=== design 1 ===
`config.mk`:
```
export PLATFORM = sky130hd
export DESIGN_NAME = fsm_enchimento_multi
export DESIGN_NICKNAME = d
export VERILOG_FILES = /design/src/rtl/enchimento_pkg.sv /design/src/rtl/canal_enchimento.sv /design/src/rtl/fsm_enchimento_multi.sv
export SDC_FILE = /design/constraint.sdc
export NUM_CORES = 1
export LEC_CHECK = 0
export CORE_ASPECT_RATIO = 1.5
export CORE_MARGIN = 4
export CORE_UTILIZATION = 48
export DETAILED_ROUTE_END_ITERATION = 8
export PLACE_DENSITY = 0.75
export SETUP_SLACK_MARGIN = 0.2
export SLEW_MARGIN = 20
export SYNTH_ARGS = -nofsm -noshare
export SYNTH_HDL_FRONTEND = slang
export SYNTH_HIERARCHICAL = 1
export SYNTH_SLANG_ARGS = --single-unit
```
`constraint.sdc`:
```
create_clock -name clk -period 1.55 [get_ports clk]
set_clock_uncertainty 0.05 [all_clocks]
set_input_delay 0.31 -clock clk [delete_from_list [all_inputs] [get_ports clk]]
set_output_delay 0.31 -clock clk [all_outputs]
set_load 0.02 [all_outputs]
```
`src/rtl/enchimento_pkg.sv`:
```
// Shared types and width helpers for the multi-head filling-valve controller.
// State encodings match the master sequencer's status decode.
package enchimento_pkg;

  typedef enum logic [1:0] {
    IDLE      = 2'b00,
    ENCHENDO  = 2'b01,
    CONCLUIDO = 2'b10,
    FALHA     = 2'b11
  } estado_t;

  // Bits needed for a counter that must hold values 0..n-1 (never narrower than 1).
  function automatic int cnt_w(input int n);
    return (n <= 1) ? 1 : $clog2(n);
  endfunction

endpackage

```
`src/rtl/canal_enchimento.sv`:
```
// One filling head: sensor synchroniser + debounce, valve FSM, optional fill watchdog.
// Watchdog and FALHA state exist only when FILL_TIMEOUT_EN is defined.
module canal_enchimento
  import enchimento_pkg::*;
#(
  parameter int DEBOUNCE_CYC = 16,
  parameter int TIMEOUT_CYC  = 1000000
) (
  input  logic clk,
  input  logic reset,
  input  logic cmd_iniciar_i,
  input  logic sensor_nivel_i,
  input  logic abortar_i,
  output logic valvula_ativa_o,
  output logic tarefa_concluida_o,
  output logic falha_o
);

  localparam int             DB_W   = cnt_w(DEBOUNCE_CYC);
  localparam logic [DB_W-1:0] DB_MAX = DB_W'(DEBOUNCE_CYC - 1);

  logic            sync1_q, sync2_q, filt_q;
  logic [DB_W-1:0] dbCnt_q;
  estado_t         estado_q, estado_d;
  logic            valvula_q, concluida_q, falha_q;
  logic            timeout;

  // A new level must disagree with the filtered value for DEBOUNCE_CYC cycles in a row.
  always_ff @(posedge clk or posedge reset) begin
    if (reset) begin
      sync1_q <= 1'b0;
      sync2_q <= 1'b0;
      filt_q  <= 1'b0;
      dbCnt_q <= '0;
    end else begin
      sync1_q <= sensor_nivel_i;
      sync2_q <= sync1_q;
      if (sync2_q == filt_q) begin
        dbCnt_q <= '0;
      end else if (dbCnt_q == DB_MAX) begin
        filt_q  <= ~filt_q;
        dbCnt_q <= '0;
      end else begin
        dbCnt_q <= dbCnt_q + 1'b1;
      end
    end
  end

`ifdef FILL_TIMEOUT_EN
  localparam bit               TIMEOUT_ON = 1'b1;
  localparam int               TMR_W      = cnt_w(TIMEOUT_CYC);
  localparam logic [TMR_W-1:0] TMR_MAX    = TMR_W'(TIMEOUT_CYC - 1);

  logic [TMR_W-1:0] tmr_q;

  always_ff @(posedge clk or posedge reset) begin
    if (reset) begin
      tmr_q <= '0;
    end else if (estado_q == ENCHENDO) begin
      tmr_q <= tmr_q + 1'b1;
    end else begin
      tmr_q <= '0;
    end
  end

  assign timeout = (estado_q == ENCHENDO) && (tmr_q == TMR_MAX);
`else
  localparam bit TIMEOUT_ON = 1'b0;
  assign timeout = 1'b0;
`endif

  // Abort wins over everything except an unacknowledged fault.
  always_comb begin
    estado_d = estado_q;
    case (estado_q)
      IDLE: begin
        if (cmd_iniciar_i && !abortar_i) begin
          estado_d = filt_q ? CONCLUIDO : ENCHENDO;
        end
      end
      ENCHENDO: begin
        if (abortar_i || !cmd_iniciar_i) begin
          estado_d = IDLE;
        end else if (filt_q) begin
          estado_d = CONCLUIDO;
        end else if (timeout) begin
          estado_d = FALHA;
        end
      end
      CONCLUIDO: begin
        if (!cmd_iniciar_i || abortar_i) begin
          estado_d = IDLE;
        end
      end
      FALHA: begin
        if (!cmd_iniciar_i) begin
          estado_d = IDLE;
        end
      end
      default: estado_d = IDLE;
    endcase
  end

  always_ff @(posedge clk or posedge reset) begin
    if (reset) begin
      estado_q    <= IDLE;
      valvula_q   <= 1'b0;
      concluida_q <= 1'b0;
      falha_q     <= 1'b0;
    end else begin
      estado_q    <= estado_d;
      valvula_q   <= (estado_d == ENCHENDO);
      concluida_q <= (estado_d == CONCLUIDO);
      falha_q     <= (estado_d == FALHA) && TIMEOUT_ON;
    end
  end

  assign valvula_ativa_o    = valvula_q;
  assign tarefa_concluida_o = concluida_q;
  assign falha_o            = falha_q;

endmodule

```
`src/rtl/fsm_enchimento_multi.sv`:
```
// N-channel filling-valve controller: independent channels plus busy/fault summaries.
// Define FILL_TIMEOUT_EN to enable the per-channel fill watchdog and FALHA state.
module fsm_enchimento_multi
  import enchimento_pkg::*;
#(
  parameter int N_CANAIS     = 4,
  parameter int DEBOUNCE_CYC = 16,
  parameter int TIMEOUT_CYC  = 1000000
) (
  input  logic                clk,
  input  logic                reset,
  input  logic [N_CANAIS-1:0] cmd_iniciar_i,
  input  logic [N_CANAIS-1:0] sensor_nivel_i,
  input  logic                abortar_i,
  output logic [N_CANAIS-1:0] valvula_ativa_o,
  output logic [N_CANAIS-1:0] tarefa_concluida_o,
  output logic [N_CANAIS-1:0] falha_o,
  output logic                ocupado_o,
  output logic                qualquer_falha_o
);

  for (genvar ch = 0; ch < N_CANAIS; ch++) begin : gCanal
    canal_enchimento #(
      .DEBOUNCE_CYC (DEBOUNCE_CYC),
      .TIMEOUT_CYC  (TIMEOUT_CYC)
    ) uCanal (
      .clk                (clk),
      .reset              (reset),
      .cmd_iniciar_i      (cmd_iniciar_i[ch]),
      .sensor_nivel_i     (sensor_nivel_i[ch]),
      .abortar_i          (abortar_i),
      .valvula_ativa_o    (valvula_ativa_o[ch]),
      .tarefa_concluida_o (tarefa_concluida_o[ch]),
      .falha_o            (falha_o[ch])
    );
  end

  assign ocupado_o        = |valvula_ativa_o;
  assign qualquer_falha_o = |falha_o;

endmodule

```
=== design 2 ===
--- src/rtl/ahb_dma_req_pkg.sv ---
// Shared types and constants for the peripheral-side DMA request logic.
package ahb_dma_req_pkg;

    typedef enum logic [1:0] {
        REQ_IDLE,
        REQ_ASSERT,
        REQ_GAP
    } dma_req_state_t;

    // Which direction's request is older and so owns the next acknowledge.
    typedef enum logic {
        ACK_SRC,
        ACK_DST
    } ack_owner_t;

    localparam int GAP_W = 4;

endpackage

--- src/rtl/ahb_dma_req_fsm.sv ---
// One direction of the DMA request handshake: raise on cond, hold until ack,
// then keep the request low for a minimum gap and time the wait for ack.
module ahb_dma_req_fsm
    import ahb_dma_req_pkg::*;
#(
    parameter int GAP_CYCLES = 2,
    parameter int TMO_W      = 16
) (
    input  logic             clk,
    input  logic             rst,
    input  logic             cond,
    input  logic             ack,
    input  logic [TMO_W-1:0] tmo_limit,
    output logic             req,
    output logic             start,
    output logic             busy_nxt,
    output logic             tmo_hit
);

    dma_req_state_t   state;
    logic [GAP_W-1:0] gap_cnt;
    logic [TMO_W-1:0] tmo_cnt;
    logic [TMO_W-1:0] tmo_nxt;

    // NOTE: every signal driven here gets a default first, so no path can leave one unassigned and infer a latch.
    always_comb begin
        start    = 1'b0;
        busy_nxt = 1'b0;
        tmo_nxt  = '0;
        case (state)
            REQ_IDLE: begin
                start    = cond;
                busy_nxt = cond;
                if (cond) begin
                    tmo_nxt = TMO_W'(1);
                end
            end
            REQ_ASSERT: begin
                busy_nxt = !(ack && GAP_CYCLES == 1);
                if (!ack) begin
                    tmo_nxt = (&tmo_cnt) ? tmo_cnt : tmo_cnt + 1'b1;
                end
            end
            REQ_GAP: begin
                busy_nxt = (gap_cnt != GAP_W'(1));
            end
            default: begin
                busy_nxt = 1'b0;
            end
        endcase
        // tmo_nxt is the number of cycles the request will have been high next cycle.
        tmo_hit = (tmo_limit != '0) && (tmo_nxt == tmo_limit);
    end

    // The low cycle in which IDLE samples cond counts as the last gap cycle,
    // so a persisting cond gives exactly GAP_CYCLES low cycles after an ack.
    // NOTE: state registers use non-blocking assignments so every flop samples pre-edge values.
    always_ff @(posedge clk) begin
        if (rst) begin
            state   <= REQ_IDLE;
            req     <= 1'b0;
            gap_cnt <= '0;
            tmo_cnt <= '0;
        end else begin
            tmo_cnt <= tmo_nxt;
            case (state)
                REQ_IDLE: begin
                    if (cond) begin
                        state <= REQ_ASSERT;
                        req   <= 1'b1;
                    end
                end
                REQ_ASSERT: begin
                    if (ack) begin
                        req     <= 1'b0;
                        gap_cnt <= GAP_W'(GAP_CYCLES - 1);
                        state   <= (GAP_CYCLES > 1) ? REQ_GAP : REQ_IDLE;
                    end
                end
                REQ_GAP: begin
                    if (gap_cnt == GAP_W'(1)) begin
                        state   <= REQ_IDLE;
                        gap_cnt <= '0;
                    end else begin
                        gap_cnt <= gap_cnt - 1'b1;
                    end
                end
                default: begin
                    state <= REQ_IDLE;
                    req   <= 1'b0;
                end
            endcase
        end
    end

endmodule

--- src/rtl/ahb_dma_periph_req.sv ---
// Peripheral-side DMA request generator: RX-data source request, TX-space
// destination request, acknowledge steering and a sticky request timeout.
module ahb_dma_periph_req
    import ahb_dma_req_pkg::*;
#(
    parameter int FIFO_DEPTH = 16,
    parameter int LVL_W      = $clog2(FIFO_DEPTH + 1),
    parameter int GAP_CYCLES = 2,
    parameter int TMO_W      = 16
) (
    input  logic             clk,
    input  logic             rst,
    input  logic             src_en,
    input  logic             dst_en,
    input  logic [LVL_W-1:0] rx_level,
    input  logic [LVL_W-1:0] tx_level,
    input  logic [LVL_W-1:0] rx_thresh,
    input  logic [LVL_W-1:0] tx_thresh,
    input  logic             rx_flush,
    input  logic             ack_i,
    input  logic [TMO_W-1:0] tmo_limit,
    output logic             src_req_o,
    output logic             dst_req_o,
    output logic             busy_o,
    output logic             tmo_err_o,
    input  logic             tmo_clr
);

    localparam int FREE_W = LVL_W + 1;

    logic [LVL_W-1:0]  rx_th_eff;
    logic [LVL_W-1:0]  tx_th_eff;
    logic [FREE_W-1:0] tx_free;
    logic              src_cond;
    logic              dst_cond;
    logic              src_ack;
    logic              dst_ack;
    logic              src_start;
    logic              dst_start;
    logic              src_busy_nxt;
    logic              dst_busy_nxt;
    logic              src_hit;
    logic              dst_hit;
    ack_owner_t        older;

    always_comb begin
        rx_th_eff = (rx_thresh == '0) ? LVL_W'(1) : rx_thresh;
        tx_th_eff = (tx_thresh == '0) ? LVL_W'(1) : tx_thresh;
        // An out-of-range TX level reports no free space rather than wrapping.
        if ({1'b0, tx_level} > FREE_W'(FIFO_DEPTH)) begin
            tx_free = '0;
        end else begin
            tx_free = FREE_W'(FIFO_DEPTH) - {1'b0, tx_level};
        end
        src_cond = src_en && ((rx_level >= rx_th_eff) || (rx_flush && rx_level != '0));
        dst_cond = dst_en && (tx_free >= {1'b0, tx_th_eff});
        src_ack  = ack_i && src_req_o && (!dst_req_o || older == ACK_SRC);
        dst_ack  = ack_i && dst_req_o && (!src_req_o || older == ACK_DST);
    end

    ahb_dma_req_fsm #(
        .GAP_CYCLES (GAP_CYCLES),
        .TMO_W      (TMO_W)
    ) u_src (
        .clk       (clk),
        .rst       (rst),
        .cond      (src_cond),
        .ack       (src_ack),
        .tmo_limit (tmo_limit),
        .req       (src_req_o),
        .start     (src_start),
        .busy_nxt  (src_busy_nxt),
        .tmo_hit   (src_hit)
    );

    ahb_dma_req_fsm #(
        .GAP_CYCLES (GAP_CYCLES),
        .TMO_W      (TMO_W)
    ) u_dst (
        .clk       (clk),
        .rst       (rst),
        .cond      (dst_cond),
        .ack       (dst_ack),
        .tmo_limit (tmo_limit),
        .req       (dst_req_o),
        .start     (dst_start),
        .busy_nxt  (dst_busy_nxt),
        .tmo_hit   (dst_hit)
    );

    // Simultaneous rises leave src as the older request, matching the
    // selector's source-then-destination phase order.
    always_ff @(posedge clk) begin
        if (rst) begin
            older     <= ACK_SRC;
            busy_o    <= 1'b0;
            tmo_err_o <= 1'b0;
        end else begin
            if (dst_start) begin
                older <= ACK_SRC;
            end else if (src_start && dst_req_o) begin
                older <= ACK_DST;
            end
            busy_o    <= src_busy_nxt || dst_busy_nxt;
            tmo_err_o <= (tmo_err_o && !tmo_clr) || src_hit || dst_hit;
        end
    end

endmodule

--- config.mk ---
export PLATFORM = sky130hd
export DESIGN_NAME = ahb_dma_periph_req
export DESIGN_NICKNAME = d
export VERILOG_FILES = /design/src/rtl/ahb_dma_req_pkg.sv /design/src/rtl/ahb_dma_req_fsm.sv /design/src/rtl/ahb_dma_periph_req.sv
export SDC_FILE = /design/constraint.sdc
export NUM_CORES = 1
export LEC_CHECK = 0
export ABC_AREA = 1
export CORE_ASPECT_RATIO = 2
export CORE_UTILIZATION = 62
export DETAILED_ROUTE_END_ITERATION = 8
export GPL_ROUTABILITY_DRIVEN = 1
export GPL_TIMING_DRIVEN = 0
export PLACE_DENSITY = 0.87
export SLEW_MARGIN = 10
export SYNTH_ARGS = -nofsm -noshare
export SYNTH_HDL_FRONTEND = slang
export SYNTH_HIERARCHICAL = 1
export SYNTH_SLANG_ARGS = --single-unit
--- constraint.sdc ---
create_clock -name clk -period 6.5 [get_ports clk]
set_clock_uncertainty 0.05 [all_clocks]
set_input_delay 0.65 -clock clk [delete_from_list [all_inputs] [get_ports clk]]
set_output_delay 0.65 -clock clk [all_outputs]
set_load 0.05 [all_outputs]
=== design 3 ===
===== src/rtl/scan_load_ctrl.sv =====
// ----------------------------------------------------------------------------
// scan_load_ctrl
//   Drives a scan-mux flop chain through one load sequence. LOAD_WORD is
//   shifted in (bit 0 first) while the old chain contents arrive on SO and are
//   collected into UNLOAD_WORD. An optional functional-capture cycle can follow
//   the shift. The sequence closes with a one-cycle DONE pulse.
//
// Parameters
//   CHAIN_LEN  number of flops in the chain (2..64)
//   CNT_W      shift counter width, 2^CNT_W > CHAIN_LEN
//
// Ports
//   CK          clock, rising edge
//   CD          asynchronous active-high reset
//   START       request a load sequence (accepted only in IDLE)
//   ABORT       cancel an active shift/capture; blocks START in IDLE
//   CAPTURE     latched at START: append one capture cycle after shifting
//   LOAD_WORD   pattern to shift in, bit 0 first
//   SO          serial output of the last chain flop
//   SD          mux select (1 = scan path, 0 = functional path)
//   SP          chain clock enable
//   SI          serial data into the first chain flop
//   BUSY        sequence in progress (shift or capture)
//   DONE        one-cycle completion pulse
//   UNLOAD_WORD chain contents shifted out; bit k sampled in shift cycle k
// ----------------------------------------------------------------------------
module scan_load_ctrl #(
  parameter int CHAIN_LEN = 16,
  parameter int CNT_W     = 6
) (
  input  logic                 CK,
  input  logic                 CD,
  input  logic                 START,
  input  logic                 ABORT,
  input  logic                 CAPTURE,
  input  logic [CHAIN_LEN-1:0] LOAD_WORD,
  input  logic                 SO,
  output logic                 SD,
  output logic                 SP,
  output logic                 SI,
  output logic                 BUSY,
  output logic                 DONE,
  output logic [CHAIN_LEN-1:0] UNLOAD_WORD
);

  typedef enum logic [1:0] {IDLE, SHIFT, CAPT, FIN} state_t;

  localparam logic [CNT_W-1:0] LAST_CNT = CNT_W'(CHAIN_LEN - 1);

  state_t               r_state;
  logic [CNT_W-1:0]     r_cnt;
  logic [CHAIN_LEN-1:0] r_word;    // remaining bits to shift, next one at bit 0
  logic                 r_capt;
  logic                 r_sd;
  logic                 r_sp;
  logic                 r_si;
  logic                 r_busy;
  logic                 r_done;
  logic [CHAIN_LEN-1:0] r_unload;

  always_ff @(posedge CK or posedge CD) begin
    if (CD) begin
      r_state  <= IDLE;
      r_cnt    <= '0;
      r_word   <= '0;
      r_capt   <= 1'b0;
      r_sd     <= 1'b0;
      r_sp     <= 1'b0;
      r_si     <= 1'b0;
      r_busy   <= 1'b0;
      r_done   <= 1'b0;
      r_unload <= '0;
    end else begin
      case (r_state)
        IDLE: begin
          // ABORT alongside START keeps the controller idle.
          if (START && !ABORT) begin
            r_state <= SHIFT;
            r_cnt   <= '0;
            r_capt  <= CAPTURE;
            // Bit 0 goes straight onto SI for shift cycle 0.
            r_si    <= LOAD_WORD[0];
            r_word  <= LOAD_WORD >> 1;
            r_sd    <= 1'b1;
            r_sp    <= 1'b1;
            r_busy  <= 1'b1;
          end
        end

        SHIFT: begin
          // SP is high this cycle, so the chain shifts at this edge and SO
          // carries the bit belonging to position r_cnt.
          for (int i = 0; i < CHAIN_LEN; i++) begin
            if (r_cnt == CNT_W'(i)) r_unload[i] <= SO;
          end
          if (ABORT) begin
            r_state <= IDLE;
            r_cnt   <= '0;
            r_sd    <= 1'b0;
            r_sp    <= 1'b0;
            r_si    <= 1'b0;
            r_busy  <= 1'b0;
          end else if (r_cnt == LAST_CNT) begin
            r_cnt <= '0;
            r_sd  <= 1'b0;
            r_si  <= 1'b0;
            if (r_capt) begin
              r_state <= CAPT;          // SP stays high for the capture cycle
            end else begin
              r_state <= FIN;
              r_sp    <= 1'b0;
              r_busy  <= 1'b0;
              r_done  <= 1'b1;
            end
          end else begin
            r_cnt  <= r_cnt + CNT_W'(1);
            r_si   <= r_word[0];
            r_word <= r_word >> 1;
          end
        end

        CAPT: begin
          r_sp   <= 1'b0;
          r_busy <= 1'b0;
          if (ABORT) begin
            r_state <= IDLE;
          end else begin
            r_state <= FIN;
            r_done  <= 1'b1;
          end
        end

        FIN: begin
          // START seen here is dropped; a held START is taken from IDLE.
          r_state <= IDLE;
          r_done  <= 1'b0;
        end

        default: begin
          r_state <= IDLE;
          r_sd    <= 1'b0;
          r_sp    <= 1'b0;
          r_si    <= 1'b0;
          r_busy  <= 1'b0;
          r_done  <= 1'b0;
        end
      endcase
    end
  end

  assign SD          = r_sd;
  assign SP          = r_sp;
  assign SI          = r_si;
  assign BUSY        = r_busy;
  assign DONE        = r_done;
  assign UNLOAD_WORD = r_unload;

endmodule


===== config.mk =====
export PLATFORM = sky130hd
export DESIGN_NAME = scan_load_ctrl
export DESIGN_NICKNAME = d
export VERILOG_FILES = /design/src/rtl/scan_load_ctrl.sv
export SDC_FILE = /design/constraint.sdc
export NUM_CORES = 1
export LEC_CHECK = 0
export CORE_AREA = 2 2 75 77
export CTS_BUF_LIST = sky130_fd_sc_hd__clkbuf_4 sky130_fd_sc_hd__clkbuf_8
export CTS_CLUSTER_SIZE = 8
export DETAILED_ROUTE_END_ITERATION = 12
export DIE_AREA = 0 0 77 79
export PLACE_DENSITY_LB_ADDON = 0.12
export SLEW_MARGIN = 20
export SYNTH_ARGS = -nofsm -noshare
export SYNTH_HDL_FRONTEND = slang
export SYNTH_SLANG_ARGS = --single-unit

===== constraint.sdc =====
create_clock -name CK -period 4 [get_ports CK]
set_clock_uncertainty 0.1 [all_clocks]
set_input_delay 0.8 -clock CK [delete_from_list [all_inputs] [get_ports CK]]
set_output_delay 0.8 -clock CK [all_outputs]
set_load 0.02 [all_outputs]

=== design 4 ===
### src/rtl/decryption_regfile_arbiter_if.sv
// rtl/decryption_regfile_arbiter_if.sv - requester, register-file and status bus of the regfile arbiter
interface decryption_regfile_arbiter_if #(
    parameter int ADDR_WIDTH = 8,
    parameter int REG_WIDTH  = 16
);
    // requester port 0
    logic [ADDR_WIDTH-1:0] m0_addr;
    logic                  m0_read;
    logic                  m0_write;
    logic [REG_WIDTH-1:0]  m0_wdata;
    logic [REG_WIDTH-1:0]  m0_rdata;
    logic                  m0_done;
    logic                  m0_error;

    // requester port 1
    logic [ADDR_WIDTH-1:0] m1_addr;
    logic                  m1_read;
    logic                  m1_write;
    logic [REG_WIDTH-1:0]  m1_wdata;
    logic [REG_WIDTH-1:0]  m1_rdata;
    logic                  m1_done;
    logic                  m1_error;

    // shared register-file access bus
    logic [ADDR_WIDTH-1:0] rf_addr;
    logic                  rf_read;
    logic                  rf_write;
    logic [REG_WIDTH-1:0]  rf_wdata;
    logic [REG_WIDTH-1:0]  rf_rdata;
    logic                  rf_done;
    logic                  rf_error;

    // status
    logic                  busy;
    logic                  grant;

    // arbiter side
    modport slave (
        input  m0_addr, m0_read, m0_write, m0_wdata,
        output m0_rdata, m0_done, m0_error,
        input  m1_addr, m1_read, m1_write, m1_wdata,
        output m1_rdata, m1_done, m1_error,
        output rf_addr, rf_read, rf_write, rf_wdata,
        input  rf_rdata, rf_done, rf_error,
        output busy, grant
    );

    // requesters plus register file side
    modport master (
        output m0_addr, m0_read, m0_write, m0_wdata,
        input  m0_rdata, m0_done, m0_error,
        output m1_addr, m1_read, m1_write, m1_wdata,
        input  m1_rdata, m1_done, m1_error,
        input  rf_addr, rf_read, rf_write, rf_wdata,
        output rf_rdata, rf_done, rf_error,
        input  busy, grant
    );
endinterface

### src/rtl/decryption_regfile_arbiter.sv
// rtl/decryption_regfile_arbiter.sv - two-port round-robin arbiter for the decryption_regfile access bus (optional ARB_TIMEOUT_EN)
module decryption_regfile_arbiter #(
    parameter int ADDR_WIDTH = 8,
    parameter int REG_WIDTH  = 16,
    parameter int TIMEOUT    = 16
) (
    input logic                         clk,
    input logic                         rst,
    decryption_regfile_arbiter_if.slave bus
);

    if (TIMEOUT < 1 || TIMEOUT > 255) begin : g_bad_timeout
        $error("decryption_regfile_arbiter: TIMEOUT must be within 1..255");
    end

    typedef enum logic [1:0] {
        S_IDLE  = 2'd0,
        S_ISSUE = 2'd1,
        S_WAIT  = 2'd2,
        S_RESP  = 2'd3
    } state_t;

    state_t                state_q;
    logic                  last_grant_q;
    logic                  grant_q;
    logic                  busy_q;
    logic [ADDR_WIDTH-1:0] addr_q;
    logic [REG_WIDTH-1:0]  wdata_q;
    logic                  op_write_q;
    logic                  op_illegal_q;

    logic [ADDR_WIDTH-1:0] rf_addr_q;
    logic [REG_WIDTH-1:0]  rf_wdata_q;
    logic                  rf_read_q;
    logic                  rf_write_q;

    logic [REG_WIDTH-1:0]  m0_rdata_q;
    logic                  m0_done_q;
    logic                  m0_error_q;
    logic [REG_WIDTH-1:0]  m1_rdata_q;
    logic                  m1_done_q;
    logic                  m1_error_q;

`ifdef ARB_TIMEOUT_EN
    localparam logic [7:0] TIMEOUT_LAST = 8'(TIMEOUT - 1);
    logic [7:0]            wait_cnt_q;
`endif

    logic                  m0_pend_d;
    logic                  m1_pend_d;
    logic                  grant_d;
    logic                  pick_read_d;
    logic                  pick_write_d;
    logic [ADDR_WIDTH-1:0] pick_addr_d;
    logic [REG_WIDTH-1:0]  pick_wdata_d;

    logic                  resp_fire_d;
    logic [REG_WIDTH-1:0]  resp_rdata_d;
    logic                  resp_error_d;

    // Round-robin pick: a lone requester wins, a tie goes to the port that did not win last time.
    always_comb begin
        m0_pend_d = bus.m0_read | bus.m0_write;
        m1_pend_d = bus.m1_read | bus.m1_write;
        grant_d   = last_grant_q;
        if (m0_pend_d && m1_pend_d) begin
            grant_d = ~last_grant_q;
        end else if (m0_pend_d) begin
            grant_d = 1'b0;
        end else if (m1_pend_d) begin
            grant_d = 1'b1;
        end
        pick_read_d  = grant_d ? bus.m1_read  : bus.m0_read;
        pick_write_d = grant_d ? bus.m1_write : bus.m0_write;
        pick_addr_d  = grant_d ? bus.m1_addr  : bus.m0_addr;
        pick_wdata_d = grant_d ? bus.m1_wdata : bus.m0_wdata;
    end

    // Decide whether the current cycle completes the transaction, and with what result.
    always_comb begin
        resp_fire_d  = 1'b0;
        resp_rdata_d = '0;
        resp_error_d = 1'b0;
        case (state_q)
            S_ISSUE: begin
                // An illegal read+write request never touches the register file.
                if (op_illegal_q) begin
                    resp_fire_d  = 1'b1;
                    resp_error_d = 1'b1;
                end
            end
            S_WAIT: begin
                if (bus.rf_done) begin
                    resp_fire_d  = 1'b1;
                    resp_rdata_d = op_write_q ? '0 : bus.rf_rdata;
                    resp_error_d = bus.rf_error;
                end
`ifdef ARB_TIMEOUT_EN
                else if (wait_cnt_q == TIMEOUT_LAST) begin
                    resp_fire_d  = 1'b1;
                    resp_error_d = 1'b1;
                end
`endif
            end
            default: begin
            end
        endcase
    end

    // Arbiter FSM; every output is a register updated here.
    always_ff @(posedge clk) begin
        if (rst) begin
            state_q      <= S_IDLE;
            last_grant_q <= 1'b1;
            grant_q      <= 1'b0;
            busy_q       <= 1'b0;
            addr_q       <= '0;
            wdata_q      <= '0;
            op_write_q   <= 1'b0;
            op_illegal_q <= 1'b0;
            rf_addr_q    <= '0;
            rf_wdata_q   <= '0;
            rf_read_q    <= 1'b0;
            rf_write_q   <= 1'b0;
            m0_rdata_q   <= '0;
            m0_done_q    <= 1'b0;
            m0_error_q   <= 1'b0;
            m1_rdata_q   <= '0;
            m1_done_q    <= 1'b0;
            m1_error_q   <= 1'b0;
`ifdef ARB_TIMEOUT_EN
            wait_cnt_q   <= '0;
`endif
        end else begin
            // Bus drive and port responses last exactly one cycle unless re-armed below.
            rf_addr_q  <= '0;
            rf_wdata_q <= '0;
            rf_read_q  <= 1'b0;
            rf_write_q <= 1'b0;
            m0_done_q  <= resp_fire_d & ~grant_q;
            m0_rdata_q <= (resp_fire_d & ~grant_q) ? resp_rdata_d : '0;
            m0_error_q <= resp_fire_d & ~grant_q & resp_error_d;
            m1_done_q  <= resp_fire_d & grant_q;
            m1_rdata_q <= (resp_fire_d & grant_q) ? resp_rdata_d : '0;
            m1_error_q <= resp_fire_d & grant_q & resp_error_d;

            case (state_q)
                S_IDLE: begin
                    if (m0_pend_d || m1_pend_d) begin
                        grant_q      <= grant_d;
                        last_grant_q <= grant_d;
                        addr_q       <= pick_addr_d;
                        wdata_q      <= pick_wdata_d;
                        op_write_q   <= pick_write_d;
                        op_illegal_q <= pick_read_d & pick_write_d;
                        busy_q       <= 1'b1;
                        state_q      <= S_ISSUE;
                        if (!(pick_read_d && pick_write_d)) begin
                            rf_addr_q  <= pick_addr_d;
                            rf_wdata_q <= pick_wdata_d;
                            rf_read_q  <= pick_read_d;
                            rf_write_q <= pick_write_d;
                        end
                    end
                end
                S_ISSUE: begin
                    // An illegal request spends its ISSUE cycle idle, then responds.
                    if (op_illegal_q) begin
                        state_q <= S_RESP;
                    end else begin
                        state_q <= S_WAIT;
                    end
`ifdef ARB_TIMEOUT_EN
                    wait_cnt_q <= '0;
`endif
                end
                S_WAIT: begin
                    if (resp_fire_d) begin
                        state_q <= S_RESP;
                    end
`ifdef ARB_TIMEOUT_EN
                    else begin
                        wait_cnt_q <= wait_cnt_q + 8'd1;
                    end
`endif
                end
                S_RESP: begin
                    busy_q  <= 1'b0;
                    state_q <= S_IDLE;
                end
                default: begin
                    busy_q  <= 1'b0;
                    state_q <= S_IDLE;
                end
            endcase
        end
    end

    assign bus.rf_addr  = rf_addr_q;
    assign bus.rf_wdata = rf_wdata_q;
    assign bus.rf_read  = rf_read_q;
    assign bus.rf_write = rf_write_q;
    assign bus.m0_rdata = m0_rdata_q;
    assign bus.m0_done  = m0_done_q;
    assign bus.m0_error = m0_error_q;
    assign bus.m1_rdata = m1_rdata_q;
    assign bus.m1_done  = m1_done_q;
    assign bus.m1_error = m1_error_q;
    assign bus.busy     = busy_q;
    assign bus.grant    = grant_q;

endmodule

### src/flat_wrapper.sv
// flat-port wrapper written by rule: the top's interface ports become plain ports
module decryption_regfile_arbiter_flat 
#(
    parameter int ADDR_WIDTH = 8,
    parameter int REG_WIDTH  = 16,
    parameter int TIMEOUT    = 16
)
  (clk, rst, bus_m0_addr, bus_m0_read, bus_m0_write, bus_m0_wdata, bus_m0_rdata, bus_m0_done, bus_m0_error, bus_m1_addr, bus_m1_read, bus_m1_write, bus_m1_wdata, bus_m1_rdata, bus_m1_done, bus_m1_error, bus_rf_addr, bus_rf_read, bus_rf_write, bus_rf_wdata, bus_rf_rdata, bus_rf_done, bus_rf_error, bus_busy, bus_grant);
  decryption_regfile_arbiter_if #(.ADDR_WIDTH(ADDR_WIDTH), .REG_WIDTH(REG_WIDTH)) bus_i ();
  input logic clk;
  input logic rst;
  input wire logic [$bits(bus_i.m0_addr)-1:0] bus_m0_addr;
  input wire logic [$bits(bus_i.m0_read)-1:0] bus_m0_read;
  input wire logic [$bits(bus_i.m0_write)-1:0] bus_m0_write;
  input wire logic [$bits(bus_i.m0_wdata)-1:0] bus_m0_wdata;
  output wire logic [$bits(bus_i.m0_rdata)-1:0] bus_m0_rdata;
  output wire logic [$bits(bus_i.m0_done)-1:0] bus_m0_done;
  output wire logic [$bits(bus_i.m0_error)-1:0] bus_m0_error;
  input wire logic [$bits(bus_i.m1_addr)-1:0] bus_m1_addr;
  input wire logic [$bits(bus_i.m1_read)-1:0] bus_m1_read;
  input wire logic [$bits(bus_i.m1_write)-1:0] bus_m1_write;
  input wire logic [$bits(bus_i.m1_wdata)-1:0] bus_m1_wdata;
  output wire logic [$bits(bus_i.m1_rdata)-1:0] bus_m1_rdata;
  output wire logic [$bits(bus_i.m1_done)-1:0] bus_m1_done;
  output wire logic [$bits(bus_i.m1_error)-1:0] bus_m1_error;
  output wire logic [$bits(bus_i.rf_addr)-1:0] bus_rf_addr;
  output wire logic [$bits(bus_i.rf_read)-1:0] bus_rf_read;
  output wire logic [$bits(bus_i.rf_write)-1:0] bus_rf_write;
  output wire logic [$bits(bus_i.rf_wdata)-1:0] bus_rf_wdata;
  input wire logic [$bits(bus_i.rf_rdata)-1:0] bus_rf_rdata;
  input wire logic [$bits(bus_i.rf_done)-1:0] bus_rf_done;
  input wire logic [$bits(bus_i.rf_error)-1:0] bus_rf_error;
  output wire logic [$bits(bus_i.busy)-1:0] bus_busy;
  output wire logic [$bits(bus_i.grant)-1:0] bus_grant;
  assign bus_i.m0_addr = bus_m0_addr;
  assign bus_i.m0_read = bus_m0_read;
  assign bus_i.m0_write = bus_m0_write;
  assign bus_i.m0_wdata = bus_m0_wdata;
  assign bus_m0_rdata = bus_i.m0_rdata;
  assign bus_m0_done = bus_i.m0_done;
  assign bus_m0_error = bus_i.m0_error;
  assign bus_i.m1_addr = bus_m1_addr;
  assign bus_i.m1_read = bus_m1_read;
  assign bus_i.m1_write = bus_m1_write;
  assign bus_i.m1_wdata = bus_m1_wdata;
  assign bus_m1_rdata = bus_i.m1_rdata;
  assign bus_m1_done = bus_i.m1_done;
  assign bus_m1_error = bus_i.m1_error;
  assign bus_rf_addr = bus_i.rf_addr;
  assign bus_rf_read = bus_i.rf_read;
  assign bus_rf_write = bus_i.rf_write;
  assign bus_rf_wdata = bus_i.rf_wdata;
  assign bus_i.rf_rdata = bus_rf_rdata;
  assign bus_i.rf_done = bus_rf_done;
  assign bus_i.rf_error = bus_rf_error;
  assign bus_busy = bus_i.busy;
  assign bus_grant = bus_i.grant;
  decryption_regfile_arbiter #(.ADDR_WIDTH(ADDR_WIDTH), .REG_WIDTH(REG_WIDTH), .TIMEOUT(TIMEOUT)) u_core (.clk(clk), .rst(rst), .bus(bus_i));
endmodule
### config.mk
export PLATFORM = sky130hd
export DESIGN_NAME = decryption_regfile_arbiter_flat
export DESIGN_NICKNAME = d
export VERILOG_FILES = /design/src/rtl/decryption_regfile_arbiter_if.sv /design/src/rtl/decryption_regfile_arbiter.sv /design/src/flat_wrapper.sv
export SDC_FILE = /design/constraint.sdc
export NUM_CORES = 1
export LEC_CHECK = 0
export ABC_AREA = 1
export CORE_MARGIN = 2
export CORE_UTILIZATION = 35
export DETAILED_ROUTE_END_ITERATION = 6
export PLACE_DENSITY = 0.82
export RECOVER_POWER = 50
export SYNTH_ARGS = -nofsm -noshare
export SYNTH_HDL_FRONTEND = slang
export SYNTH_SLANG_ARGS = --single-unit
### constraint.sdc
create_clock -name clk -period 1.3 [get_ports clk]
set_input_delay 0.13 -clock clk [delete_from_list [all_inputs] [get_ports clk]]
set_output_delay 0.13 -clock clk [all_outputs]
set_load 0.02 [all_outputs]
Fig. 1: design 1, met2 routing
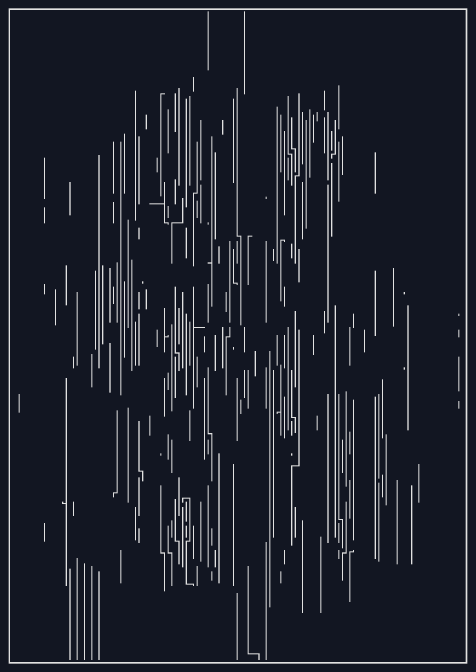
The wires run mostly vertical. The layer carries 1610 um of wire. 159 nets have wire on it.
met2 usage in global routing: 26.92%
count of vias placed by the detailed router: 1111
routed wire length: 2.961 mm

==> reports/results.md, design 1 <==
| Quantity | This run |
| --- | --- |
| First-pass GRT wire length | 5.181 mm |
| Number of buffers added on ports | 19 |
| Top cell area share | 61.97% |
| Clock Tree Root | sky130_fd_sc_hd__clkbuf_8 |
| Pin count of the biggest net entering global routing | 14 |
| Violations in the final reports | negative setup slack |
| Number of flops mapped to enable cells by yosys | 0 |
| Cell count of the worst hold path | 0 |
| Clock sink count | 44 |
| Estimated wirelength of the detail-placed design | 2.296 mm |
| Vias in the first global route | 1171 |
| Main flop type | sky130_fd_sc_hd__dfrtp_1 |
| Total power per unit cell area | 1098 nW/um2 |
| Worst Setup EP | ocupado_o |
| Number of rows in the core area | 26 |
| Cell leakage power | 0.9715 nW |
| Minimum setup slack in the final design | -0.1458 ns |
| Antenna Violating Nets Remaining | 0 |
| Syn avg cell area | 12.17 um2 |
| Register-to-Register Setup Slack | 0.25 ns |
| DRC viols | 0 |
| Clk Latency, worst-skew pair | 0.29 ns |
| Height of the chip | 82.52 um |
| Capturing point of the worst reg2reg path | gCanal[3].uCanal/filt_q$_DFFE_PP0P_ |
| Quantity of gates resized following cts | 21 |
| Most frequent cell after synthesis | sky130_fd_sc_hd__dfrtp_1 |
| Highest-power group | sequential cells |
| Clock Tree Buf Depth | 2 |
| Worst EP required | 1.19 ns |
| Instance count of the mapped netlist | 146 |
| Run status | finished with violations |
| Final count of negative-setup-slack endpoints | 1 |
| First-iteration detailed-routing DRC count | 18 |
| Count of buffer and inverter cells on the critical path | 1 |
| Fmax | 589.7 MHz |
| Net switching power figure | 0.4875 mW |
==> design 1: layer usage <==
metal  wire length [um]  GRT usage, %
met1               1150         14.99
met2               1613         26.92
met3                138         4.821
met4                 59         6.265
met5                  0             0
==> design 1: kinds of logic after synthesis <==
| logic type | after synthesis | synth area share [%] |
|---|---|---|
| DFF | 44 | 61.97 |
| and+or+nand+nor | 34 | 10.42 |
| AOI/OAI and AO/OA | 32 | 13.24 |
| buffers and inverters | 16 | 4.225 |
| xor gates and xnor gates | 8 | 3.944 |
| adders and majority gates | 4 | 2.817 |
| other | 4 | 0.8448 |
| muxes | 4 | 2.535 |
==> design 1: metrics by stage <==
step / instances / hold slack, ns / utilization [%]
2_1_floorplan: 146 / 0.1124 / -
5_1_grt: 213 / 0.3338 / 61.11
3_3_place_gp: 205 / 0.2875 / 57.73
6_report: 213 / 0.3183 / 61.11
3_5_place_dp: 205 / 0.2865 / 57.73
4_1_cts: 213 / 0.3192 / 61.14
==> design 1: layout make-up <==
type	instances	area [um2]	area share, %
timing repair buffer	21	188.9	8.882
multi-input combinational	86	611.8	28.76
inverter	12	45.04	2.118
tap	42	52.55	2.471
clock buffer	7	96.34	4.529
clock inverter	1	30.03	1.412
sequential	44	1102	51.82
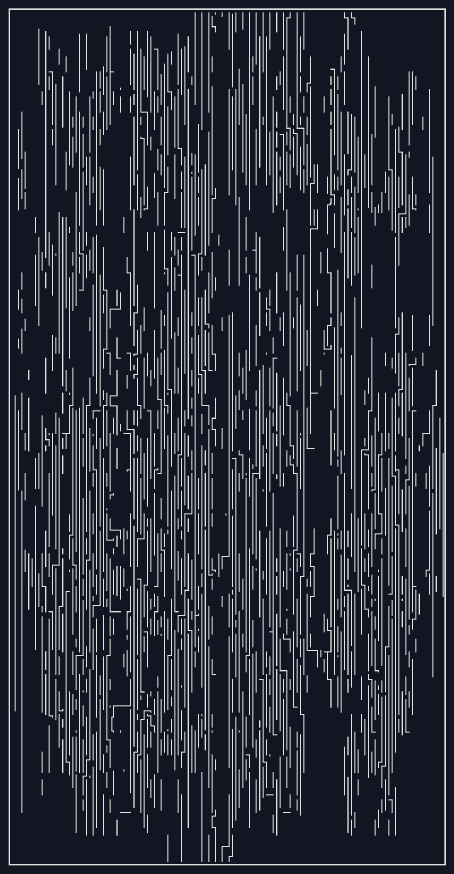
Fig. 2. Met2 routing (design 2).
The layer carries 6280 um of wire. The layer holds 54% of the routed length. The wires run mostly vertical. The longest straight run is 53.0 um. 652 nets have wire on it.
count of vias placed by the detailed router: 4573
routed wire length: 11.57 mm

==> reports/results.md, design 2 <==
| Quantity | This run |
| --- | --- |
| Worst slew margin relative to its limit | 61.85% |
| Well-tap cell count | 86 |
| Total number of nets in the final design | 779 |
| Wire length the detailed router placed on met1 | 3.870 mm |
| Minimum setup slack in the final design | 3.229 ns |
| Cell at the slowest stage of the critical path | sky130_fd_sc_hd__clkdlybuf4s50_1 |
| DRC viols | 0 |
| Critical path's top delay family | simple AND/OR/NAND/NOR gates |
| Instance count of the mapped netlist | 666 |
| Grt peak-use layer | met2 |
| Logic share of the area | 52.60% |
| Area growth, synth to finish | 18.00% |
| Antenna Violating Nets Remaining | 0 |
| Relative contribution of combinational cells to total power | 19.4% |
| Hold violation total from the final report | 0 |
| Multi-input combinational cell count | 489 |
| Chip area estimate from yosys synthesis | 4004 um2 |
| Synth unique cells | 32 |
| XOR/XNOR Area Share | 3.062% |
| Fraction of met3 tracks used by global routing | 7.143% |
| Vias in the first global route | 4386 |
| Cycle use final | 50.32% |
| Routed length on met2 | 6.275 mm |
| Quantity of gates resized following cts | 0 |
| Number of top-level design ports | 47 |
| Worst EP required | 6.62 ns |
| FFs & Latches | 49 |
| Cell area after layout | 4725 um2 |
| Number of warnings issued by yosys | 6 |
| Final total power | 0.7267 mW |
| Placer congestion estimate | 0.9832 |
| Worst VDD drop | 128.2 uV |
| Cell depth of the worst setup path | 24 |
| Run status | finished, final reports clean |
| Cell leakage power | 2.172 nW |
| Die x size | 58.83 um |
[design 2: registers in the layout, summed over array words and instances (netlist names)]
| register | count |
|---|---|
| u_dst/state | 2 |
| u_src/state | 2 |
| u_dst/tmo_cnt | 16 |
| busy_o | 1 |
| u_dst/req | 1 |
| u_dst/gap_cnt | 4 |
| u_src/gap_cnt | 4 |
| older | 1 |
| u_src/req | 1 |
| tmo_err_o | 1 |
| u_src/tmo_cnt | 16 |
[design 2: worst min path at each step]
stage	depth (start not counted)	to	slack [ns]	start
finish	2	tmo_err_o$_SDFF_PP0_	0.42	tmo_err_o$_SDFF_PP0_
global route	2	tmo_err_o$_SDFF_PP0_	0.43	tmo_err_o$_SDFF_PP0_
CTS	2	tmo_err_o$_SDFF_PP0_	0.42	tmo_err_o$_SDFF_PP0_
detailed placement	2	tmo_err_o$_SDFF_PP0_	0.41	tmo_err_o$_SDFF_PP0_
global placement	2	tmo_err_o$_SDFF_PP0_	0.40	tmo_err_o$_SDFF_PP0_
floorplan	2	u_dst/gap_cnt[3]$_SDFFE_PP0P_	0.44	u_dst/gap_cnt[3]$_SDFFE_PP0P_
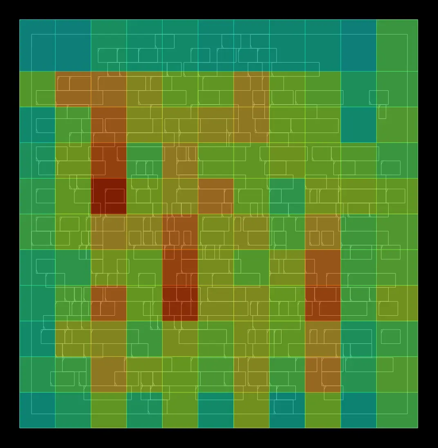
Fig. 3. Routing congestion map (design 3).
fraction of met3 tracks used by global routing: 3.864%
core occupancy in the finished layout: 52.81%
met2 usage in global routing: 24.47%
overall fraction of global-route tracks in use: 15.81%
grt peak-use layer: met2

Fig. 4: design 3, cell density map
The die is cut into 8 by 8 equal tiles; white is low, dark blue is high, 0 to 100% covered.
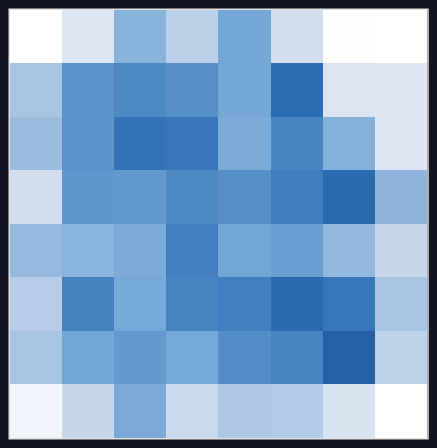
The emptiest ninth of the die: north-east. The fullest tile reaches 80%. 6.2% of the tiles are nearly empty. 6.2% of the tiles are over 75% full.

==> reports/results.md, design 3 <==
| Quantity | This run |
| --- | --- |
| Vias per std cell | 5.217 |
| Critical path data arrival time | 2.43 ns |
| Smallest hold slack | 0.4085 ns |
| Unrepaired setup endpoints after global routing | no |
| Register share of the cell area | 39.06% |
| Hold violation total from the final report | 0 |
| Critical path class | flip-flop to flip-flop |
| Height of the chip | 79 um |
| Register-to-Register Setup Slack | 1.65 ns |
| Estimated wirelength of the detail-placed design | 3.252 mm |
| Area growth, synth to finish | 23.38% |
| Wire length the detailed router placed on met1 | 2.275 mm |
| Minimum setup slack in the final design | 1.652 ns |
| Non-Filler Instances | 314 |
| Final worst path period need | 2.348 ns |
| Clock sink count | 44 |
| Number of warnings in the stage logs | 33 |
| Mux cell area share | 9.310% |
| Total cell area at the placement stage | 2726 um2 |
| First-pass GRT wire length | 7.617 mm |
| Cell at the slowest stage of the critical path | sky130_fd_sc_hd__ha_1 |
| Total of clock buffers placed in the layout | 6 |
| Synthesis-stage register bit count | 44 |
| Worst hold path startpoint | UNLOAD_WORD[10]$_DFFE_PP0P_ |
| Instance count of the mapped netlist | 202 |
| Fin Setup TNS | 0 ns |
| Cell total after placement | 306 |
| Vias in the first global route | 1608 |
| Run status | finished, final reports clean |
| Worst Setup End Kind | flip-flop |
| Die x size | 77 um |
| Antenna cell count | 0 |
## design 3: worst max path at each step
stage / cells past startpoint / from / to
final: 6 / r_state[1]$_DFFE_PP0P_ / r_word[10]$_DFFE_PP0P_
after detailed placement: 4 / ABORT / r_word[6]$_DFFE_PP0P_
after global placement: 5 / START / r_word[4]$_DFFE_PP0P_
after floorplan: 6 / ABORT / r_word[0]$_DFFE_PP0P_
after CTS: 6 / r_state[1]$_DFFE_PP0P_ / r_word[10]$_DFFE_PP0P_
after global routing: 6 / r_state[1]$_DFFE_PP0P_ / r_word[12]$_DFFE_PP0P_
## design 3: metal layers
metal	vias to the layer above	track usage [%]
li1	796	-
met1	805	22.11
met2	31	24.47
met3	6	3.864
met4	0	4.821
met5	-	0
## design 3: worst max-delay path, delay by kind of cell, from the launching register on
family | cells | cell delay [ns]
simple gates | 1 | 0.25
fa+ha+maj | 1 | 0.60
flops | 1 | 0.40
compound gates | 3 | 0.77
buf+inv | 1 | 0.12
## design 3: power breakdown
part,internal [mW],leakage (nW),switching [mW]
sequential,0.595,0.514,0.100
combinational,0.388,0.558,0.415
clock,0.138,0.0510,0.146
total,1.12,1.12,0.661
Fig. 5: design 4, met2 routing
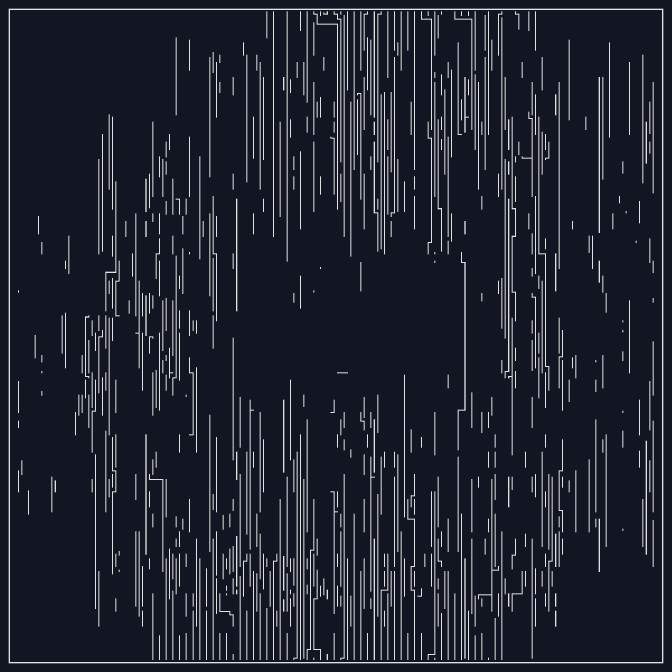
The longest straight run is 34.2 um. 457 nets have wire on it. The wires run mostly vertical. The layer holds 52% of the routed length.

==> reports/results.md, design 4 <==
| Quantity | This run |
| --- | --- |
| Routed length on met2 | 3.816 mm |
| Placer congestion estimate | 0.7593 |
| Clk Latency, worst-skew pair | 0.34 ns |
| Number of warnings in the stage logs | 33 |
| Met2 usage in global routing | 31.72% |
| Run status | finished with violations |
| Minimum setup slack in the final design | -0.02190 ns |
| Violations in the final reports | negative setup slack |
| Cell count of the worst hold path | 4 |
| Worst hold path startpoint | bus_m1_write |
| Number of warnings issued by yosys | 0 |
| Reg2Reg Launch Point | u_core.state_q[1]$_SDFFE_PP0P_ |
| Area growth, synth to finish | 78.24% |
| Final count of negative-setup-slack endpoints | 1 |
| Number of buffers added on ports | 135 |
| First-iteration detailed-routing DRC count | 93 |
[design 4: cell type report]
| type | instances | area [um2] | area share, % |
|---|---|---|---|
| Clock buffer | 9 | 123.9 | 2.728 |
| Clock inverter | 7 | 98.84 | 2.177 |
| Inverter | 55 | 220.2 | 4.850 |
| Multi-Input combinational cell | 184 | 1097 | 24.17 |
| Sequential cell | 69 | 1389 | 30.59 |
| Tap cell | 99 | 123.9 | 2.728 |
| Timing Repair Buffer | 154 | 1488 | 32.76 |
[design 4: what timing repair did]
item	CTS	global route
resized	67	31
cloned	1	2
setup endpoints to repair	85	62
buffers inserted	0	0
hold buffers	0	0
pin swaps	0	2
[design 4: power by group]
part	internal, mW	leakage, nW	switching (mW)
clock	1.09	0.110	0.836
combinational	1.18	1.63	1.61
sequential	2.40	0.562	0.139
total	4.67	2.30	2.58
[design 4: registers in the layout, summed over array words and instances (netlist names), 2 cells and up]
register and flops:
u_core.bus.rf_addr 8, u_core.bus.m1_rdata 16, u_core.state_q 2, u_core.bus.m0_rdata 16, u_core.bus.rf_wdata 16

==> layout pictures side by side <==
Routed metal, one color a layer.
Plate I
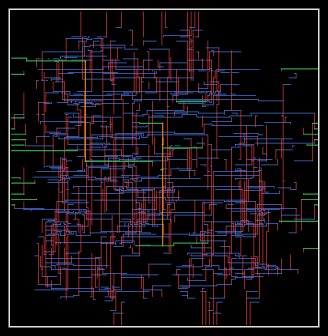
Plate II
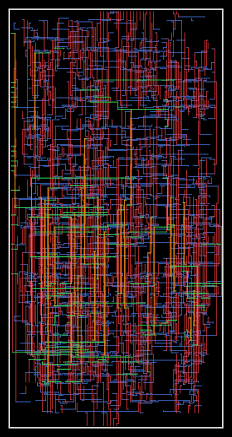
Plate III
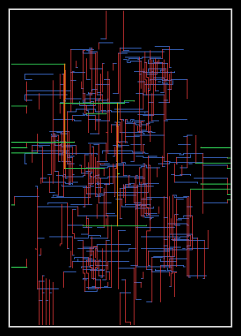
Plate IV
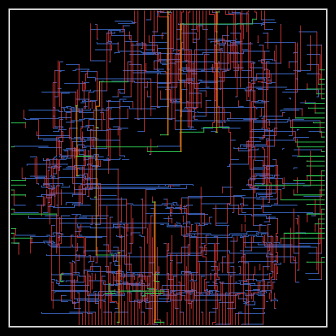
- design 2 = Plate II
- design 3 = Plate I
- design 4 = Plate IV
- design 1 = Plate III

Key to Plate IV:
Key: red = metal 2 [wire length 3820 um]; orange = metal 4 [wire length 228 um]; green = metal 3 [wire length 344 um]; blue = metal 1 [wire length 2980 um]


=== design 5 ===
Fig. 6: design 5, cell density map
The die is cut into 12 by 12 equal tiles; white is low, dark blue is high, 0 to 100% covered.
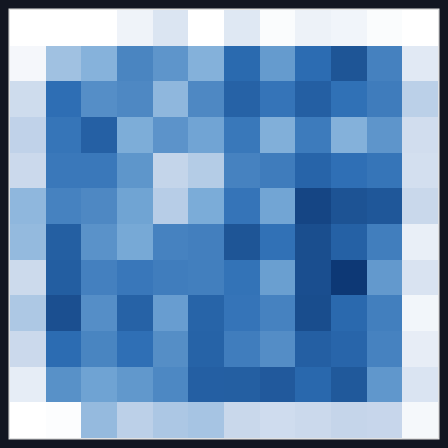

[src/rtl/wb_stage.sv]
// Write-back stage: retires one instruction per handshake, formats load data and drives the
// register-file write port. Optional macro WB_BYPASS_EN adds the fwd_* forwarding outputs.
module wb_stage #(
    parameter int unsigned XLEN  = 32,
    parameter int unsigned CNT_W = 32
) (
    input  logic             clk,
    input  logic             rst_n,
    input  logic             in_valid,
    output logic             in_ready,
    input  logic [4:0]       in_rd,
    input  logic             in_rd_wen,
    input  logic             in_is_load,
    input  logic [2:0]       in_funct3,
    input  logic [1:0]       in_addr_lo,
    input  logic [XLEN-1:0]  in_result,
    input  logic             dmem_rvalid,
    input  logic [XLEN-1:0]  dmem_rdata,
    output logic             Wen,
    output logic [4:0]       Wnum,
    output logic [XLEN-1:0]  Wd,
    output logic             busy,
    output logic [CNT_W-1:0] retire_cnt
`ifdef WB_BYPASS_EN
    ,
    output logic             fwd_valid,
    output logic [4:0]       fwd_rnum,
    output logic [XLEN-1:0]  fwd_data
`endif
);

    typedef enum logic [1:0] {StIdle, StWaitMem, StCommit} state_e;

    state_e            state_q, state_d;
    logic              xfer, load_done, commit;

    // Commit-side registers double as the held Wnum/Wd values between commits.
    logic [4:0]        wnum_q;
    logic [XLEN-1:0]   wd_q;
    logic              wen_q;

    logic [4:0]        ld_rd_q;
    logic              ld_wen_q;
    logic [2:0]        ld_funct3_q;
    logic [1:0]        ld_addr_lo_q;
    logic [CNT_W-1:0]  cnt_q;

    logic [7:0]        ld_byte;
    logic [15:0]       ld_half;
    logic [XLEN-1:0]   ld_fmt;

    always_comb begin
        state_d   = state_q;
        in_ready  = (state_q != StWaitMem);
        xfer      = in_valid & in_ready;
        commit    = (state_q == StCommit);
        load_done = (state_q == StWaitMem) & dmem_rvalid;
        unique case (state_q)
            StIdle, StCommit: begin
                if (xfer) state_d = in_is_load ? StWaitMem : StCommit;
                else      state_d = StIdle;
            end
            StWaitMem: if (dmem_rvalid) state_d = StCommit;
            default:   state_d = StIdle;
        endcase
    end

    always_comb begin
        ld_byte = dmem_rdata[7:0];
        unique case (ld_addr_lo_q)
            2'd0: ld_byte = dmem_rdata[7:0];
            2'd1: ld_byte = dmem_rdata[15:8];
            2'd2: ld_byte = dmem_rdata[23:16];
            2'd3: ld_byte = dmem_rdata[31:24];
            default: ld_byte = dmem_rdata[7:0];
        endcase
        // addr_lo[0] is ignored for halfwords; misalignment never reaches this stage.
        ld_half = ld_addr_lo_q[1] ? dmem_rdata[31:16] : dmem_rdata[15:0];
        case (ld_funct3_q)
            3'b000:  ld_fmt = {{(XLEN-8){ld_byte[7]}}, ld_byte};
            3'b001:  ld_fmt = {{(XLEN-16){ld_half[15]}}, ld_half};
            3'b100:  ld_fmt = {{(XLEN-8){1'b0}}, ld_byte};
            3'b101:  ld_fmt = {{(XLEN-16){1'b0}}, ld_half};
            default: ld_fmt = dmem_rdata;
        endcase
    end

    always_ff @(posedge clk or negedge rst_n) begin
        if (!rst_n) begin
            state_q <= StIdle;
        end else begin
            state_q <= state_d;
        end
    end

    always_ff @(posedge clk or negedge rst_n) begin
        if (!rst_n) begin
            wnum_q       <= '0;
            wd_q         <= '0;
            wen_q        <= 1'b0;
            ld_rd_q      <= '0;
            ld_wen_q     <= 1'b0;
            ld_funct3_q  <= '0;
            ld_addr_lo_q <= '0;
            cnt_q        <= '0;
        end else begin
            if (xfer && !in_is_load) begin
                wnum_q <= in_rd;
                wd_q   <= in_result;
                wen_q  <= in_rd_wen;
            end
            if (xfer && in_is_load) begin
                ld_rd_q      <= in_rd;
                ld_wen_q     <= in_rd_wen;
                ld_funct3_q  <= in_funct3;
                ld_addr_lo_q <= in_addr_lo;
            end
            if (load_done) begin
                wnum_q <= ld_rd_q;
                wd_q   <= ld_fmt;
                wen_q  <= ld_wen_q;
            end
            if (commit) cnt_q <= cnt_q + CNT_W'(1);
        end
    end

    assign Wen        = commit & wen_q & (wnum_q != 5'd0);
    assign Wnum       = wnum_q;
    assign Wd         = wd_q;
    assign busy       = (state_q == StWaitMem);
    assign retire_cnt = cnt_q;

`ifdef WB_BYPASS_EN
    assign fwd_valid = Wen;
    assign fwd_rnum  = Wnum;
    assign fwd_data  = Wd;
`endif

endmodule

[config.mk]
export PLATFORM = sky130hd
export DESIGN_NAME = wb_stage
export DESIGN_NICKNAME = d
export VERILOG_FILES = /design/src/rtl/wb_stage.sv
export SDC_FILE = /design/constraint.sdc
export NUM_CORES = 1
export LEC_CHECK = 0
export ABC_AREA = 1
export CORE_MARGIN = 5
export CORE_UTILIZATION = 45
export CTS_BUF_LIST = sky130_fd_sc_hd__clkbuf_16
export DETAILED_ROUTE_END_ITERATION = 6
export PLACE_DENSITY_LB_ADDON = 0.2
export SYNTH_ARGS = -nofsm -noshare
export SYNTH_HDL_FRONTEND = slang
export SYNTH_SLANG_ARGS = --single-unit
[constraint.sdc]
create_clock -name clk -period 1.7 [get_ports clk]
set_input_delay 0.34 -clock clk [delete_from_list [all_inputs] [get_ports clk]]
set_output_delay 0.34 -clock clk [all_outputs]
set_load 0.02 [all_outputs]
=== design 6 ===
**src/rtl/fpu_addsub_sequencer.sv**
```systemverilog
// rtl/fpu_addsub_sequencer.sv - request/launch/watchdog/response sequencer for the half-precision add/sub unit
module fpu_addsub_sequencer #(
    parameter int TIMEOUT = 64
) (
    input  logic        clk,
    input  logic        reset,
    input  logic        req_valid,
    output logic        req_ready,
    input  logic [15:0] req_x,
    input  logic [15:0] req_y,
    input  logic        req_sub,
    output logic [15:0] au_x,
    output logic [15:0] au_y,
    output logic        au_addSub,
    output logic        au_reset,
    input  logic        au_done,
    input  logic [1:0]  au_ofuf,
    input  logic [15:0] au_result,
    output logic        rsp_valid,
    input  logic        rsp_ready,
    output logic [15:0] rsp_result,
    output logic [1:0]  rsp_flags,
    output logic        busy
);

    localparam logic [1:0] ST_IDLE = 2'b00;
    localparam logic [1:0] ST_LOAD = 2'b01;
    localparam logic [1:0] ST_RUN  = 2'b10;
    localparam logic [1:0] ST_RESP = 2'b11;

    // Last RUN count value before the watchdog aborts the operation.
    localparam logic [7:0] LP_CNT_LAST = 8'(TIMEOUT - 1);

    logic [1:0]  r_state;
    logic [7:0]  r_cnt;
    logic [15:0] r_au_x;
    logic [15:0] r_au_y;
    logic        r_au_addsub;
    logic        r_au_reset;
    logic        r_rsp_valid;
    logic [15:0] r_rsp_result;
    logic [1:0]  r_rsp_flags;

    // Sequencer: accept, one-cycle load pulse, watch for completion, hold the response.
    always_ff @(posedge clk or negedge reset) begin
        if (!reset) begin
            r_state      <= ST_IDLE;
            r_au_x       <= 16'h0000;
            r_au_y       <= 16'h0000;
            r_au_addsub  <= 1'b0;
            r_au_reset   <= 1'b1;
            r_rsp_valid  <= 1'b0;
            r_rsp_result <= 16'h0000;
            r_rsp_flags  <= 2'b00;
        end else begin
            case (r_state)
                ST_IDLE: begin
                    if (req_valid) begin
                        r_au_x      <= req_x;
                        r_au_y      <= req_y;
                        r_au_addsub <= req_sub;
                        r_state     <= ST_LOAD;
                    end
                end
                ST_LOAD: begin
                    r_au_reset <= 1'b0;
                    r_state    <= ST_RUN;
                end
                ST_RUN: begin
                    // Overflow/underflow wins over done; the unit result is not trusted then.
                    if (au_ofuf != 2'b00) begin
                        r_rsp_flags  <= au_ofuf;
                        r_rsp_result <= 16'h0000;
                        r_rsp_valid  <= 1'b1;
                        r_au_reset   <= 1'b1;
                        r_state      <= ST_RESP;
                    end else if (au_done) begin
                        r_rsp_flags  <= 2'b00;
                        r_rsp_result <= au_result;
                        r_rsp_valid  <= 1'b1;
                        r_au_reset   <= 1'b1;
                        r_state      <= ST_RESP;
                    end else if (r_cnt == LP_CNT_LAST) begin
                        r_rsp_flags  <= 2'b11;
                        r_rsp_result <= 16'h0000;
                        r_rsp_valid  <= 1'b1;
                        r_au_reset   <= 1'b1;
                        r_state      <= ST_RESP;
                    end
                end
                ST_RESP: begin
                    if (rsp_ready) begin
                        r_rsp_valid <= 1'b0;
                        r_state     <= ST_IDLE;
                    end
                end
                default: begin
                    r_state <= ST_IDLE;
                end
            endcase
        end
    end

    // Watchdog: cleared while loading, counts RUN cycles, saturates at all-ones.
    always_ff @(posedge clk or negedge reset) begin
        if (!reset) begin
            r_cnt <= 8'd0;
        end else if (r_state == ST_LOAD) begin
            r_cnt <= 8'd0;
        end else if ((r_state == ST_RUN) && (r_cnt != 8'hFF)) begin
            r_cnt <= r_cnt + 8'd1;
        end
    end

    assign req_ready  = (r_state == ST_IDLE);
    assign busy       = (r_state != ST_IDLE);
    assign au_x       = r_au_x;
    assign au_y       = r_au_y;
    assign au_addSub  = r_au_addsub;
    assign au_reset   = r_au_reset;
    assign rsp_valid  = r_rsp_valid;
    assign rsp_result = r_rsp_result;
    assign rsp_flags  = r_rsp_flags;

endmodule

```
**config.mk**
```make
export PLATFORM = sky130hd
export DESIGN_NAME = fpu_addsub_sequencer
export DESIGN_NICKNAME = d
export VERILOG_FILES = /design/src/rtl/fpu_addsub_sequencer.sv
export SDC_FILE = /design/constraint.sdc
export NUM_CORES = 1
export LEC_CHECK = 0
export CORE_ASPECT_RATIO = 1.1
export CORE_UTILIZATION = 35
export CTS_CLUSTER_SIZE = 8
export DETAILED_ROUTE_END_ITERATION = 7
export PLACE_DENSITY_LB_ADDON = 0.08
export SYNTH_ARGS = -nofsm -noshare
export SYNTH_HDL_FRONTEND = slang
export SYNTH_SLANG_ARGS = --single-unit
```
**constraint.sdc**
```tcl
create_clock -name clk -period 2.3 [get_ports clk]
set_clock_uncertainty 0.2 [all_clocks]
set_input_delay 0.46 -clock clk [delete_from_list [all_inputs] [get_ports clk]]
set_output_delay 0.46 -clock clk [all_outputs]
set_load 0.005 [all_outputs]
```
=== design 7 ===
## src/rtl/wr_ptr_full.sv

```systemverilog
// Write-side pointer, full/almost-full/level and sticky overflow logic of an async FIFO.
// Latency: mem_we/wr_addr combinational; pointer, flags and level registered (1 cycle).
// Backpressure: writes are dropped while wr_full is high and recorded in wr_overflow.
module wr_ptr_full #(
  parameter int ADDR_WIDTH   = 4,
  parameter int AFULL_MARGIN = 2
) (
  input  logic                  wr_clk,
  input  logic                  rst_n,
  input  logic                  wr_en,
  input  logic [ADDR_WIDTH:0]   rd_ptr_gray_sync,
  input  logic                  ovf_clr,
  output logic                  mem_we,
  output logic [ADDR_WIDTH-1:0] wr_addr,
  output logic [ADDR_WIDTH:0]   wr_ptr_gray,
  output logic                  wr_full,
  output logic                  wr_almost_full,
  output logic [ADDR_WIDTH:0]   wr_level,
  output logic                  wr_overflow
);

  localparam int PW    = ADDR_WIDTH + 1;
  localparam int DEPTH = 1 << ADDR_WIDTH;
  localparam logic [ADDR_WIDTH:0] AFULL_THRESH = PW'(DEPTH - AFULL_MARGIN);

  logic [ADDR_WIDTH:0] wr_ptr_bin;
  logic [ADDR_WIDTH:0] bin_next;
  logic [ADDR_WIDTH:0] gray_next;
  logic [ADDR_WIDTH:0] rd_bin;
  logic [ADDR_WIDTH:0] level_next;
  logic [ADDR_WIDTH:0] full_match;
  logic                ovf_set;

  assign mem_we    = wr_en & ~wr_full;
  assign wr_addr   = wr_ptr_bin[ADDR_WIDTH-1:0];
  assign bin_next  = wr_ptr_bin + {{ADDR_WIDTH{1'b0}}, mem_we};
  assign gray_next = bin_next ^ (bin_next >> 1);

  // Each binary bit is the XOR of its Gray bit and every Gray bit above it.
  always_comb begin
    rd_bin = '0;
    for (int i = 0; i < PW; i++) begin
      rd_bin[i] = ^(rd_ptr_gray_sync >> i);
    end
  end

  // Full when the write pointer has lapped the read pointer by exactly one wrap.
  assign full_match = {~rd_ptr_gray_sync[ADDR_WIDTH:ADDR_WIDTH-1],
                       rd_ptr_gray_sync[ADDR_WIDTH-2:0]};
  assign level_next = bin_next - rd_bin;
  assign ovf_set    = wr_en & wr_full;

  always_ff @(posedge wr_clk or negedge rst_n) begin
    if (!rst_n) begin
      wr_ptr_bin     <= '0;
      wr_ptr_gray    <= '0;
      wr_full        <= 1'b0;
      wr_almost_full <= 1'b0;
      wr_level       <= '0;
      wr_overflow    <= 1'b0;
    end else begin
      wr_ptr_bin     <= bin_next;
      wr_ptr_gray    <= gray_next;
      wr_full        <= (gray_next == full_match);
      wr_almost_full <= (level_next >= AFULL_THRESH);
      wr_level       <= level_next;
      if (ovf_set) begin
        wr_overflow <= 1'b1;
      end else if (ovf_clr) begin
        wr_overflow <= 1'b0;
      end
    end
  end

endmodule

```

## config.mk

```make
export PLATFORM = sky130hd
export DESIGN_NAME = wr_ptr_full
export DESIGN_NICKNAME = d
export VERILOG_FILES = /design/src/rtl/wr_ptr_full.sv
export SDC_FILE = /design/constraint.sdc
export NUM_CORES = 1
export LEC_CHECK = 0
export CAP_MARGIN = 20
export CORE_MARGIN = 2
export CORE_UTILIZATION = 24
export CTS_CLUSTER_SIZE = 8
export DETAILED_ROUTE_END_ITERATION = 8
export PLACE_DENSITY = 0.43
export SLEW_MARGIN = 10
export SYNTH_ARGS = -nofsm -noshare
export SYNTH_HDL_FRONTEND = slang
export SYNTH_SLANG_ARGS = --single-unit
```

## constraint.sdc

```tcl
create_clock -name wr_clk -period 2.65 [get_ports wr_clk]
set_input_delay 0.53 -clock wr_clk [delete_from_list [all_inputs] [get_ports wr_clk]]
set_output_delay 0.53 -clock wr_clk [all_outputs]
set_load 0.005 [all_outputs]
```

=== design 8 ===
--- config.mk ---
export PLATFORM = sky130hd
export DESIGN_NAME = conv_mode_scheduler
export DESIGN_NICKNAME = d
export VERILOG_FILES = /design/src/rtl/conv_mode_scheduler.sv
export SDC_FILE = /design/constraint.sdc
export NUM_CORES = 1
export LEC_CHECK = 0
export CORE_AREA = 2 2 60 62
export DETAILED_ROUTE_END_ITERATION = 12
export DIE_AREA = 0 0 62 64
export PLACE_DENSITY = 0.74
export SLEW_MARGIN = 20
export SYNTH_ARGS = -nofsm -noshare
export SYNTH_HDL_FRONTEND = slang
export SYNTH_SLANG_ARGS = --single-unit
--- constraint.sdc ---
create_clock -name clk -period 5.6 [get_ports clk]
set_input_delay 1.68 -clock clk [delete_from_list [all_inputs] [get_ports clk]]
set_output_delay 1.68 -clock clk [all_outputs]
set_load 0.01 [all_outputs]
--- src/rtl/conv_mode_scheduler.sv ---
// Mode scheduler for the convolution buffer: arbitrates mode-change requests and applies them at frame boundaries.
// Optional macro CONV_SCHED_RR_EN selects round-robin arbitration instead of fixed host priority.
module conv_mode_scheduler #(
  parameter int H_ACTIVE = 640,
  parameter int V_ACTIVE = 480
) (
  input  logic       clk,
  input  logic       rst,
  input  logic       sw_req,
  input  logic [1:0] sw_mode,
  input  logic       host_req,
  input  logic [1:0] host_mode,
  output logic       sw_gnt,
  output logic       host_gnt,
  input  logic       pix_valid,
  output logic [1:0] mode_out,
  output logic       pend,
  output logic [9:0] col,
  output logic [8:0] row,
  output logic       frame_start
);

  typedef enum logic {IDLE, PENDING} state_t;

  state_t     state;
  logic [1:0] pend_mode;
  logic       col_last;
  logic       row_last;
  logic       frame_end;
  logic       sw_elig;
  logic       host_elig;
  logic       grant_sw;
  logic       grant_host;
  logic       accept;
  logic [1:0] accept_mode;

  assign col_last  = (col == 10'(H_ACTIVE - 1));
  assign row_last  = (row == 9'(V_ACTIVE - 1));
  assign frame_end = pix_valid & col_last & row_last;

  // A requester whose grant is showing this cycle still holds its request; masking it avoids a double grant.
  assign sw_elig   = sw_req & ~sw_gnt;
  assign host_elig = host_req & ~host_gnt;

`ifdef CONV_SCHED_RR_EN
  logic last_host;

  always_comb begin
    grant_sw   = sw_elig & (~host_elig | last_host);
    grant_host = host_elig & (~sw_elig | ~last_host);
  end

  always_ff @(posedge clk or posedge rst) begin
    if (rst) begin
      last_host <= 1'b1;
    end else if (grant_sw) begin
      last_host <= 1'b0;
    end else if (grant_host) begin
      last_host <= 1'b1;
    end
  end
`else
  always_comb begin
    grant_host = host_elig;
    grant_sw   = sw_elig & ~host_elig;
  end
`endif

  assign accept      = grant_sw | grant_host;
  assign accept_mode = grant_host ? host_mode : sw_mode;
  assign pend        = (state == PENDING);

  always_ff @(posedge clk or posedge rst) begin
    if (rst) begin
      col <= '0;
      row <= '0;
    end else if (pix_valid) begin
      if (col_last) begin
        col <= '0;
        row <= row_last ? '0 : row + 9'd1;
      end else begin
        col <= col + 10'd1;
      end
    end
  end

  // On a frame_end that coincides with a new accept, mode_out takes the older pend_mode before it is overwritten.
  always_ff @(posedge clk or posedge rst) begin
    if (rst) begin
      state       <= IDLE;
      pend_mode   <= 2'b00;
      mode_out    <= 2'b00;
      sw_gnt      <= 1'b0;
      host_gnt    <= 1'b0;
      frame_start <= 1'b0;
    end else begin
      sw_gnt      <= grant_sw;
      host_gnt    <= grant_host;
      frame_start <= frame_end;
      if (frame_end && state == PENDING) begin
        mode_out <= pend_mode;
      end
      if (accept) begin
        pend_mode <= accept_mode;
        state     <= PENDING;
      end else if (frame_end) begin
        state <= IDLE;
      end
    end
  end

endmodule


==> screenshots <==
Routed metal, one color a layer.
shot_01.png
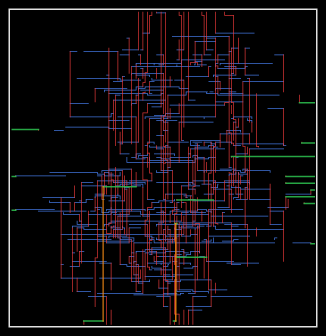
shot_02.png
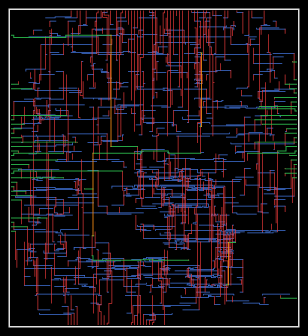
shot_03.png
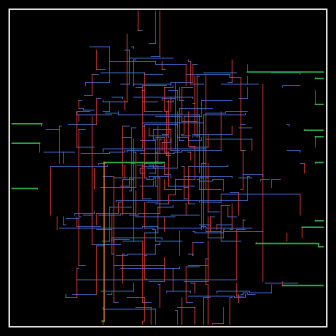
shot_04.png
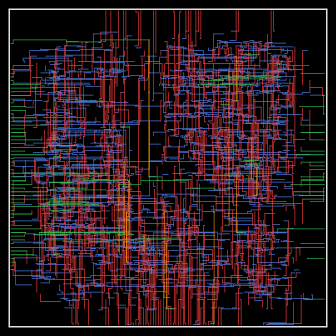
- least wire: shot_03.png
- most wire: shot_04.png
- design 5 = shot_04.png
- design 6 = shot_02.png
- design 8 = shot_01.png
- design 7 = shot_03.png

Key to shot_01.png:
Key: red = metal 2 [wire length 1380 um]; green = metal 3 [wire length 73.7 um]; blue = metal 1 [wire length 1280 um]; orange = metal 4 [wire length 46.9 um]

Fig. 7: design 5, met2 routing
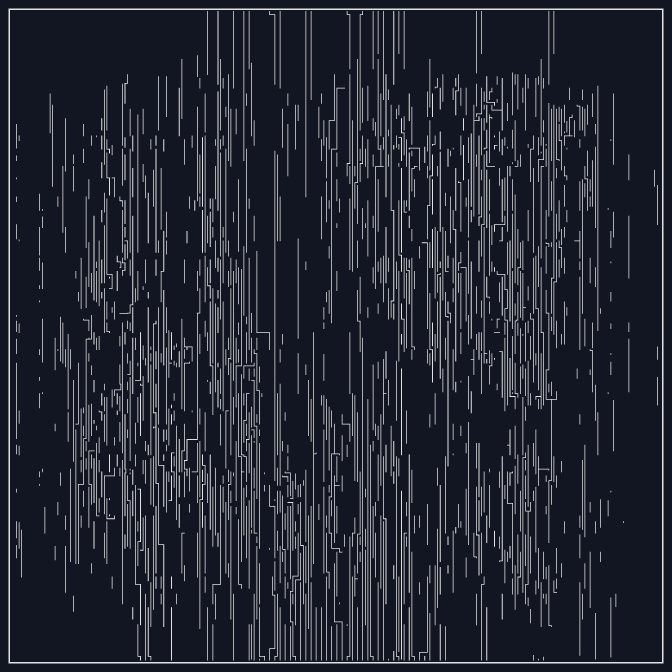
The layer carries 7660 um of wire. The layer holds 49% of the routed length. The longest straight run is 58.6 um. 793 nets have wire on it.

Fig. 8: design 5, routing congestion map
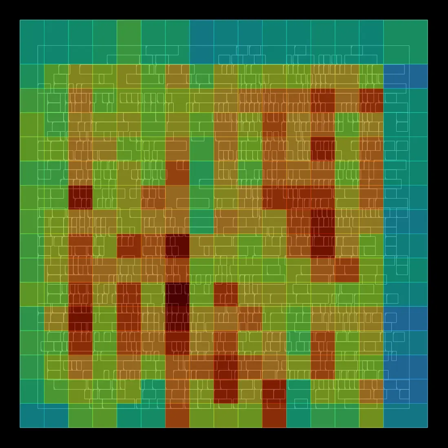
met2 usage in global routing: 41.43%
global routing met1 resource utilization: 29.16%

About Fig. 6:
22% of the tiles are over 75% full. The mean over all tiles is 52%. The emptiest ninth of the die: north-west.

==> reports/results.md, design 5 <==
| Quantity | This run |
| --- | --- |
| Grt peak-use layer | met2 |
| Main flop type | sky130_fd_sc_hd__dfrtp_1 |
| Fraction of the yosys area taken by sequential cells | 41.03% |
| Critical path data arrival time | 1.33 ns |
| Core occupancy in the finished layout | 65.87% |
| Fraction of met3 tracks used by global routing | 4.334% |
| Hold violation total from the final report | 0 |
| Clock buffers created by TritonCTS | 9 |
| Cell depth of the worst setup path | 1 |
| Routed wire length | 15.57 mm |
| Well-tap cell count | 140 |
| Mux cell area share | 0.6673% |
| Cells along the critical path | clkdlybuf4s50_1 |
| Fin Setup TNS | 0 ns |
| Run status | finished, final reports clean |
-- design 5: synth_stat cells, types with 4 or more instances --
cell type | n | share of area [%]
sky130_fd_sc_hd__o21ai_1 | 15 | 1.5
sky130_fd_sc_hd__a21oi_1 | 50 | 4.9
sky130_fd_sc_hd__nor2_1 | 75 | 5.6
sky130_fd_sc_hd__buf_2 | 9 | 0.89
sky130_fd_sc_hd__dfrtp_1 | 83 | 41
sky130_fd_sc_hd__clkbuf_1 | 7 | 0.52
sky130_fd_sc_hd__xnor2_1 | 6 | 1.0
sky130_fd_sc_hd__nand2_2 | 4 | 0.49
sky130_fd_sc_hd__o21ai_0 | 18 | 1.8
sky130_fd_sc_hd__nand3_1 | 46 | 4.5
sky130_fd_sc_hd__o22ai_1 | 10 | 1.2
sky130_fd_sc_hd__inv_2 | 4 | 0.30
sky130_fd_sc_hd__nand2_1 | 247 | 18
sky130_fd_sc_hd__nand4_1 | 16 | 2.0
sky130_fd_sc_hd__buf_6 | 8 | 1.8
sky130_fd_sc_hd__xor2_1 | 10 | 1.7
sky130_fd_sc_hd__inv_1 | 99 | 7.3
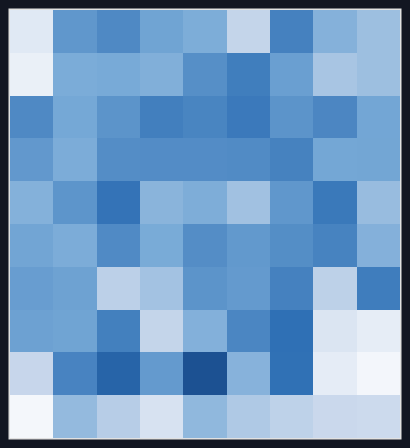
Fig. 9. Cell density map (design 6).
The die is cut into 9 by 10 equal tiles; white is low, dark blue is high, 0 to 100% covered.
The mean over all tiles is 50%. The emptiest ninth of the die: south-east. 2.2% of the tiles are over 75% full.
Std-Cell Core Area: 7870 um2
core occupancy in the finished layout: 54.98%
Initial Util: 36.04%

==> reports/results.md, design 6 <==
| Quantity | This run |
| --- | --- |
| Largest cell class by area | sequential cells |
| Crit path launch type | flip-flop |
| Clock edge transition at the registers on the reported setup and hold paths | 0.07 ns |
| Worst-margin pin slew | 0.7265 ns |
| Main combinational cell family by area after synthesis | multiplexers |
| Worst slew margin relative to its limit | 51.40% |
| Antenna cell count | 0 |
| First-pass GRT wire length | 10.05 mm |
| Count of vias placed by the detailed router | 2144 |
| FFs & Latches | 63 |
| Die x size | 87.84 um |
| Comb. cell area | 1131 um2 |
| Count of buffer and inverter cells on the critical path | 3 |
| Most area-consuming cells after synthesis | sky130_fd_sc_hd__dfrtp_1 (55%), sky130_fd_sc_hd__mux2_2 (14%), sky130_fd_sc_hd__mux2i_1 (6.4%) |
| Most frequently placed logic cell in the final layout | sky130_fd_sc_hd__clkdlybuf4s50_1 |
| Area growth, synth to finish | 52.54% |
| FFs w/ async S/R, synth | 100.0% |
| Register-to-Register Setup Slack | 0.13 ns |
| Cycle use final | 96.63% |
| Routed wire length | 6.306 mm |
| Number of top-level design ports | 111 |
| Number of flops mapped to enable cells by yosys | 0 |
| Area used by sequential logic in the layout | 1578 um2 |
| Total number of nets in the final design | 410 |
| Worst Setup Slack post-DPL | 0.02475 ns |
| Cell total after placement | 441 |
| TritonCTS clock tree | yes |
| Worst Setup EP | busy |
| Run status | finished, final reports clean |
| Number of warnings in the stage logs | 30 |
| Final Max Slew Viols | 0 |
| Worst EP required | 1.64 ns |
| Number of rows in the core area | 34 |
| Antenna Violating Nets Remaining | 0 |
[design 6: synth_stat cells (4+ instances only)]
cell type	instances
sky130_fd_sc_hd__nand2_1	20
sky130_fd_sc_hd__nor2_1	5
sky130_fd_sc_hd__ha_1	6
sky130_fd_sc_hd__mux2_2	35
sky130_fd_sc_hd__dfrtp_1	62
sky130_fd_sc_hd__nor2b_1	4
sky130_fd_sc_hd__a21oi_1	4
sky130_fd_sc_hd__mux2i_1	18
sky130_fd_sc_hd__inv_1	22
[design 6: where the power goes]
part           switching, mW  total [mW]  internal (mW)
logic                  0.753        2.21           1.46
registers              0.252        1.82           1.56
clock network          0.428       0.925          0.497
[design 6: kinds of logic (layout without fill, tap and decap cells)]
family                     count (synthesis)  in the layout
adders and majority gates                  6              6
AOI/OAI and AO/OA                         24             24
buffers and inverters                     31            158
DFF                                       63             63
muxes                                     53             53
and+or+nand+nor                           49             49
[design 6: metal layers]
layer / part of all wire [%] / vias to the layer above / GRT usage (%)
met5: 0 / - / 0
met4: 1.5 / 0 / 7.377
met3: 6.9 / 9 / 5.183
met2: 49 / 63 / 24.68
met1: 43 / 1039 / 19.62
li1: - / 1033 / -
Fig. 10: design 7, routing congestion map
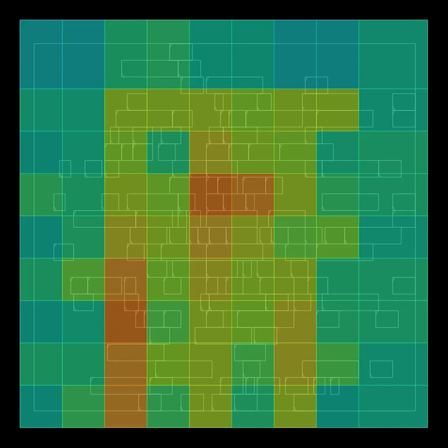
global routing met1 resource utilization: 13.74%
grt peak-use layer: met2
core occupancy in the finished layout: 41.55%

Fig. 11: design 7, cell density map
The die is cut into 7 by 7 equal tiles; white is low, dark blue is high, 0 to 100% covered.
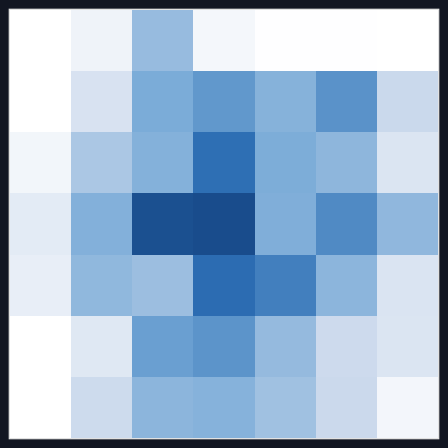
The emptiest ninth of the die: north-west. 14% of the tiles are nearly empty. The mean over all tiles is 34%. The fullest tile reaches 89%. 6.1% of the tiles are over 75% full.
Std-Cell Core Area: 3716 um2
Initial Util: 25.15%

==> reports/results.md, design 7 <==
| Quantity | This run |
| --- | --- |
| Setup skew after layout | 0.001763 ns |
| Register-to-Register Setup Slack | 0.42 ns |
| HP Class | flip-flop to flip-flop |
| Top cell area share | 45.52% |
| Most instantiated cells after synthesis | sky130_fd_sc_hd__dfrtp_1 (17), sky130_fd_sc_hd__xnor2_1 (9), sky130_fd_sc_hd__inv_1 (8) |
| First-iteration detailed-routing DRC count | 22 |
| Instance count of the mapped netlist | 76 |
| Non-Filler Instances | 178 |
| Count of hold buffers inserted by post-cts repair | 0 |
| Run status | finished, final reports clean |
| DRC viols | 0 |
| Routed length on met2 | 960 um |
| Die x size | 66.41 um |
| Cell leakage power | 0.6985 nW |
| Antenna violations before repair | 0 |
| Peak fanout along the critical path | 2 |
| Most frequently placed logic cell in the final layout | sky130_fd_sc_hd__buf_4 |
| Worst Setup End Kind | flip-flop |
| Worst slew margin relative to its limit | 49.44% |
| Well-tap cell count | 48 |
==> design 7: flip-flops by register name, summed over array words and instances, names as in the netlist <==
name            cells
wr_level            5
wr_ptr_bin          5
wr_ptr_gray         4
wr_almost_full      1
wr_full             1
wr_overflow         1
==> design 7: report_power, final <==
part | internal (mW) | switching (mW)
clock | 0.104 | 0.0874
combinational | 0.860 | 0.546
sequential | 0.402 | 0.0893
total | 1.37 | 0.723
==> design 7: cell families after synthesis <==
group | after synthesis | share of synthesized area, %
AND-OR/OR-AND | 9 | 7.630
XOR/XNOR | 21 | 25.17
adder cells (fa/ha/maj) | 6 | 8.835
buffers and inverters | 9 | 4.418
AND/OR/NAND/NOR | 14 | 8.432
flip-flops | 17 | 45.52
==> design 7: per-layer routing <==
layer	GRT usage (%)	vias up
li1	-	355
met1	13.74	346
met2	14.50	15
met3	1.874	2
met4	5.357	0
met5	0	-
==> design 7: tightest hold or removal path: stages, from the launching register on <==
cell and delay (ns):
sky130_fd_sc_hd__dfrtp_1 0.38, sky130_fd_sc_hd__inv_1 0.05, sky130_fd_sc_hd__o21ai_0 0.06
Fig. 12: design 8, met2 routing
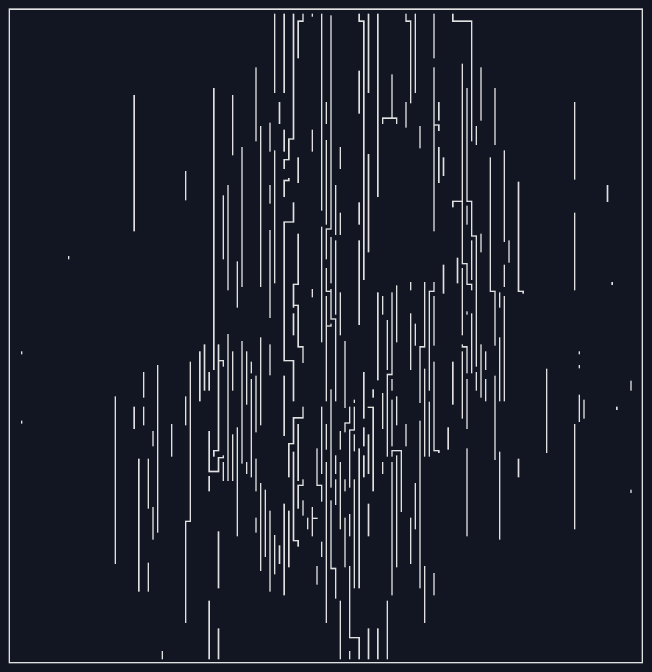
The layer holds 50% of the routed length. 150 nets have wire on it. The wires run mostly vertical.
met2 usage in global routing: 23.31%
count of vias placed by the detailed router: 1052

==> reports/results.md, design 8 <==
| Quantity | This run |
| --- | --- |
| Instance count of the mapped netlist | 124 |
| Routed len/inst | 13.67 um |
| Number of buffers added on ports | 33 |
| Estimated wirelength of the detail-placed design | 2.108 mm |
| Placer congestion estimate | 0.8088 |
| Final worst path period need | 3.537 ns |
| Mapped cell area | 1292 um2 |
| Smallest hold slack | 0.5195 ns |
| Total number of nets in the final design | 169 |
| Worst Setup Slack post-DPL | 1.723 ns |
| Sink of the worst hold path | col[8]$_DFFE_PP0P_ |
| Power consumed by sequential cells | 0.261 mW |
| Fin Setup TNS | 0 ns |
| XOR/XNOR Area Share | 6.099% |
| FFs w/ async S/R, synth | 100.0% |
| Grt ovf | 0 |
| Worst-margin pin slew | 0.5777 ns |
| Synthesized-area fraction occupied by and/or/nand/nor cells | 24.69% |
| Critical path data arrival time | 3.73 ns |
| Vias per std cell | 5.182 |
| Worst Setup End Kind | flip-flop |
| Fraction of power consumed by the clock network | 16.8% |
| Final total power | 0.4832 mW |
| Initial Util | 39.35% |
| Peak fanout along the critical path | 11 |
| Mux cell area share | 4.163% |
| Run status | finished, final reports clean |
| Number of warnings in the stage logs | 26 |
| HP Class | flip-flop to flip-flop |
| Cell count of the worst hold path | 1 |
| Cell-internal power | 0.3262 mW |
| Std-Cell Core Area | 3284 um2 |
| Worst hold path startpoint | col[8]$_DFFE_PP0P_ |
| Clk Latency, worst-skew pair | 0.32 ns |
| Most frequent cell after synthesis | sky130_fd_sc_hd__dfrtp_1 |
| Cell total after placement | 199 |
[design 8: state kept, by name (all words and copies together), names as in the netlist]
name,flops
pend,1
row,9
frame_start,1
host_gnt,1
mode_out,2
sw_gnt,1
pend_mode,2
col,10
[design 8: worst reg2reg max path, stage by stage, from the launching register on]
cell and delay (ns):
sky130_fd_sc_hd__dfrtp_1 0.46, sky130_fd_sc_hd__nand4bb_1 0.41, sky130_fd_sc_hd__or3_4 0.52, sky130_fd_sc_hd__nor4_4 0.48, sky130_fd_sc_hd__o21ai_0 0.14
[design 8: cell type report]
type | count | share of cell area (%)
clock buffer | 4 | 1.556
tap | 46 | 3.407
multi-input combinational | 90 | 34.81
sequential | 27 | 40.00
inverter | 3 | 0.6667
timing repair buffer | 33 | 19.56
[design 8: metal layers]
metal / vias up / GRT usage [%] / share of wire (%)
met1: 517 / 21.11 / 46
met5: - / 0 / 0
met3: 4 / 1.619 / 2.6
li1: 510 / - / -
met2: 21 / 23.31 / 50
met4: 0 / 6.915 / 1.7

=== design 9 ===
Fig. 13: design 9, gate-type map
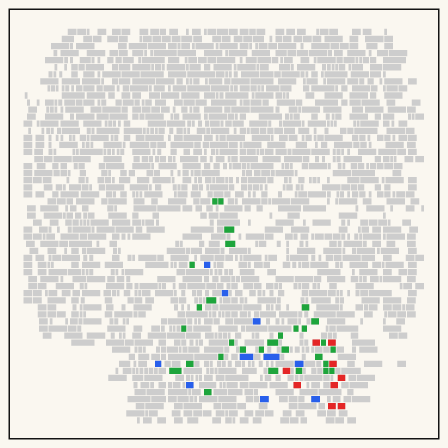

<file path="src/rtl/window_fetcher_if.sv">
// Frame-buffer read port and window handshake bundle for window_fetcher.
// master = fetcher side, slave = frame buffer / convolution side.
interface window_fetcher_if #(
    parameter int P_COLUMNS     = 640,
    parameter int P_ROWS        = 3,
    parameter int P_PIXEL_DEPTH = 24
);
    logic [P_PIXEL_DEPTH-1:0]   I_FB_PIXEL;
    logic [$clog2(P_COLUMNS)-1:0] O_PIXEL_COL;
    logic [$clog2(P_ROWS)-1:0]  O_PIXEL_ROW;
    logic                       O_READ_ENABLE;
    logic [9*P_PIXEL_DEPTH-1:0] O_WINDOW;
    logic [$clog2(P_COLUMNS)-1:0] O_WINDOW_COL;
    logic                       O_WINDOW_VALID;
    logic                       I_WINDOW_READY;

    modport master (
        input  I_FB_PIXEL, I_WINDOW_READY,
        output O_PIXEL_COL, O_PIXEL_ROW, O_READ_ENABLE,
               O_WINDOW, O_WINDOW_COL, O_WINDOW_VALID
    );

    modport slave (
        output I_FB_PIXEL, I_WINDOW_READY,
        input  O_PIXEL_COL, O_PIXEL_ROW, O_READ_ENABLE,
               O_WINDOW, O_WINDOW_COL, O_WINDOW_VALID
    );
endinterface

</file>
<file path="src/rtl/window_fetcher.sv">
// Reads a 3-row circular line store column by column and presents one 3x3
// window per column of the centre row, with clamped column borders.
module window_fetcher #(
    parameter int P_COLUMNS     = 640,
    parameter int P_ROWS        = 3,
    parameter int P_PIXEL_DEPTH = 24
) (
    input  logic                      I_CLK,
    input  logic                      I_RESET,
    input  logic                      I_ENABLE,
    input  logic                      I_START,
    input  logic [$clog2(P_ROWS)-1:0] I_CENTER_ROW,
    output logic                      O_BUSY,
    output logic                      O_ROW_DONE,
    window_fetcher_if.master          bus
);
    localparam int CW = $clog2(P_COLUMNS);
    localparam int RW = $clog2(P_ROWS);
    localparam int PW = P_PIXEL_DEPTH;
    localparam logic [CW-1:0] LAST_COL = CW'(P_COLUMNS - 1);
    localparam logic [RW-1:0] LAST_ROW = RW'(P_ROWS - 1);

    typedef enum logic [1:0] {IDLE, PRIME, PRESENT, FETCH} state_t;

    state_t              state;
    logic [RW-1:0]       center;
    logic [CW-1:0]       col;
    logic [2:0]          rd_cnt;
    logic [2:0]          cap_cnt;
    logic [1:0]          vld_pipe;  // [0] read issued, [1] its data is on I_FB_PIXEL
    logic [2:0][PW-1:0]  win_l, win_m, win_r;
    logic [CW-1:0]       pix_col;
    logic [RW-1:0]       pix_row;
    logic                win_vld;
    logic                busy;
    logic                done;
    logic [1:0]          cap_slot;

    // slot 0 = top, 1 = mid, 2 = bottom; neighbours wrap around the line store
    function automatic logic [RW-1:0] row_of(input logic [RW-1:0] ctr, input logic [1:0] slot);
        case (slot)
            2'd0:    row_of = (ctr == '0) ? LAST_ROW : ctr - RW'(1);
            2'd2:    row_of = (ctr == LAST_ROW) ? '0 : ctr + RW'(1);
            default: row_of = ctr;
        endcase
    endfunction

    function automatic logic [1:0] slot_of(input logic [2:0] n);
        return (n >= 3'd3) ? 2'(n - 3'd3) : n[1:0];
    endfunction

    assign cap_slot = slot_of(cap_cnt);

    always_ff @(posedge I_CLK) begin
        if (I_RESET) begin
            state    <= IDLE;
            center   <= '0;
            col      <= '0;
            rd_cnt   <= '0;
            cap_cnt  <= '0;
            vld_pipe <= '0;
            win_l    <= '0;
            win_m    <= '0;
            win_r    <= '0;
            pix_col  <= '0;
            pix_row  <= '0;
            win_vld  <= 1'b0;
            busy     <= 1'b0;
            done     <= 1'b0;
        end else if (I_ENABLE) begin
            vld_pipe <= {vld_pipe[0], 1'b0};
            done     <= 1'b0;
            case (state)
                IDLE: begin
                    if (I_START) begin
                        state       <= PRIME;
                        center      <= I_CENTER_ROW;
                        col         <= '0;
                        busy        <= 1'b1;
                        vld_pipe[0] <= 1'b1;
                        pix_col     <= '0;
                        pix_row     <= row_of(I_CENTER_ROW, 2'd0);
                        rd_cnt      <= 3'd1;
                        cap_cnt     <= '0;
                    end
                end
                PRIME, FETCH: begin
                    if (rd_cnt < ((state == PRIME) ? 3'd6 : 3'd3)) begin
                        vld_pipe[0] <= 1'b1;
                        rd_cnt      <= rd_cnt + 3'd1;
                        pix_row     <= row_of(center, slot_of(rd_cnt));
                        if (state == PRIME)
                            pix_col <= (rd_cnt >= 3'd3) ? CW'(1) : '0;
                    end
                    if (vld_pipe[1]) begin
                        cap_cnt <= cap_cnt + 3'd1;
                        // column 0 is replicated into the left border
                        if (state == PRIME && cap_cnt < 3'd3) begin
                            win_l[cap_slot] <= bus.I_FB_PIXEL;
                            win_m[cap_slot] <= bus.I_FB_PIXEL;
                        end else begin
                            win_r[cap_slot] <= bus.I_FB_PIXEL;
                        end
                        if (cap_cnt == ((state == PRIME) ? 3'd5 : 3'd2)) begin
                            state   <= PRESENT;
                            win_vld <= 1'b1;
                        end
                    end
                end
                PRESENT: begin
                    if (bus.I_WINDOW_READY) begin
                        if (col == LAST_COL) begin
                            state   <= IDLE;
                            win_vld <= 1'b0;
                            busy    <= 1'b0;
                            done    <= 1'b1;
                        end else begin
                            win_l <= win_m;
                            win_m <= win_r;
                            col   <= col + CW'(1);
                            // last column keeps the old right column: right border clamp
                            if (col + CW'(1) != LAST_COL) begin
                                state       <= FETCH;
                                win_vld     <= 1'b0;
                                vld_pipe[0] <= 1'b1;
                                pix_col     <= col + CW'(2);
                                pix_row     <= row_of(center, 2'd0);
                                rd_cnt      <= 3'd1;
                                cap_cnt     <= '0;
                            end
                        end
                    end
                end
                default: state <= IDLE;
            endcase
        end
    end

    for (genvar r = 0; r < 3; r++) begin : g_row
        assign bus.O_WINDOW[(3*r+0)*PW +: PW] = win_l[r];
        assign bus.O_WINDOW[(3*r+1)*PW +: PW] = win_m[r];
        assign bus.O_WINDOW[(3*r+2)*PW +: PW] = win_r[r];
    end

    assign bus.O_PIXEL_COL    = pix_col;
    assign bus.O_PIXEL_ROW    = pix_row;
    assign bus.O_READ_ENABLE  = vld_pipe[0] & I_ENABLE;
    assign bus.O_WINDOW_COL   = col;
    assign bus.O_WINDOW_VALID = win_vld;
    assign O_BUSY             = busy;
    assign O_ROW_DONE         = done;
endmodule
</file>
<file path="src/flat_wrapper.sv">
// flat-port wrapper written by rule: the top's interface ports become plain ports
module window_fetcher_flat 
#(
    parameter int P_COLUMNS     = 640,
    parameter int P_ROWS        = 3,
    parameter int P_PIXEL_DEPTH = 24
)
  (I_CLK, I_RESET, I_ENABLE, I_START, I_CENTER_ROW, O_BUSY, O_ROW_DONE, bus_I_FB_PIXEL, bus_I_WINDOW_READY, bus_O_PIXEL_COL, bus_O_PIXEL_ROW, bus_O_READ_ENABLE, bus_O_WINDOW, bus_O_WINDOW_COL, bus_O_WINDOW_VALID);
  window_fetcher_if #(.P_COLUMNS(P_COLUMNS), .P_ROWS(P_ROWS), .P_PIXEL_DEPTH(P_PIXEL_DEPTH)) bus_i ();
  input  logic I_CLK;
  input  logic I_RESET;
  input  logic I_ENABLE;
  input  logic I_START;
  input  logic [$clog2(P_ROWS)-1:0] I_CENTER_ROW;
  output logic O_BUSY;
  output logic O_ROW_DONE;
  input wire logic [$bits(bus_i.I_FB_PIXEL)-1:0] bus_I_FB_PIXEL;
  input wire logic [$bits(bus_i.I_WINDOW_READY)-1:0] bus_I_WINDOW_READY;
  output wire logic [$bits(bus_i.O_PIXEL_COL)-1:0] bus_O_PIXEL_COL;
  output wire logic [$bits(bus_i.O_PIXEL_ROW)-1:0] bus_O_PIXEL_ROW;
  output wire logic [$bits(bus_i.O_READ_ENABLE)-1:0] bus_O_READ_ENABLE;
  output wire logic [$bits(bus_i.O_WINDOW)-1:0] bus_O_WINDOW;
  output wire logic [$bits(bus_i.O_WINDOW_COL)-1:0] bus_O_WINDOW_COL;
  output wire logic [$bits(bus_i.O_WINDOW_VALID)-1:0] bus_O_WINDOW_VALID;
  assign bus_i.I_FB_PIXEL = bus_I_FB_PIXEL;
  assign bus_i.I_WINDOW_READY = bus_I_WINDOW_READY;
  assign bus_O_PIXEL_COL = bus_i.O_PIXEL_COL;
  assign bus_O_PIXEL_ROW = bus_i.O_PIXEL_ROW;
  assign bus_O_READ_ENABLE = bus_i.O_READ_ENABLE;
  assign bus_O_WINDOW = bus_i.O_WINDOW;
  assign bus_O_WINDOW_COL = bus_i.O_WINDOW_COL;
  assign bus_O_WINDOW_VALID = bus_i.O_WINDOW_VALID;
  window_fetcher #(.P_COLUMNS(P_COLUMNS), .P_ROWS(P_ROWS), .P_PIXEL_DEPTH(P_PIXEL_DEPTH)) u_core (.I_CLK(I_CLK), .I_RESET(I_RESET), .I_ENABLE(I_ENABLE), .I_START(I_START), .I_CENTER_ROW(I_CENTER_ROW), .O_BUSY(O_BUSY), .O_ROW_DONE(O_ROW_DONE), .bus(bus_i));
endmodule
</file>
<file path="config.mk">
export PLATFORM = sky130hd
export DESIGN_NAME = window_fetcher_flat
export DESIGN_NICKNAME = d
export VERILOG_FILES = /design/src/rtl/window_fetcher_if.sv /design/src/rtl/window_fetcher.sv /design/src/flat_wrapper.sv
export SDC_FILE = /design/constraint.sdc
export NUM_CORES = 1
export LEC_CHECK = 0
export CAP_MARGIN = 5
export CORE_MARGIN = 5
export CORE_UTILIZATION = 45
export CTS_CLUSTER_SIZE = 40
export DETAILED_ROUTE_END_ITERATION = 7
export GPL_TIMING_DRIVEN = 0
export PLACE_DENSITY = 0.77
export SYNTH_ARGS = -nofsm -noshare
export SYNTH_HDL_FRONTEND = slang
export SYNTH_SLANG_ARGS = --single-unit
</file>
<file path="constraint.sdc">
create_clock -name I_CLK -period 2.2 [get_ports I_CLK]
set_input_delay 0.66 -clock I_CLK [delete_from_list [all_inputs] [get_ports I_CLK]]
set_output_delay 0.66 -clock I_CLK [all_outputs]
set_load 0.005 [all_outputs]
</file>
=== design 10 ===
### src/rtl/mc_pkg.sv
// Package for the TinyChip multicycle controller.
// Holds the FSM state type, the I-form and R-form opcode values, and the
// field-slice helpers for the 9-bit instruction word
// [8]=bt, [7:5]=op, [4:3]=rd, [2:1]=rs, [0]=fn, imm={rs,fn}.
package mc_pkg;

  typedef enum logic [2:0] {
    FETCH,
    DECODE,
    EXEC,
    MEM,
    WB,
    HALT,
    FAULT
  } state_t;

  // bt=1 (immediate / branch / memory) opcodes
  localparam logic [2:0] OP_ADDI = 3'b000;
  localparam logic [2:0] OP_ANDI = 3'b001;
  localparam logic [2:0] OP_BEQ  = 3'b010;
  localparam logic [2:0] OP_BNE  = 3'b011;
  localparam logic [2:0] OP_LW   = 3'b100;
  localparam logic [2:0] OP_SW   = 3'b101;
  localparam logic [2:0] OP_SRL  = 3'b110;
  localparam logic [2:0] OP_SLTI = 3'b111;

  // bt=0 (register-register) opcodes
  localparam logic [2:0] OP_ADD  = 3'b000;
  localparam logic [2:0] OP_AND  = 3'b001;
  localparam logic [2:0] OP_OR   = 3'b010;
  localparam logic [2:0] OP_XOR  = 3'b011;
  localparam logic [2:0] OP_SUB  = 3'b100;
  localparam logic [2:0] OP_SLTU = 3'b101;
  localparam logic [2:0] OP_SLL  = 3'b110;
  localparam logic [2:0] OP_SYS  = 3'b111;  // fn=1 jr, fn=0 halt

  function automatic logic f_bt(input logic [8:0] ins);
    return ins[8];
  endfunction

  function automatic logic [2:0] f_op(input logic [8:0] ins);
    return ins[7:5];
  endfunction

  function automatic logic [1:0] f_rd(input logic [8:0] ins);
    return ins[4:3];
  endfunction

  function automatic logic [1:0] f_rs(input logic [8:0] ins);
    return ins[2:1];
  endfunction

  function automatic logic f_fn(input logic [8:0] ins);
    return ins[0];
  endfunction

  function automatic logic [2:0] f_imm(input logic [8:0] ins);
    return ins[2:0];
  endfunction

endpackage

### src/rtl/mc_alu.sv
// Combinational ALU for the multicycle controller.
// Ports: a (rd operand), b (rs operand or zero-extended immediate),
//        op (opcode field), bt (instruction form), result (DATA_W wide).
// Comparisons are unsigned; srl is logical; sll by >= DATA_W yields 0.
module mc_alu
  import mc_pkg::*;
#(
  parameter int DATA_W = 8
) (
  input  logic [DATA_W-1:0] a,
  input  logic [DATA_W-1:0] b,
  input  logic [2:0]        op,
  input  logic              bt,
  output logic [DATA_W-1:0] result
);

  localparam logic [DATA_W-1:0] SHIFT_LIM = DATA_W'(DATA_W);

  always_comb begin
    result = a;
    if (bt) begin
      case (op)
        OP_ADDI: result = a + b;
        OP_ANDI: result = a & b;
        OP_SRL:  result = a >> b;
        OP_SLTI: result = DATA_W'(a < b);
        default: result = a;
      endcase
    end else begin
      case (op)
        OP_ADD:  result = a + b;
        OP_AND:  result = a & b;
        OP_OR:   result = a | b;
        OP_XOR:  result = a ^ b;
        OP_SUB:  result = a - b;
        OP_SLTU: result = DATA_W'(a < b);
        OP_SLL:  result = (b >= SHIFT_LIM) ? '0 : (a << b);
        default: result = a;
      endcase
    end
  end

endmodule

### src/rtl/multicycle_controller.sv
// TinyChip multicycle core: FETCH/DECODE/EXEC/MEM/WB sequencer with PC,
// instruction register and a 4-entry register file.
// Ports: clk, reset (async, active-low), imem_addr/imem_rdata (synchronous
//        instruction memory, data one cycle after address), dmem_req/we/
//        addr/wdata/rdata/ready (req/ready data memory), output_data (last
//        register write or store data), halted, fault.
// Optional feature: define MC_DMEM_TIMEOUT_EN to abort a data access after
// DM_TMO MEM cycles without ready and park in FAULT.
module multicycle_controller
  import mc_pkg::*;
#(
  parameter int DATA_W   = 8,
  parameter int PC_W     = 8,
  parameter int RESET_PC = 0,
  parameter int DM_TMO   = 15
) (
  input  logic              clk,
  input  logic              reset,
  output logic [PC_W-1:0]   imem_addr,
  input  logic [8:0]        imem_rdata,
  output logic              dmem_req,
  output logic              dmem_we,
  output logic [DATA_W-1:0] dmem_addr,
  output logic [DATA_W-1:0] dmem_wdata,
  input  logic [DATA_W-1:0] dmem_rdata,
  input  logic              dmem_ready,
  output logic [DATA_W-1:0] output_data,
  output logic              halted,
  output logic              fault
);

  state_t              state;
  logic [PC_W-1:0]     pc;
  logic [8:0]          ir;
  logic [DATA_W-1:0]   regs [4];
  logic [DATA_W-1:0]   opa;      // R[rd] captured in DECODE
  logic [DATA_W-1:0]   opb;      // R[rs] captured in DECODE
  logic [DATA_W-1:0]   res;      // ALU result or load data awaiting WB
  logic [DATA_W-1:0]   alu_b;
  logic [DATA_W-1:0]   alu_res;
  logic [PC_W-1:0]     pc_inc;
  logic [PC_W-1:0]     pc_br;
  logic                br_taken;
  logic                is_br;
  logic                is_mem;
  logic                is_sys;
  logic                is_sw;

`ifdef MC_DMEM_TIMEOUT_EN
  localparam int TMO_W = (DM_TMO > 1) ? $clog2(DM_TMO) : 1;
  logic [TMO_W-1:0] tmo_cnt;
`else
  assign fault = 1'b0;
`endif

  assign imem_addr = pc;
  assign pc_inc    = pc + PC_W'(1);
  // Offset is sign-extended to PC_W so the add wraps modulo 2^PC_W.
  assign pc_br     = pc + PC_W'($signed(f_imm(ir)));
  assign br_taken  = (opa == '0) ^ (f_op(ir) == OP_BNE);
  assign alu_b     = f_bt(ir) ? DATA_W'(f_imm(ir)) : opb;

  assign is_br  = f_bt(ir) && ((f_op(ir) == OP_BEQ) || (f_op(ir) == OP_BNE));
  assign is_mem = f_bt(ir) && ((f_op(ir) == OP_LW) || (f_op(ir) == OP_SW));
  assign is_sys = !f_bt(ir) && (f_op(ir) == OP_SYS);
  assign is_sw  = f_bt(ir) && (f_op(ir) == OP_SW);

  mc_alu #(.DATA_W(DATA_W)) u_alu (
    .a      (opa),
    .b      (alu_b),
    .op     (f_op(ir)),
    .bt     (f_bt(ir)),
    .result (alu_res)
  );

  always_ff @(posedge clk or negedge reset) begin
    if (!reset) begin
      state       <= FETCH;
      pc          <= PC_W'(RESET_PC);
      ir          <= '0;
      opa         <= '0;
      opb         <= '0;
      res         <= '0;
      for (int unsigned i = 0; i < 4; i++) regs[i] <= '0;
      dmem_req    <= 1'b0;
      dmem_we     <= 1'b0;
      dmem_addr   <= '0;
      dmem_wdata  <= '0;
      output_data <= '0;
      halted      <= 1'b0;
`ifdef MC_DMEM_TIMEOUT_EN
      fault       <= 1'b0;
      tmo_cnt     <= '0;
`endif
    end else begin
      case (state)
        FETCH: state <= DECODE;

        // imem_rdata is valid now; operands are read straight from it.
        DECODE: begin
          ir    <= imem_rdata;
          opa   <= regs[f_rd(imem_rdata)];
          opb   <= regs[f_rs(imem_rdata)];
          state <= EXEC;
        end

        EXEC: begin
          if (is_br) begin
            pc    <= br_taken ? pc_br : pc_inc;
            state <= FETCH;
          end else if (is_mem) begin
            dmem_req   <= 1'b1;
            dmem_we    <= is_sw;
            dmem_addr  <= opb;
            dmem_wdata <= opa;
            state      <= MEM;
`ifdef MC_DMEM_TIMEOUT_EN
            tmo_cnt    <= '0;
`endif
          end else if (is_sys) begin
            if (f_fn(ir)) begin
              pc    <= PC_W'(opb);
              state <= FETCH;
            end else begin
              halted <= 1'b1;
              state  <= HALT;
            end
          end else begin
            res   <= alu_res;
            state <= WB;
          end
        end

        MEM: begin
          if (dmem_ready) begin
            dmem_req <= 1'b0;
            if (dmem_we) output_data <= dmem_wdata;
            else         res         <= dmem_rdata;
            state <= WB;
          end
`ifdef MC_DMEM_TIMEOUT_EN
          else if (tmo_cnt == TMO_W'(DM_TMO - 1)) begin
            dmem_req <= 1'b0;
            halted   <= 1'b1;
            fault    <= 1'b1;
            state    <= FAULT;
          end else begin
            tmo_cnt <= tmo_cnt + TMO_W'(1);
          end
`endif
        end

        WB: begin
          if (!is_sw) begin
            regs[f_rd(ir)] <= res;
            output_data    <= res;
          end
          pc    <= pc_inc;
          state <= FETCH;
        end

        HALT:    state <= HALT;
        FAULT:   state <= FAULT;
        default: state <= FETCH;
      endcase
    end
  end

endmodule

### config.mk
export PLATFORM = sky130hd
export DESIGN_NAME = multicycle_controller
export DESIGN_NICKNAME = d
export VERILOG_FILES = /design/src/rtl/mc_pkg.sv /design/src/rtl/mc_alu.sv /design/src/rtl/multicycle_controller.sv
export SDC_FILE = /design/constraint.sdc
export NUM_CORES = 1
export LEC_CHECK = 0
export ABC_AREA = 1
export CAP_MARGIN = 40
export CORE_MARGIN = 1
export CORE_UTILIZATION = 54
export CTS_CLUSTER_SIZE = 12
export DETAILED_ROUTE_END_ITERATION = 16
export PLACE_DENSITY_LB_ADDON = 0.2
export SLEW_MARGIN = 5
export SYNTH_ARGS = -nofsm -noshare
export SYNTH_HDL_FRONTEND = slang
export SYNTH_SLANG_ARGS = --single-unit
### constraint.sdc
create_clock -name clk -period 2.5 [get_ports clk]
set_input_delay 0.25 -clock clk [delete_from_list [all_inputs] [get_ports clk]]
set_output_delay 0.25 -clock clk [all_outputs]
set_load 0.02 [all_outputs]
=== design 11 ===
`src/rtl/tlp_mux.sv`:
```
// Packet-atomic round-robin merge of the read-side and write-side TLP streams
// onto one transmit port, fully registered through a two-entry skid buffer.
module tlp_mux #(
  parameter int DOUBLE_WORD  = 32,
  parameter int HEADER_SIZE  = 4*DOUBLE_WORD,
  parameter int PAYLOAD_SIZE = 8*DOUBLE_WORD
) (
  input  logic                    clk,
  input  logic                    rst,
  input  logic [PAYLOAD_SIZE-1:0] r_in_data,
  input  logic [HEADER_SIZE-1:0]  r_in_hdr,
  input  logic                    r_in_sop,
  input  logic                    r_in_eop,
  input  logic                    r_in_valid,
  output logic                    r_in_ready,
  input  logic [PAYLOAD_SIZE-1:0] w_in_data,
  input  logic [HEADER_SIZE-1:0]  w_in_hdr,
  input  logic                    w_in_sop,
  input  logic                    w_in_eop,
  input  logic                    w_in_valid,
  output logic                    w_in_ready,
  output logic [PAYLOAD_SIZE-1:0] out_data,
  output logic [HEADER_SIZE-1:0]  out_hdr,
  output logic                    out_sop,
  output logic                    out_eop,
  output logic                    out_valid,
  input  logic                    out_ready,
  input  logic                    enable,
  output logic                    drop
);

  typedef enum logic [1:0] {IDLE, LOCK_R, LOCK_W} state_t;

  state_t state, state_next;
  logic   last_grant, last_grant_next;  // 1 = write side granted last
  logic   sel_r, sel_w, r_stray, w_stray;
  logic   r_acc, w_acc, beat_accept;
  logic   in_ready_int, in_ready_early;

  logic [PAYLOAD_SIZE-1:0] beat_data;
  logic [HEADER_SIZE-1:0]  beat_hdr, sel_hdr, hdr_reg;
  logic                    beat_sop, beat_eop;

  logic [PAYLOAD_SIZE-1:0] tmp_data;
  logic [HEADER_SIZE-1:0]  tmp_hdr;
  logic                    tmp_sop, tmp_eop, tmp_valid;
  logic                    out_valid_next, tmp_valid_next;
  logic                    store_in_to_out, store_in_to_tmp, store_tmp_to_out;

  // Stray beats get ready too (only in IDLE) so they can be discarded.
  assign r_in_ready = in_ready_int & (sel_r | r_stray);
  assign w_in_ready = in_ready_int & (sel_w | w_stray);

  always_comb begin
    sel_r           = 1'b0;
    sel_w           = 1'b0;
    r_stray         = 1'b0;
    w_stray         = 1'b0;
    state_next      = state;
    last_grant_next = last_grant;
    case (state)
      IDLE: begin
        r_stray = r_in_valid & ~r_in_sop;
        w_stray = w_in_valid & ~w_in_sop;
        if (enable) begin
          if ((r_in_valid & r_in_sop) && (w_in_valid & w_in_sop)) begin
            sel_r = last_grant;
            sel_w = ~last_grant;
          end else begin
            sel_r = r_in_valid & r_in_sop;
            sel_w = w_in_valid & w_in_sop;
          end
        end
      end
      LOCK_R:  sel_r = 1'b1;
      LOCK_W:  sel_w = 1'b1;
      default: state_next = IDLE;
    endcase

    r_acc       = sel_r & r_in_valid & in_ready_int;
    w_acc       = sel_w & w_in_valid & in_ready_int;
    beat_accept = r_acc | w_acc;

    beat_data = sel_w ? w_in_data : r_in_data;
    sel_hdr   = sel_w ? w_in_hdr  : r_in_hdr;
    beat_sop  = sel_w ? w_in_sop  : r_in_sop;
    beat_eop  = sel_w ? w_in_eop  : r_in_eop;
    beat_hdr  = (state == IDLE) ? sel_hdr : hdr_reg;

    if (state == IDLE) begin
      if (r_acc) begin
        last_grant_next = 1'b0;
        if (!r_in_eop) state_next = LOCK_R;
      end else if (w_acc) begin
        last_grant_next = 1'b1;
        if (!w_in_eop) state_next = LOCK_W;
      end
    end else if (beat_accept && beat_eop) begin
      state_next = IDLE;
    end
  end

  // Skid control: input ready is registered, so out_ready never reaches the
  // input ready ports combinationally; the temp entry absorbs the one beat
  // that can arrive after downstream stalls.
  always_comb begin
    out_valid_next   = out_valid;
    tmp_valid_next   = tmp_valid;
    store_in_to_out  = 1'b0;
    store_in_to_tmp  = 1'b0;
    store_tmp_to_out = 1'b0;
    if (in_ready_int) begin
      if (out_ready || !out_valid) begin
        out_valid_next  = beat_accept;
        store_in_to_out = 1'b1;
      end else begin
        tmp_valid_next  = beat_accept;
        store_in_to_tmp = 1'b1;
      end
    end else if (out_ready) begin
      out_valid_next   = tmp_valid;
      tmp_valid_next   = 1'b0;
      store_tmp_to_out = 1'b1;
    end
    in_ready_early = out_ready | (~tmp_valid & (~out_valid | ~beat_accept));
  end

  always_ff @(posedge clk or posedge rst) begin
    if (rst) begin
      state      <= IDLE;
      last_grant <= 1'b1;
      hdr_reg    <= '0;
      drop       <= 1'b0;
    end else begin
      state      <= state_next;
      last_grant <= last_grant_next;
      drop       <= in_ready_int & (r_stray | w_stray);
      if (beat_accept && state == IDLE) hdr_reg <= sel_hdr;
    end
  end

  always_ff @(posedge clk or posedge rst) begin
    if (rst) begin
      in_ready_int <= 1'b0;
      out_valid    <= 1'b0;
      out_data     <= '0;
      out_hdr      <= '0;
      out_sop      <= 1'b0;
      out_eop      <= 1'b0;
      tmp_valid    <= 1'b0;
      tmp_data     <= '0;
      tmp_hdr      <= '0;
      tmp_sop      <= 1'b0;
      tmp_eop      <= 1'b0;
    end else begin
      in_ready_int <= in_ready_early;
      out_valid    <= out_valid_next;
      tmp_valid    <= tmp_valid_next;
      if (store_in_to_out) begin
        out_data <= beat_data;
        out_hdr  <= beat_hdr;
        out_sop  <= beat_sop;
        out_eop  <= beat_eop;
      end else if (store_tmp_to_out) begin
        out_data <= tmp_data;
        out_hdr  <= tmp_hdr;
        out_sop  <= tmp_sop;
        out_eop  <= tmp_eop;
      end
      if (store_in_to_tmp) begin
        tmp_data <= beat_data;
        tmp_hdr  <= beat_hdr;
        tmp_sop  <= beat_sop;
        tmp_eop  <= beat_eop;
      end
    end
  end

endmodule

```
`config.mk`:
```
export PLATFORM = sky130hd
export DESIGN_NAME = tlp_mux
export DESIGN_NICKNAME = d
export VERILOG_FILES = /design/src/rtl/tlp_mux.sv
export SDC_FILE = /design/constraint.sdc
export NUM_CORES = 2
export LEC_CHECK = 0
export CORE_AREA = 2 2 456 458
export CTS_BUF_LIST = sky130_fd_sc_hd__clkbuf_4 sky130_fd_sc_hd__clkbuf_8 sky130_fd_sc_hd__clkbuf_16
export CTS_CLUSTER_SIZE = 14
export DETAILED_ROUTE_END_ITERATION = 8
export DIE_AREA = 0 0 458 460
export GPL_TIMING_DRIVEN = 0
export SETUP_SLACK_MARGIN = 0.3
export SYNTH_ARGS = -nofsm -noshare
export SYNTH_HDL_FRONTEND = slang
export SYNTH_SLANG_ARGS = --single-unit
```
`constraint.sdc`:
```
create_clock -name clk -period 41.9 [get_ports clk]
set_input_delay 8.38 -clock clk [delete_from_list [all_inputs] [get_ports clk]]
set_output_delay 8.38 -clock clk [all_outputs]
set_load 0.005 [all_outputs]
```
Fig. 14: design 11, met2 routing
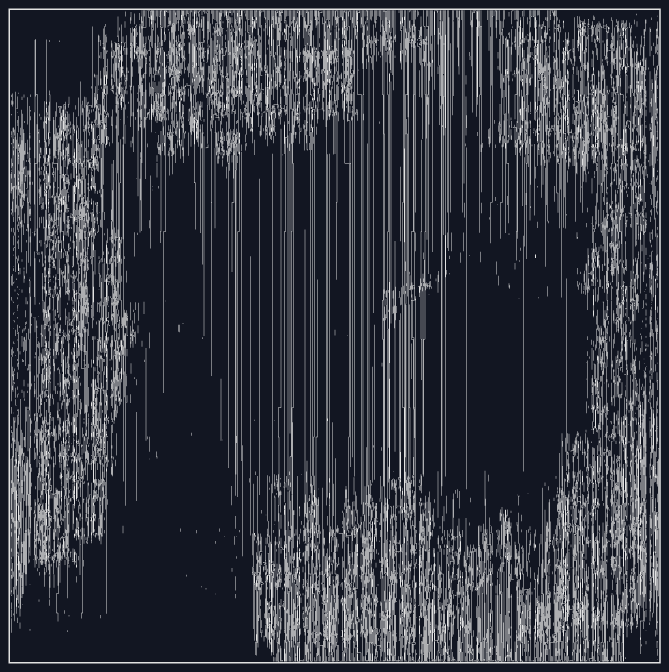
The longest straight run is 336 um. The layer carries 109 mm of wire. 5089 nets have wire on it. The wires run mostly vertical.
routed wire length: 223.8 mm
met2 usage in global routing: 34.45%
count of vias placed by the detailed router: 37610

Fig. 15: design 11, routing congestion map
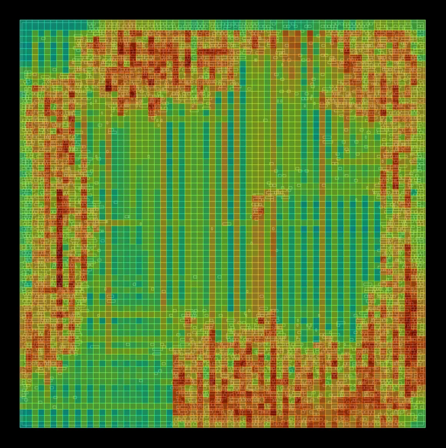
grt peak-use layer: met2
overall fraction of global-route tracks in use: 20.42%

==> reports/results.md, design 11 <==
| Quantity | This run |
| --- | --- |
| Max incr delay on CP | 0.74 ns |
| Worst-margin pin slew | 1.304 ns |
| Core occupancy in the finished layout | 28.82% |
| Clock buffers created by TritonCTS | 103 |
| Quantity of gates resized following cts | 0 |
| Filler Cells Inserted | 21460 |
| FFs w/ async S/R, synth | 100.0% |
| Most frequent cell after synthesis | sky130_fd_sc_hd__dfrtp_1 |
| TritonCTS clock tree | yes |
| Cells along the critical path | clkdlybuf4s50_1 -> nand3_1 -> a21oi_2 -> buf_6 -> buf_6 -> buf_6 -> o21ai_0 -> and2_1 -> clkdlybuf4s50_1 |
| Power consumed by sequential cells | 1.61 mW |
| Clock sink count | 907 |
| Fin Setup TNS | 0 ns |
| Cell leakage power | 25.88 nW |
| Cell area after layout | 59380 um2 |
| Worst Setup Slack post-DPL | 21.96 ns |
| Run status | finished, final reports clean |
| Initial Util | 19.65% |
| Vias in the first global route | 37370 |
| Smallest hold slack | 0.4752 ns |
| Aoi/oai-family share of the synthesized area | 18.78% |
| Logic depth of the worst register-to-register path | 7 |
| Fmax | 50.81 MHz |
| Worst EP required | 33.52 ns |
| Setup crit start | r_in_sop |
| Net switching power figure | 1.659 mW |
| Fraction of power consumed by the clock network | 22.3% |
| Total power per unit cell area | 71.99 nW/um2 |
| Main combinational cell family by area after synthesis | AND-OR/OR-AND gates |
| Count of hold buffers inserted by post-cts repair | 0 |
| 1st-pass router iterations | 7 |
| DRC viols | 0 |
| Wire length the detailed router placed on met1 | 83.71 mm |
| Clock Tree Root | sky130_fd_sc_hd__clkbuf_16 |
| Pin count of the biggest net entering global routing | 131 |
| Uppermost layer routed | met5 |
| Std-Cell Core Area | 206000 um2 |
| Cycle use final | 46.97% |
| Cell count of the worst hold path | 2 |
| HP Class | flip-flop to flip-flop |
| Height of the chip | 460 um |
| Unrepaired setup endpoints after global routing | no |
| Register-to-Register Setup Slack | 38.54 ns |
| Die x size | 458 um |
| Cell total after placement | 7611 |
[design 11: routing by layer]
| metal | global-route usage [%] | vias up |
|---|---|---|
| met1 | 23.49 | 19060 |
| li1 | - | 16250 |
| met5 | 0 | - |
| met4 | 9.865 | 50 |
| met2 | 34.45 | 1833 |
| met3 | 6.185 | 417 |
[design 11: cell type report]
| cell class | count | area (um2) | area share, % |
|---|---|---|---|
| flip-flops and latches | 907 | 22700 | 38.22 |
| multi-input cells | 2364 | 15690 | 26.42 |
| repair buffers | 1174 | 11870 | 20.00 |
| well taps | 2704 | 3383 | 5.697 |
| clock buffers | 155 | 3080 | 5.188 |
| plain buffers | 326 | 1587 | 2.672 |
| inverters | 136 | 518.0 | 0.8723 |
| clock inverters | 28 | 427.9 | 0.7206 |
| diodes | 50 | 125.1 | 0.2107 |
[design 11: critical path: cells and delay by family]
| kind | cells | cell delay (ns) |
|---|---|---|
| compound gates | 2 | 0.33 |
| buf+inv | 5 | 2.12 |
| simple gates | 2 | 0.44 |
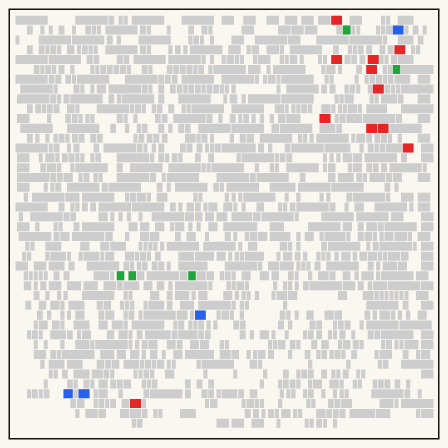
Fig. 16. Gate-type map (design 10).
Key: blue = non-inverting ao/oa cells [cells 4, most used o31a_1, where widely spread]; green = and/or cells [cells 5, most used or2_2]; red = xor and xnor cells [cells 11, most used xor2_1, where north-east]
Non-Filler Instances: 1327
most frequently placed logic cell in the final layout: sky130_fd_sc_hd__nand2_1
logic share of the area: 48.17%

==> reports/results.md, design 10 <==
| Quantity | This run |
| --- | --- |
| Run status | finished, final reports clean |
| Top cell area share | 35.21% |
| Global routing met1 resource utilization | 49.67% |
| Number of flops mapped to enable cells by yosys | 0 |
| Net switching power figure | 6.576 mW |
| Quantity of gates resized following cts | 4 |
| Register-to-Register Setup Slack | 0.07 ns |
| Routed len/inst | 18.30 um |
| Main flop type | sky130_fd_sc_hd__dfrtp_1 |
| Total number of nets in the final design | 1206 |
| Aoi/oai-family share of the synthesized area | 19.09% |
| Routed wire length | 24.28 mm |
| Max-capacitance violation count | 0 |
| Critical path data arrival time | 2.70 ns |
| Final Max Slew Viols | 0 |
-- design 10: cell type report --
type                            instances  area, um2
Clock buffer                            9      225.2
Clock inverter                          7      83.83
Timing Repair Buffer                  123       1114
Tap cell                              176      220.2
Fill cell                            1181       4230
Sequential cell                       103       2580
Inverter                              118      447.9
Multi-Input combinational cell        791       4342
-- design 10: through the flow --
| stage | cells | total power, mW | utilization [%] | setup TNS (ns) | worst slack [ns] |
|---|---|---|---|---|---|
| floorplan | 1053 | 7.857 | - | 0 | 0.01016 |
| global placement | 1301 | 10.52 | 62.97 | -0.03149 | -0.03149 |
| detailed placement | 1301 | 10.57 | 62.97 | -0.08039 | -0.05695 |
| CTS | 1318 | 12.10 | 65.52 | 0 | 0.006185 |
| global route | 1327 | 13.89 | 68.06 | -0.1831 | -0.06696 |
| finish | 1327 | 12.92 | 68.06 | 0 | 0.06697 |
-- design 10: sequential cells by signal (all words and copies together), names as in the netlist --
name / count
output_data: 8
regs: 32
imem_addr: 8
dmem_req: 1
dmem_we: 1
dmem_wdata: 8
state: 3
opb: 8
res: 8
opa: 8
ir: 9
dmem_addr: 8
halted: 1
Fig. 17: design 9, met2 routing
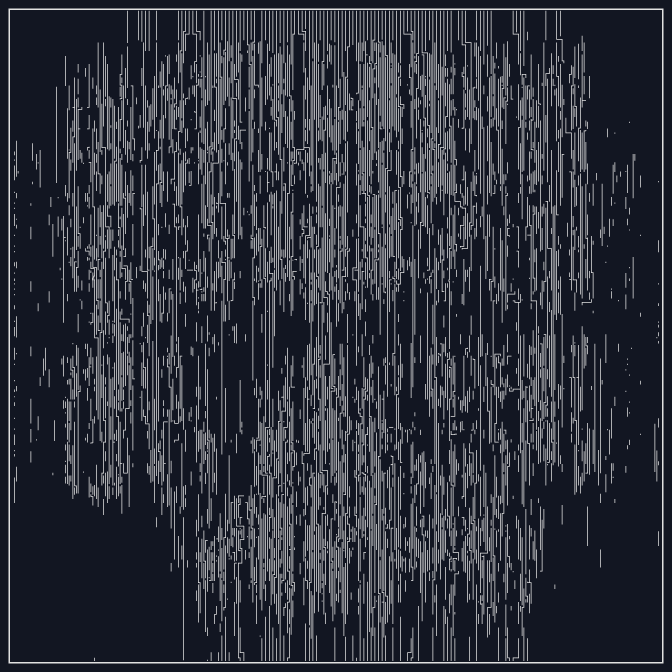
The layer holds 44% of the routed length. 1391 nets have wire on it. The wires run mostly vertical. The layer carries 19100 um of wire. The longest straight run is 73.8 um.
routed wire length: 43.24 mm
met2 usage in global routing: 43.55%
count of vias placed by the detailed router: 11640

Notes on Fig. 13 above:
Key: red = xor and xnor cells [cells 9, most used xor2_1, where south-east]; blue = non-inverting ao/oa cells [cells 10, where south]; green = and/or cells [cells 30]

==> reports/results.md, design 9 <==
| Quantity | This run |
| --- | --- |
| Violations in the final reports | negative setup slack |
| Largest cell class by area | logic gates |
| Clock buffers created by TritonCTS | 27 |
| First-pass GRT wire length | 60.77 mm |
| Worst slew margin relative to its limit | 37.40% |
| FFs w/ async S/R, synth | 0% |
| Height of the chip | 164.9 um |
| Antenna cell count | 0 |
| Run status | finished with violations |
| Die x size | 164.9 um |
| Mapped cell area | 10790 um2 |
| Final Max Slew Viols | 0 |
| Clock sink count | 253 |
| Well-tap cell count | 319 |
| Number of nets in the synthesized netlist | 1298 |
| Power consumed by sequential cells | 4.69 mW |
| XOR/XNOR Area Share | 0.7305% |
| Aoi/oai-family share of the synthesized area | 25.09% |
| Estimated wirelength of the detail-placed design | 29.69 mm |
| Antenna violations before repair | 0 |
| Share of final layout cell area taken by clock buffers and inverters | 5.424% |
| Worst Setup End Kind | flip-flop |
| Minimum setup slack in the final design | -0.05674 ns |
| Routed len/inst | 22.88 um |
| Worst VDD drop | 553.1 uV |
| Cell type with the largest total area after synthesis | sky130_fd_sc_hd__dfxtp_1 |
| Setup skew after layout | 0.01778 ns |
| Total cell area at the placement stage | 13680 um2 |
| Placer congestion estimate | 0.9296 |
| Final count of negative-setup-slack endpoints | 16 |
| Clock Tree Buf Depth | 3 |
| Reg2Reg Launch Point | u_core.bus.O_WINDOW_COL[7]$_SDFFE_PP0P_ |
| Fraction of power consumed by the clock network | 44.8% |
| Unrepaired setup endpoints after global routing | yes |
| Synthesis-stage register bit count | 253 |
| Fraction of the yosys area taken by sequential cells | 46.94% |
| Worst-margin pin slew | 0.9390 ns |
| Worst EP required | 2.57 ns |
| Critical path data arrival time | 2.62 ns |
==> design 9: per-stage QoR <==
stage | TNS, ns | utilization (%) | hold slack (ns) | power, mW
detailed placement | -94.95 | 58.09 | 0.4531 | 5.449
CTS | -0.06934 | 63.18 | 0.4646 | 9.817
floorplan | -0.4868 | - | 0.4317 | 5.153
global placement | -82.89 | 58.09 | 0.4407 | 5.434
finish | -0.2646 | 67.12 | 0.4717 | 9.964
global route | -4.076 | 67.12 | 0.4814 | 10.21
==> design 9: state kept, by name, summed over array words and instances (netlist names), 2 cells and up <==
register and flops:
u_core.cap_cnt 3, u_core.bus.O_WINDOW 216, u_core.rd_cnt 3, u_core.bus.O_PIXEL_COL 10, u_core.state 2, u_core.bus.O_WINDOW_COL 10
u_core.vld_pipe 2, u_core.bus.O_PIXEL_ROW 2, u_core.center 2
==> design 9: worst min-delay path, stage by stage (launching register included) <==
cell	delay [ns]
sky130_fd_sc_hd__dfxtp_1	0.32
sky130_fd_sc_hd__nand2_1	0.06
sky130_fd_sc_hd__a21oi_1	0.05

=== design 12 ===
[src/rtl/imm_packer.sv]
// -----------------------------------------------------------------------------
// imm_packer
// Encoder side of the U/J immediate field. Each accepted request
// {specifier, imm, rd} is packed into the 25-bit opcode-stripped
// instruction_data layout that the decode-stage immediate extractor consumes.
// The packed word is buffered in a DEPTH-entry FIFO with valid/ready on both
// sides. The round trip decode(encode(x)) returns x for every legal x.
//
// Parameters
//   DEPTH  FIFO entries (power of 2, >= 2)
//   CNT_W  width of err_count
//
// Ports
//   clk           rising-edge clock
//   rst_n         asynchronous active-low reset
//   in_valid      request valid
//   in_ready      FIFO can accept a request (= !full)
//   in_specifier  0 = U-type, 1 = J-type
//   in_imm[20:0]  immediate in the decoder's output format
//   in_rd[4:0]    destination register
//   out_valid     head entry valid (= !empty)
//   out_ready     consumer takes the head entry
//   out_data      packed instruction_data of the head entry
//   out_err       head entry was encoded from an illegal immediate
//   occupancy     number of entries held (0..DEPTH)
//   err_count     illegal requests accepted, saturating at all-ones
//
// Configuration macro: IMM_PACK_STRICT_EN
//   defined   - an illegal request completes its handshake but is dropped
//               instead of being buffered; out_err is always 0.
//   undefined - an illegal request is buffered with the offending bit
//               ignored, and the entry carries out_err = 1.
// -----------------------------------------------------------------------------
module imm_packer #(
  parameter int DEPTH = 4,
  parameter int CNT_W = 8
) (
  input  logic                     clk,
  input  logic                     rst_n,
  input  logic                     in_valid,
  output logic                     in_ready,
  input  logic                     in_specifier,
  input  logic [20:0]              in_imm,
  input  logic [4:0]               in_rd,
  output logic                     out_valid,
  input  logic                     out_ready,
  output logic [24:0]              out_data,
  output logic                     out_err,
  output logic [$clog2(DEPTH):0]   occupancy,
  output logic [CNT_W-1:0]         err_count
);

  localparam int PTR_W = $clog2(DEPTH);
  localparam int OCC_W = PTR_W + 1;
  localparam logic [OCC_W-1:0] FULL_OCC = OCC_W'(DEPTH);

  // Each entry stores {err, data}.
  logic [25:0]      mem [DEPTH];
  logic [25:0]      last_q;
  logic [25:0]      head;
  logic [PTR_W-1:0] wr_ptr;
  logic [PTR_W-1:0] rd_ptr;
  logic [OCC_W-1:0] occ_q;
  logic [CNT_W-1:0] err_q;

  logic [24:0] enc_data;
  logic        enc_illegal;
  logic        entry_err;
  logic        accept;
  logic        push;
  logic        pop;
  logic        err_inc;

  // Encode map. U-type keeps imm[20:1] (imm[0] must be zero); J-type
  // scatters imm[19:0] into the J field order (imm[20] must be zero).
  always_comb begin
    enc_data    = '0;
    enc_illegal = 1'b0;
    if (!in_specifier) begin
      enc_data    = {in_imm[20:1], in_rd};
      enc_illegal = in_imm[0];
    end else begin
      enc_data    = {in_imm[19], in_imm[9:0], in_imm[10], in_imm[18:11], in_rd};
      enc_illegal = in_imm[20];
    end
  end

  // in_ready depends only on registered occupancy, so a pop in the same
  // cycle never opens the input of a full FIFO.
  assign in_ready  = (occ_q != FULL_OCC);
  assign out_valid = (occ_q != '0);
  assign accept    = in_valid && in_ready;
  assign pop       = out_valid && out_ready;
  assign err_inc   = accept && enc_illegal;

`ifdef IMM_PACK_STRICT_EN
  assign push      = accept && !enc_illegal;
  assign entry_err = 1'b0;
`else
  assign push      = accept;
  assign entry_err = enc_illegal;
`endif

  // Storage and pointers. The array is reset so the head read is never X,
  // and last_q remembers the most recently popped entry so the outputs
  // hold steady while the FIFO is empty.
  always_ff @(posedge clk or negedge rst_n) begin
    if (!rst_n) begin
      for (int i = 0; i < DEPTH; i++) begin
        mem[i] <= '0;
      end
      wr_ptr <= '0;
      rd_ptr <= '0;
      last_q <= '0;
    end else begin
      if (push) begin
        mem[wr_ptr] <= {entry_err, enc_data};
        wr_ptr      <= wr_ptr + PTR_W'(1);
      end
      if (pop) begin
        last_q <= mem[rd_ptr];
        rd_ptr <= rd_ptr + PTR_W'(1);
      end
    end
  end

  // Occupancy is tracked separately from the wrapping pointers so that
  // full and empty are unambiguous.
  always_ff @(posedge clk or negedge rst_n) begin
    if (!rst_n) begin
      occ_q <= '0;
    end else if (push && !pop) begin
      occ_q <= occ_q + OCC_W'(1);
    end else if (!push && pop) begin
      occ_q <= occ_q - OCC_W'(1);
    end
  end

  // Saturating count of accepted illegal requests.
  always_ff @(posedge clk or negedge rst_n) begin
    if (!rst_n) begin
      err_q <= '0;
    end else if (err_inc && (err_q != '1)) begin
      err_q <= err_q + CNT_W'(1);
    end
  end

  assign head      = out_valid ? mem[rd_ptr] : last_q;
  assign out_data  = head[24:0];
  assign out_err   = head[25];
  assign occupancy = occ_q;
  assign err_count = err_q;

endmodule
[config.mk]
export PLATFORM = sky130hd
export DESIGN_NAME = imm_packer
export DESIGN_NICKNAME = d
export VERILOG_FILES = /design/src/rtl/imm_packer.sv
export SDC_FILE = /design/constraint.sdc
export NUM_CORES = 1
export LEC_CHECK = 0
export ABC_AREA = 1
export CAP_MARGIN = 15
export CORE_AREA = 3 3 110 112
export DETAILED_ROUTE_END_ITERATION = 6
export DIE_AREA = 0 0 113 115
export DONT_BUFFER_PORTS = 1
export HOLD_SLACK_MARGIN = 0.05
export PLACE_DENSITY = 0.84
export REMOVE_ABC_BUFFERS = 1
export SYNTH_ARGS = -nofsm -noshare
export SYNTH_HDL_FRONTEND = slang
export SYNTH_SLANG_ARGS = --single-unit
[constraint.sdc]
create_clock -name clk -period 2.95 [get_ports clk]
set_input_delay 0.4425 -clock clk [delete_from_list [all_inputs] [get_ports clk]]
set_output_delay 0.4425 -clock clk [all_outputs]
set_load 0.1 [all_outputs]
=== design 13 ===
## config.mk

```make
export PLATFORM = sky130hd
export DESIGN_NAME = nibble_serial_add_ctrl
export DESIGN_NICKNAME = d
export VERILOG_FILES = /design/src/rtl/nibble_serial_add_ctrl.sv
export SDC_FILE = /design/constraint.sdc
export NUM_CORES = 1
export LEC_CHECK = 0
export CAP_MARGIN = 20
export CORE_MARGIN = 2
export CORE_UTILIZATION = 35
export CTS_CLUSTER_SIZE = 30
export DETAILED_ROUTE_END_ITERATION = 8
export GPL_ROUTABILITY_DRIVEN = 0
export PLACE_DENSITY = 0.68
export SLEW_MARGIN = 20
export SYNTH_ARGS = -nofsm -noshare
export SYNTH_HDL_FRONTEND = slang
export SYNTH_SLANG_ARGS = --single-unit
```

## constraint.sdc

```tcl
create_clock -name clk -period 5.7 [get_ports clk]
set_input_delay 0.855 -clock clk [delete_from_list [all_inputs] [get_ports clk]]
set_output_delay 0.855 -clock clk [all_outputs]
set_load 0.05 [all_outputs]
```

## src/rtl/nibble_serial_add_ctrl.sv

```systemverilog
// nibble_serial_add_ctrl
//   Adds or subtracts two WIDTH-bit operands with one shared 4-bit
//   ripple-carry adder. The operation takes one nibble per clock, starting
//   with the least significant nibble. Subtraction is computed as A + ~B + 1.
//
//   Ports:
//     clk    rising-edge clock
//     rst    asynchronous, active-high reset
//     start  request, sampled in IDLE or DONE
//     sub    0: A+B+cin, 1: A-B (sampled with start)
//     a, b   WIDTH-bit operands (sampled with start)
//     cin    carry-in for add, ignored for subtract (sampled with start)
//     busy   high while nibbles are being processed (NIB cycles)
//     done   one-cycle pulse; sum/cout are valid
//     sum    result, held until the next completion or reset
//     cout   final carry (for subtract: 1 means no borrow, A >= B unsigned)
//
// ripplecarry_adder4bit
//   4-bit ripple-carry adder used as the shared nibble datapath.
//   Ports: a, b (4-bit addends), cin (carry in), sum (4-bit), cout.

module ripplecarry_adder4bit (
  input  logic [3:0] a,
  input  logic [3:0] b,
  input  logic       cin,
  output logic [3:0] sum,
  output logic       cout
);

  logic [4:0] c;

  always_comb begin
    c = '0;
    sum = '0;
    c[0] = cin;
    for (int i = 0; i < 4; i++) begin
      sum[i]   = a[i] ^ b[i] ^ c[i];
      c[i + 1] = (a[i] & b[i]) | (c[i] & (a[i] ^ b[i]));
    end
  end

  assign cout = c[4];

endmodule

module nibble_serial_add_ctrl #(
  parameter int WIDTH = 16
) (
  input  logic             clk,
  input  logic             rst,
  input  logic             start,
  input  logic             sub,
  input  logic [WIDTH-1:0] a,
  input  logic [WIDTH-1:0] b,
  input  logic             cin,
  output logic             busy,
  output logic             done,
  output logic [WIDTH-1:0] sum,
  output logic             cout
);

  localparam int NIB = WIDTH / 4;
  localparam int CW  = (NIB > 1) ? $clog2(NIB) : 1;
  localparam logic [CW-1:0] LAST = CW'(NIB - 1);

  typedef enum logic [1:0] {IDLE, RUN, DONE} state_t;

  state_t           state;
  state_t           state_nxt;
  logic [WIDTH-1:0] a_sh;
  logic [WIDTH-1:0] b_sh;
  logic [WIDTH-1:0] res_sh;
  logic             carry;
  logic [CW-1:0]    cnt;
  logic [3:0]       nib_sum;
  logic             nib_cout;
  logic             accept;
  logic             last;

  ripplecarry_adder4bit u_adder (
    .a    (a_sh[3:0]),
    .b    (b_sh[3:0]),
    .cin  (carry),
    .sum  (nib_sum),
    .cout (nib_cout)
  );

  always_ff @(posedge clk or posedge rst) begin
    if (rst) begin
      state <= IDLE;
    end else begin
      state <= state_nxt;
    end
  end

  // start is only honoured in IDLE and DONE; in RUN it is deliberately ignored
  // so an in-flight operation can never be disturbed or queued behind.
  always_comb begin
    state_nxt = state;
    accept    = 1'b0;
    busy      = 1'b0;
    done      = 1'b0;
    last      = (cnt == LAST);
    case (state)
      IDLE: begin
        if (start) begin
          accept    = 1'b1;
          state_nxt = RUN;
        end
      end
      RUN: begin
        busy = 1'b1;
        if (last) state_nxt = DONE;
      end
      DONE: begin
        done = 1'b1;
        if (start) begin
          accept    = 1'b1;
          state_nxt = RUN;
        end else begin
          state_nxt = IDLE;
        end
      end
      default: state_nxt = IDLE;
    endcase
  end

  always_ff @(posedge clk or posedge rst) begin
    if (rst) begin
      a_sh   <= '0;
      b_sh   <= '0;
      res_sh <= '0;
      carry  <= 1'b0;
      cnt    <= '0;
      sum    <= '0;
      cout   <= 1'b0;
    end else if (accept) begin
      // Subtract is folded into the add: B is inverted once here and the
      // +1 enters through the initial carry.
      a_sh  <= a;
      b_sh  <= sub ? ~b : b;
      carry <= sub ? 1'b1 : cin;
      cnt   <= '0;
    end else if (state == RUN) begin
      a_sh   <= {4'b0000, a_sh[WIDTH-1:4]};
      b_sh   <= {4'b0000, b_sh[WIDTH-1:4]};
      res_sh <= {nib_sum, res_sh[WIDTH-1:4]};
      carry  <= nib_cout;
      cnt    <= cnt + 1'b1;
      // Publish on the edge that enters DONE, using the final nibble directly
      // so sum/cout are already valid while done is high.
      if (last) begin
        sum  <= {nib_sum, res_sh[WIDTH-1:4]};
        cout <= nib_cout;
      end
    end
  end

endmodule

```

=== design 14 ===
File: src/rtl/nand_sched_pkg.sv
// Shared encodings for the NAND command scheduler: ops, status codes, FSM states
// and the queued command entry.
package nand_sched_pkg;

   localparam logic [1:0] OP_WRITE   = 2'd0;
   localparam logic [1:0] OP_READ    = 2'd1;
   localparam logic [1:0] OP_ERASE   = 2'd2;
   localparam logic [1:0] OP_ILLEGAL = 2'd3;

   localparam logic [1:0] ST_OK      = 2'd0;
   localparam logic [1:0] ST_TIMEOUT = 2'd1;
   localparam logic [1:0] ST_NORESP  = 2'd2;

   typedef enum logic [2:0] {
      StIdle,
      StIssue,
      StWait,
      StDone,
      StAbortNr,
      StAbortTo,
      StGap
   } state_e;

   typedef struct packed {
      logic        src;
      logic [1:0]  op;
      logic [23:0] row;
   } entry_t;

   localparam int unsigned ENTRY_W = 27;

endpackage

File: src/rtl/nand_cmd_fifo.sv
// Synchronous command FIFO with first-word-fall-through head; flush empties it and
// wins over a same-cycle push.
module nand_cmd_fifo
   import nand_sched_pkg::*;
#(
   parameter int unsigned Depth = 4,
   parameter int unsigned Width = ENTRY_W
) (
   input  logic                     clk,
   input  logic                     rst,
   input  logic                     push,
   input  logic [Width-1:0]         wdata,
   input  logic                     pop,
   input  logic                     flush,
   output logic [Width-1:0]         head,
   output logic [$clog2(Depth):0]   count
);

   localparam int unsigned AW = $clog2(Depth);
   localparam logic [AW:0] Full = (AW + 1)'(Depth);

   logic [Width-1:0] mem [Depth];
   logic [AW-1:0]    wr_ptr_q, rd_ptr_q;
   logic [AW:0]      count_q;
   logic             push_ok, pop_ok;

   assign push_ok = push && (count_q != Full);
   assign pop_ok  = pop && (count_q != '0);

   always_ff @(posedge clk or negedge rst) begin
      if (!rst) begin
         wr_ptr_q <= '0;
         rd_ptr_q <= '0;
         count_q  <= '0;
      end else if (flush) begin
         wr_ptr_q <= '0;
         rd_ptr_q <= '0;
         count_q  <= '0;
      end else begin
         if (push_ok) wr_ptr_q <= wr_ptr_q + 1'b1;
         if (pop_ok)  rd_ptr_q <= rd_ptr_q + 1'b1;
         count_q <= count_q + {{AW{1'b0}}, push_ok} - {{AW{1'b0}}, pop_ok};
      end
   end

   always_ff @(posedge clk) begin
      if (push_ok && !flush) mem[wr_ptr_q] <= wdata;
   end

   assign head  = mem[rd_ptr_q];
   assign count = count_q;

endmodule

File: src/rtl/nand_cmd_scheduler.sv
// Round-robin two-requester command scheduler in front of the NAND controller:
// queues commands, issues one at a time with a watchdog, reports completion status.
module nand_cmd_scheduler
   import nand_sched_pkg::*;
#(
   parameter int unsigned QUEUE_DEPTH    = 4,
   parameter int unsigned TIMEOUT_CYCLES = 2400000,
   parameter int unsigned GAP_CYCLES     = 4
) (
   input  logic                           clk,
   input  logic                           rst,
   input  logic                           req0_valid,
   output logic                           req0_ready,
   input  logic [1:0]                     req0_op,
   input  logic [23:0]                    req0_row,
   input  logic                           req1_valid,
   output logic                           req1_ready,
   input  logic [1:0]                     req1_op,
   input  logic [23:0]                    req1_row,
   input  logic                           flush,
   output logic                           en_write_page,
   output logic                           en_read,
   output logic                           en_erase_page,
   output logic [23:0]                    write_addr_row,
   output logic [23:0]                    read_addr_row,
   output logic [23:0]                    erase_addr_row,
   input  logic                           end_write_page,
   input  logic                           end_read,
   input  logic                           end_erase_page,
   input  logic                           nandflash_busy_Noresponse,
   output logic                           cmp_valid,
   output logic                           cmp_src,
   output logic [1:0]                     cmp_op,
   output logic [1:0]                     cmp_status,
   output logic                           illegal_op,
   output logic [$clog2(QUEUE_DEPTH):0]   q_count,
   output logic                           busy
);

   localparam int unsigned CntW = $clog2(QUEUE_DEPTH) + 1;
   localparam int unsigned WdW  = (TIMEOUT_CYCLES > 1) ? $clog2(TIMEOUT_CYCLES) : 1;
   localparam int unsigned GapW = (GAP_CYCLES > 1) ? $clog2(GAP_CYCLES) : 1;
   localparam logic [CntW-1:0] QFull   = CntW'(QUEUE_DEPTH);
   localparam logic [WdW-1:0]  WdLast  = WdW'(TIMEOUT_CYCLES - 1);
   localparam logic [GapW-1:0] GapLast = GapW'(GAP_CYCLES - 1);

   // Arbitration: rr_q set means req1 wins a tie.
   logic   rr_q, illegal_q;
   logic   space, grant0, grant1, accept, push, pop;
   entry_t acc_entry, cmd_q, cmd_d;
   logic [ENTRY_W-1:0] head;

   assign space      = (q_count < QFull) && !flush;
   assign grant0     = req0_valid && (!req1_valid || !rr_q);
   assign grant1     = req1_valid && (!req0_valid || rr_q);
   assign req0_ready = grant0 && space;
   assign req1_ready = grant1 && space;
   assign accept     = req0_ready || req1_ready;

   always_comb begin
      acc_entry.src = req1_ready;
      acc_entry.op  = req1_ready ? req1_op : req0_op;
      acc_entry.row = req1_ready ? req1_row : req0_row;
   end

   assign push = accept && (acc_entry.op != OP_ILLEGAL);

   always_ff @(posedge clk or negedge rst) begin
      if (!rst) begin
         rr_q      <= 1'b0;
         illegal_q <= 1'b0;
      end else if (accept) begin
         rr_q <= !acc_entry.src;
         if (acc_entry.op == OP_ILLEGAL) illegal_q <= 1'b1;
      end
   end

   assign illegal_op = illegal_q;

   nand_cmd_fifo #(
      .Depth (QUEUE_DEPTH),
      .Width (ENTRY_W)
   ) u_fifo (
      .clk   (clk),
      .rst   (rst),
      .push  (push),
      .wdata (acc_entry),
      .pop   (pop),
      .flush (flush),
      .head  (head),
      .count (q_count)
   );

   state_e          state_q, state_d;
   logic [WdW-1:0]  wd_q, wd_d;
   logic [GapW-1:0] gap_q, gap_d;
   logic [2:0]      en_q, en_d;
   logic            end_match;

   always_comb begin
      end_match = 1'b0;
      case (cmd_q.op)
         OP_WRITE: end_match = end_write_page;
         OP_READ:  end_match = end_read;
         OP_ERASE: end_match = end_erase_page;
         default:  end_match = 1'b0;
      endcase
   end

   always_comb begin
      state_d = state_q;
      cmd_d   = cmd_q;
      wd_d    = wd_q;
      gap_d   = gap_q;
      pop     = 1'b0;
      unique case (state_q)
         StIdle: begin
            if (q_count != '0 && !flush) begin
               pop     = 1'b1;
               cmd_d   = head;
               state_d = StIssue;
            end
         end
         StIssue: begin
            wd_d    = '0;
            state_d = StWait;
         end
         StWait: begin
            wd_d = wd_q + 1'b1;
            if (end_match)                      state_d = StDone;
            else if (nandflash_busy_Noresponse) state_d = StAbortNr;
            else if (wd_q == WdLast)            state_d = StAbortTo;
         end
         StDone, StAbortNr, StAbortTo: begin
            gap_d   = '0;
            state_d = StGap;
         end
         StGap: begin
            gap_d = gap_q + 1'b1;
            if (gap_q == GapLast) state_d = StIdle;
         end
         default: state_d = StIdle;
      endcase
   end

   // Enables are registered straight from next-state so they never glitch.
   always_comb begin
      en_d = 3'b000;
      if (state_d == StWait) begin
         case (cmd_d.op)
            OP_WRITE: en_d = 3'b001;
            OP_READ:  en_d = 3'b010;
            OP_ERASE: en_d = 3'b100;
            default:  en_d = 3'b000;
         endcase
      end
   end

   always_ff @(posedge clk or negedge rst) begin
      if (!rst) begin
         state_q <= StIdle;
         cmd_q   <= '0;
         wd_q    <= '0;
         gap_q   <= '0;
         en_q    <= 3'b000;
      end else begin
         state_q <= state_d;
         cmd_q   <= cmd_d;
         wd_q    <= wd_d;
         gap_q   <= gap_d;
         en_q    <= en_d;
      end
   end

   logic active;
   assign active = state_q inside {StIssue, StWait, StDone, StAbortNr, StAbortTo};

   assign en_write_page  = en_q[0];
   assign en_read        = en_q[1];
   assign en_erase_page  = en_q[2];
   assign write_addr_row = (active && cmd_q.op == OP_WRITE) ? cmd_q.row : '0;
   assign read_addr_row  = (active && cmd_q.op == OP_READ)  ? cmd_q.row : '0;
   assign erase_addr_row = (active && cmd_q.op == OP_ERASE) ? cmd_q.row : '0;

   assign cmp_valid = state_q inside {StDone, StAbortNr, StAbortTo};
   assign cmp_src   = cmp_valid && cmd_q.src;
   assign cmp_op    = cmp_valid ? cmd_q.op : 2'd0;

   always_comb begin
      cmp_status = ST_OK;
      if (state_q == StAbortNr)      cmp_status = ST_NORESP;
      else if (state_q == StAbortTo) cmp_status = ST_TIMEOUT;
   end

   assign busy = (state_q != StIdle) || (q_count != '0);

endmodule

File: config.mk
export PLATFORM = sky130hd
export DESIGN_NAME = nand_cmd_scheduler
export DESIGN_NICKNAME = d
export VERILOG_FILES = /design/src/rtl/nand_sched_pkg.sv /design/src/rtl/nand_cmd_fifo.sv /design/src/rtl/nand_cmd_scheduler.sv
export SDC_FILE = /design/constraint.sdc
export NUM_CORES = 1
export LEC_CHECK = 0
export ABC_CLOCK_PERIOD_IN_PS = 3850
export CAP_MARGIN = 15
export CELL_PAD_IN_SITES_DETAIL_PLACEMENT = 0
export CELL_PAD_IN_SITES_GLOBAL_PLACEMENT = 1
export CORE_MARGIN = 4
export CORE_UTILIZATION = 48
export CTS_BUF_LIST = sky130_fd_sc_hd__clkbuf_4 sky130_fd_sc_hd__clkbuf_8
export CTS_CLUSTER_DIAMETER = 40
export DETAILED_ROUTE_END_ITERATION = 6
export MAX_ROUTING_LAYER = met4
export PLACE_DENSITY = 0.89
export SETUP_SLACK_MARGIN = 0.1
export SLEW_MARGIN = 5
export SYNTH_ARGS = -nofsm -noshare
export SYNTH_HDL_FRONTEND = slang
export SYNTH_SLANG_ARGS = --single-unit
File: constraint.sdc
create_clock -name clk -period 3.85 [get_ports clk]
set_input_delay 0.77 -clock clk [delete_from_list [all_inputs] [get_ports clk]]
set_output_delay 0.77 -clock clk [all_outputs]
set_load 0.005 [all_outputs]
=== design 15 ===
==> src/rtl/ram_loader.sv <==
// ram_loader: streams program bytes into a manually-strobed RAM while holding the CPU. Rev 1.0
`default_nettype none

module ram_loader #(
   parameter int LOAD_DEPTH   = 16,
   parameter int SETUP_CYCLES = 1
) (
   input  logic       clk,
   input  logic       rst_n,
   input  logic       start,
   input  logic       abort,
   input  logic       byte_valid,
   input  logic [7:0] byte_data,
   output logic       byte_ready,
   output logic       manual_mode,
   output logic       manual_read,
   output logic [3:0] address,
   output logic [7:0] program_switches,
   output logic       cpu_halt,
   output logic       busy,
   output logic       done,
   output logic       aborted
);

   localparam logic [3:0] c_LAST_ADDR  = 4'(LOAD_DEPTH - 1);
   localparam logic [3:0] c_SETUP_LAST = 4'(SETUP_CYCLES - 1);

   typedef enum logic [2:0] {
      S_IDLE   = 3'd0,
      S_ENTER  = 3'd1,
      S_WAIT   = 3'd2,
      S_SETUP  = 3'd3,
      S_STROBE = 3'd4,
      S_HOLD   = 3'd5,
      S_EXIT   = 3'd6
   } state_t;

   state_t     r_state;
   logic [3:0] r_cnt;
   logic [3:0] r_addr;
   logic [7:0] r_psw;
   logic       r_ready;
   logic       r_own;
   logic       r_read;
   logic       r_busy;
   logic       r_done;
   logic       r_aborted;
   logic       w_abort;
   logic       w_exit;

   // Abort is honoured in every loading state; a strobe already issued simply completes.
   assign w_abort = abort && (r_state inside {S_ENTER, S_WAIT, S_SETUP, S_STROBE, S_HOLD});
   assign w_exit  = w_abort || ((r_state == S_HOLD) && (r_addr == c_LAST_ADDR));

   always_ff @(posedge clk or negedge rst_n) begin
      if (!rst_n) begin
         r_state   <= S_IDLE;
         r_cnt     <= '0;
         r_addr    <= '0;
         r_psw     <= '0;
         r_ready   <= 1'b0;
         r_own     <= 1'b0;
         r_read    <= 1'b0;
         r_busy    <= 1'b0;
         r_done    <= 1'b0;
         r_aborted <= 1'b0;
      end else begin
         r_ready <= 1'b0;
         r_read  <= 1'b0;
         r_done  <= 1'b0;
         if (w_exit) begin
            r_state <= S_EXIT;
            r_own   <= 1'b0;
            r_done  <= 1'b1;
            if (w_abort) begin
               r_aborted <= 1'b1;
            end
         end else begin
            case (r_state)
               S_IDLE: begin
                  if (start) begin
                     r_state   <= S_ENTER;
                     r_addr    <= '0;
                     r_aborted <= 1'b0;
                     r_own     <= 1'b1;
                     r_busy    <= 1'b1;
                  end
               end
               S_ENTER: begin
                  r_state <= S_WAIT;
                  r_ready <= 1'b1;
               end
               S_WAIT: begin
                  if (byte_valid) begin
                     r_psw   <= byte_data;
                     r_cnt   <= '0;
                     r_state <= S_SETUP;
                  end else begin
                     r_ready <= 1'b1;
                  end
               end
               S_SETUP: begin
                  if (r_cnt == c_SETUP_LAST) begin
                     r_state <= S_STROBE;
                     r_read  <= 1'b1;
                  end else begin
                     r_cnt <= r_cnt + 4'd1;
                  end
               end
               S_STROBE: begin
                  r_state <= S_HOLD;
               end
               S_HOLD: begin
                  r_addr  <= r_addr + 4'd1;
                  r_state <= S_WAIT;
                  r_ready <= 1'b1;
               end
               S_EXIT: begin
                  r_state <= S_IDLE;
                  r_busy  <= 1'b0;
               end
               default: begin
                  r_state <= S_IDLE;
                  r_own   <= 1'b0;
                  r_busy  <= 1'b0;
               end
            endcase
         end
      end
   end

   assign byte_ready       = r_ready;
   assign manual_mode      = r_own;
   assign cpu_halt         = r_own;
   assign manual_read      = r_read;
   assign address          = r_addr;
   assign program_switches = r_psw;
   assign busy             = r_busy;
   assign done             = r_done;
   assign aborted          = r_aborted;

endmodule

`default_nettype wire

==> config.mk <==
export PLATFORM = sky130hd
export DESIGN_NAME = ram_loader
export DESIGN_NICKNAME = d
export VERILOG_FILES = /design/src/rtl/ram_loader.sv
export SDC_FILE = /design/constraint.sdc
export NUM_CORES = 1
export LEC_CHECK = 0
export CAP_MARGIN = 15
export CORE_MARGIN = 2
export CORE_UTILIZATION = 40
export DETAILED_ROUTE_END_ITERATION = 7
export GPL_TIMING_DRIVEN = 0
export PLACE_DENSITY = 0.68
export SLEW_MARGIN = 20
export SYNTH_ARGS = -nofsm -noshare
export SYNTH_HDL_FRONTEND = slang
export SYNTH_SLANG_ARGS = --single-unit
==> constraint.sdc <==
create_clock -name clk -period 5.7 [get_ports clk]
set_input_delay 1.425 -clock clk [delete_from_list [all_inputs] [get_ports clk]]
set_output_delay 1.425 -clock clk [all_outputs]
set_load 0.1 [all_outputs]
Fig. 18: design 15, met2 routing
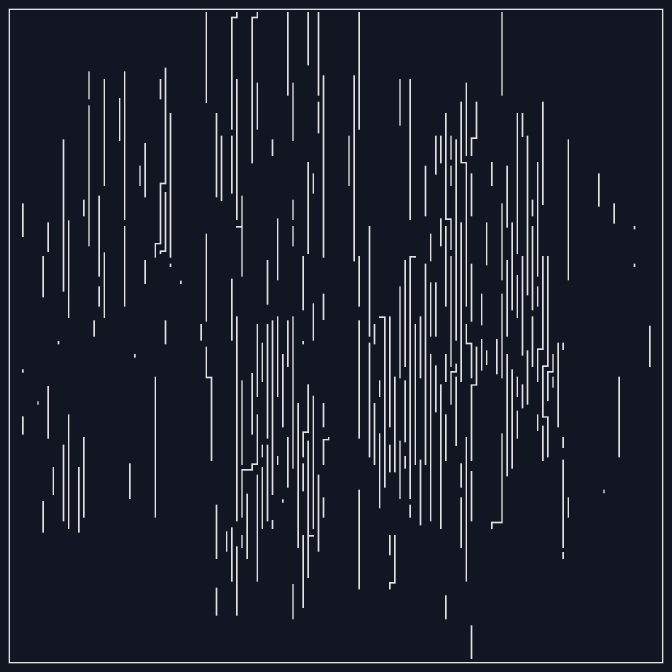
The longest straight run is 21.8 um. The layer holds 52% of the routed length. 147 nets have wire on it. The wires run mostly vertical. The layer carries 1350 um of wire.

Fig. 19: design 15, routed metal, one color a layer
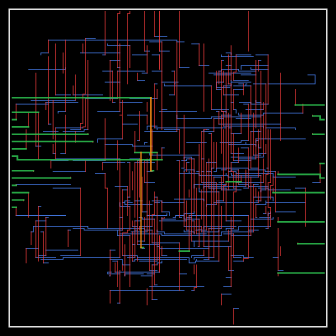
Key: red = metal 2 [wire length 1350 um]; blue = metal 1 [wire length 1050 um]; orange = metal 4 [wire length 31.3 um]; green = metal 3 [wire length 176 um]

==> reports/results.md, design 15 <==
| Quantity | This run |
| --- | --- |
| Run status | finished with violations |
| Violations in the final reports | design-rule violations |
| Cycle use final | 59.19% |
| Crit path launch type | flip-flop |
| 1st-pass router iterations | 6 |
| Multi-input combinational cell count | 75 |
| Worst Setup End Kind | output pin |
| Final count of negative-setup-slack endpoints | 0 |
| Main flop type | sky130_fd_sc_hd__dfrtp_1 |
| Filler Cells Inserted | 273 |
| Antenna Violating Nets Remaining | 0 |
| Routed len/inst | 14.53 um |
| Routed wire length | 2.601 mm |
| Aoi/oai-family share of the synthesized area | 12.80% |
| Logic share of the area | 32.83% |
| Syn avg cell area | 10.64 um2 |
| Comb. cell area | 516.7 um2 |
| Number of standard cells reported by yosys | 113 |
| Synthesis-stage register bit count | 25 |
| Die footprint | 3460 um2 |
| Clock edge transition at the registers on the reported setup and hold paths | 0.14 ns |
| TritonCTS clock tree | yes |
| Top cell area share | 52.03% |
| DRC viols | 2 |
| Mux cell area share | 8.325% |
| Fmax | 296.4 MHz |
| Max-capacitance violation count | 0 |
| Number of warnings issued by yosys | 0 |
| Number of buffers added on ports | 31 |
| Overall fraction of global-route tracks in use | 16.46% |
| Peak fanout along the critical path | 6 |
| Most frequently placed logic cell in the final layout | sky130_fd_sc_hd__clkdlybuf4s50_1 |
| Most frequent cell after synthesis | sky130_fd_sc_hd__dfrtp_1 |
| Antenna violations before repair | 0 |
## design 15: metal layers
layer	vias to the layer above	track usage [%]	wire [um]
met4	0	5.519	31
met5	-	0	0
li1	476	-	-
met2	30	30.48	1345
met1	493	18.23	1049
met3	4	3.956	175
## design 15: flip-flops by register name, indices dropped and copies added (netlist names)
name              flops
aborted               1
address               4
busy                  1
byte_ready            1
cpu_halt              1
done                  1
manual_read           1
program_switches      8
r_cnt                 4
r_state               3
## design 15: worst min-delay path: cells and delay by family, from the launching register on
family	cells	cell delay, ns
compound gates	1	0.05
flops	1	0.40
buf+inv	1	0.05
## design 15: worst max-delay path by stage
stage | end | cells after the start | slack (ns) | start
floorplan | manual_mode | 1 | 2.94 | cpu_halt$_DFFE_PN0P_
global placement | address[1]$_DFFE_PN0P_ | 4 | 2.48 | start
detailed placement | address[1]$_DFFE_PN0P_ | 4 | 2.46 | start
CTS | manual_mode | 2 | 2.31 | cpu_halt$_DFFE_PN0P_
global route | manual_mode | 2 | 2.25 | cpu_halt$_DFFE_PN0P_
finish | address[0] | 1 | 2.33 | address[0]$_DFFE_PN0P_
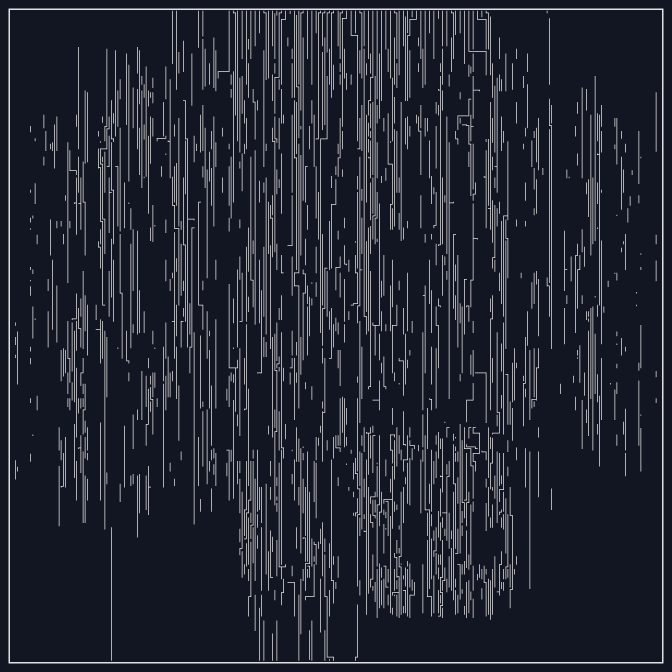
Fig. 20. Met2 routing (design 14).
674 nets have wire on it. The wires run mostly vertical. The layer carries 9070 um of wire. The longest straight run is 56.4 um.
met2 usage in global routing: 31.81%
count of vias placed by the detailed router: 5124
routed wire length: 17.52 mm

==> reports/results.md, design 14 <==
| Quantity | This run |
| --- | --- |
| Top cell area share | 40.22% |
| Area growth, synth to finish | 25.85% |
| Smallest hold slack | 0.3461 ns |
| Crit path launch type | flip-flop |
| Clock buffers created by TritonCTS | 17 |
| Flip-flop count of the largest register, all copies and words added | 108 |
| Number of standard cells reported by yosys | 560 |
| Pin count of the biggest net entering global routing | 43 |
| Run status | finished, final reports clean |
| XOR/XNOR Area Share | 0.5431% |
| Final count of negative-setup-slack endpoints | 0 |
| Estimated wirelength of the detail-placed design | 11.92 mm |
| Die footprint | 18940 um2 |
| Proportion of layout cells with a drive suffix above 1 | 17.64% |
| Overall fraction of global-route tracks in use | 19.62% |
| Fin Setup TNS | 0 ns |
| Unrepaired setup endpoints after global routing | no |
| Global routing met1 resource utilization | 25.18% |
| FFs & Latches | 174 |
-- design 14: cell usage in the layout, fill, tap and decap left out, types with 7 or more instances in the layout --
| cell | instances |
|---|---|
| sky130_fd_sc_hd__ha_1 | 8 |
| sky130_fd_sc_hd__mux4_2 | 27 |
| sky130_fd_sc_hd__nand2b_1 | 7 |
| sky130_fd_sc_hd__mux2_2 | 43 |
| sky130_fd_sc_hd__edfxtp_1 | 108 |
| sky130_fd_sc_hd__dfrtp_1 | 65 |
| sky130_fd_sc_hd__and3_1 | 9 |
| sky130_fd_sc_hd__mux2_1 | 11 |
| sky130_fd_sc_hd__o21ai_0 | 13 |
| sky130_fd_sc_hd__a31oi_1 | 14 |
| sky130_fd_sc_hd__a21oi_1 | 9 |
| sky130_fd_sc_hd__nand4_1 | 7 |
| sky130_fd_sc_hd__inv_1 | 11 |
| sky130_fd_sc_hd__buf_4 | 13 |
| sky130_fd_sc_hd__nand2_1 | 20 |
| sky130_fd_sc_hd__clkdlybuf4s50_1 | 147 |
| sky130_fd_sc_hd__nand3_1 | 9 |
| sky130_fd_sc_hd__clkbuf_8 | 17 |
| sky130_fd_sc_hd__nor2_1 | 14 |
| sky130_fd_sc_hd__and2_1 | 84 |
Fig. 21: design 13, routing congestion map
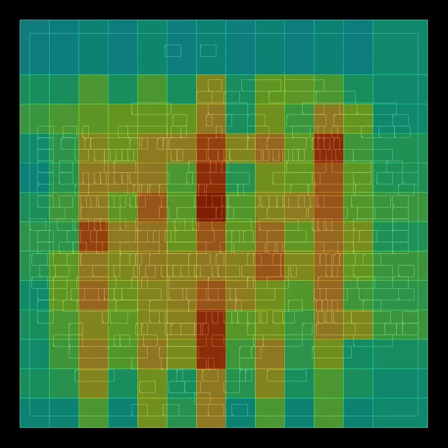
grt peak-use layer: met2
fraction of met3 tracks used by global routing: 5.296%
met2 usage in global routing: 22.55%
global routing met1 resource utilization: 17.87%

Fig. 22: design 13, routed metal, one color a layer
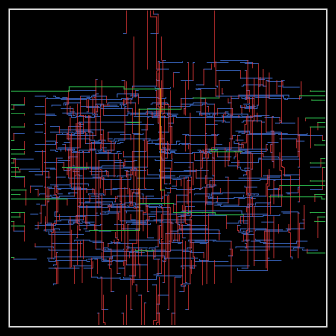
Key: red = metal 2 [wire length 2750 um]; green = metal 3 [wire length 302 um]; blue = metal 1 [wire length 2640 um]; orange = metal 4 [wire length 67.3 um]
routed len/inst: 12.91 um
overall fraction of global-route tracks in use: 14.08%
count of vias placed by the detailed router: 2103
routed wire length: 5.757 mm

==> reports/results.md, design 13 <==
| Quantity | This run |
| --- | --- |
| Run status | finished, final reports clean |
| Die footprint | 9142 um2 |
| Estimated wirelength of the detail-placed design | 3.907 mm |
| Number of buffers added on ports | 55 |
| Most frequently placed logic cell in the final layout | sky130_fd_sc_hd__nand2_1 |
| Worst EP required | 4.85 ns |
| Worst slew margin relative to its limit | 38.99% |
| Logic share of the area | 30.26% |
| Synthesis-stage register bit count | 66 |
| Reg2Reg Launch Point | a_sh[0]$_DFFE_PP0P_ |
| Count of H-tree levels built during CTS | 3 |
| 1st-pass router iterations | 4 |
| Cycle use final | 55.31% |
| Largest cell class by area | sequential cells |
| Number of top-level design ports | 56 |
| Area growth, synth to finish | 26.11% |
| Chip area estimate from yosys synthesis | 2938 um2 |
| Critical path's top delay family | buffers and inverters |
| Count of buffer and inverter cells on the critical path | 3 |
| Crit path launch type | flip-flop |
| Vias per std cell | 4.715 |
| Core occupancy in the finished layout | 45.32% |
| Non-clock buffers | 58 |
## design 13: kinds of logic after synthesis
group,count (synthesis),synth area share [%]
AND-OR/OR-AND,42,9.455
XOR/XNOR,16,4.770
adder cells (fa/ha/maj),5,3.152
buffers and inverters,29,5.622
flip-flops,66,56.22
multiplexers,14,5.366
AND/OR/NAND/NOR,114,15.42
## design 13: worst min-delay path: cells and delay by family (launching register included)
family	cells	cell delay, ns
flops	1	0.35
simple gates	2	0.10
## design 13: routing by layer
metal | vias up | GRT usage (%) | part of all wire, %
met5 | - | 0 | 0
met4 | 0 | 3.929 | 1.2
met3 | 6 | 5.296 | 5.2
met2 | 59 | 22.55 | 48
met1 | 1001 | 17.87 | 46
li1 | 1037 | - | -
## design 13: per-stage QoR
step | setup WS, ns | hold slack (ns) | cells
after floorplan | 3.190 | 0.4418 | 286
after global placement | 2.923 | 0.4614 | 430
after detailed placement | 2.892 | 0.4697 | 430
after CTS | 2.512 | 0.4882 | 446
after global routing | 2.424 | 0.5199 | 446
final | 2.547 | 0.4815 | 446
## design 13: registers in the layout (all words and copies together) (netlist names)
signal,flops
cnt,2
a_sh,16
b_sh,16
res_sh,12
cout,1
sum,16
carry,1
state,2
Fig. 23: design 12, cell density map
The die is cut into 11 by 12 equal tiles; white is low, dark blue is high, 0 to 100% covered.
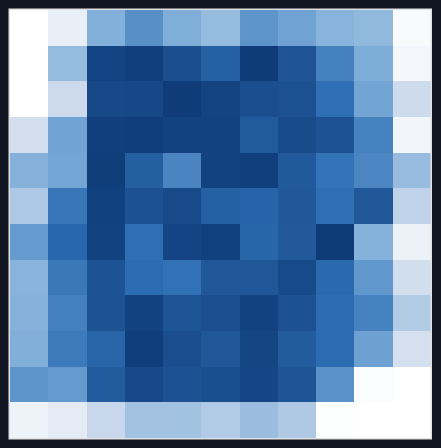
The fullest tile reaches 96%. 49% of the tiles are over 75% full. The emptiest ninth of the die: south-east. 6.1% of the tiles are nearly empty.

Fig. 24: design 12, gate-type map
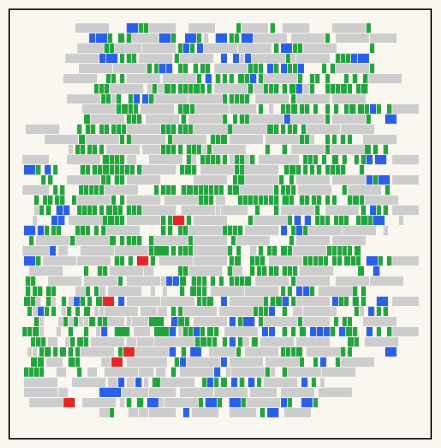
Key: green = nand cells [cells 585, most used nand2_1, where widely spread]; blue = aoi and oai cells [cells 100, most used o21ai_0, where widely spread]; red = xor and xnor cells [cells 6, most used xor2_1]
logic share of the area: 37.35%
Non-Filler Instances: 1109
most frequently placed logic cell in the final layout: sky130_fd_sc_hd__nand2_1

==> reports/results.md, design 12 <==
| Quantity | This run |
| --- | --- |
| Main combinational cell family by area after synthesis | simple AND/OR/NAND/NOR gates |
| Total of clock buffers placed in the layout | 21 |
| Clock edge transition at the registers on the reported setup and hold paths | 0.06 ns |
| Clk Latency, worst-skew pair | 0.42 ns |
| Run status | finished with violations |
| Number of warnings issued by yosys | 0 |
| Register share of the cell area | 43.56% |
| Worst-margin pin slew | 0.6679 ns |
| Minimum setup slack in the final design | 0.2907 ns |
| Placer congestion estimate | 0.8097 |
| FFs w/ async S/R, synth | 100.0% |
| Height of the chip | 115 um |
| FFs & Latches | 145 |
| Number of rows in the core area | 39 |
| Most area-consuming cells after synthesis | sky130_fd_sc_hd__dfrtp_1 (51%), sky130_fd_sc_hd__nand2_1 (27%), sky130_fd_sc_hd__o21ai_0 (5.5%) |
| DRC viols | 0 |
| Worst Setup End Kind | output pin |
| 1st-pass router iterations | 6 |
| Violations in the final reports | negative hold slack |
| Peak fanout along the critical path | 16 |
| Total cell area at the placement stage | 7742 um2 |
| Smallest hold slack | -0.2794 ns |
| Worst Setup EP | out_data[12] |
| Mux cell area share | 0.1590% |
| Hold violation total from the final report | 145 |
| Number of buffers added on ports | 0 |
| Reg2Reg Launch Point | occupancy[2]$_DFFE_PN0P_ |
| Die x size | 113 um |
-- design 12: layout by cell type (no fill, tap or decap), types with 6 or more instances in the layout --
cell | synthesis | layout
sky130_fd_sc_hd__buf_12 | 0 | 28
sky130_fd_sc_hd__nand3_1 | 63 | 63
sky130_fd_sc_hd__ha_1 | 6 | 6
sky130_fd_sc_hd__clkbuf_16 | 0 | 17
sky130_fd_sc_hd__nand2_1 | 517 | 517
sky130_fd_sc_hd__inv_2 | 5 | 6
sky130_fd_sc_hd__nor2_1 | 8 | 8
sky130_fd_sc_hd__o21ai_1 | 20 | 20
sky130_fd_sc_hd__inv_1 | 30 | 29
sky130_fd_sc_hd__o21ai_0 | 78 | 52
sky130_fd_sc_hd__buf_4 | 1 | 17
sky130_fd_sc_hd__dfrtp_1 | 145 | 145
sky130_fd_sc_hd__o21ai_2 | 0 | 26

=== design 16 ===
$ cat src/rtl/mips_multicycle_ctrl.sv
// Multi-cycle MIPS control FSM: takes one opcode/funct per handshake, sequences
// DECODE/EXEC/ADDR/MEM/BR/WB and drives ALU select plus datapath strobes.
module mips_multicycle_ctrl #(
    parameter int unsigned MEM_TIMEOUT = 16
) (
    input  logic       clk_i,
    input  logic       rst_n_i,
    input  logic       instr_valid_i,
    output logic       instr_ready_o,
    input  logic [5:0] opcode_i,
    input  logic [5:0] funct_i,
    input  logic       zero_i,
    input  logic       mem_ack_i,
    output logic [2:0] alu_control_o,
    output logic       alu_src_b_o,
    output logic       reg_dst_o,
    output logic       mem_to_reg_o,
    output logic       reg_write_o,
    output logic       mem_read_o,
    output logic       mem_write_o,
    output logic       pc_write_o,
    output logic [1:0] pc_src_o,
    output logic       illegal_o,
    output logic       mem_err_o
);

    typedef enum logic [2:0] {
        S_IDLE, S_DECODE, S_EXEC, S_ADDR, S_MEM, S_BR, S_WB
    } state_e;

    state_e     state_q, state_d;
    logic [5:0] opcode_q, opcode_d;
    logic [5:0] funct_q, funct_d;
    logic [7:0] cnt_q, cnt_d;

    logic       is_r, is_i, is_lw, is_sw, is_beq, is_bne, is_j;
    logic [2:0] alu_op;
    logic       timeout;

    assign timeout = (cnt_q == 8'(MEM_TIMEOUT - 1));

    always_ff @(posedge clk_i) begin
        if (!rst_n_i) begin
            state_q  <= S_IDLE;
            opcode_q <= '0;
            funct_q  <= '0;
            cnt_q    <= '0;
        end else begin
            state_q  <= state_d;
            opcode_q <= opcode_d;
            funct_q  <= funct_d;
            cnt_q    <= cnt_d;
        end
    end

    // Instruction class and ALU operation from the latched fields.
    always_comb begin
        is_r   = 1'b0;
        is_i   = 1'b0;
        is_lw  = 1'b0;
        is_sw  = 1'b0;
        is_beq = 1'b0;
        is_bne = 1'b0;
        is_j   = 1'b0;
        alu_op = 3'd0;
        case (opcode_q)
            6'h00: begin
                is_r = 1'b1;
                case (funct_q)
                    6'h20: alu_op = 3'd0;
                    6'h22: alu_op = 3'd1;
                    6'h24: alu_op = 3'd2;
                    6'h25: alu_op = 3'd3;
                    6'h27: alu_op = 3'd4;
                    6'h2A: alu_op = 3'd5;
                    default: is_r = 1'b0;
                endcase
            end
            6'h08: begin is_i = 1'b1; alu_op = 3'd0; end
            6'h0C: begin is_i = 1'b1; alu_op = 3'd2; end
            6'h0D: begin is_i = 1'b1; alu_op = 3'd3; end
            6'h0A: begin is_i = 1'b1; alu_op = 3'd5; end
            6'h23: is_lw  = 1'b1;
            6'h2B: is_sw  = 1'b1;
            6'h04: is_beq = 1'b1;
            6'h05: is_bne = 1'b1;
            6'h02: is_j   = 1'b1;
            default: ;
        endcase
    end

    always_comb begin
        state_d       = state_q;
        opcode_d      = opcode_q;
        funct_d       = funct_q;
        cnt_d         = cnt_q;
        instr_ready_o = 1'b0;
        alu_control_o = 3'd0;
        alu_src_b_o   = 1'b0;
        reg_dst_o     = 1'b0;
        mem_to_reg_o  = 1'b0;
        reg_write_o   = 1'b0;
        mem_read_o    = 1'b0;
        mem_write_o   = 1'b0;
        pc_write_o    = 1'b0;
        pc_src_o      = 2'd0;
        illegal_o     = 1'b0;
        mem_err_o     = 1'b0;
        case (state_q)
            S_IDLE: begin
                instr_ready_o = 1'b1;
                if (instr_valid_i) begin
                    opcode_d = opcode_i;
                    funct_d  = funct_i;
                    state_d  = S_DECODE;
                end
            end
            S_DECODE: begin
                if (is_r || is_i)          state_d = S_EXEC;
                else if (is_lw || is_sw)   state_d = S_ADDR;
                else if (is_beq || is_bne) state_d = S_BR;
                else if (is_j) begin
                    pc_write_o = 1'b1;
                    pc_src_o   = 2'd2;
                    state_d    = S_IDLE;
                end else begin
                    illegal_o  = 1'b1;
                    pc_write_o = 1'b1;
                    state_d    = S_IDLE;
                end
            end
            S_EXEC: begin
                alu_control_o = alu_op;
                alu_src_b_o   = is_i;
                state_d       = S_WB;
            end
            S_ADDR: begin
                alu_src_b_o = 1'b1;
                cnt_d       = '0;
                state_d     = S_MEM;
            end
            S_MEM: begin
                mem_read_o  = is_lw;
                mem_write_o = is_sw;
                // An ack on the final allowed cycle still completes the access.
                if (mem_ack_i) begin
                    if (is_lw) state_d = S_WB;
                    else begin
                        pc_write_o = 1'b1;
                        state_d    = S_IDLE;
                    end
                end else if (timeout) begin
                    mem_err_o  = 1'b1;
                    pc_write_o = 1'b1;
                    state_d    = S_IDLE;
                end else begin
                    cnt_d = cnt_q + 8'd1;
                end
            end
            S_BR: begin
                alu_control_o = 3'd1;
                pc_write_o    = 1'b1;
                pc_src_o      = (is_beq ? zero_i : ~zero_i) ? 2'd1 : 2'd0;
                state_d       = S_IDLE;
            end
            S_WB: begin
                reg_write_o  = 1'b1;
                pc_write_o   = 1'b1;
                reg_dst_o    = is_r;
                mem_to_reg_o = is_lw;
                state_d      = S_IDLE;
            end
            default: state_d = S_IDLE;
        endcase
    end

endmodule

$ cat config.mk
export PLATFORM = sky130hd
export DESIGN_NAME = mips_multicycle_ctrl
export DESIGN_NICKNAME = d
export VERILOG_FILES = /design/src/rtl/mips_multicycle_ctrl.sv
export SDC_FILE = /design/constraint.sdc
export NUM_CORES = 1
export LEC_CHECK = 0
export CAP_MARGIN = 20
export CELL_PAD_IN_SITES_DETAIL_PLACEMENT = 1
export CELL_PAD_IN_SITES_GLOBAL_PLACEMENT = 1
export CORE_MARGIN = 1.5
export CORE_UTILIZATION = 37
export DETAILED_ROUTE_END_ITERATION = 10
export PLACE_DENSITY_LB_ADDON = 0.1
export RECOVER_POWER = 50
export SLEW_MARGIN = 20
export SYNTH_ARGS = -nofsm -noshare
export SYNTH_HDL_FRONTEND = slang
export SYNTH_SLANG_ARGS = --single-unit
$ cat constraint.sdc
create_clock -name clk_i -period 1.9 [get_ports clk_i]
set_input_delay 0.285 -clock clk_i [delete_from_list [all_inputs] [get_ports clk_i]]
set_output_delay 0.285 -clock clk_i [all_outputs]
set_load 0.05 [all_outputs]
=== design 17 ===
$ cat config.mk
export PLATFORM = sky130hd
export DESIGN_NAME = rr_handshake_arbiter_flat
export DESIGN_NICKNAME = d
export VERILOG_FILES = /design/src/rtl/rr_handshake_arbiter_pkg.sv /design/src/rtl/rr_handshake_arbiter_if.sv /design/src/rtl/rr_handshake_arbiter_priority_pick.sv /design/src/rtl/rr_handshake_arbiter.sv /design/src/flat_wrapper.sv
export SDC_FILE = /design/constraint.sdc
export NUM_CORES = 1
export LEC_CHECK = 0
export ABC_AREA = 1
export CORE_MARGIN = 5
export CORE_UTILIZATION = 50
export DETAILED_ROUTE_END_ITERATION = 16
export PLACE_DENSITY_LB_ADDON = 0.15
export SYNTH_ARGS = -nofsm -noshare
export SYNTH_HDL_FRONTEND = slang
export SYNTH_HIERARCHICAL = 1
export SYNTH_SLANG_ARGS = --single-unit
$ cat constraint.sdc
create_clock -name clk -period 3.3 [get_ports clk]
set_clock_uncertainty 0.15 [all_clocks]
set_input_delay 0.495 -clock clk [delete_from_list [all_inputs] [get_ports clk]]
set_output_delay 0.495 -clock clk [all_outputs]
set_load 0.02 [all_outputs]
$ cat src/rtl/rr_handshake_arbiter_pkg.sv
// Shared types and the round-robin search function for the req/gnt/done arbiter.
// Holds the FSM state enum and next_rr(), which rr_priority_pick uses as its combinational core.
package rr_arb_pkg;

  localparam int MAX_N = 16;

  typedef enum logic [1:0] {IDLE, GRANT, RELEASE} arb_state_t;

  // Index of the first set request bit, searching last+1, last+2, ... modulo n.
  function automatic int next_rr(input logic [MAX_N-1:0] req, input int last, input int n);
    logic [4:0] k;
    int         sel;
    logic       found;
    sel   = 0;
    found = 1'b0;
    for (int i = 1; i <= MAX_N; i++) begin
      k = 5'(last + i);
      if (k >= 5'(n)) k = k - 5'(n);
      if (!found && (i <= n) && req[k[3:0]]) begin
        sel   = int'(k);
        found = 1'b1;
      end
    end
    return sel;
  endfunction

endpackage

$ cat src/rtl/rr_handshake_arbiter_if.sv
// Requester-side handshake bundle for rr_handshake_arbiter.
// The arbiter takes the master modport; requester agents take the slave modport.
interface rr_handshake_arbiter_if #(
  parameter int N = 4
) ();
  localparam int IDW = $clog2(N);

  logic [N-1:0]   req;
  logic [N-1:0]   done;
  logic [N-1:0]   gnt;
  logic           busy;
  logic [IDW-1:0] owner_id;
  logic           timeout_err;

  modport master (input req, input done, output gnt, output busy, output owner_id, output timeout_err);
  modport slave  (output req, output done, input gnt, input busy, input owner_id, input timeout_err);
endinterface

$ cat src/rtl/rr_handshake_arbiter_priority_pick.sv
// Combinational rotate-and-find-first-set: picks the next requester after i_last.
// o_valid is low when nobody is requesting; o_idx is then 0 and must be ignored.
module rr_priority_pick
  import rr_arb_pkg::*;
#(
  parameter int N   = 4,
  parameter int IDW = $clog2(N)
) (
  input  logic [N-1:0]   i_req,
  input  logic [IDW-1:0] i_last,
  output logic [IDW-1:0] o_idx,
  output logic           o_valid
);

  logic [MAX_N-1:0] w_req_ext;

  assign w_req_ext = MAX_N'(i_req);
  assign o_idx     = IDW'(next_rr(w_req_ext, int'(i_last), N));
  assign o_valid   = |i_req;

endmodule

$ cat src/rtl/rr_handshake_arbiter.sv
// Round-robin req/gnt/done arbiter with a hold-time watchdog and a mandatory dead cycle.
// Define RR_HANDSHAKE_ARB_ASSERT_EN to compile in the handshake assertions and watchdog cover.
module rr_handshake_arbiter
  import rr_arb_pkg::*;
#(
  parameter int N        = 4,
  parameter int MAX_HOLD = 8
) (
  input  logic                   clk,
  input  logic                   rst_n,
  rr_handshake_arbiter_if.master bus
);

  localparam int IDW   = $clog2(N);
  localparam int CNT_W = $clog2(MAX_HOLD);
  localparam logic [CNT_W-1:0] HOLD_LAST = CNT_W'(MAX_HOLD - 1);

  arb_state_t       r_state, w_state_nxt;
  logic [N-1:0]     r_gnt, w_gnt_nxt;
  logic [IDW-1:0]   r_owner, w_owner_nxt;
  logic [IDW-1:0]   r_last, w_last_nxt;
  logic [CNT_W-1:0] r_cnt, w_cnt_nxt;
  logic             w_timeout;
  logic [IDW-1:0]   w_pick_idx;
  logic             w_pick_valid;
  logic             w_own_done;
  logic             w_own_req;

  rr_priority_pick #(.N(N), .IDW(IDW)) u_pick (
    .i_req   (bus.req),
    .i_last  (r_last),
    .o_idx   (w_pick_idx),
    .o_valid (w_pick_valid)
  );

  assign w_own_done = bus.done[r_owner];
  assign w_own_req  = bus.req[r_owner];

  always_comb begin
    // NOTE: every output of this block gets a default first so no path can infer a latch.
    w_state_nxt = r_state;
    w_gnt_nxt   = r_gnt;
    w_owner_nxt = r_owner;
    w_last_nxt  = r_last;
    w_cnt_nxt   = r_cnt;
    w_timeout   = 1'b0;
    unique case (r_state)
      IDLE: begin
        if (w_pick_valid) begin
          w_state_nxt = GRANT;
          w_gnt_nxt   = {{(N-1){1'b0}}, 1'b1} << w_pick_idx;
          w_owner_nxt = w_pick_idx;
          w_cnt_nxt   = '0;
        end
      end
      GRANT: begin
        // Completion and abandon take precedence over the watchdog limit.
        if (w_own_done || !w_own_req) begin
          w_state_nxt = RELEASE;
          w_gnt_nxt   = '0;
        end else if (r_cnt == HOLD_LAST) begin
          w_state_nxt = RELEASE;
          w_gnt_nxt   = '0;
          w_timeout   = 1'b1;
        end else begin
          w_cnt_nxt = r_cnt + CNT_W'(1);
        end
      end
      RELEASE: begin
        w_state_nxt = IDLE;
        w_last_nxt  = r_owner;
        w_cnt_nxt   = '0;
      end
      default: begin
        w_state_nxt = IDLE;
        w_gnt_nxt   = '0;
      end
    endcase
  end

  // NOTE: sequential state uses non-blocking assignments so every flop updates from pre-edge values.
  always_ff @(posedge clk or negedge rst_n) begin
    if (!rst_n) begin
      r_state <= IDLE;
      r_gnt   <= '0;
      r_owner <= '0;
      r_last  <= IDW'(N - 1);
      r_cnt   <= '0;
    end else begin
      r_state <= w_state_nxt;
      r_gnt   <= w_gnt_nxt;
      r_owner <= w_owner_nxt;
      r_last  <= w_last_nxt;
      r_cnt   <= w_cnt_nxt;
    end
  end

  assign bus.gnt         = r_gnt;
  assign bus.busy        = (r_state != IDLE);
  assign bus.owner_id    = r_owner;
  assign bus.timeout_err = w_timeout;

`ifdef RR_HANDSHAKE_ARB_ASSERT_EN
  a_gnt_onehot0: assert property (@(posedge clk) disable iff (!rst_n) $onehot0(bus.gnt))
    $info("%0t a_gnt_onehot0 held", $time);
    else $error("%0t gnt not onehot0: %b", $time, bus.gnt);

  for (genvar k = 0; k < N; k++) begin : g_sva
    a_gnt_needs_req: assert property (@(posedge clk) disable iff (!rst_n)
      $rose(bus.gnt[k]) |-> bus.req[k])
      $info("%0t a_gnt_needs_req[%0d] held", $time, k);
      else $error("%0t grant %0d without request", $time, k);

    a_done_drops_gnt: assert property (@(posedge clk) disable iff (!rst_n)
      bus.gnt[k] && bus.done[k] |=> !bus.gnt[k])
      $info("%0t a_done_drops_gnt[%0d] held", $time, k);
      else $error("%0t grant %0d held after done", $time, k);

    a_hold_bounded: assert property (@(posedge clk) disable iff (!rst_n)
      $rose(bus.gnt[k]) |-> ##[1:MAX_HOLD] !bus.gnt[k])
      $info("%0t a_hold_bounded[%0d] held", $time, k);
      else $error("%0t grant %0d exceeded hold limit", $time, k);
  end

  c_watchdog: cover property (@(posedge clk) disable iff (!rst_n) bus.timeout_err)
    $info("%0t watchdog release covered", $time);
`else
  // Assertions compiled out; the RTL above is unchanged.
`endif

endmodule

$ cat src/flat_wrapper.sv
// flat-port wrapper written by rule: the top's interface ports become plain ports
module rr_handshake_arbiter_flat import rr_arb_pkg::*;
#(
  parameter int N        = 4,
  parameter int MAX_HOLD = 8
)
  (clk, rst_n, bus_req, bus_done, bus_gnt, bus_busy, bus_owner_id, bus_timeout_err);
  rr_handshake_arbiter_if #(.N(N)) bus_i ();
  input  logic clk;
  input  logic rst_n;
  input wire logic [$bits(bus_i.req)-1:0] bus_req;
  input wire logic [$bits(bus_i.done)-1:0] bus_done;
  output wire logic [$bits(bus_i.gnt)-1:0] bus_gnt;
  output wire logic [$bits(bus_i.busy)-1:0] bus_busy;
  output wire logic [$bits(bus_i.owner_id)-1:0] bus_owner_id;
  output wire logic [$bits(bus_i.timeout_err)-1:0] bus_timeout_err;
  assign bus_i.req = bus_req;
  assign bus_i.done = bus_done;
  assign bus_gnt = bus_i.gnt;
  assign bus_busy = bus_i.busy;
  assign bus_owner_id = bus_i.owner_id;
  assign bus_timeout_err = bus_i.timeout_err;
  rr_handshake_arbiter #(.N(N), .MAX_HOLD(MAX_HOLD)) u_core (.clk(clk), .rst_n(rst_n), .bus(bus_i));
endmodule
Fig. 25: design 17, met2 routing
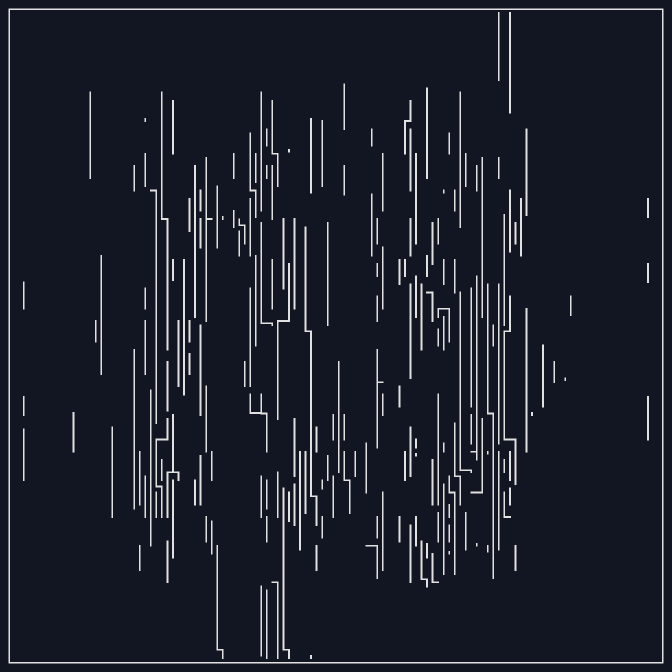
The longest straight run is 19.4 um. 145 nets have wire on it. The layer holds 46% of the routed length. The wires run mostly vertical. The layer carries 950 um of wire.
count of vias placed by the detailed router: 935
met2 usage in global routing: 28.69%

Fig. 26: design 17, gate-type map
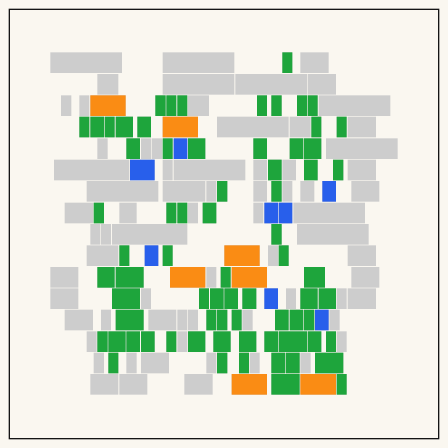
Key: green = nand cells [cells 72, most used nand2_1]; orange = fa/ha/maj cells [cells 7, most used ha_1]; blue = aoi and oai cells [cells 8, most used o21ai_0]
logic share of the area: 48.04%
Non-Filler Instances: 184
most frequently placed logic cell in the final layout: sky130_fd_sc_hd__nand2_1

==> reports/results.md, design 17 <==
| Quantity | This run |
| --- | --- |
| Cycle use final | 80.09% |
| Core occupancy in the finished layout | 63.02% |
| Fraction of met3 tracks used by global routing | 5.722% |
| FFs w/ async S/R, synth | 100.0% |
| Non-clock buffer contribution to total cell area | 14.05% |
| Synthesis-stage register bit count | 13 |
| Cell leakage power | 0.6264 nW |
| Die footprint | 2948 um2 |
| Comb. cell area | 581.8 um2 |
| Grt peak-use layer | met2 |
| Worst Setup Slack post-DPL | 0.6587 ns |
| Die x size | 54.30 um |
| Register share of the cell area | 27.07% |
| Worst Setup End Kind | output pin |
| Count of buffer and inverter cells on the critical path | 2 |
| Critical path data arrival time | 2.00 ns |
| Pin count of the biggest net entering global routing | 14 |
| Height of the chip | 54.30 um |
| Vias in the first global route | 900 |
| First-iteration detailed-routing DRC count | 18 |
| Global routing met1 resource utilization | 23.90% |
| Run status | finished, final reports clean |
## design 17: report_power, final
part / internal, mW / total, mW / switching (mW)
clock network: 0.0468 / 0.0954 / 0.0486
registers: 0.229 / 0.301 / 0.0719
logic: 0.283 / 0.745 / 0.463
## design 17: per-stage QoR
stage	cells	hold slack, ns
floorplan	136	0.04941
global placement	180	0.3064
detailed placement	180	0.3076
CTS	184	0.3267
global route	184	0.3711
finish	184	0.3219
## design 17: cell families (layout without fill, tap and decap cells)
family | Yosys count | after routing | synth area share (%)
AND-OR/OR-AND | 9 | 9 | 5.994
buffers and inverters | 19 | 40 | 7.271
multiplexers | 1 | 1 | 1.148
adder cells (fa/ha/maj) | 7 | 7 | 8.928
AND/OR/NAND/NOR | 87 | 87 | 43.24
flip-flops | 13 | 13 | 33.42
## design 17: cells in the mapped netlist (all sizes together), types with 2 or more instances
master  count
dfstp       2
nor3        4
o21ai       6
ha          7
dfrtp      11
nand4       3
a21oi       2
inv        19
nand3      25
nor2       11
nand2      43
## design 17: state kept, by name, indices dropped and copies added (netlist names)
name                 cells
u_core/r_last            2
u_core/r_cnt             3
u_core/bus.gnt           4
u_core/bus.owner_id      2
u_core/r_state           2
Fig. 27: design 16, routing congestion map
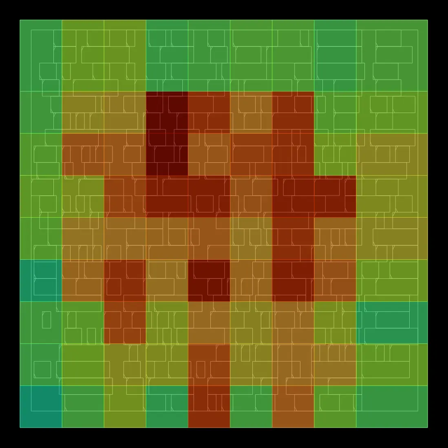
overall fraction of global-route tracks in use: 27.60%
fraction of met3 tracks used by global routing: 3.885%
global routing met1 resource utilization: 32.65%
met2 usage in global routing: 49.50%

Fig. 28: design 16, gate-type map
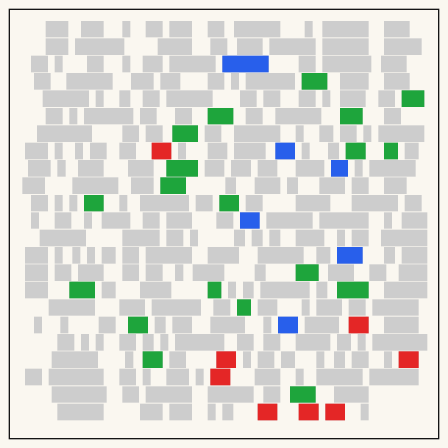
Key: green = and/or cells [cells 19, most used or3b_2]; red = xor and xnor cells [cells 8, most used xnor2_1]; blue = non-inverting ao/oa cells [cells 6]
most frequently placed logic cell in the final layout: sky130_fd_sc_hd__nand2_1
Non-Filler Instances: 304
logic share of the area: 46.17%

==> reports/results.md, design 16 <==
| Quantity | This run |
| --- | --- |
| Run status | finished with violations |
| Violations in the final reports | negative setup slack |
| Number of warnings in the stage logs | 29 |
| Well-tap cell count | 50 |
| Vias in the first global route | 1825 |
| Final count of negative-setup-slack endpoints | 10 |
| Number of buffers added on ports | 31 |
| Smallest hold slack | 0.4844 ns |
| Wire length the detailed router placed on met1 | 2.607 mm |
| Proportion of layout cells with a drive suffix above 1 | 44.88% |
| Max incr delay on CP | 0.48 ns |
| Final worst path period need | 2.183 ns |
| Most frequent cell after synthesis | sky130_fd_sc_hd__nand2_1 |
| Largest cell class by area | logic gates |
| Most area-consuming cells after synthesis | sky130_fd_sc_hd__dfxtp_1 (30%), sky130_fd_sc_hd__nand2_1 (7.9%), sky130_fd_sc_hd__a21boi_0 (7.0%) |
| Register-to-Register Setup Slack | -0.04 ns |
| Count of hold buffers inserted by post-cts repair | 0 |
| Instance count of the mapped netlist | 193 |
| HP Class | flip-flop to flip-flop |
| Cycle use final | 114.9% |
| Final Max Slew Viols | 0 |
| Syn avg cell area | 7.831 um2 |
| Minimum setup slack in the final design | -0.2829 ns |
==> design 16: worst min-delay path, stage by stage (launching register included) <==
cell and delay, ns:
sky130_fd_sc_hd__dfxtp_1 0.32, sky130_fd_sc_hd__nand2_1 0.05, sky130_fd_sc_hd__a21boi_0 0.07
==> design 16: worst max path at each step <==
stage | end | slack (ns) | cells after the start
floorplan | alu_control_o[0] | -0.29 | 5
global placement | cnt_q[7]$_SDFFE_PN0P_ | -0.16 | 6
detailed placement | cnt_q[5]$_SDFFE_PN0P_ | -0.22 | 6
CTS | alu_control_o[2] | -0.31 | 6
global route | alu_control_o[0] | -0.36 | 7
finish | alu_control_o[0] | -0.28 | 6
==> design 16: repair_timing <==
item / CTS / global route
buffers inserted: 1 / 6
setup endpoints to repair: 14 / 16
gates resized: 31 / 31
pin swaps: 9 / 7
==> design 16: cells by family (layout without fill, tap and decap cells) <==
logic type               Yosys count  count (layout)  synth area share (%)
multiplexers                       2               2                 1.490
AND/OR/NAND/NOR                   98              98                 36.01
AND-OR/OR-AND                     44              44                 22.27
buffers and inverters             17              78                 4.304
XOR/XNOR                           8               8                 4.636
adder cells (fa/ha/maj)            1               1                0.8277
flip-flops                        23              23                 30.46

=== design 18 ===
Fig. 29: design 18, routed metal, one color a layer
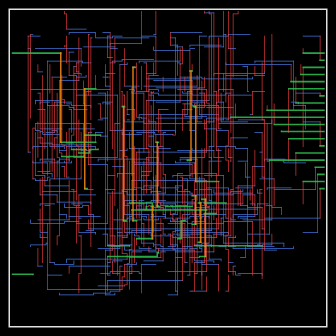

--- src/rtl/step_sequencer_pkg.sv ---
// Shared encodings for the instruction step sequencer: states, register codes
// and the step numbers that carry special meaning.
package step_sequencer_pkg;

  typedef enum logic [2:0] {
    S_RUN,
    S_STALL,
    S_HALT,
    S_IRQ_SAVE,
    S_IRQ_JUMP
  } state_t;

  localparam logic [3:0] REG_PC        = 4'h0;
  localparam logic [3:0] REG_INTERRUPT = 4'hC;
  localparam logic [3:0] REG_RB3       = 4'hF;

  localparam logic [1:0] STEP_COMMIT = 2'h3;
  localparam logic [1:0] STEP_MEM    = 2'h2;

  function automatic logic is_synthetic(input state_t s);
    return (s == S_IRQ_SAVE) || (s == S_IRQ_JUMP);
  endfunction

endpackage

--- src/rtl/step_sequencer_stall_watchdog.sv ---
// Counts consecutive step-2 wait cycles; fires once the count hits the limit
// and latches a sticky bus_error that only reset clears.
module stall_watchdog #(
  parameter int unsigned STALL_LIMIT = 255
) (
  input  logic clock,
  input  logic reset,
  input  logic waiting,
  output logic expire,
  output logic bus_error
);

  localparam int unsigned CW = $clog2(STALL_LIMIT + 1);

  logic [CW-1:0] count;

  // The STALL_LIMIT-th consecutive wait cycle is the one that expires.
  assign expire = waiting && (count == CW'(STALL_LIMIT - 1));

  always_ff @(posedge clock or negedge reset) begin
    if (!reset) begin
      count     <= '0;
      bus_error <= 1'b0;
    end else begin
      if (waiting && !expire) begin
        count <= count + 1'b1;
      end else begin
        count <= '0;
      end
      if (expire) begin
        bus_error <= 1'b1;
      end
    end
  end

endmodule

--- src/rtl/step_sequencer.sv ---
// Four-phase instruction step sequencer: owns commit strobes, memory stall
// stretching, halt and the two-slot synthetic interrupt entry.
module step_sequencer
  import step_sequencer_pkg::*;
#(
  parameter int unsigned STALL_LIMIT = 255,
  parameter logic [3:0]  SAVE_REG    = REG_RB3
) (
  input  logic       clock,
  input  logic       reset,
  input  logic       mem_ready,
  input  logic       halt_req,
  input  logic       resume,
  input  logic       irq,
  input  logic       irq_enable,
  input  logic       irq_return,
  input  logic       dec_write,
  input  logic       dec_push,
  input  logic       dec_pop,
  input  logic       dec_flags,
  output logic [1:0] step,
  output logic       write_enable,
  output logic       inc_enable,
  output logic       write_flags,
  output logic       force_sel,
  output logic [3:0] force_src,
  output logic [3:0] force_dest,
  output logic       irq_active,
  output logic       halted,
  output logic       bus_error,
  output logic       retired
);

  state_t     state, state_next;
  state_t     stall_slot, stall_slot_next;
  state_t     cur_slot;
  logic [1:0] step_next;
  logic       irq_active_next;
  logic       aborted;
  logic       waiting;
  logic       expire;
  logic       irq_take;
  logic       commit;
  logic       synthetic;

  assign waiting  = (step == STEP_MEM) && !mem_ready;
  assign irq_take = irq && irq_enable && !irq_active;

  stall_watchdog #(
    .STALL_LIMIT(STALL_LIMIT)
  ) u_watchdog (
    .clock    (clock),
    .reset    (reset),
    .waiting  (waiting),
    .expire   (expire),
    .bus_error(bus_error)
  );

  always_ff @(posedge clock or negedge reset) begin
    if (!reset) begin
      state      <= S_RUN;
      stall_slot <= S_RUN;
      step       <= 2'd0;
      irq_active <= 1'b0;
      aborted    <= 1'b0;
    end else begin
      state      <= state_next;
      stall_slot <= stall_slot_next;
      step       <= step_next;
      irq_active <= irq_active_next;
      aborted    <= expire;
    end
  end

  always_comb begin
    state_next      = state;
    stall_slot_next = stall_slot;
    step_next       = step;
    irq_active_next = irq_active;
    case (state)
      S_RUN, S_IRQ_SAVE, S_IRQ_JUMP: begin
        if (waiting) begin
          if (expire) begin
            step_next = STEP_COMMIT;
          end else begin
            state_next      = S_STALL;
            stall_slot_next = state;
          end
        end else if (step == STEP_COMMIT) begin
          step_next = 2'd0;
          if (irq_return) begin
            irq_active_next = 1'b0;
          end
          case (state)
            S_IRQ_SAVE: state_next = S_IRQ_JUMP;
            S_IRQ_JUMP: begin
              irq_active_next = 1'b1;
              state_next      = halt_req ? S_HALT : S_RUN;
            end
            default: begin
              if (irq_take) begin
                state_next = S_IRQ_SAVE;
              end else if (halt_req) begin
                state_next = S_HALT;
              end else begin
                state_next = S_RUN;
              end
            end
          endcase
        end else begin
          step_next = step + 2'd1;
        end
      end
      S_STALL: begin
        if (mem_ready || expire) begin
          step_next  = STEP_COMMIT;
          state_next = stall_slot;
        end
      end
      S_HALT: begin
        step_next = 2'd0;
        if (irq_take) begin
          state_next = S_IRQ_SAVE;
        end else if (resume) begin
          state_next = S_RUN;
        end
      end
      default: begin
        state_next = S_RUN;
        step_next  = 2'd0;
      end
    endcase
  end

  // A stalled slot keeps its forced register selects, so look through STALL.
  assign cur_slot  = (state == S_STALL) ? stall_slot : state;
  assign synthetic = is_synthetic(cur_slot);
  assign commit    = (step == STEP_COMMIT) && !aborted;

  always_comb begin
    force_src  = 4'h0;
    force_dest = 4'h0;
    if (cur_slot == S_IRQ_SAVE) begin
      force_src  = REG_PC;
      force_dest = SAVE_REG;
    end else if (cur_slot == S_IRQ_JUMP) begin
      force_src  = REG_INTERRUPT;
      force_dest = REG_PC;
    end
  end

  assign force_sel    = synthetic;
  assign write_enable = commit && (synthetic || dec_write);
  assign inc_enable   = commit && !synthetic && (dec_push || dec_pop);
  assign write_flags  = commit && !synthetic && dec_flags;
  assign retired      = (step == STEP_COMMIT);
  assign halted       = (state == S_HALT);

endmodule

--- config.mk ---
export PLATFORM = sky130hd
export DESIGN_NAME = step_sequencer
export DESIGN_NICKNAME = d
export VERILOG_FILES = /design/src/rtl/step_sequencer_pkg.sv /design/src/rtl/step_sequencer_stall_watchdog.sv /design/src/rtl/step_sequencer.sv
export SDC_FILE = /design/constraint.sdc
export NUM_CORES = 1
export LEC_CHECK = 0
export ABC_AREA = 1
export CORE_MARGIN = 3
export CORE_UTILIZATION = 45
export DETAILED_ROUTE_END_ITERATION = 8
export PLACE_DENSITY = 0.72
export SLEW_MARGIN = 20
export SYNTH_ARGS = -nofsm -noshare
export SYNTH_HDL_FRONTEND = slang
export SYNTH_SLANG_ARGS = --single-unit
--- constraint.sdc ---
create_clock -name clock -period 1.4 [get_ports clock]
set_clock_uncertainty 0.1 [all_clocks]
set_input_delay 0.28 -clock clock [delete_from_list [all_inputs] [get_ports clock]]
set_output_delay 0.28 -clock clock [all_outputs]
set_load 0.1 [all_outputs]
=== design 19 ===
[src/rtl/lcd_time_writer.sv]
// lcd_time_writer
//   Feeds the i2c_lcd byte driver. After a power-up wait it brings an
//   HD44780-style LCD (4-bit mode behind a PCF8574 backpack) up with a fixed
//   command table. It then redraws "HH:MM:SS" at line 1, column 0 whenever an
//   update is requested.
//
//   Every byte uses the same handshake with the driver:
//     ISSUE : send_buffer/rs driven, send=1, held until lcd_busy is sampled high
//     WAIT  : send=0, held until lcd_busy is sampled low, then the next byte
//
// Ports
//   clk          system clock
//   reset        synchronous, active-high reset
//   update       one-cycle redraw request
//   hour10..sec1 BCD digits of the current time
//   lcd_busy     busy flag from i2c_lcd
//   send_buffer  byte presented to the driver
//   send         byte request to the driver
//   rs           0 = command byte, 1 = data byte
//   init_done    high once the init table has been sent (sticky until reset)
//   writing      high while a redraw is in progress
module lcd_time_writer #(
  parameter int POWERUP_CYCLES = 4_000_000,
  localparam int INIT_LEN = 6
) (
  input  logic       clk,
  input  logic       reset,
  input  logic       update,
  input  logic [3:0] hour10,
  input  logic [3:0] hour1,
  input  logic [3:0] min10,
  input  logic [3:0] min1,
  input  logic [3:0] sec10,
  input  logic [3:0] sec1,
  input  logic       lcd_busy,
  output logic [7:0] send_buffer,
  output logic       send,
  output logic       rs,
  output logic       init_done,
  output logic       writing
);

  // Top-level sequencer states
  localparam logic [2:0] ST_POWERUP = 3'd0;
  localparam logic [2:0] ST_INIT    = 3'd1;
  localparam logic [2:0] ST_IDLE    = 3'd2;
  localparam logic [2:0] ST_CURSOR  = 3'd3;
  localparam logic [2:0] ST_CHARS   = 3'd4;

  // Per-byte handshake phases
  localparam logic PH_ISSUE = 1'b0;
  localparam logic PH_WAIT  = 1'b1;

  localparam logic [7:0] CMD_CURSOR = 8'h80;  // DDRAM address 0x00: line 1, column 0
  localparam logic [7:0] CHAR_COLON = 8'h3A;
  localparam logic [7:0] CHAR_BAD   = 8'h3F;  // '?' for a non-BCD digit

  localparam logic [2:0] INIT_LAST = 3'(INIT_LEN - 1);
  localparam logic [2:0] CHAR_LAST = 3'd7;

  localparam int CNT_W = (POWERUP_CYCLES > 1) ? $clog2(POWERUP_CYCLES) : 1;
  localparam logic [CNT_W-1:0] CNT_MAX = CNT_W'(POWERUP_CYCLES - 1);
  localparam logic [CNT_W-1:0] CNT_ONE = CNT_W'(1);

  // Init table: 0x33/0x32 force 4-bit mode, 0x28 two lines 5x8,
  // 0x0C display on cursor off, 0x01 clear, 0x06 increment no shift.
  function automatic logic [7:0] init_cmd(input logic [2:0] idx);
    case (idx)
      3'd0:    init_cmd = 8'h33;
      3'd1:    init_cmd = 8'h32;
      3'd2:    init_cmd = 8'h28;
      3'd3:    init_cmd = 8'h0C;
      3'd4:    init_cmd = 8'h01;
      3'd5:    init_cmd = 8'h06;
      default: init_cmd = 8'h00;
    endcase
  endfunction

  // ASCII digit, or '?' when the nibble is not a BCD digit
  function automatic logic [7:0] digit_char(input logic [3:0] d);
    if (d <= 4'd9) begin
      digit_char = 8'h30 + {4'h0, d};
    end else begin
      digit_char = CHAR_BAD;
    end
  endfunction

  // Character at position pos of "HH:MM:SS"
  function automatic logic [7:0] frame_char(
    input logic [2:0] pos,
    input logic [3:0] h10,
    input logic [3:0] h1,
    input logic [3:0] m10,
    input logic [3:0] m1,
    input logic [3:0] s10,
    input logic [3:0] s1
  );
    case (pos)
      3'd0:    frame_char = digit_char(h10);
      3'd1:    frame_char = digit_char(h1);
      3'd2:    frame_char = CHAR_COLON;
      3'd3:    frame_char = digit_char(m10);
      3'd4:    frame_char = digit_char(m1);
      3'd5:    frame_char = CHAR_COLON;
      3'd6:    frame_char = digit_char(s10);
      3'd7:    frame_char = digit_char(s1);
      default: frame_char = CHAR_BAD;
    endcase
  endfunction

  logic [2:0]       state_r;
  logic             phase_r;
  logic [CNT_W-1:0] cnt_r;
  logic [2:0]       idx_r;
  logic             pending_r;

  // Digits frozen at the start of a redraw; only these are transmitted
  logic [3:0] h10_r, h1_r, m10_r, m1_r, s10_r, s1_r;

  logic       start_s;
  logic       follow_s;
  logic [2:0] next_state_s;
  logic [2:0] next_idx_s;
  logic [7:0] next_byte_s;
  logic       next_rs_s;
  logic       fin_init_s;
  logic       fin_frame_s;

  assign start_s = (state_r == ST_IDLE) && (update || pending_r);

  // What happens once the current byte's busy pulse has ended:
  // either another byte follows (follow_s) or the sequence closes out.
  always_comb begin
    follow_s     = 1'b0;
    next_state_s = state_r;
    next_idx_s   = idx_r;
    next_byte_s  = send_buffer;
    next_rs_s    = rs;
    fin_init_s   = 1'b0;
    fin_frame_s  = 1'b0;
    case (state_r)
      ST_INIT: begin
        if (idx_r == INIT_LAST) begin
          next_state_s = ST_IDLE;
          fin_init_s   = 1'b1;
        end else begin
          follow_s    = 1'b1;
          next_idx_s  = idx_r + 3'd1;
          next_byte_s = init_cmd(idx_r + 3'd1);
          next_rs_s   = 1'b0;
        end
      end
      ST_CURSOR: begin
        follow_s     = 1'b1;
        next_state_s = ST_CHARS;
        next_idx_s   = 3'd0;
        next_byte_s  = frame_char(3'd0, h10_r, h1_r, m10_r, m1_r, s10_r, s1_r);
        next_rs_s    = 1'b1;
      end
      ST_CHARS: begin
        if (idx_r == CHAR_LAST) begin
          next_state_s = ST_IDLE;
          fin_frame_s  = 1'b1;
        end else begin
          follow_s    = 1'b1;
          next_idx_s  = idx_r + 3'd1;
          next_byte_s = frame_char(idx_r + 3'd1, h10_r, h1_r, m10_r, m1_r, s10_r, s1_r);
          next_rs_s   = 1'b1;
        end
      end
      default: begin
        follow_s = 1'b0;
      end
    endcase
  end

  // Main sequencer: power-up wait, init table, cursor command, frame characters
  always_ff @(posedge clk) begin
    if (reset) begin
      state_r     <= ST_POWERUP;
      phase_r     <= PH_ISSUE;
      cnt_r       <= '0;
      idx_r       <= 3'd0;
      send_buffer <= 8'h00;
      send        <= 1'b0;
      rs          <= 1'b0;
      init_done   <= 1'b0;
      writing     <= 1'b0;
      h10_r       <= 4'h0;
      h1_r        <= 4'h0;
      m10_r       <= 4'h0;
      m1_r        <= 4'h0;
      s10_r       <= 4'h0;
      s1_r        <= 4'h0;
    end else begin
      case (state_r)
        ST_POWERUP: begin
          if (cnt_r == CNT_MAX) begin
            cnt_r       <= '0;
            state_r     <= ST_INIT;
            idx_r       <= 3'd0;
            phase_r     <= PH_ISSUE;
            send_buffer <= init_cmd(3'd0);
            rs          <= 1'b0;
            send        <= 1'b1;
          end else begin
            cnt_r <= cnt_r + CNT_ONE;
          end
        end
        ST_IDLE: begin
          if (start_s) begin
            h10_r       <= hour10;
            h1_r        <= hour1;
            m10_r       <= min10;
            m1_r        <= min1;
            s10_r       <= sec10;
            s1_r        <= sec1;
            writing     <= 1'b1;
            state_r     <= ST_CURSOR;
            phase_r     <= PH_ISSUE;
            send_buffer <= CMD_CURSOR;
            rs          <= 1'b0;
            send        <= 1'b1;
          end
        end
        ST_INIT, ST_CURSOR, ST_CHARS: begin
          if (phase_r == PH_ISSUE) begin
            // Byte accepted once the driver raises busy; drop the request.
            if (lcd_busy) begin
              send    <= 1'b0;
              phase_r <= PH_WAIT;
            end
          end else if (!lcd_busy) begin
            // Busy has ended: next byte (if any) goes out on this edge,
            // so send never rises while busy is still high.
            state_r     <= next_state_s;
            idx_r       <= next_idx_s;
            phase_r     <= PH_ISSUE;
            send        <= follow_s;
            send_buffer <= next_byte_s;
            rs          <= next_rs_s;
            if (fin_init_s) begin
              init_done <= 1'b1;
            end
            if (fin_frame_s) begin
              writing <= 1'b0;
            end
          end
        end
        default: begin
          state_r <= ST_POWERUP;
        end
      endcase
    end
  end

  // Requests arriving during a redraw (including its final cycle) collapse
  // into one pending bit, consumed when the sequencer is back in IDLE.
  always_ff @(posedge clk) begin
    if (reset) begin
      pending_r <= 1'b0;
    end else if (start_s) begin
      pending_r <= 1'b0;
    end else if (update && writing) begin
      pending_r <= 1'b1;
    end
  end

endmodule

[config.mk]
export PLATFORM = sky130hd
export DESIGN_NAME = lcd_time_writer
export DESIGN_NICKNAME = d
export VERILOG_FILES = /design/src/rtl/lcd_time_writer.sv
export SDC_FILE = /design/constraint.sdc
export NUM_CORES = 1
export LEC_CHECK = 0
export CORE_UTILIZATION = 55
export CTS_CLUSTER_DIAMETER = 50
export DETAILED_ROUTE_END_ITERATION = 6
export PLACE_DENSITY = 0.88
export SETUP_SLACK_MARGIN = 0.15
export SLEW_MARGIN = 30
export SYNTH_ARGS = -nofsm -noshare
export SYNTH_HDL_FRONTEND = slang
export SYNTH_SLANG_ARGS = --single-unit
[constraint.sdc]
create_clock -name clk -period 2.7 [get_ports clk]
set_input_delay 0.54 -clock clk [delete_from_list [all_inputs] [get_ports clk]]
set_output_delay 0.54 -clock clk [all_outputs]
set_load 0.01 [all_outputs]
=== design 20 ===
### src/rtl/display_pkg.sv
// Shared types and constants for the display scan controller.
package display_pkg;

    // Width of one digit code presented to the shared decoder.
    localparam int DIGIT_W = 4;

    // Common-anode drivers: a high enable switches the digit off.
    localparam logic ANODE_OFF = 1'b1;

    // Scan sequencer states.
    typedef enum logic [1:0] {
        OFF   = 2'd0,
        GAP   = 2'd1,
        DRIVE = 2'd2
    } scan_state_t;

    // Larger of two integers, used when sizing the shared prescaler.
    function automatic int max_int(input int a, input int b);
        return (a > b) ? a : b;
    endfunction

endpackage

### src/rtl/scan_prescaler.sv
// Loadable down-counter that times both the dead-time gap and the drive slot.
// The terminal flag is high while the count sits at zero.
module scan_prescaler #(
    parameter int WIDTH = 2
) (
    input  logic             clock,
    input  logic             reset,
    input  logic             load,
    input  logic [WIDTH-1:0] value,
    output logic             terminal
);

    logic [WIDTH-1:0] count;

    // Load a new interval or count down toward zero, then hold.
    always_ff @(posedge clock) begin
        if (reset) begin
            count <= '0;
        end else if (load) begin
            count <= value;
        end else if (count != '0) begin
            count <= count - 1'b1;
        end
    end

    assign terminal = (count == '0);

endmodule

### src/rtl/display_scan_controller.sv
// Time-multiplexes one seven-segment decoder across NUM_DIGITS common-anode
// digits with frame-aligned value commit, dead-time, zero blanking and blink.
module display_scan_controller
    import display_pkg::*;
#(
    parameter int NUM_DIGITS  = 4,
    parameter int REFRESH_DIV = 50000,
    parameter int DEAD_CYCLES = 2,
    parameter int BLINK_DIV   = 32
) (
    input  logic                          clock,
    input  logic                          reset,
    input  logic                          load,
    input  logic [DIGIT_W*NUM_DIGITS-1:0] digitsIn,
    input  logic                          errorIn,
    input  logic                          blankZeros,
    output logic [DIGIT_W-1:0]            binaryNumber,
    output logic                          isError,
    output logic [NUM_DIGITS-1:0]         digitEnable,
    output logic                          frameDone
);

    localparam int PRESC_MAX = max_int(REFRESH_DIV, DEAD_CYCLES);
    localparam int PRESC_W   = ($clog2(PRESC_MAX) < 1) ? 1 : $clog2(PRESC_MAX);
    localparam int IDX_W     = $clog2(NUM_DIGITS);
    localparam int BLINK_W   = ($clog2(BLINK_DIV) < 1) ? 1 : $clog2(BLINK_DIV);

    localparam logic [PRESC_W-1:0] DEAD_VAL   = PRESC_W'(DEAD_CYCLES - 1);
    localparam logic [PRESC_W-1:0] DRIVE_VAL  = PRESC_W'(REFRESH_DIV - 1);
    localparam logic [IDX_W-1:0]   LAST_IDX   = IDX_W'(NUM_DIGITS - 1);
    localparam logic [BLINK_W-1:0] BLINK_LAST = BLINK_W'(BLINK_DIV - 1);

    scan_state_t                   state, state_next;
    logic [DIGIT_W*NUM_DIGITS-1:0] active_buf, active_next, pending_buf;
    logic                          pending_valid;
    logic [IDX_W-1:0]              scan_index, index_next;
    logic                          blink_phase;
    logic [BLINK_W-1:0]            blink_count;
    logic                          presc_load, presc_tc;
    logic [PRESC_W-1:0]            presc_value;
    logic                          enter_gap, wrap;
    logic [DIGIT_W-1:0]            next_code;
    logic [NUM_DIGITS-1:0]         tail_zero;
    logic                          running_zero;
    logic                          suppress;

    scan_prescaler #(.WIDTH(PRESC_W)) u_prescaler (
        .clock    (clock),
        .reset    (reset),
        .load     (presc_load),
        .value    (presc_value),
        .terminal (presc_tc)
    );

    // State register.
    always_ff @(posedge clock) begin
        if (reset) begin
            state <= OFF;
        end else begin
            state <= state_next;
        end
    end

    // Next state, prescaler reload and slot advance; wrap marks the end of a frame.
    always_comb begin
        state_next  = state;
        presc_load  = 1'b0;
        presc_value = '0;
        enter_gap   = 1'b0;
        wrap        = 1'b0;
        index_next  = scan_index;
        case (state)
            OFF: begin
                if (load || errorIn) begin
                    state_next  = GAP;
                    enter_gap   = 1'b1;
                    index_next  = '0;
                    presc_load  = 1'b1;
                    presc_value = DEAD_VAL;
                end
            end
            GAP: begin
                if (presc_tc) begin
                    state_next  = DRIVE;
                    presc_load  = 1'b1;
                    presc_value = DRIVE_VAL;
                end
            end
            DRIVE: begin
                if (presc_tc) begin
                    state_next  = GAP;
                    enter_gap   = 1'b1;
                    presc_load  = 1'b1;
                    presc_value = DEAD_VAL;
                    if (scan_index == LAST_IDX) begin
                        wrap       = 1'b1;
                        index_next = '0;
                    end else begin
                        index_next = scan_index + 1'b1;
                    end
                end
            end
            default: state_next = OFF;
        endcase
    end

    // Active buffer only changes while idle or on the frame wrap edge; a fresh load beats a pending one.
    always_comb begin
        active_next = active_buf;
        if (state == OFF && load) begin
            active_next = digitsIn;
        end else if (wrap) begin
            if (load) begin
                active_next = digitsIn;
            end else if (pending_valid) begin
                active_next = pending_buf;
            end
        end
    end

    // Select the digit code for the slot being entered.
    always_comb begin
        next_code = '0;
        for (int i = 0; i < NUM_DIGITS; i++) begin
            if (index_next == IDX_W'(i)) begin
                next_code = active_next[i*DIGIT_W +: DIGIT_W];
            end
        end
    end

    // Datapath: buffers, scan index, decoder code, error flag, blink timing, frame pulse.
    always_ff @(posedge clock) begin
        if (reset) begin
            active_buf    <= '0;
            pending_buf   <= '0;
            pending_valid <= 1'b0;
            scan_index    <= '0;
            binaryNumber  <= '0;
            isError       <= 1'b0;
            blink_phase   <= 1'b0;
            blink_count   <= '0;
            frameDone     <= 1'b0;
        end else begin
            active_buf <= active_next;
            scan_index <= index_next;
            isError    <= errorIn;
            frameDone  <= wrap;

            if (enter_gap) begin
                binaryNumber <= next_code;
            end

            if (wrap) begin
                pending_valid <= 1'b0;
            end else if (load && state != OFF) begin
                pending_buf   <= digitsIn;
                pending_valid <= 1'b1;
            end

            if (isError && !errorIn) begin
                blink_phase <= 1'b0;
                blink_count <= '0;
            end else if (wrap) begin
                if (blink_count == BLINK_LAST) begin
                    blink_count <= '0;
                    blink_phase <= ~blink_phase;
                end else begin
                    blink_count <= blink_count + 1'b1;
                end
            end
        end
    end

    // tail_zero[i] is set when digits i..NUM_DIGITS-1 of the active value are all zero.
    always_comb begin
        tail_zero    = '0;
        running_zero = 1'b1;
        for (int i = NUM_DIGITS - 1; i >= 0; i--) begin
            running_zero = running_zero && (active_buf[i*DIGIT_W +: DIGIT_W] == '0);
            tail_zero[i] = running_zero;
        end
    end

    // Anode drive: only the current digit during DRIVE, unless blanked or in the dark blink phase.
    always_comb begin
        digitEnable = {NUM_DIGITS{ANODE_OFF}};
        suppress    = (blankZeros && (scan_index != '0) && tail_zero[scan_index]) ||
                      (isError && blink_phase);
        if (state == DRIVE && !suppress) begin
            digitEnable[scan_index] = ~ANODE_OFF;
        end
    end

endmodule

### config.mk
export PLATFORM = sky130hd
export DESIGN_NAME = display_scan_controller
export DESIGN_NICKNAME = d
export VERILOG_FILES = /design/src/rtl/display_pkg.sv /design/src/rtl/scan_prescaler.sv /design/src/rtl/display_scan_controller.sv
export SDC_FILE = /design/constraint.sdc
export NUM_CORES = 1
export LEC_CHECK = 0
export ABC_AREA = 1
export CAP_MARGIN = 20
export CORE_MARGIN = 1.5
export CORE_UTILIZATION = 53
export DETAILED_ROUTE_END_ITERATION = 10
export PLACE_DENSITY_LB_ADDON = 0.3
export SLEW_MARGIN = 30
export SYNTH_ARGS = -nofsm -noshare
export SYNTH_HDL_FRONTEND = slang
export SYNTH_SLANG_ARGS = --single-unit
### constraint.sdc
create_clock -name clock -period 1.8 [get_ports clock]
set_input_delay 0.36 -clock clock [delete_from_list [all_inputs] [get_ports clock]]
set_output_delay 0.36 -clock clock [all_outputs]
set_load 0.01 [all_outputs]
Fig. 30: design 19, routing congestion map
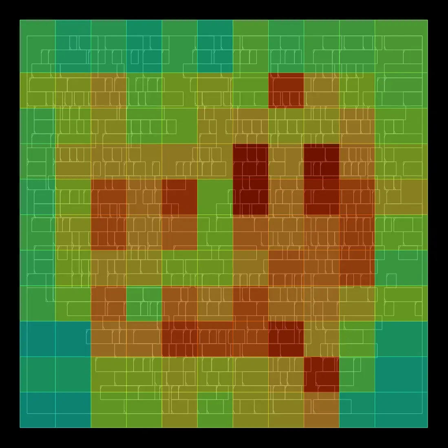
core occupancy in the finished layout: 69.33%
global routing met1 resource utilization: 35.57%

==> reports/results.md, design 19 <==
| Quantity | This run |
| --- | --- |
| Net Sw Frac | 31.31% |
| Count of vias placed by the detailed router | 3142 |
| Net switching power figure | 0.7529 mW |
| Number of nets in the synthesized netlist | 462 |
| Estimated wirelength of the detail-placed design | 5.361 mm |
| Placer congestion estimate | 0.9199 |
| FFs w/ async S/R, synth | 0% |
| Run status | finished, final reports clean |
| Area growth, synth to finish | 19.18% |
| Number of standard cells reported by yosys | 426 |
| First-pass GRT wire length | 13.08 mm |
| Synth unique cells | 57 |
| Initial Util | 58.17% |
| Clock Tree Root | sky130_fd_sc_hd__clkbuf_8 |
| Final total power | 2.405 mW |
| Die x size | 79.25 um |
[design 19: per-layer routing]
layer	up-vias	track usage, %	share of wire (%)	routed length [um]
li1	1560	-	-	-
met1	1467	35.57	47	3658
met2	99	41.98	47	3716
met3	16	4.713	4.4	342
met4	0	11.64	1.7	131
met5	-	0	0	0
[design 19: worst paths after layout]
kind	slack, ns	endpoint	start	depth (start not counted)
setup reg to reg	0.33	send_buffer[0]$_SDFFE_PP0P_	idx_r[0]$_SDFFE_PP0P_	7
setup / recovery	0.33	send_buffer[0]$_SDFFE_PP0P_	idx_r[0]$_SDFFE_PP0P_	7
hold reg to reg	0.46	send_buffer[4]$_SDFFE_PP0P_	send_buffer[4]$_SDFFE_PP0P_	2
hold / removal	0.46	send_buffer[4]$_SDFFE_PP0P_	send_buffer[4]$_SDFFE_PP0P_	2
[design 19: area by class of cell]
cell class / instances / area, um2 / share of cell area (%)
sequential: 65 / 1301 / 33.27
clock buffer: 11 / 141.4 / 3.615
clock inverter: 4 / 20.02 / 0.5118
inverter: 5 / 18.77 / 0.4798
tap: 72 / 90.09 / 2.303
multi-input combinational: 335 / 1877 / 47.98
timing repair buffer: 49 / 462.9 / 11.84
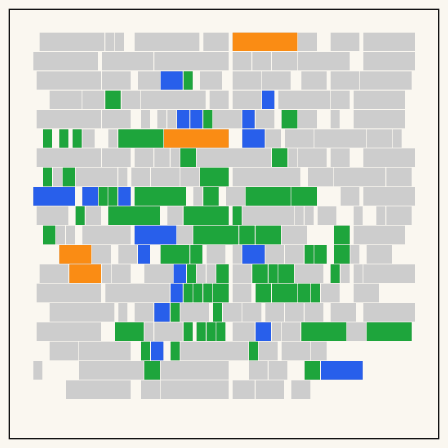
Fig. 31. Gate-type map (design 18).
Key: orange = fa/ha/maj cells [cells 4]; green = nand cells [cells 61, most used nand2_1]; blue = aoi and oai cells [cells 18, most used o21ai_1]

Notes on Fig. 29 above:
Key: orange = metal 4 [wire length 161 um]; blue = metal 1 [wire length 1460 um]; green = metal 3 [wire length 223 um]; red = metal 2 [wire length 2170 um]

==> reports/results.md, design 18 <==
| Quantity | This run |
| --- | --- |
| Power consumed by sequential cells | 0.883 mW |
| Fraction of power consumed by the clock network | 5.0% |
| Top cell area share | 35.92% |
| Total number of nets in the final design | 250 |
| Uppermost layer routed | met4 |
| Die x size | 60.24 um |
| Estimated wirelength of the detail-placed design | 2.666 mm |
| 1st-pass router iterations | 4 |
| Net Sw Frac | 53.25% |
| Cell-internal power | 2.505 mW |
| Post-CTS setup repair buffer count | 11 |
| Violations in the final reports | negative setup slack |
| Antenna violations before repair | 0 |
| Non-Filler Instances | 264 |
| Relative contribution of combinational cells to total power | 78.5% |
| Cells along the critical path | o21ai_2 -> inv_1 -> nor2_2 -> nand3_2 -> buf_6 -> clkinvlp_4 -> buf_12 |
| Main combinational cell family by area after synthesis | simple AND/OR/NAND/NOR gates |
| Count of vias placed by the detailed router | 1410 |
| Fraction of met3 tracks used by global routing | 2.160% |
| Count of hold buffers inserted by post-cts repair | 0 |
| Wire length the detailed router placed on met1 | 1.463 mm |
| Clock Tree Buf Depth | 2 |
| Grt ovf | 0 |
| HP Class | input pin to asynchronous set/reset pin |
| Minimum setup slack in the final design | -0.6963 ns |
| Total cell area at the placement stage | 2038 um2 |
| Cell total after placement | 246 |
| Biggest registers after layout | u_watchdog.count: 8 flops, stall_slot: 3 flops, state: 3 flops |
| Instance count of the mapped netlist | 170 |
| Flip-flop count of the largest register, all copies and words added | 8 |
| Cycle use final | 149.7% |
| Met2 usage in global routing | 42.59% |
| First-iteration detailed-routing DRC count | 32 |
| XOR/XNOR Area Share | 0.6616% |
| Number of rows in the core area | 19 |
| Run status | finished with violations |
| Final count of negative-setup-slack endpoints | 32 |
| Core occupancy in the finished layout | 85.61% |
-- design 18: worst paths after layout --
| path | startpoint | slack (ns) | cells after the start | to |
|---|---|---|---|---|
| max reg2reg | state[0]$_DFFE_PN0P_ | -0.37 | 11 | state[0]$_DFFE_PN0P_ |
| min in group clock | u_watchdog.count[0]$_DFF_PN0_ | 0.46 | 2 | u_watchdog.count[0]$_DFF_PN0_ |
| max in group asynchronous | reset | 0.77 | 2 | state[2]$_DFFE_PN0P_ |
| min | reset | 0.21 | 2 | step[0]$_DFFE_PN0P_ |
| max | state[1]$_DFFE_PN0P_ | -0.70 | 7 | force_src[2] |
| min reg2reg | u_watchdog.count[0]$_DFF_PN0_ | 0.46 | 2 | u_watchdog.count[0]$_DFF_PN0_ |
-- design 18: final cells by class --
| cell class | instances | area [um2] | area share, % |
|---|---|---|---|
| clock buffers | 4 | 26.28 | 1.104 |
| inverters | 27 | 138.9 | 5.833 |
| multi-input cells | 116 | 912.1 | 38.31 |
| flip-flops and latches | 19 | 488.0 | 20.49 |
| well taps | 31 | 38.79 | 1.629 |
| repair buffers | 67 | 777.0 | 32.63 |
Fig. 32: design 20, routing congestion map
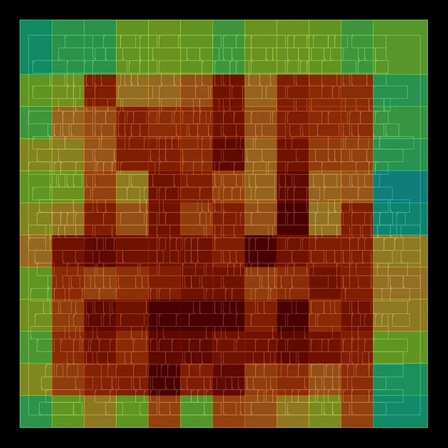
fraction of met3 tracks used by global routing: 8.954%
routed len/inst: 22.05 um
global routing met1 resource utilization: 39.25%
met2 usage in global routing: 57.69%
core occupancy in the finished layout: 85.48%

==> reports/results.md, design 20 <==
| Quantity | This run |
| --- | --- |
| Run status | finished with violations |
| Violations in the final reports | negative setup slack |
| Placer congestion estimate | 0.8869 |
| Worst hold path startpoint | blink_count[3]$_SDFFE_PP0N_ |
| Worst EP required | 2.04 ns |
| Vias in the first global route | 4415 |
| Estimated wirelength of the detail-placed design | 7.096 mm |
| Highest-power group | combinational cells |
| Final worst path period need | 2.197 ns |
| Worst Setup Slack post-DPL | -0.5131 ns |
| First-pass GRT wire length | 20.24 mm |
| Total number of nets in the final design | 701 |
| Final count of negative-setup-slack endpoints | 36 |
| Fraction of the yosys area taken by sequential cells | 34.31% |
| Grt ovf | 0 |
| Count of H-tree levels built during CTS | 3 |
| Max incr delay on CP | 0.34 ns |
| Critical path's top delay family | simple AND/OR/NAND/NOR gates |
| Clock Tree Root | sky130_fd_sc_hd__clkbuf_8 |
| Routed wire length | 16.91 mm |
| Top cell area share | 34.31% |
| Cell count of the worst hold path | 2 |
| Cell-internal power | 5.012 mW |
| Total cell area at the placement stage | 4718 um2 |
| Minimum setup slack in the final design | -0.3975 ns |
| Reg2Reg Launch Point | u_prescaler.count[0]$_SDFFE_PP0P_ |
| Mapped cell area | 3792 um2 |
| Syn avg cell area | 7.049 um2 |
| Std-Cell Core Area | 6869 um2 |
| Number of warnings in the stage logs | 34 |
[design 20: cells by family (layout without fill, tap and decap cells)]
kind of cell | after synthesis | in the layout | share of synthesized area [%]
muxes | 2 | 2 | 0.5279
xor gates and xnor gates | 13 | 13 | 3.002
DFF | 65 | 65 | 34.31
and+or+nand+nor | 266 | 266 | 34.84
adders and majority gates | 11 | 11 | 3.629
AOI/OAI and AO/OA | 102 | 102 | 14.75
buffers and inverters | 79 | 212 | 8.941
[design 20: cell type report]
cell class | count | area [um2]
Fill cell | 338 | 997.2
Multi-Input combinational cell | 394 | 2645
Timing Repair inverter | 1 | 7.507
Clock buffer | 13 | 168.9
Inverter | 55 | 231.5
Tap cell | 96 | 120.1
Timing Repair Buffer | 143 | 1388
Sequential cell | 65 | 1311
[design 20: layer usage]
layer  up-vias  global-route usage (%)  part of all wire (%)
met5         -                       0                     0
met4         0                   20.20                   8.7
met3       182                   8.954                    12
met2       454                   57.69                    45
met1      2218                   39.25                    34
li1       2007                       -                     -
[design 20: repair_timing]
action                                  4_1_cts  5_1_grt
pin swaps                                    21       25
resized                                      90      131
hold buffers                                  0        0
endpoints found under the setup margin       42       52
buffers inserted                             21       14
gates cloned                                  3        2

==> screenshots <==
Met2 routing.
(a)
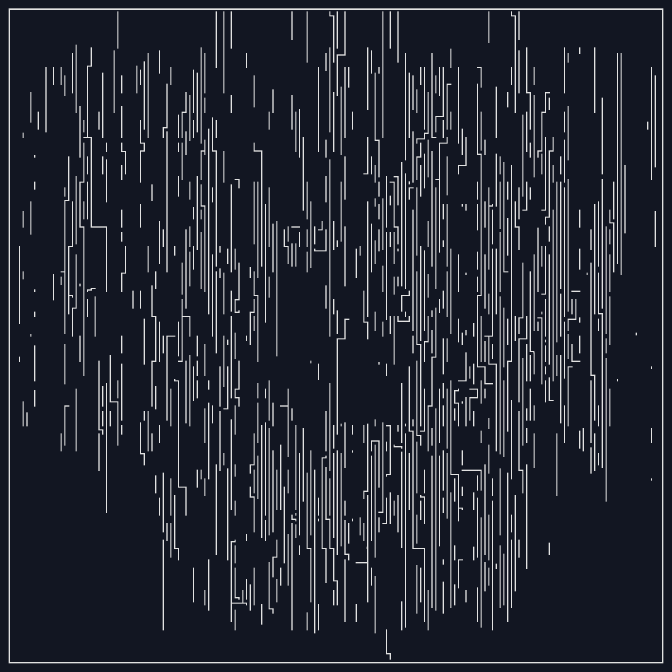
(b)
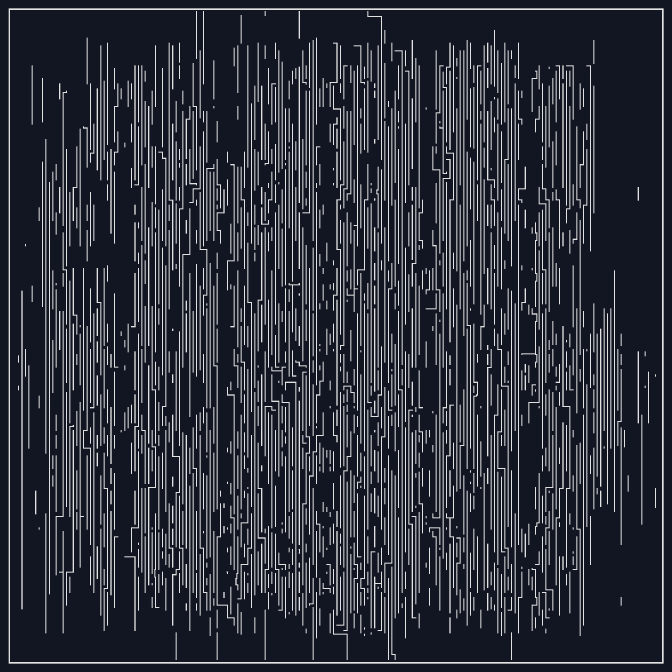
(c)
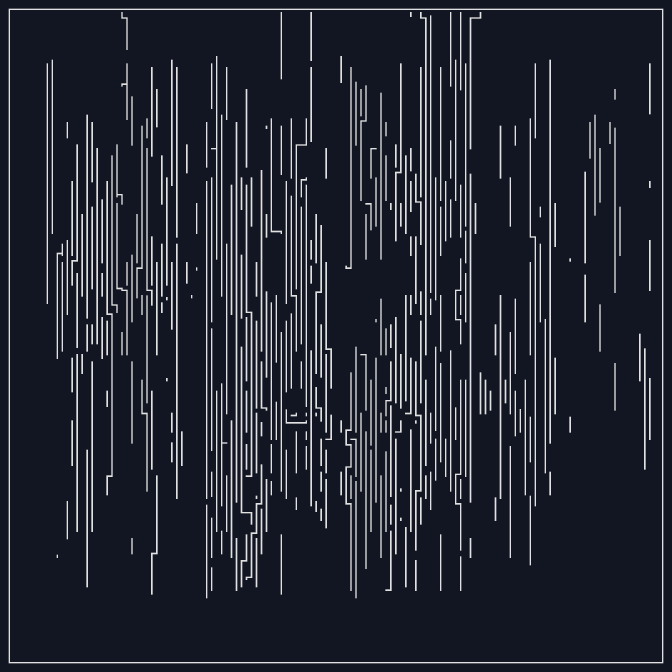
(b): design 20
(a): design 19
(c): design 18


=== design 21 ===
$ cat src/rtl/rc4_breaker_pkg.sv
// Shared types and default sizing for the RC4 key-search datapath.
package rc4_breaker_pkg;

   localparam int unsigned DEF_NUM_CORES = 4;
   localparam int unsigned DEF_KEY_WIDTH = 24;

   typedef enum logic [2:0] {
      IDLE,
      ARB,
      ISSUE,
      SETTLE,
      DRAIN,
      FOUND,
      EXHAUSTED
   } dispatch_state_t;

endpackage

$ cat src/rtl/rr_arbiter.sv
// Combinational round-robin arbiter: first requester at or after ptr wins.
module rr_arbiter
   import rc4_breaker_pkg::*;
#(
   parameter int unsigned N = DEF_NUM_CORES
) (
   input  logic [N-1:0]         req,
   input  logic [$clog2(N)-1:0] ptr,
   output logic [N-1:0]         gnt,
   output logic                 any
);

   localparam int unsigned PW = $clog2(N);

   logic [PW-1:0] idx;

   // Walk the ring starting at ptr; the first hit locks out later candidates.
   always_comb begin
      gnt = '0;
      any = 1'b0;
      idx = '0;
      for (int unsigned k = 0; k < N; k++) begin
         idx = PW'((32'(ptr) + k) % N);
         if (!any && req[idx]) begin
            gnt[idx] = 1'b1;
            any      = 1'b1;
         end
      end
   end

endmodule

$ cat src/rtl/key_dispatch_arbiter.sv
// Hands LFSR keys to RC4 decrypt cores round-robin and stops on success or exhaustion.
// Optional grant counter on keys_issued when KEY_DISPATCH_STATS_EN is defined.
module key_dispatch_arbiter
   import rc4_breaker_pkg::*;
#(
   parameter int unsigned NUM_CORES = DEF_NUM_CORES,
   parameter int unsigned KEY_WIDTH = DEF_KEY_WIDTH
) (
   input  logic                 clk,
   input  logic                 reset_n,
   input  logic                 start,
   input  logic [KEY_WIDTH-1:0] gen_key,
   input  logic                 gen_available,
   input  logic                 gen_finished,
   output logic                 gen_read,
   input  logic [NUM_CORES-1:0] core_req,
   input  logic [NUM_CORES-1:0] core_done,
   input  logic [NUM_CORES-1:0] core_found,
   output logic [NUM_CORES-1:0] core_grant,
   output logic [KEY_WIDTH-1:0] core_key,
   output logic                 stop_all,
   output logic                 done,
   output logic                 success,
   output logic [KEY_WIDTH-1:0] found_key,
   output logic [KEY_WIDTH:0]   keys_issued
);

   localparam int unsigned PW = $clog2(NUM_CORES);
   localparam int unsigned CW = KEY_WIDTH + 1;

   dispatch_state_t state, state_nxt;

   logic [NUM_CORES-1:0] busy;
   logic [PW-1:0]        ptr;
   logic [PW-1:0]        win;
   logic [KEY_WIDTH-1:0] key_tbl [NUM_CORES];

   logic [NUM_CORES-1:0] req_eff;
   logic [NUM_CORES-1:0] arb_gnt;
   logic                 arb_any;
   logic [PW-1:0]        win_idx;
   logic [NUM_CORES-1:0] live_found;
   logic                 found_hit;
   logic [KEY_WIDTH-1:0] found_key_nxt;
   logic                 issue_go;

   assign req_eff = core_req & ~busy;

   rr_arbiter #(.N(NUM_CORES)) u_rr (
      .req (req_eff),
      .ptr (ptr),
      .gnt (arb_gnt),
      .any (arb_any)
   );

   // Winner index and found resolution (descending walk lets the lowest index win).
   always_comb begin
      win_idx       = '0;
      live_found    = core_found & busy;
      found_key_nxt = '0;
      for (int i = 0; i < int'(NUM_CORES); i++) begin
         if (arb_gnt[i]) win_idx = PW'(i);
      end
      for (int i = int'(NUM_CORES) - 1; i >= 0; i--) begin
         if (live_found[i]) found_key_nxt = key_tbl[i];
      end
   end

   assign found_hit = (state inside {ARB, ISSUE, SETTLE, DRAIN}) && (|live_found);

   // Next-state logic; a found pulse preempts grants, drain and exhaustion.
   always_comb begin
      state_nxt = state;
      unique case (state)
         IDLE:      if (start) state_nxt = ARB;
         ARB: begin
            if (found_hit)                       state_nxt = FOUND;
            else if (gen_finished)               state_nxt = DRAIN;
            else if (gen_available && arb_any)   state_nxt = ISSUE;
         end
         ISSUE:     state_nxt = found_hit ? FOUND : SETTLE;
         SETTLE: begin
            if (found_hit)         state_nxt = FOUND;
            else if (gen_finished) state_nxt = DRAIN;
            else                   state_nxt = ARB;
         end
         DRAIN: begin
            if (found_hit)         state_nxt = FOUND;
            else if (busy == '0)   state_nxt = EXHAUSTED;
         end
         FOUND:     state_nxt = FOUND;
         EXHAUSTED: state_nxt = EXHAUSTED;
         default:   state_nxt = IDLE;
      endcase
   end

   assign issue_go = (state == ARB) && (state_nxt == ISSUE);

   always_ff @(posedge clk or negedge reset_n) begin
      if (!reset_n) state <= IDLE;
      else          state <= state_nxt;
   end

   // Grant outputs are registered so they line up exactly with the ISSUE cycle.
   always_ff @(posedge clk or negedge reset_n) begin
      if (!reset_n) begin
         core_grant <= '0;
         core_key   <= '0;
         gen_read   <= 1'b0;
         win        <= '0;
         done       <= 1'b0;
         success    <= 1'b0;
         stop_all   <= 1'b0;
         found_key  <= '0;
      end else begin
         core_grant <= issue_go ? arb_gnt : '0;
         core_key   <= issue_go ? gen_key : '0;
         gen_read   <= issue_go;
         if (issue_go) win <= win_idx;
         done       <= (state_nxt inside {FOUND, EXHAUSTED});
         stop_all   <= (state_nxt inside {FOUND, EXHAUSTED});
         success    <= (state_nxt == FOUND);
         if (found_hit) found_key <= found_key_nxt;
      end
   end

   // Per-core bookkeeping: busy mask, held key, and round-robin pointer.
   always_ff @(posedge clk or negedge reset_n) begin
      if (!reset_n) begin
         busy <= '0;
         ptr  <= '0;
         for (int i = 0; i < int'(NUM_CORES); i++) key_tbl[i] <= '0;
      end else begin
         busy <= (busy & ~(core_done | core_found)) | core_grant;
         if (state == ISSUE) begin
            key_tbl[win] <= core_key;
            ptr <= (32'(win) == NUM_CORES - 1) ? '0 : PW'(32'(win) + 1);
         end
      end
   end

`ifdef KEY_DISPATCH_STATS_EN
   always_ff @(posedge clk or negedge reset_n) begin
      if (!reset_n)                             keys_issued <= '0;
      else if (issue_go && (keys_issued != '1)) keys_issued <= keys_issued + CW'(1);
   end
`else
   assign keys_issued = '0;
`endif

endmodule
$ cat config.mk
export PLATFORM = sky130hd
export DESIGN_NAME = key_dispatch_arbiter
export DESIGN_NICKNAME = d
export VERILOG_FILES = /design/src/rtl/rc4_breaker_pkg.sv /design/src/rtl/rr_arbiter.sv /design/src/rtl/key_dispatch_arbiter.sv
export SDC_FILE = /design/constraint.sdc
export NUM_CORES = 1
export LEC_CHECK = 0
export CORE_MARGIN = 2
export CORE_UTILIZATION = 48
export CTS_CLUSTER_SIZE = 25
export DETAILED_ROUTE_END_ITERATION = 16
export GPL_TIMING_DRIVEN = 1
export PLACE_DENSITY_LB_ADDON = 0.12
export SLEW_MARGIN = 25
export SYNTH_ARGS = -nofsm -noshare
export SYNTH_HDL_FRONTEND = slang
export SYNTH_SLANG_ARGS = --single-unit
$ cat constraint.sdc
create_clock -name clk -period 2.7 [get_ports clk]
set_input_delay 0.81 -clock clk [delete_from_list [all_inputs] [get_ports clk]]
set_output_delay 0.81 -clock clk [all_outputs]
set_load 0.005 [all_outputs]
=== design 22 ===
File: src/rtl/instr_fetch_unit.sv
// instr_fetch_unit: program RAM + PC + 2-entry prefetch FIFO streaming instructions to the CPU.
// Optional: define HALT_DETECT_EN to stop fetching on an all-zero instruction word.
`default_nettype none

module instr_fetch_unit #(
  parameter int INSTR_WIDTH = 20,
  parameter int PC_BITS     = 5,
  parameter int FIFO_DEPTH  = 2
) (
  input  logic                   clk,
  input  logic                   rst,
  input  logic                   start,
  input  logic [PC_BITS-1:0]     end_addr,
  input  logic                   prog_we,
  input  logic [PC_BITS-1:0]     prog_addr,
  input  logic [INSTR_WIDTH-1:0] prog_data,
  input  logic                   instr_ready,
  output logic                   instr_valid,
  output logic [INSTR_WIDTH-1:0] instr_out,
  output logic [PC_BITS-1:0]     instr_pc,
  output logic                   busy,
  output logic                   done
);

  typedef enum logic [1:0] {
    IDLE  = 2'd0,
    RUN   = 2'd1,
    DRAIN = 2'd2,
    DONE  = 2'd3
  } state_t;

  localparam logic [2:0] DEPTH = 3'(FIFO_DEPTH);

  state_t                 state;
  logic [INSTR_WIDTH-1:0] mem [2**PC_BITS];
  logic [PC_BITS-1:0]     pc;
  logic [PC_BITS-1:0]     end_r;
  logic                   rd_valid;
  logic [PC_BITS-1:0]     rd_pc;
  logic [INSTR_WIDTH-1:0] rd_data;
  logic [INSTR_WIDTH-1:0] e1_data;
  logic [PC_BITS-1:0]     e1_pc;
  logic [1:0]             count;

  logic       pop;
  logic       push;
  logic       halt;
  logic       issue;
  logic       prog_ok;
  logic [2:0] occ;

`ifdef HALT_DETECT_EN
  assign halt = rd_valid && (rd_data == '0);
`else
  assign halt = 1'b0;
`endif

  assign instr_valid = (count != 2'd0);
  assign pop         = instr_valid && instr_ready;
  assign push        = rd_valid && !halt;
  // A pop in the same cycle frees a slot, which is what allows one instruction per cycle.
  assign occ         = 3'(count) + 3'(rd_valid) - 3'(pop);
  assign issue       = (state == RUN) && (occ < DEPTH) && !halt;
  assign prog_ok     = prog_we && ((state == IDLE) || (state == DONE));
  assign busy        = (state == RUN) || (state == DRAIN);
  assign done        = (state == DONE);

  always_ff @(posedge clk) begin
    if (prog_ok) begin
      mem[prog_addr] <= prog_data;
    end
    if (issue) begin
      rd_data <= mem[pc];
    end
  end

  always_ff @(posedge clk or posedge rst) begin
    if (rst) begin
      state     <= IDLE;
      pc        <= '0;
      end_r     <= '0;
      rd_valid  <= 1'b0;
      rd_pc     <= '0;
      e1_data   <= '0;
      e1_pc     <= '0;
      count     <= 2'd0;
      instr_out <= '0;
      instr_pc  <= '0;
    end else begin
      rd_valid <= issue;
      if (issue) begin
        rd_pc <= pc;
        pc    <= pc + PC_BITS'(1);
      end

      case (state)
        IDLE, DONE: begin
          if (start) begin
            state <= RUN;
            pc    <= '0;
            end_r <= end_addr;
          end
        end
        RUN: begin
          if (halt || (issue && (pc == end_r))) begin
            state <= DRAIN;
          end
        end
        DRAIN: begin
          if ((count == 2'd0) && !rd_valid) begin
            state <= DONE;
          end
        end
        default: state <= IDLE;
      endcase

      // Head register drives the outputs directly, so it only moves on a pop or a push into empty.
      if (push && pop) begin
        if (count == 2'd2) begin
          instr_out <= e1_data;
          instr_pc  <= e1_pc;
          e1_data   <= rd_data;
          e1_pc     <= rd_pc;
        end else begin
          instr_out <= rd_data;
          instr_pc  <= rd_pc;
        end
      end else if (push) begin
        if (count == 2'd0) begin
          instr_out <= rd_data;
          instr_pc  <= rd_pc;
        end else begin
          e1_data <= rd_data;
          e1_pc   <= rd_pc;
        end
      end else if (pop && (count == 2'd2)) begin
        instr_out <= e1_data;
        instr_pc  <= e1_pc;
      end

      count <= count + 2'(push) - 2'(pop);
    end
  end

endmodule

`default_nettype wire

File: config.mk
export PLATFORM = sky130hd
export DESIGN_NAME = instr_fetch_unit
export DESIGN_NICKNAME = d
export VERILOG_FILES = /design/src/rtl/instr_fetch_unit.sv
export SDC_FILE = /design/constraint.sdc
export NUM_CORES = 1
export LEC_CHECK = 0
export CAP_MARGIN = 10
export CELL_PAD_IN_SITES_DETAIL_PLACEMENT = 0
export CELL_PAD_IN_SITES_GLOBAL_PLACEMENT = 1
export CORE_AREA = 2 2 358 183
export DETAILED_ROUTE_END_ITERATION = 8
export DIE_AREA = 0 0 360 185
export PLACE_DENSITY = 0.67
export RECOVER_POWER = 50
export SLEW_MARGIN = 20
export SYNTH_ARGS = -nofsm -noshare
export SYNTH_HDL_FRONTEND = slang
export SYNTH_SLANG_ARGS = --single-unit
export TNS_END_PERCENT = 100
File: constraint.sdc
create_clock -name clk -period 3.4 [get_ports clk]
set_clock_uncertainty 0.1 [all_clocks]
set_input_delay 1.02 -clock clk [delete_from_list [all_inputs] [get_ports clk]]
set_output_delay 1.02 -clock clk [all_outputs]
set_load 0.01 [all_outputs]
Fig. 33: design 21, routed metal, one color a layer
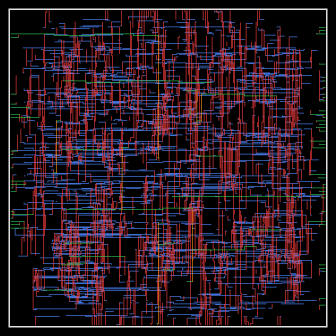
Key: red = metal 2 [wire length 8410 um]; green = metal 3 [wire length 582 um]; orange = metal 4 [wire length 191 um]; blue = metal 1 [wire length 7480 um]
count of vias placed by the detailed router: 5117
routed wire length: 16.66 mm

Fig. 34: design 21, routing congestion map
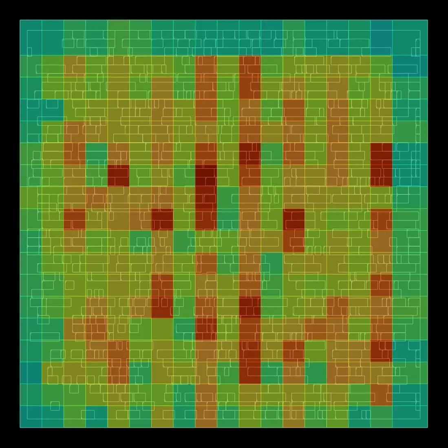
overall fraction of global-route tracks in use: 21.48%
grt peak-use layer: met2
routed len/inst: 17.84 um

==> reports/results.md, design 21 <==
| Quantity | This run |
| --- | --- |
| Run status | finished, final reports clean |
| Logic share of the area | 32.91% |
| Count of H-tree levels built during CTS | 4 |
| Synthesized-area fraction occupied by and/or/nand/nor cells | 9.501% |
| First-iteration detailed-routing DRC count | 203 |
| Most frequent cell after synthesis | sky130_fd_sc_hd__dfrtp_1 |
| Instance count of the mapped netlist | 614 |
| Antenna cell count | 0 |
| Die footprint | 16480 um2 |
| Max-capacitance violation count | 0 |
| Number of logic inverters in the finished layout | 10 |
| Register-to-Register Setup Slack | 0.15 ns |
| Worst Setup EP | win[0]$_DFFE_PN0P_ |
| Highest-power group | sequential cells |
| Number of buffers added on ports | 96 |
==> design 21: flip-flops by register name, indices dropped and copies added (netlist names) <==
register and flops:
success 1, core_key 24, win 2, busy 4
core_grant 4, key_tbl 96, ptr 2, state 3
gen_read 1, found_key 24, done 1
==> design 21: metal layers <==
layer | up-vias | global-route usage [%] | share of wire (%)
met4 | 0 | 6.464 | 1.1
li1 | 2373 | - | -
met3 | 16 | 4.906 | 3.5
met1 | 2624 | 27.81 | 45
met2 | 104 | 36.33 | 50
met5 | - | 0 | 0
==> design 21: stage by stage <==
| stage | TNS (ns) | hold slack (ns) | util, % | setup WS [ns] |
|---|---|---|---|---|
| 3_5_place_dp | -3.727 | 0.4510 | 58.07 | -0.2664 |
| 5_1_grt | 0 | 0.3669 | 61.75 | 0.04601 |
| 4_1_cts | 0 | 0.3475 | 61.73 | 0.1777 |
| 3_3_place_gp | -2.634 | 0.4417 | 58.07 | -0.2717 |
| 6_report | 0 | 0.3458 | 61.75 | 0.1253 |
| 2_1_floorplan | 0 | 0.4510 | - | 0.09226 |
==> design 21: timing repair <==
action	CTS	global route
buffers inserted	0	0
endpoints found under the setup margin	0	1
gates resized	0	1
Fig. 35: design 22, met2 routing
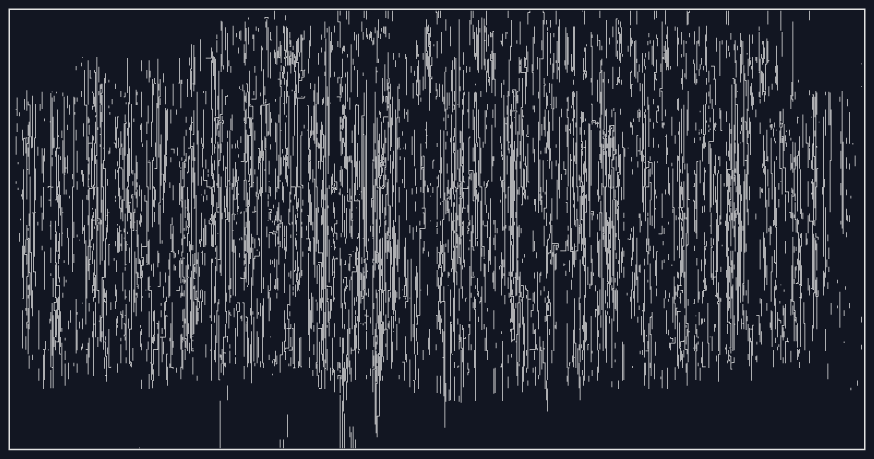
The layer carries 27.4 mm of wire. The wires run mostly vertical. The layer holds 41% of the routed length.
count of vias placed by the detailed router: 13970
met2 usage in global routing: 27.94%
routed wire length: 66.53 mm

==> reports/results.md, design 22 <==
| Quantity | This run |
| --- | --- |
| Run status | finished with violations |
| Violations in the final reports | max-capacitance violations, max-slew violations |
| Net Sw Frac | 26.30% |
| Top cell by count, worst path | sky130_fd_sc_hd__inv_1 |
| Wire length the detailed router placed on met1 | 32.58 mm |
| Post-CTS setup repair buffer count | 0 |
| Mapped cell area | 28300 um2 |
| Synthesis-stage register bit count | 730 |
| Most frequent cells in the layout | sky130_fd_sc_hd__edfxtp_1 (660), sky130_fd_sc_hd__mux4_2 (119), sky130_fd_sc_hd__mux2i_1 (84) |
| Vias per std cell | 5.745 |
| Estimated wirelength of the detail-placed design | 41.52 mm |
| Final Max Slew Viols | 266 |
| Relative contribution of combinational cells to total power | 20.8% |
| FFs w/ async S/R, synth | 9.589% |
| Max-capacitance violation count | 8 |
| Uppermost layer routed | met4 |
| Routed len/inst | 27.35 um |
| Final total power | 22.41 mW |
| Routed length on met2 | 27.42 mm |
| Number of nets in the synthesized netlist | 1397 |
| 1st-pass router iterations | 5 |
| Peak fanout along the critical path | 6 |
| Most frequently placed logic cell in the final layout | sky130_fd_sc_hd__edfxtp_1 |
| Aoi/oai-family share of the synthesized area | 4.121% |
| Die x size | 360 um |
-- design 22: area by class of cell --
class / instances / area (um2) / share of cell area [%]
repair buffers: 191 / 1861 / 5.659
well taps: 850 / 1064 / 3.235
flip-flops and latches: 730 / 21580 / 65.65
inverters: 9 / 35.03 / 0.1066
clock inverters: 30 / 274.0 / 0.8334
clock buffers: 83 / 1680 / 5.111
multi-input cells: 539 / 6381 / 19.41
-- design 22: Yosys cell counts, types with 9 or more instances --
cell	instances
sky130_fd_sc_hd__edfxtp_1	660
sky130_fd_sc_hd__mux4_2	119
sky130_fd_sc_hd__mux2i_1	84
sky130_fd_sc_hd__dfrtp_1	70
sky130_fd_sc_hd__mux2_2	65
sky130_fd_sc_hd__nor2_1	42
sky130_fd_sc_hd__a21oi_1	41
sky130_fd_sc_hd__clkbuf_1	28
sky130_fd_sc_hd__buf_2	23
sky130_fd_sc_hd__a22oi_1	21
sky130_fd_sc_hd__mux2_1	20
sky130_fd_sc_hd__o221ai_1	20
sky130_fd_sc_hd__a22o_1	19
sky130_fd_sc_hd__o22ai_1	19
sky130_fd_sc_hd__a2111oi_2	17
sky130_fd_sc_hd__buf_4	13
sky130_fd_sc_hd__inv_1	9
sky130_fd_sc_hd__nand3_1	9

=== design 23 ===
Fig. 36: design 23, routed metal, one color a layer
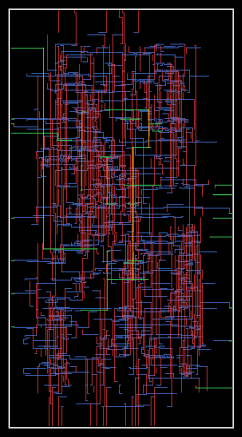
Fig. 37: design 23, cell density map
The die is cut into 6 by 12 equal tiles; white is low, dark blue is high, 0 to 100% covered.
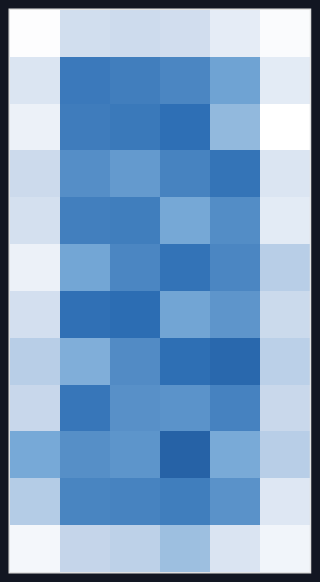
`src/rtl/game_loop_pkg.sv`:
```
// game_loop_pkg: shared state encoding and default tuning constants for the game-loop controller.
package game_loop_pkg;
   typedef enum logic [2:0] {
      WAITING    = 3'd0,
      RUNNING    = 3'd1,
      PAUSED     = 3'd2,
      CRASHED    = 3'd3,
      RESTARTING = 3'd4
   } game_state_t;
   localparam int DEF_FPS           = 60;
   localparam int DEF_SPEED_W       = 15;
   localparam int DEF_INIT_SPEED    = 6144;
   localparam int DEF_MAX_SPEED     = 13312;
   localparam int DEF_ACCEL         = 1;
   localparam int DEF_CLEAR_FRAMES  = 180;
   localparam int DEF_NUM_LIVES     = 3;
   localparam int DEF_INVULN_FRAMES = 90;
endpackage

```
`src/rtl/game_loop_ctrl_frame_tick.sv`:
```
// frame_tick: turns the painter_finished rising edge into a one-cycle update strobe and a wrapping frame timer.
module frame_tick #(
   parameter int FPS = 60,
   localparam int TW = $clog2(FPS)
) (
   input  logic          clk,
   input  logic          rst_n,
   input  logic          painter_finished,
   input  logic          hold,
   output logic          update,
   output logic [TW-1:0] timer
);
   logic pf_q;
   always_ff @(posedge clk or negedge rst_n) begin
      if (!rst_n) begin
         pf_q   <= 1'b0;
         update <= 1'b0;
         timer  <= '0;
      end else begin
         pf_q   <= painter_finished;
         update <= painter_finished && !pf_q;
         if (update && !hold) timer <= (timer == TW'(FPS - 1)) ? '0 : timer + 1'b1;
      end
   end
endmodule

```
`src/rtl/game_loop_ctrl.sv`:
```
// game_loop_ctrl: game FSM with frame tick, speed ramp, obstacle gating, lives and post-hit invulnerability.
// Define GAME_PAUSE_EN to add a pause toggle driven by rising edges of pause_req.
module game_loop_ctrl
   import game_loop_pkg::*;
#(
   parameter int FPS           = DEF_FPS,
   parameter int SPEED_W       = DEF_SPEED_W,
   parameter int INIT_SPEED    = DEF_INIT_SPEED,
   parameter int MAX_SPEED     = DEF_MAX_SPEED,
   parameter int ACCEL         = DEF_ACCEL,
   parameter int CLEAR_FRAMES  = DEF_CLEAR_FRAMES,
   parameter int NUM_LIVES     = DEF_NUM_LIVES,
   parameter int INVULN_FRAMES = DEF_INVULN_FRAMES,
   localparam int TW = $clog2(FPS),
   localparam int LW = $clog2(NUM_LIVES + 1)
) (
   input  logic               clk,
   input  logic               rst_n,
   input  logic               painter_finished,
   input  logic               jumping,
   input  logic               collision,
   input  logic               pause_req,
   output logic               update,
   output logic [TW-1:0]      timer,
   output logic [SPEED_W-1:0] speed,
   output logic [2:0]         state,
   output logic               start,
   output logic               restart,
   output logic               has_obstacles,
   output logic [LW-1:0]      lives,
   output logic               invulnerable
);
   localparam int CW = $clog2(CLEAR_FRAMES + 2);
   localparam int IW = $clog2(INVULN_FRAMES + 1);
   game_state_t        st;
   logic               jmp_q, col_q, pause_edge, hit;
   logic [CW-1:0]      clr_cnt, clr_nxt;
   logic [IW-1:0]      inv_cnt;
   logic [SPEED_W:0]   sp_inc;
   logic [SPEED_W-1:0] sp_nxt;
   frame_tick #(.FPS(FPS)) u_tick (
      .clk              (clk),
      .rst_n            (rst_n),
      .painter_finished (painter_finished),
      .hold             (st == PAUSED),
      .update           (update),
      .timer            (timer)
   );
`ifdef GAME_PAUSE_EN
   logic pr_q;
   always_ff @(posedge clk or negedge rst_n) begin
      if (!rst_n) pr_q <= 1'b0;
      else pr_q <= pause_req;
   end
   assign pause_edge = pause_req && !pr_q;
`else
   logic unused_pause;
   assign unused_pause = pause_req;
   assign pause_edge   = 1'b0;
`endif
   assign state        = st;
   assign invulnerable = (inv_cnt != '0);
   // one extra bit on the speed sum so the ceiling compare can never see a wrapped value
   always_comb begin
      sp_inc  = {1'b0, speed} + (SPEED_W + 1)'(ACCEL);
      sp_nxt  = (sp_inc > (SPEED_W + 1)'(MAX_SPEED)) ? SPEED_W'(MAX_SPEED) : sp_inc[SPEED_W-1:0];
      clr_nxt = (clr_cnt == CW'(CLEAR_FRAMES + 1)) ? clr_cnt : clr_cnt + 1'b1;
      hit     = col_q && (inv_cnt == '0);
   end
   always_ff @(posedge clk or negedge rst_n) begin
      if (!rst_n) begin
         st            <= WAITING;
         jmp_q         <= 1'b0;
         col_q         <= 1'b0;
         speed         <= '0;
         start         <= 1'b0;
         restart       <= 1'b0;
         has_obstacles <= 1'b0;
         lives         <= LW'(NUM_LIVES);
         clr_cnt       <= '0;
         inv_cnt       <= '0;
      end else begin
         jmp_q <= jumping;
         col_q <= collision;
         case (st)
            WAITING: if (update && jumping) begin
               st      <= RUNNING;
               start   <= 1'b1;
               speed   <= SPEED_W'(INIT_SPEED);
               clr_cnt <= '0;
            end
            RUNNING: if (pause_edge) st <= PAUSED;
            else begin
               if (hit) begin
                  if (lives > LW'(1)) begin
                     lives   <= lives - 1'b1;
                     inv_cnt <= IW'(INVULN_FRAMES);
                  end else begin
                     lives <= '0;
                     st    <= CRASHED;
                  end
               end
               if (update) begin
                  speed   <= sp_nxt;
                  clr_cnt <= clr_nxt;
                  if (clr_nxt > CW'(CLEAR_FRAMES)) has_obstacles <= 1'b1;
                  if (inv_cnt != '0) inv_cnt <= inv_cnt - 1'b1;
               end
            end
            PAUSED: if (pause_edge) st <= RUNNING;
            CRASHED: if (jumping && !jmp_q) begin
               st            <= RESTARTING;
               restart       <= 1'b1;
               speed         <= '0;
               start         <= 1'b0;
               has_obstacles <= 1'b0;
               lives         <= LW'(NUM_LIVES);
               clr_cnt       <= '0;
               inv_cnt       <= '0;
            end
            RESTARTING: if (!jumping) begin
               st      <= WAITING;
               restart <= 1'b0;
            end
            default: st <= WAITING;
         endcase
      end
   end
endmodule

```
`config.mk`:
```
export PLATFORM = sky130hd
export DESIGN_NAME = game_loop_ctrl
export DESIGN_NICKNAME = d
export VERILOG_FILES = /design/src/rtl/game_loop_pkg.sv /design/src/rtl/game_loop_ctrl_frame_tick.sv /design/src/rtl/game_loop_ctrl.sv
export SDC_FILE = /design/constraint.sdc
export NUM_CORES = 1
export LEC_CHECK = 0
export CORE_ASPECT_RATIO = 2
export CORE_MARGIN = 4
export CORE_UTILIZATION = 46
export DETAILED_ROUTE_END_ITERATION = 8
export GPL_TIMING_DRIVEN = 0
export PLACE_DENSITY = 0.68
export SLEW_MARGIN = 15
export SYNTH_ARGS = -nofsm -noshare
export SYNTH_HDL_FRONTEND = slang
export SYNTH_SLANG_ARGS = --single-unit
export TNS_END_PERCENT = 1
```
`constraint.sdc`:
```
create_clock -name clk -period 6.05 [get_ports clk]
set_input_delay 0.9075 -clock clk [delete_from_list [all_inputs] [get_ports clk]]
set_output_delay 0.9075 -clock clk [all_outputs]
set_load 0.01 [all_outputs]
```
==> reports/results.md <==
| Quantity | This run |
| --- | --- |
| Estimated wirelength of the detail-placed design | 5.354 mm |
| Area used by sequential logic in the layout | 1204 um2 |
| Most instantiated cells after synthesis | sky130_fd_sc_hd__dfrtp_1 (46), sky130_fd_sc_hd__nand2_1 (42), sky130_fd_sc_hd__o21ai_0 (36) |
| Clk Latency, worst-skew pair | 0.29 ns |
| Fraction of power consumed by the clock network | 26.0% |
| Count of H-tree levels built during CTS | 2 |
| Largest cell class by area | logic gates |
| Peak fanout along the critical path | 5 |
| Number of standard cells reported by yosys | 343 |
| Placer congestion estimate | 0.8876 |
| FFs & Latches | 48 |
| Filler Cells Inserted | 564 |
| Clock Tree Root | sky130_fd_sc_hd__clkbuf_16 |
| Number of rows in the core area | 40 |
| Cell leakage power | 1.444 nW |
| Max-capacitance violation count | 0 |
| Worst VDD drop | 247.3 uV |
| Largest Register | speed |
| 1st-pass router iterations | 4 |
| Unrepaired setup endpoints after global routing | no |
| Hold violation total from the final report | 0 |
| Cell count of the worst hold path | 1 |
| DRC viols | 0 |
| Well-tap cell count | 84 |
| Number of nets in the synthesized netlist | 355 |
| Run status | finished, final reports clean |
| Number of logic inverters in the finished layout | 15 |
| Max incr delay on CP | 0.50 ns |
| Vias in the first global route | 2681 |
| Non-Filler Instances | 471 |
| Fin Setup TNS | 0 ns |
| Cell at the slowest stage of the critical path | sky130_fd_sc_hd__clkdlybuf4s50_1 |
| Syn avg cell area | 8.441 um2 |
| Clock sink count | 48 |
| Total of clock buffers placed in the layout | 6 |
| Setup crit start | inv_cnt[0]$_DFFE_PN0P_ |
| Capturing point of the worst reg2reg path | speed[3]$_DFFE_PN0P_ |
| Antenna cell count | 0 |
| Worst Setup EP | invulnerable |
| Fraction of the yosys area taken by sequential cells | 41.57% |
| First-iteration detailed-routing DRC count | 133 |
| Grt ovf | 0 |
| Post-CTS setup repair buffer count | 0 |
| Cell-internal power | 0.7220 mW |
| Number of buffers added on ports | 35 |
| HP Class | flip-flop to flip-flop |
| Chip area estimate from yosys synthesis | 2895 um2 |
| Cell depth of the worst setup path | 7 |
| Worst hold path startpoint | u_tick.pf_q$_DFF_PN0_ |
| Synth unique cells | 56 |
| Flip-flop count of the largest register, all copies and words added | 15 |
| Proportion of layout cells with a drive suffix above 1 | 8.010% |
| Top cell area share | 39.76% |
| Reg2Reg Launch Point | speed[8]$_DFFE_PN0P_ |
| Power share of the sequential group | 43.2% |
| Pin count of the biggest net entering global routing | 26 |
| Cycle use final | 51.74% |
| Antenna Violating Nets Remaining | 0 |
| Logic share of the area | 44.03% |
Notes on Fig. 36 above:
Key: blue = metal 1 [wire length 2690 um]; orange = metal 4 [wire length 160 um]; red = metal 2 [wire length 4100 um]; green = metal 3 [wire length 157 um]
routed len/inst: 15.08 um
count of vias placed by the detailed router: 2630
routed wire length: 7.102 mm
overall fraction of global-route tracks in use: 19.92%

Notes on Fig. 37 above:
The emptiest ninth of the die: north-east. The mean over all tiles is 44%. The densest ninth of the die: center.
Initial Util: 47.81%
Std-Cell Core Area: 6056 um2
core occupancy in the finished layout: 58.14%

power by group through the flow:
stage	combinational, mW	clock (mW)	sequential (mW)
final	0.337	0.284	0.472
after global routing	0.377	0.304	0.484
after CTS	0.340	0.288	0.471
after detailed placement	0.338	0	0.476
after global placement	0.329	0	0.474
after floorplan	0.195	0	0.476
kinds of logic (layout without fill, tap and decap cells):
logic type	after synthesis	in the layout	synth area share [%]
buffers and inverters	33	77	5.099
AOI/OAI and AO/OA	87	87	18.54
DFF	48	48	41.57
xor gates and xnor gates	8	8	2.420
and+or+nand+nor	153	153	26.88
adders and majority gates	6	6	2.593
muxes	8	8	2.895
metal layers:
layer / up-vias / GRT usage, % / wire [um]
li1: 1315 / - / -
met1: 1262 / 21.19 / 2688
met2: 40 / 37.78 / 4098
met3: 13 / 2.788 / 156
met4: 0 / 8.609 / 159
met5: - / 0 / 0
metrics by stage:
stage          area [um2]  setup slack (ns)  total power, mW  hold WS (ns)
2_1_floorplan        2895             3.686           0.6702        0.3777
6_report             3521             2.920            1.092        0.4017
5_1_grt              3521             2.770            1.165        0.4124
4_1_cts              3515             2.899            1.100        0.4090
3_5_place_dp         3366             2.842           0.8148        0.4003
3_3_place_gp         3351             2.605           0.8038        0.3829


==> notes/layouts.md <==
Pictures saved along the way, in no particular order.

Met2 routing.
image #1
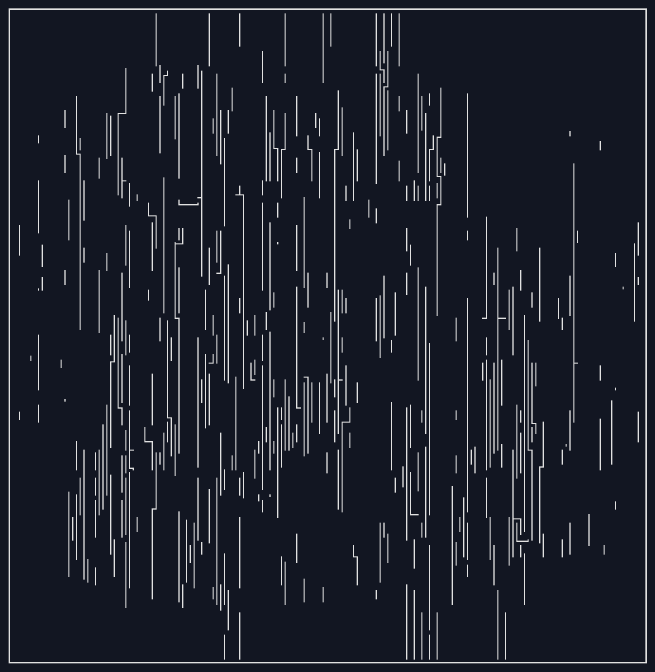
image #2
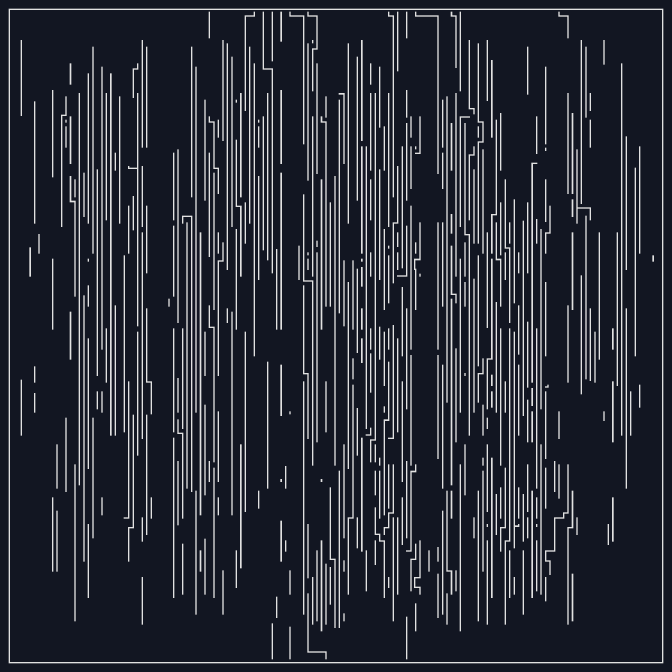
image #3
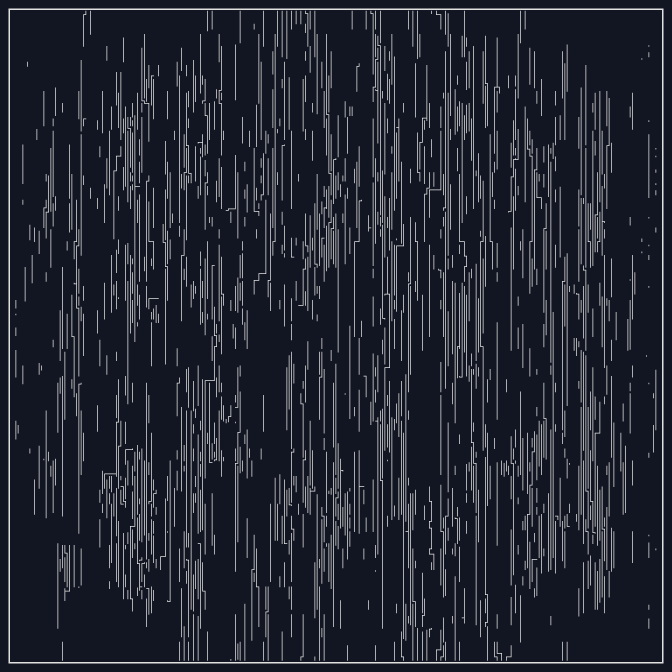
image #4
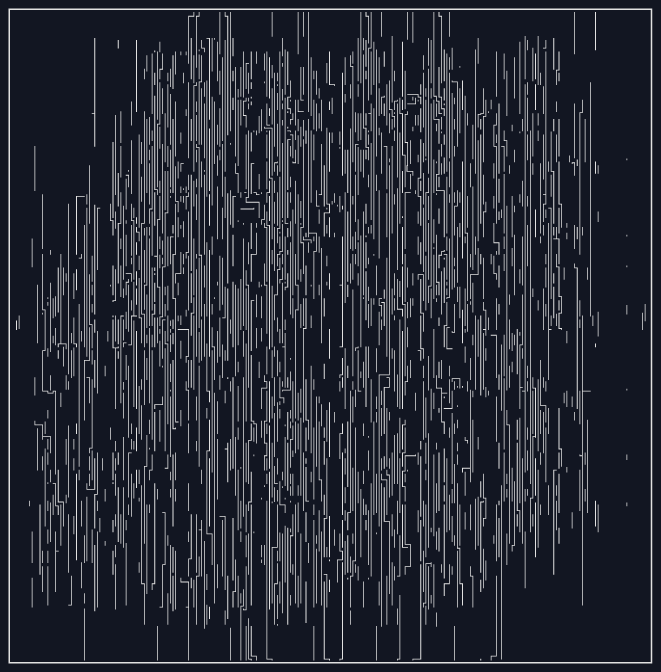
image #5
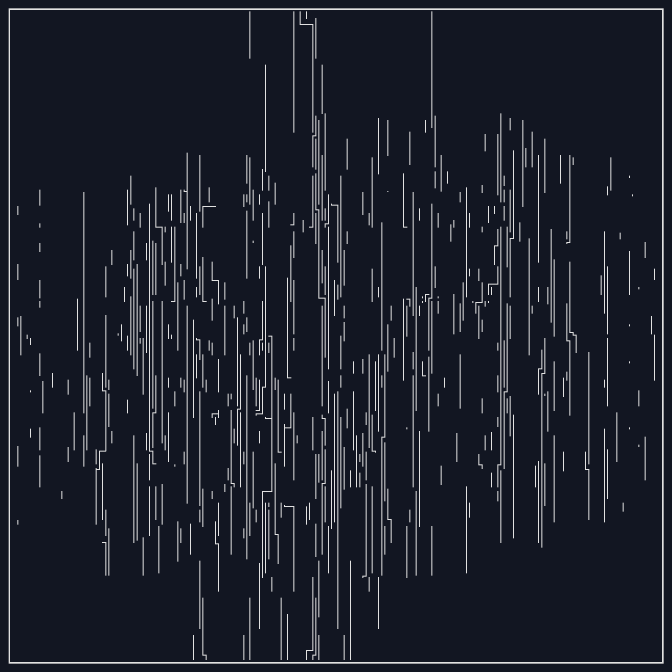
image #6
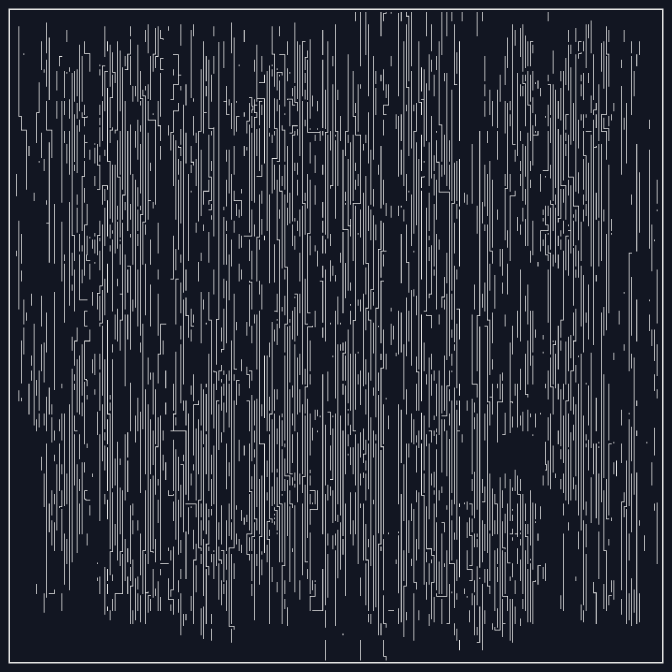
Design 3 is image #1.
Design 21 is image #3.
Design 12 is image #4.
Design 16 is image #2.
Design 13 is image #5.
Design 10 is image #6.

Key to image #6:
The longest straight run is 50.3 um. The wires run mostly vertical.


==> gallery <==
Gate-type map.
panel A
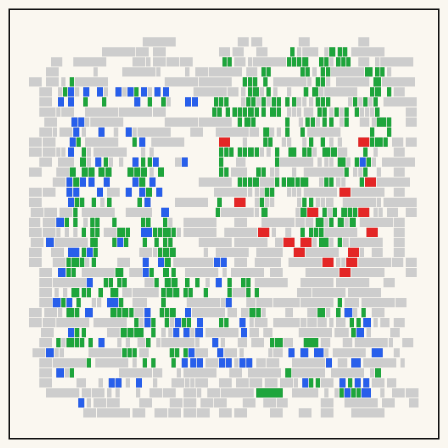
panel B
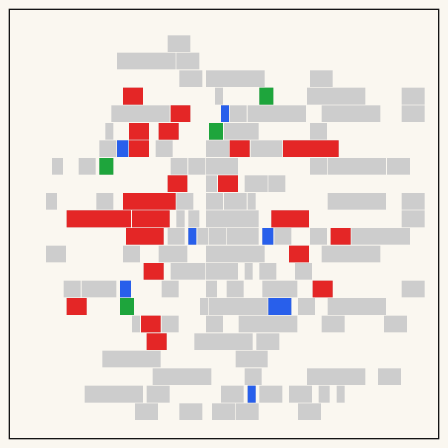
panel C
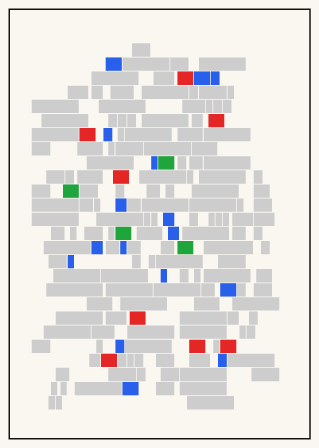
panel D
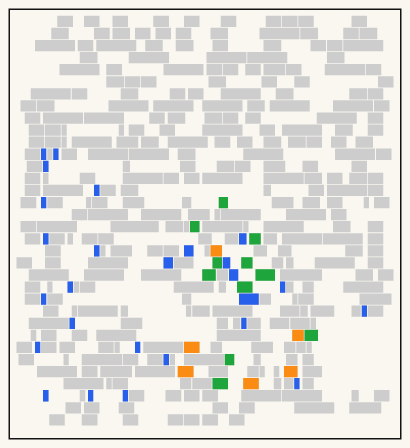
panel E
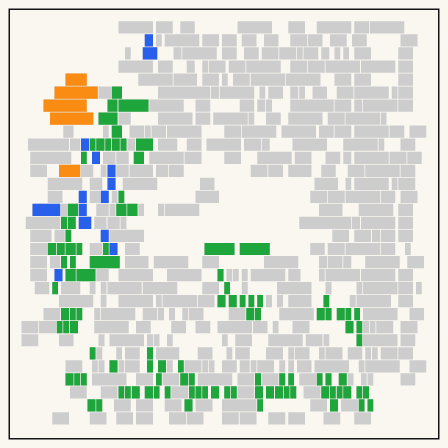
panel F
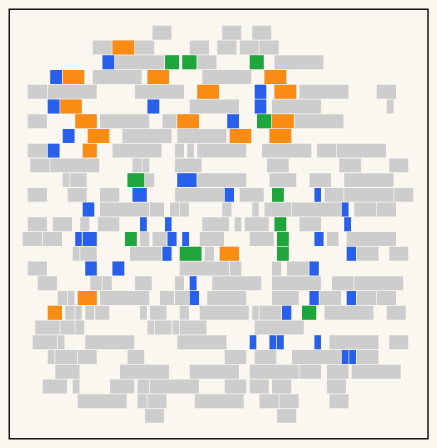
Of these, most cells: panel A
Of these, fewest cells: panel B
For design 7, see panel B.
For design 4, see panel E.
For design 5, see panel A.
For design 6, see panel D.
For design 3, see panel F.
For design 1, see panel C.

Power figures rest on the tool's default switching activity, not on a simulated workload.
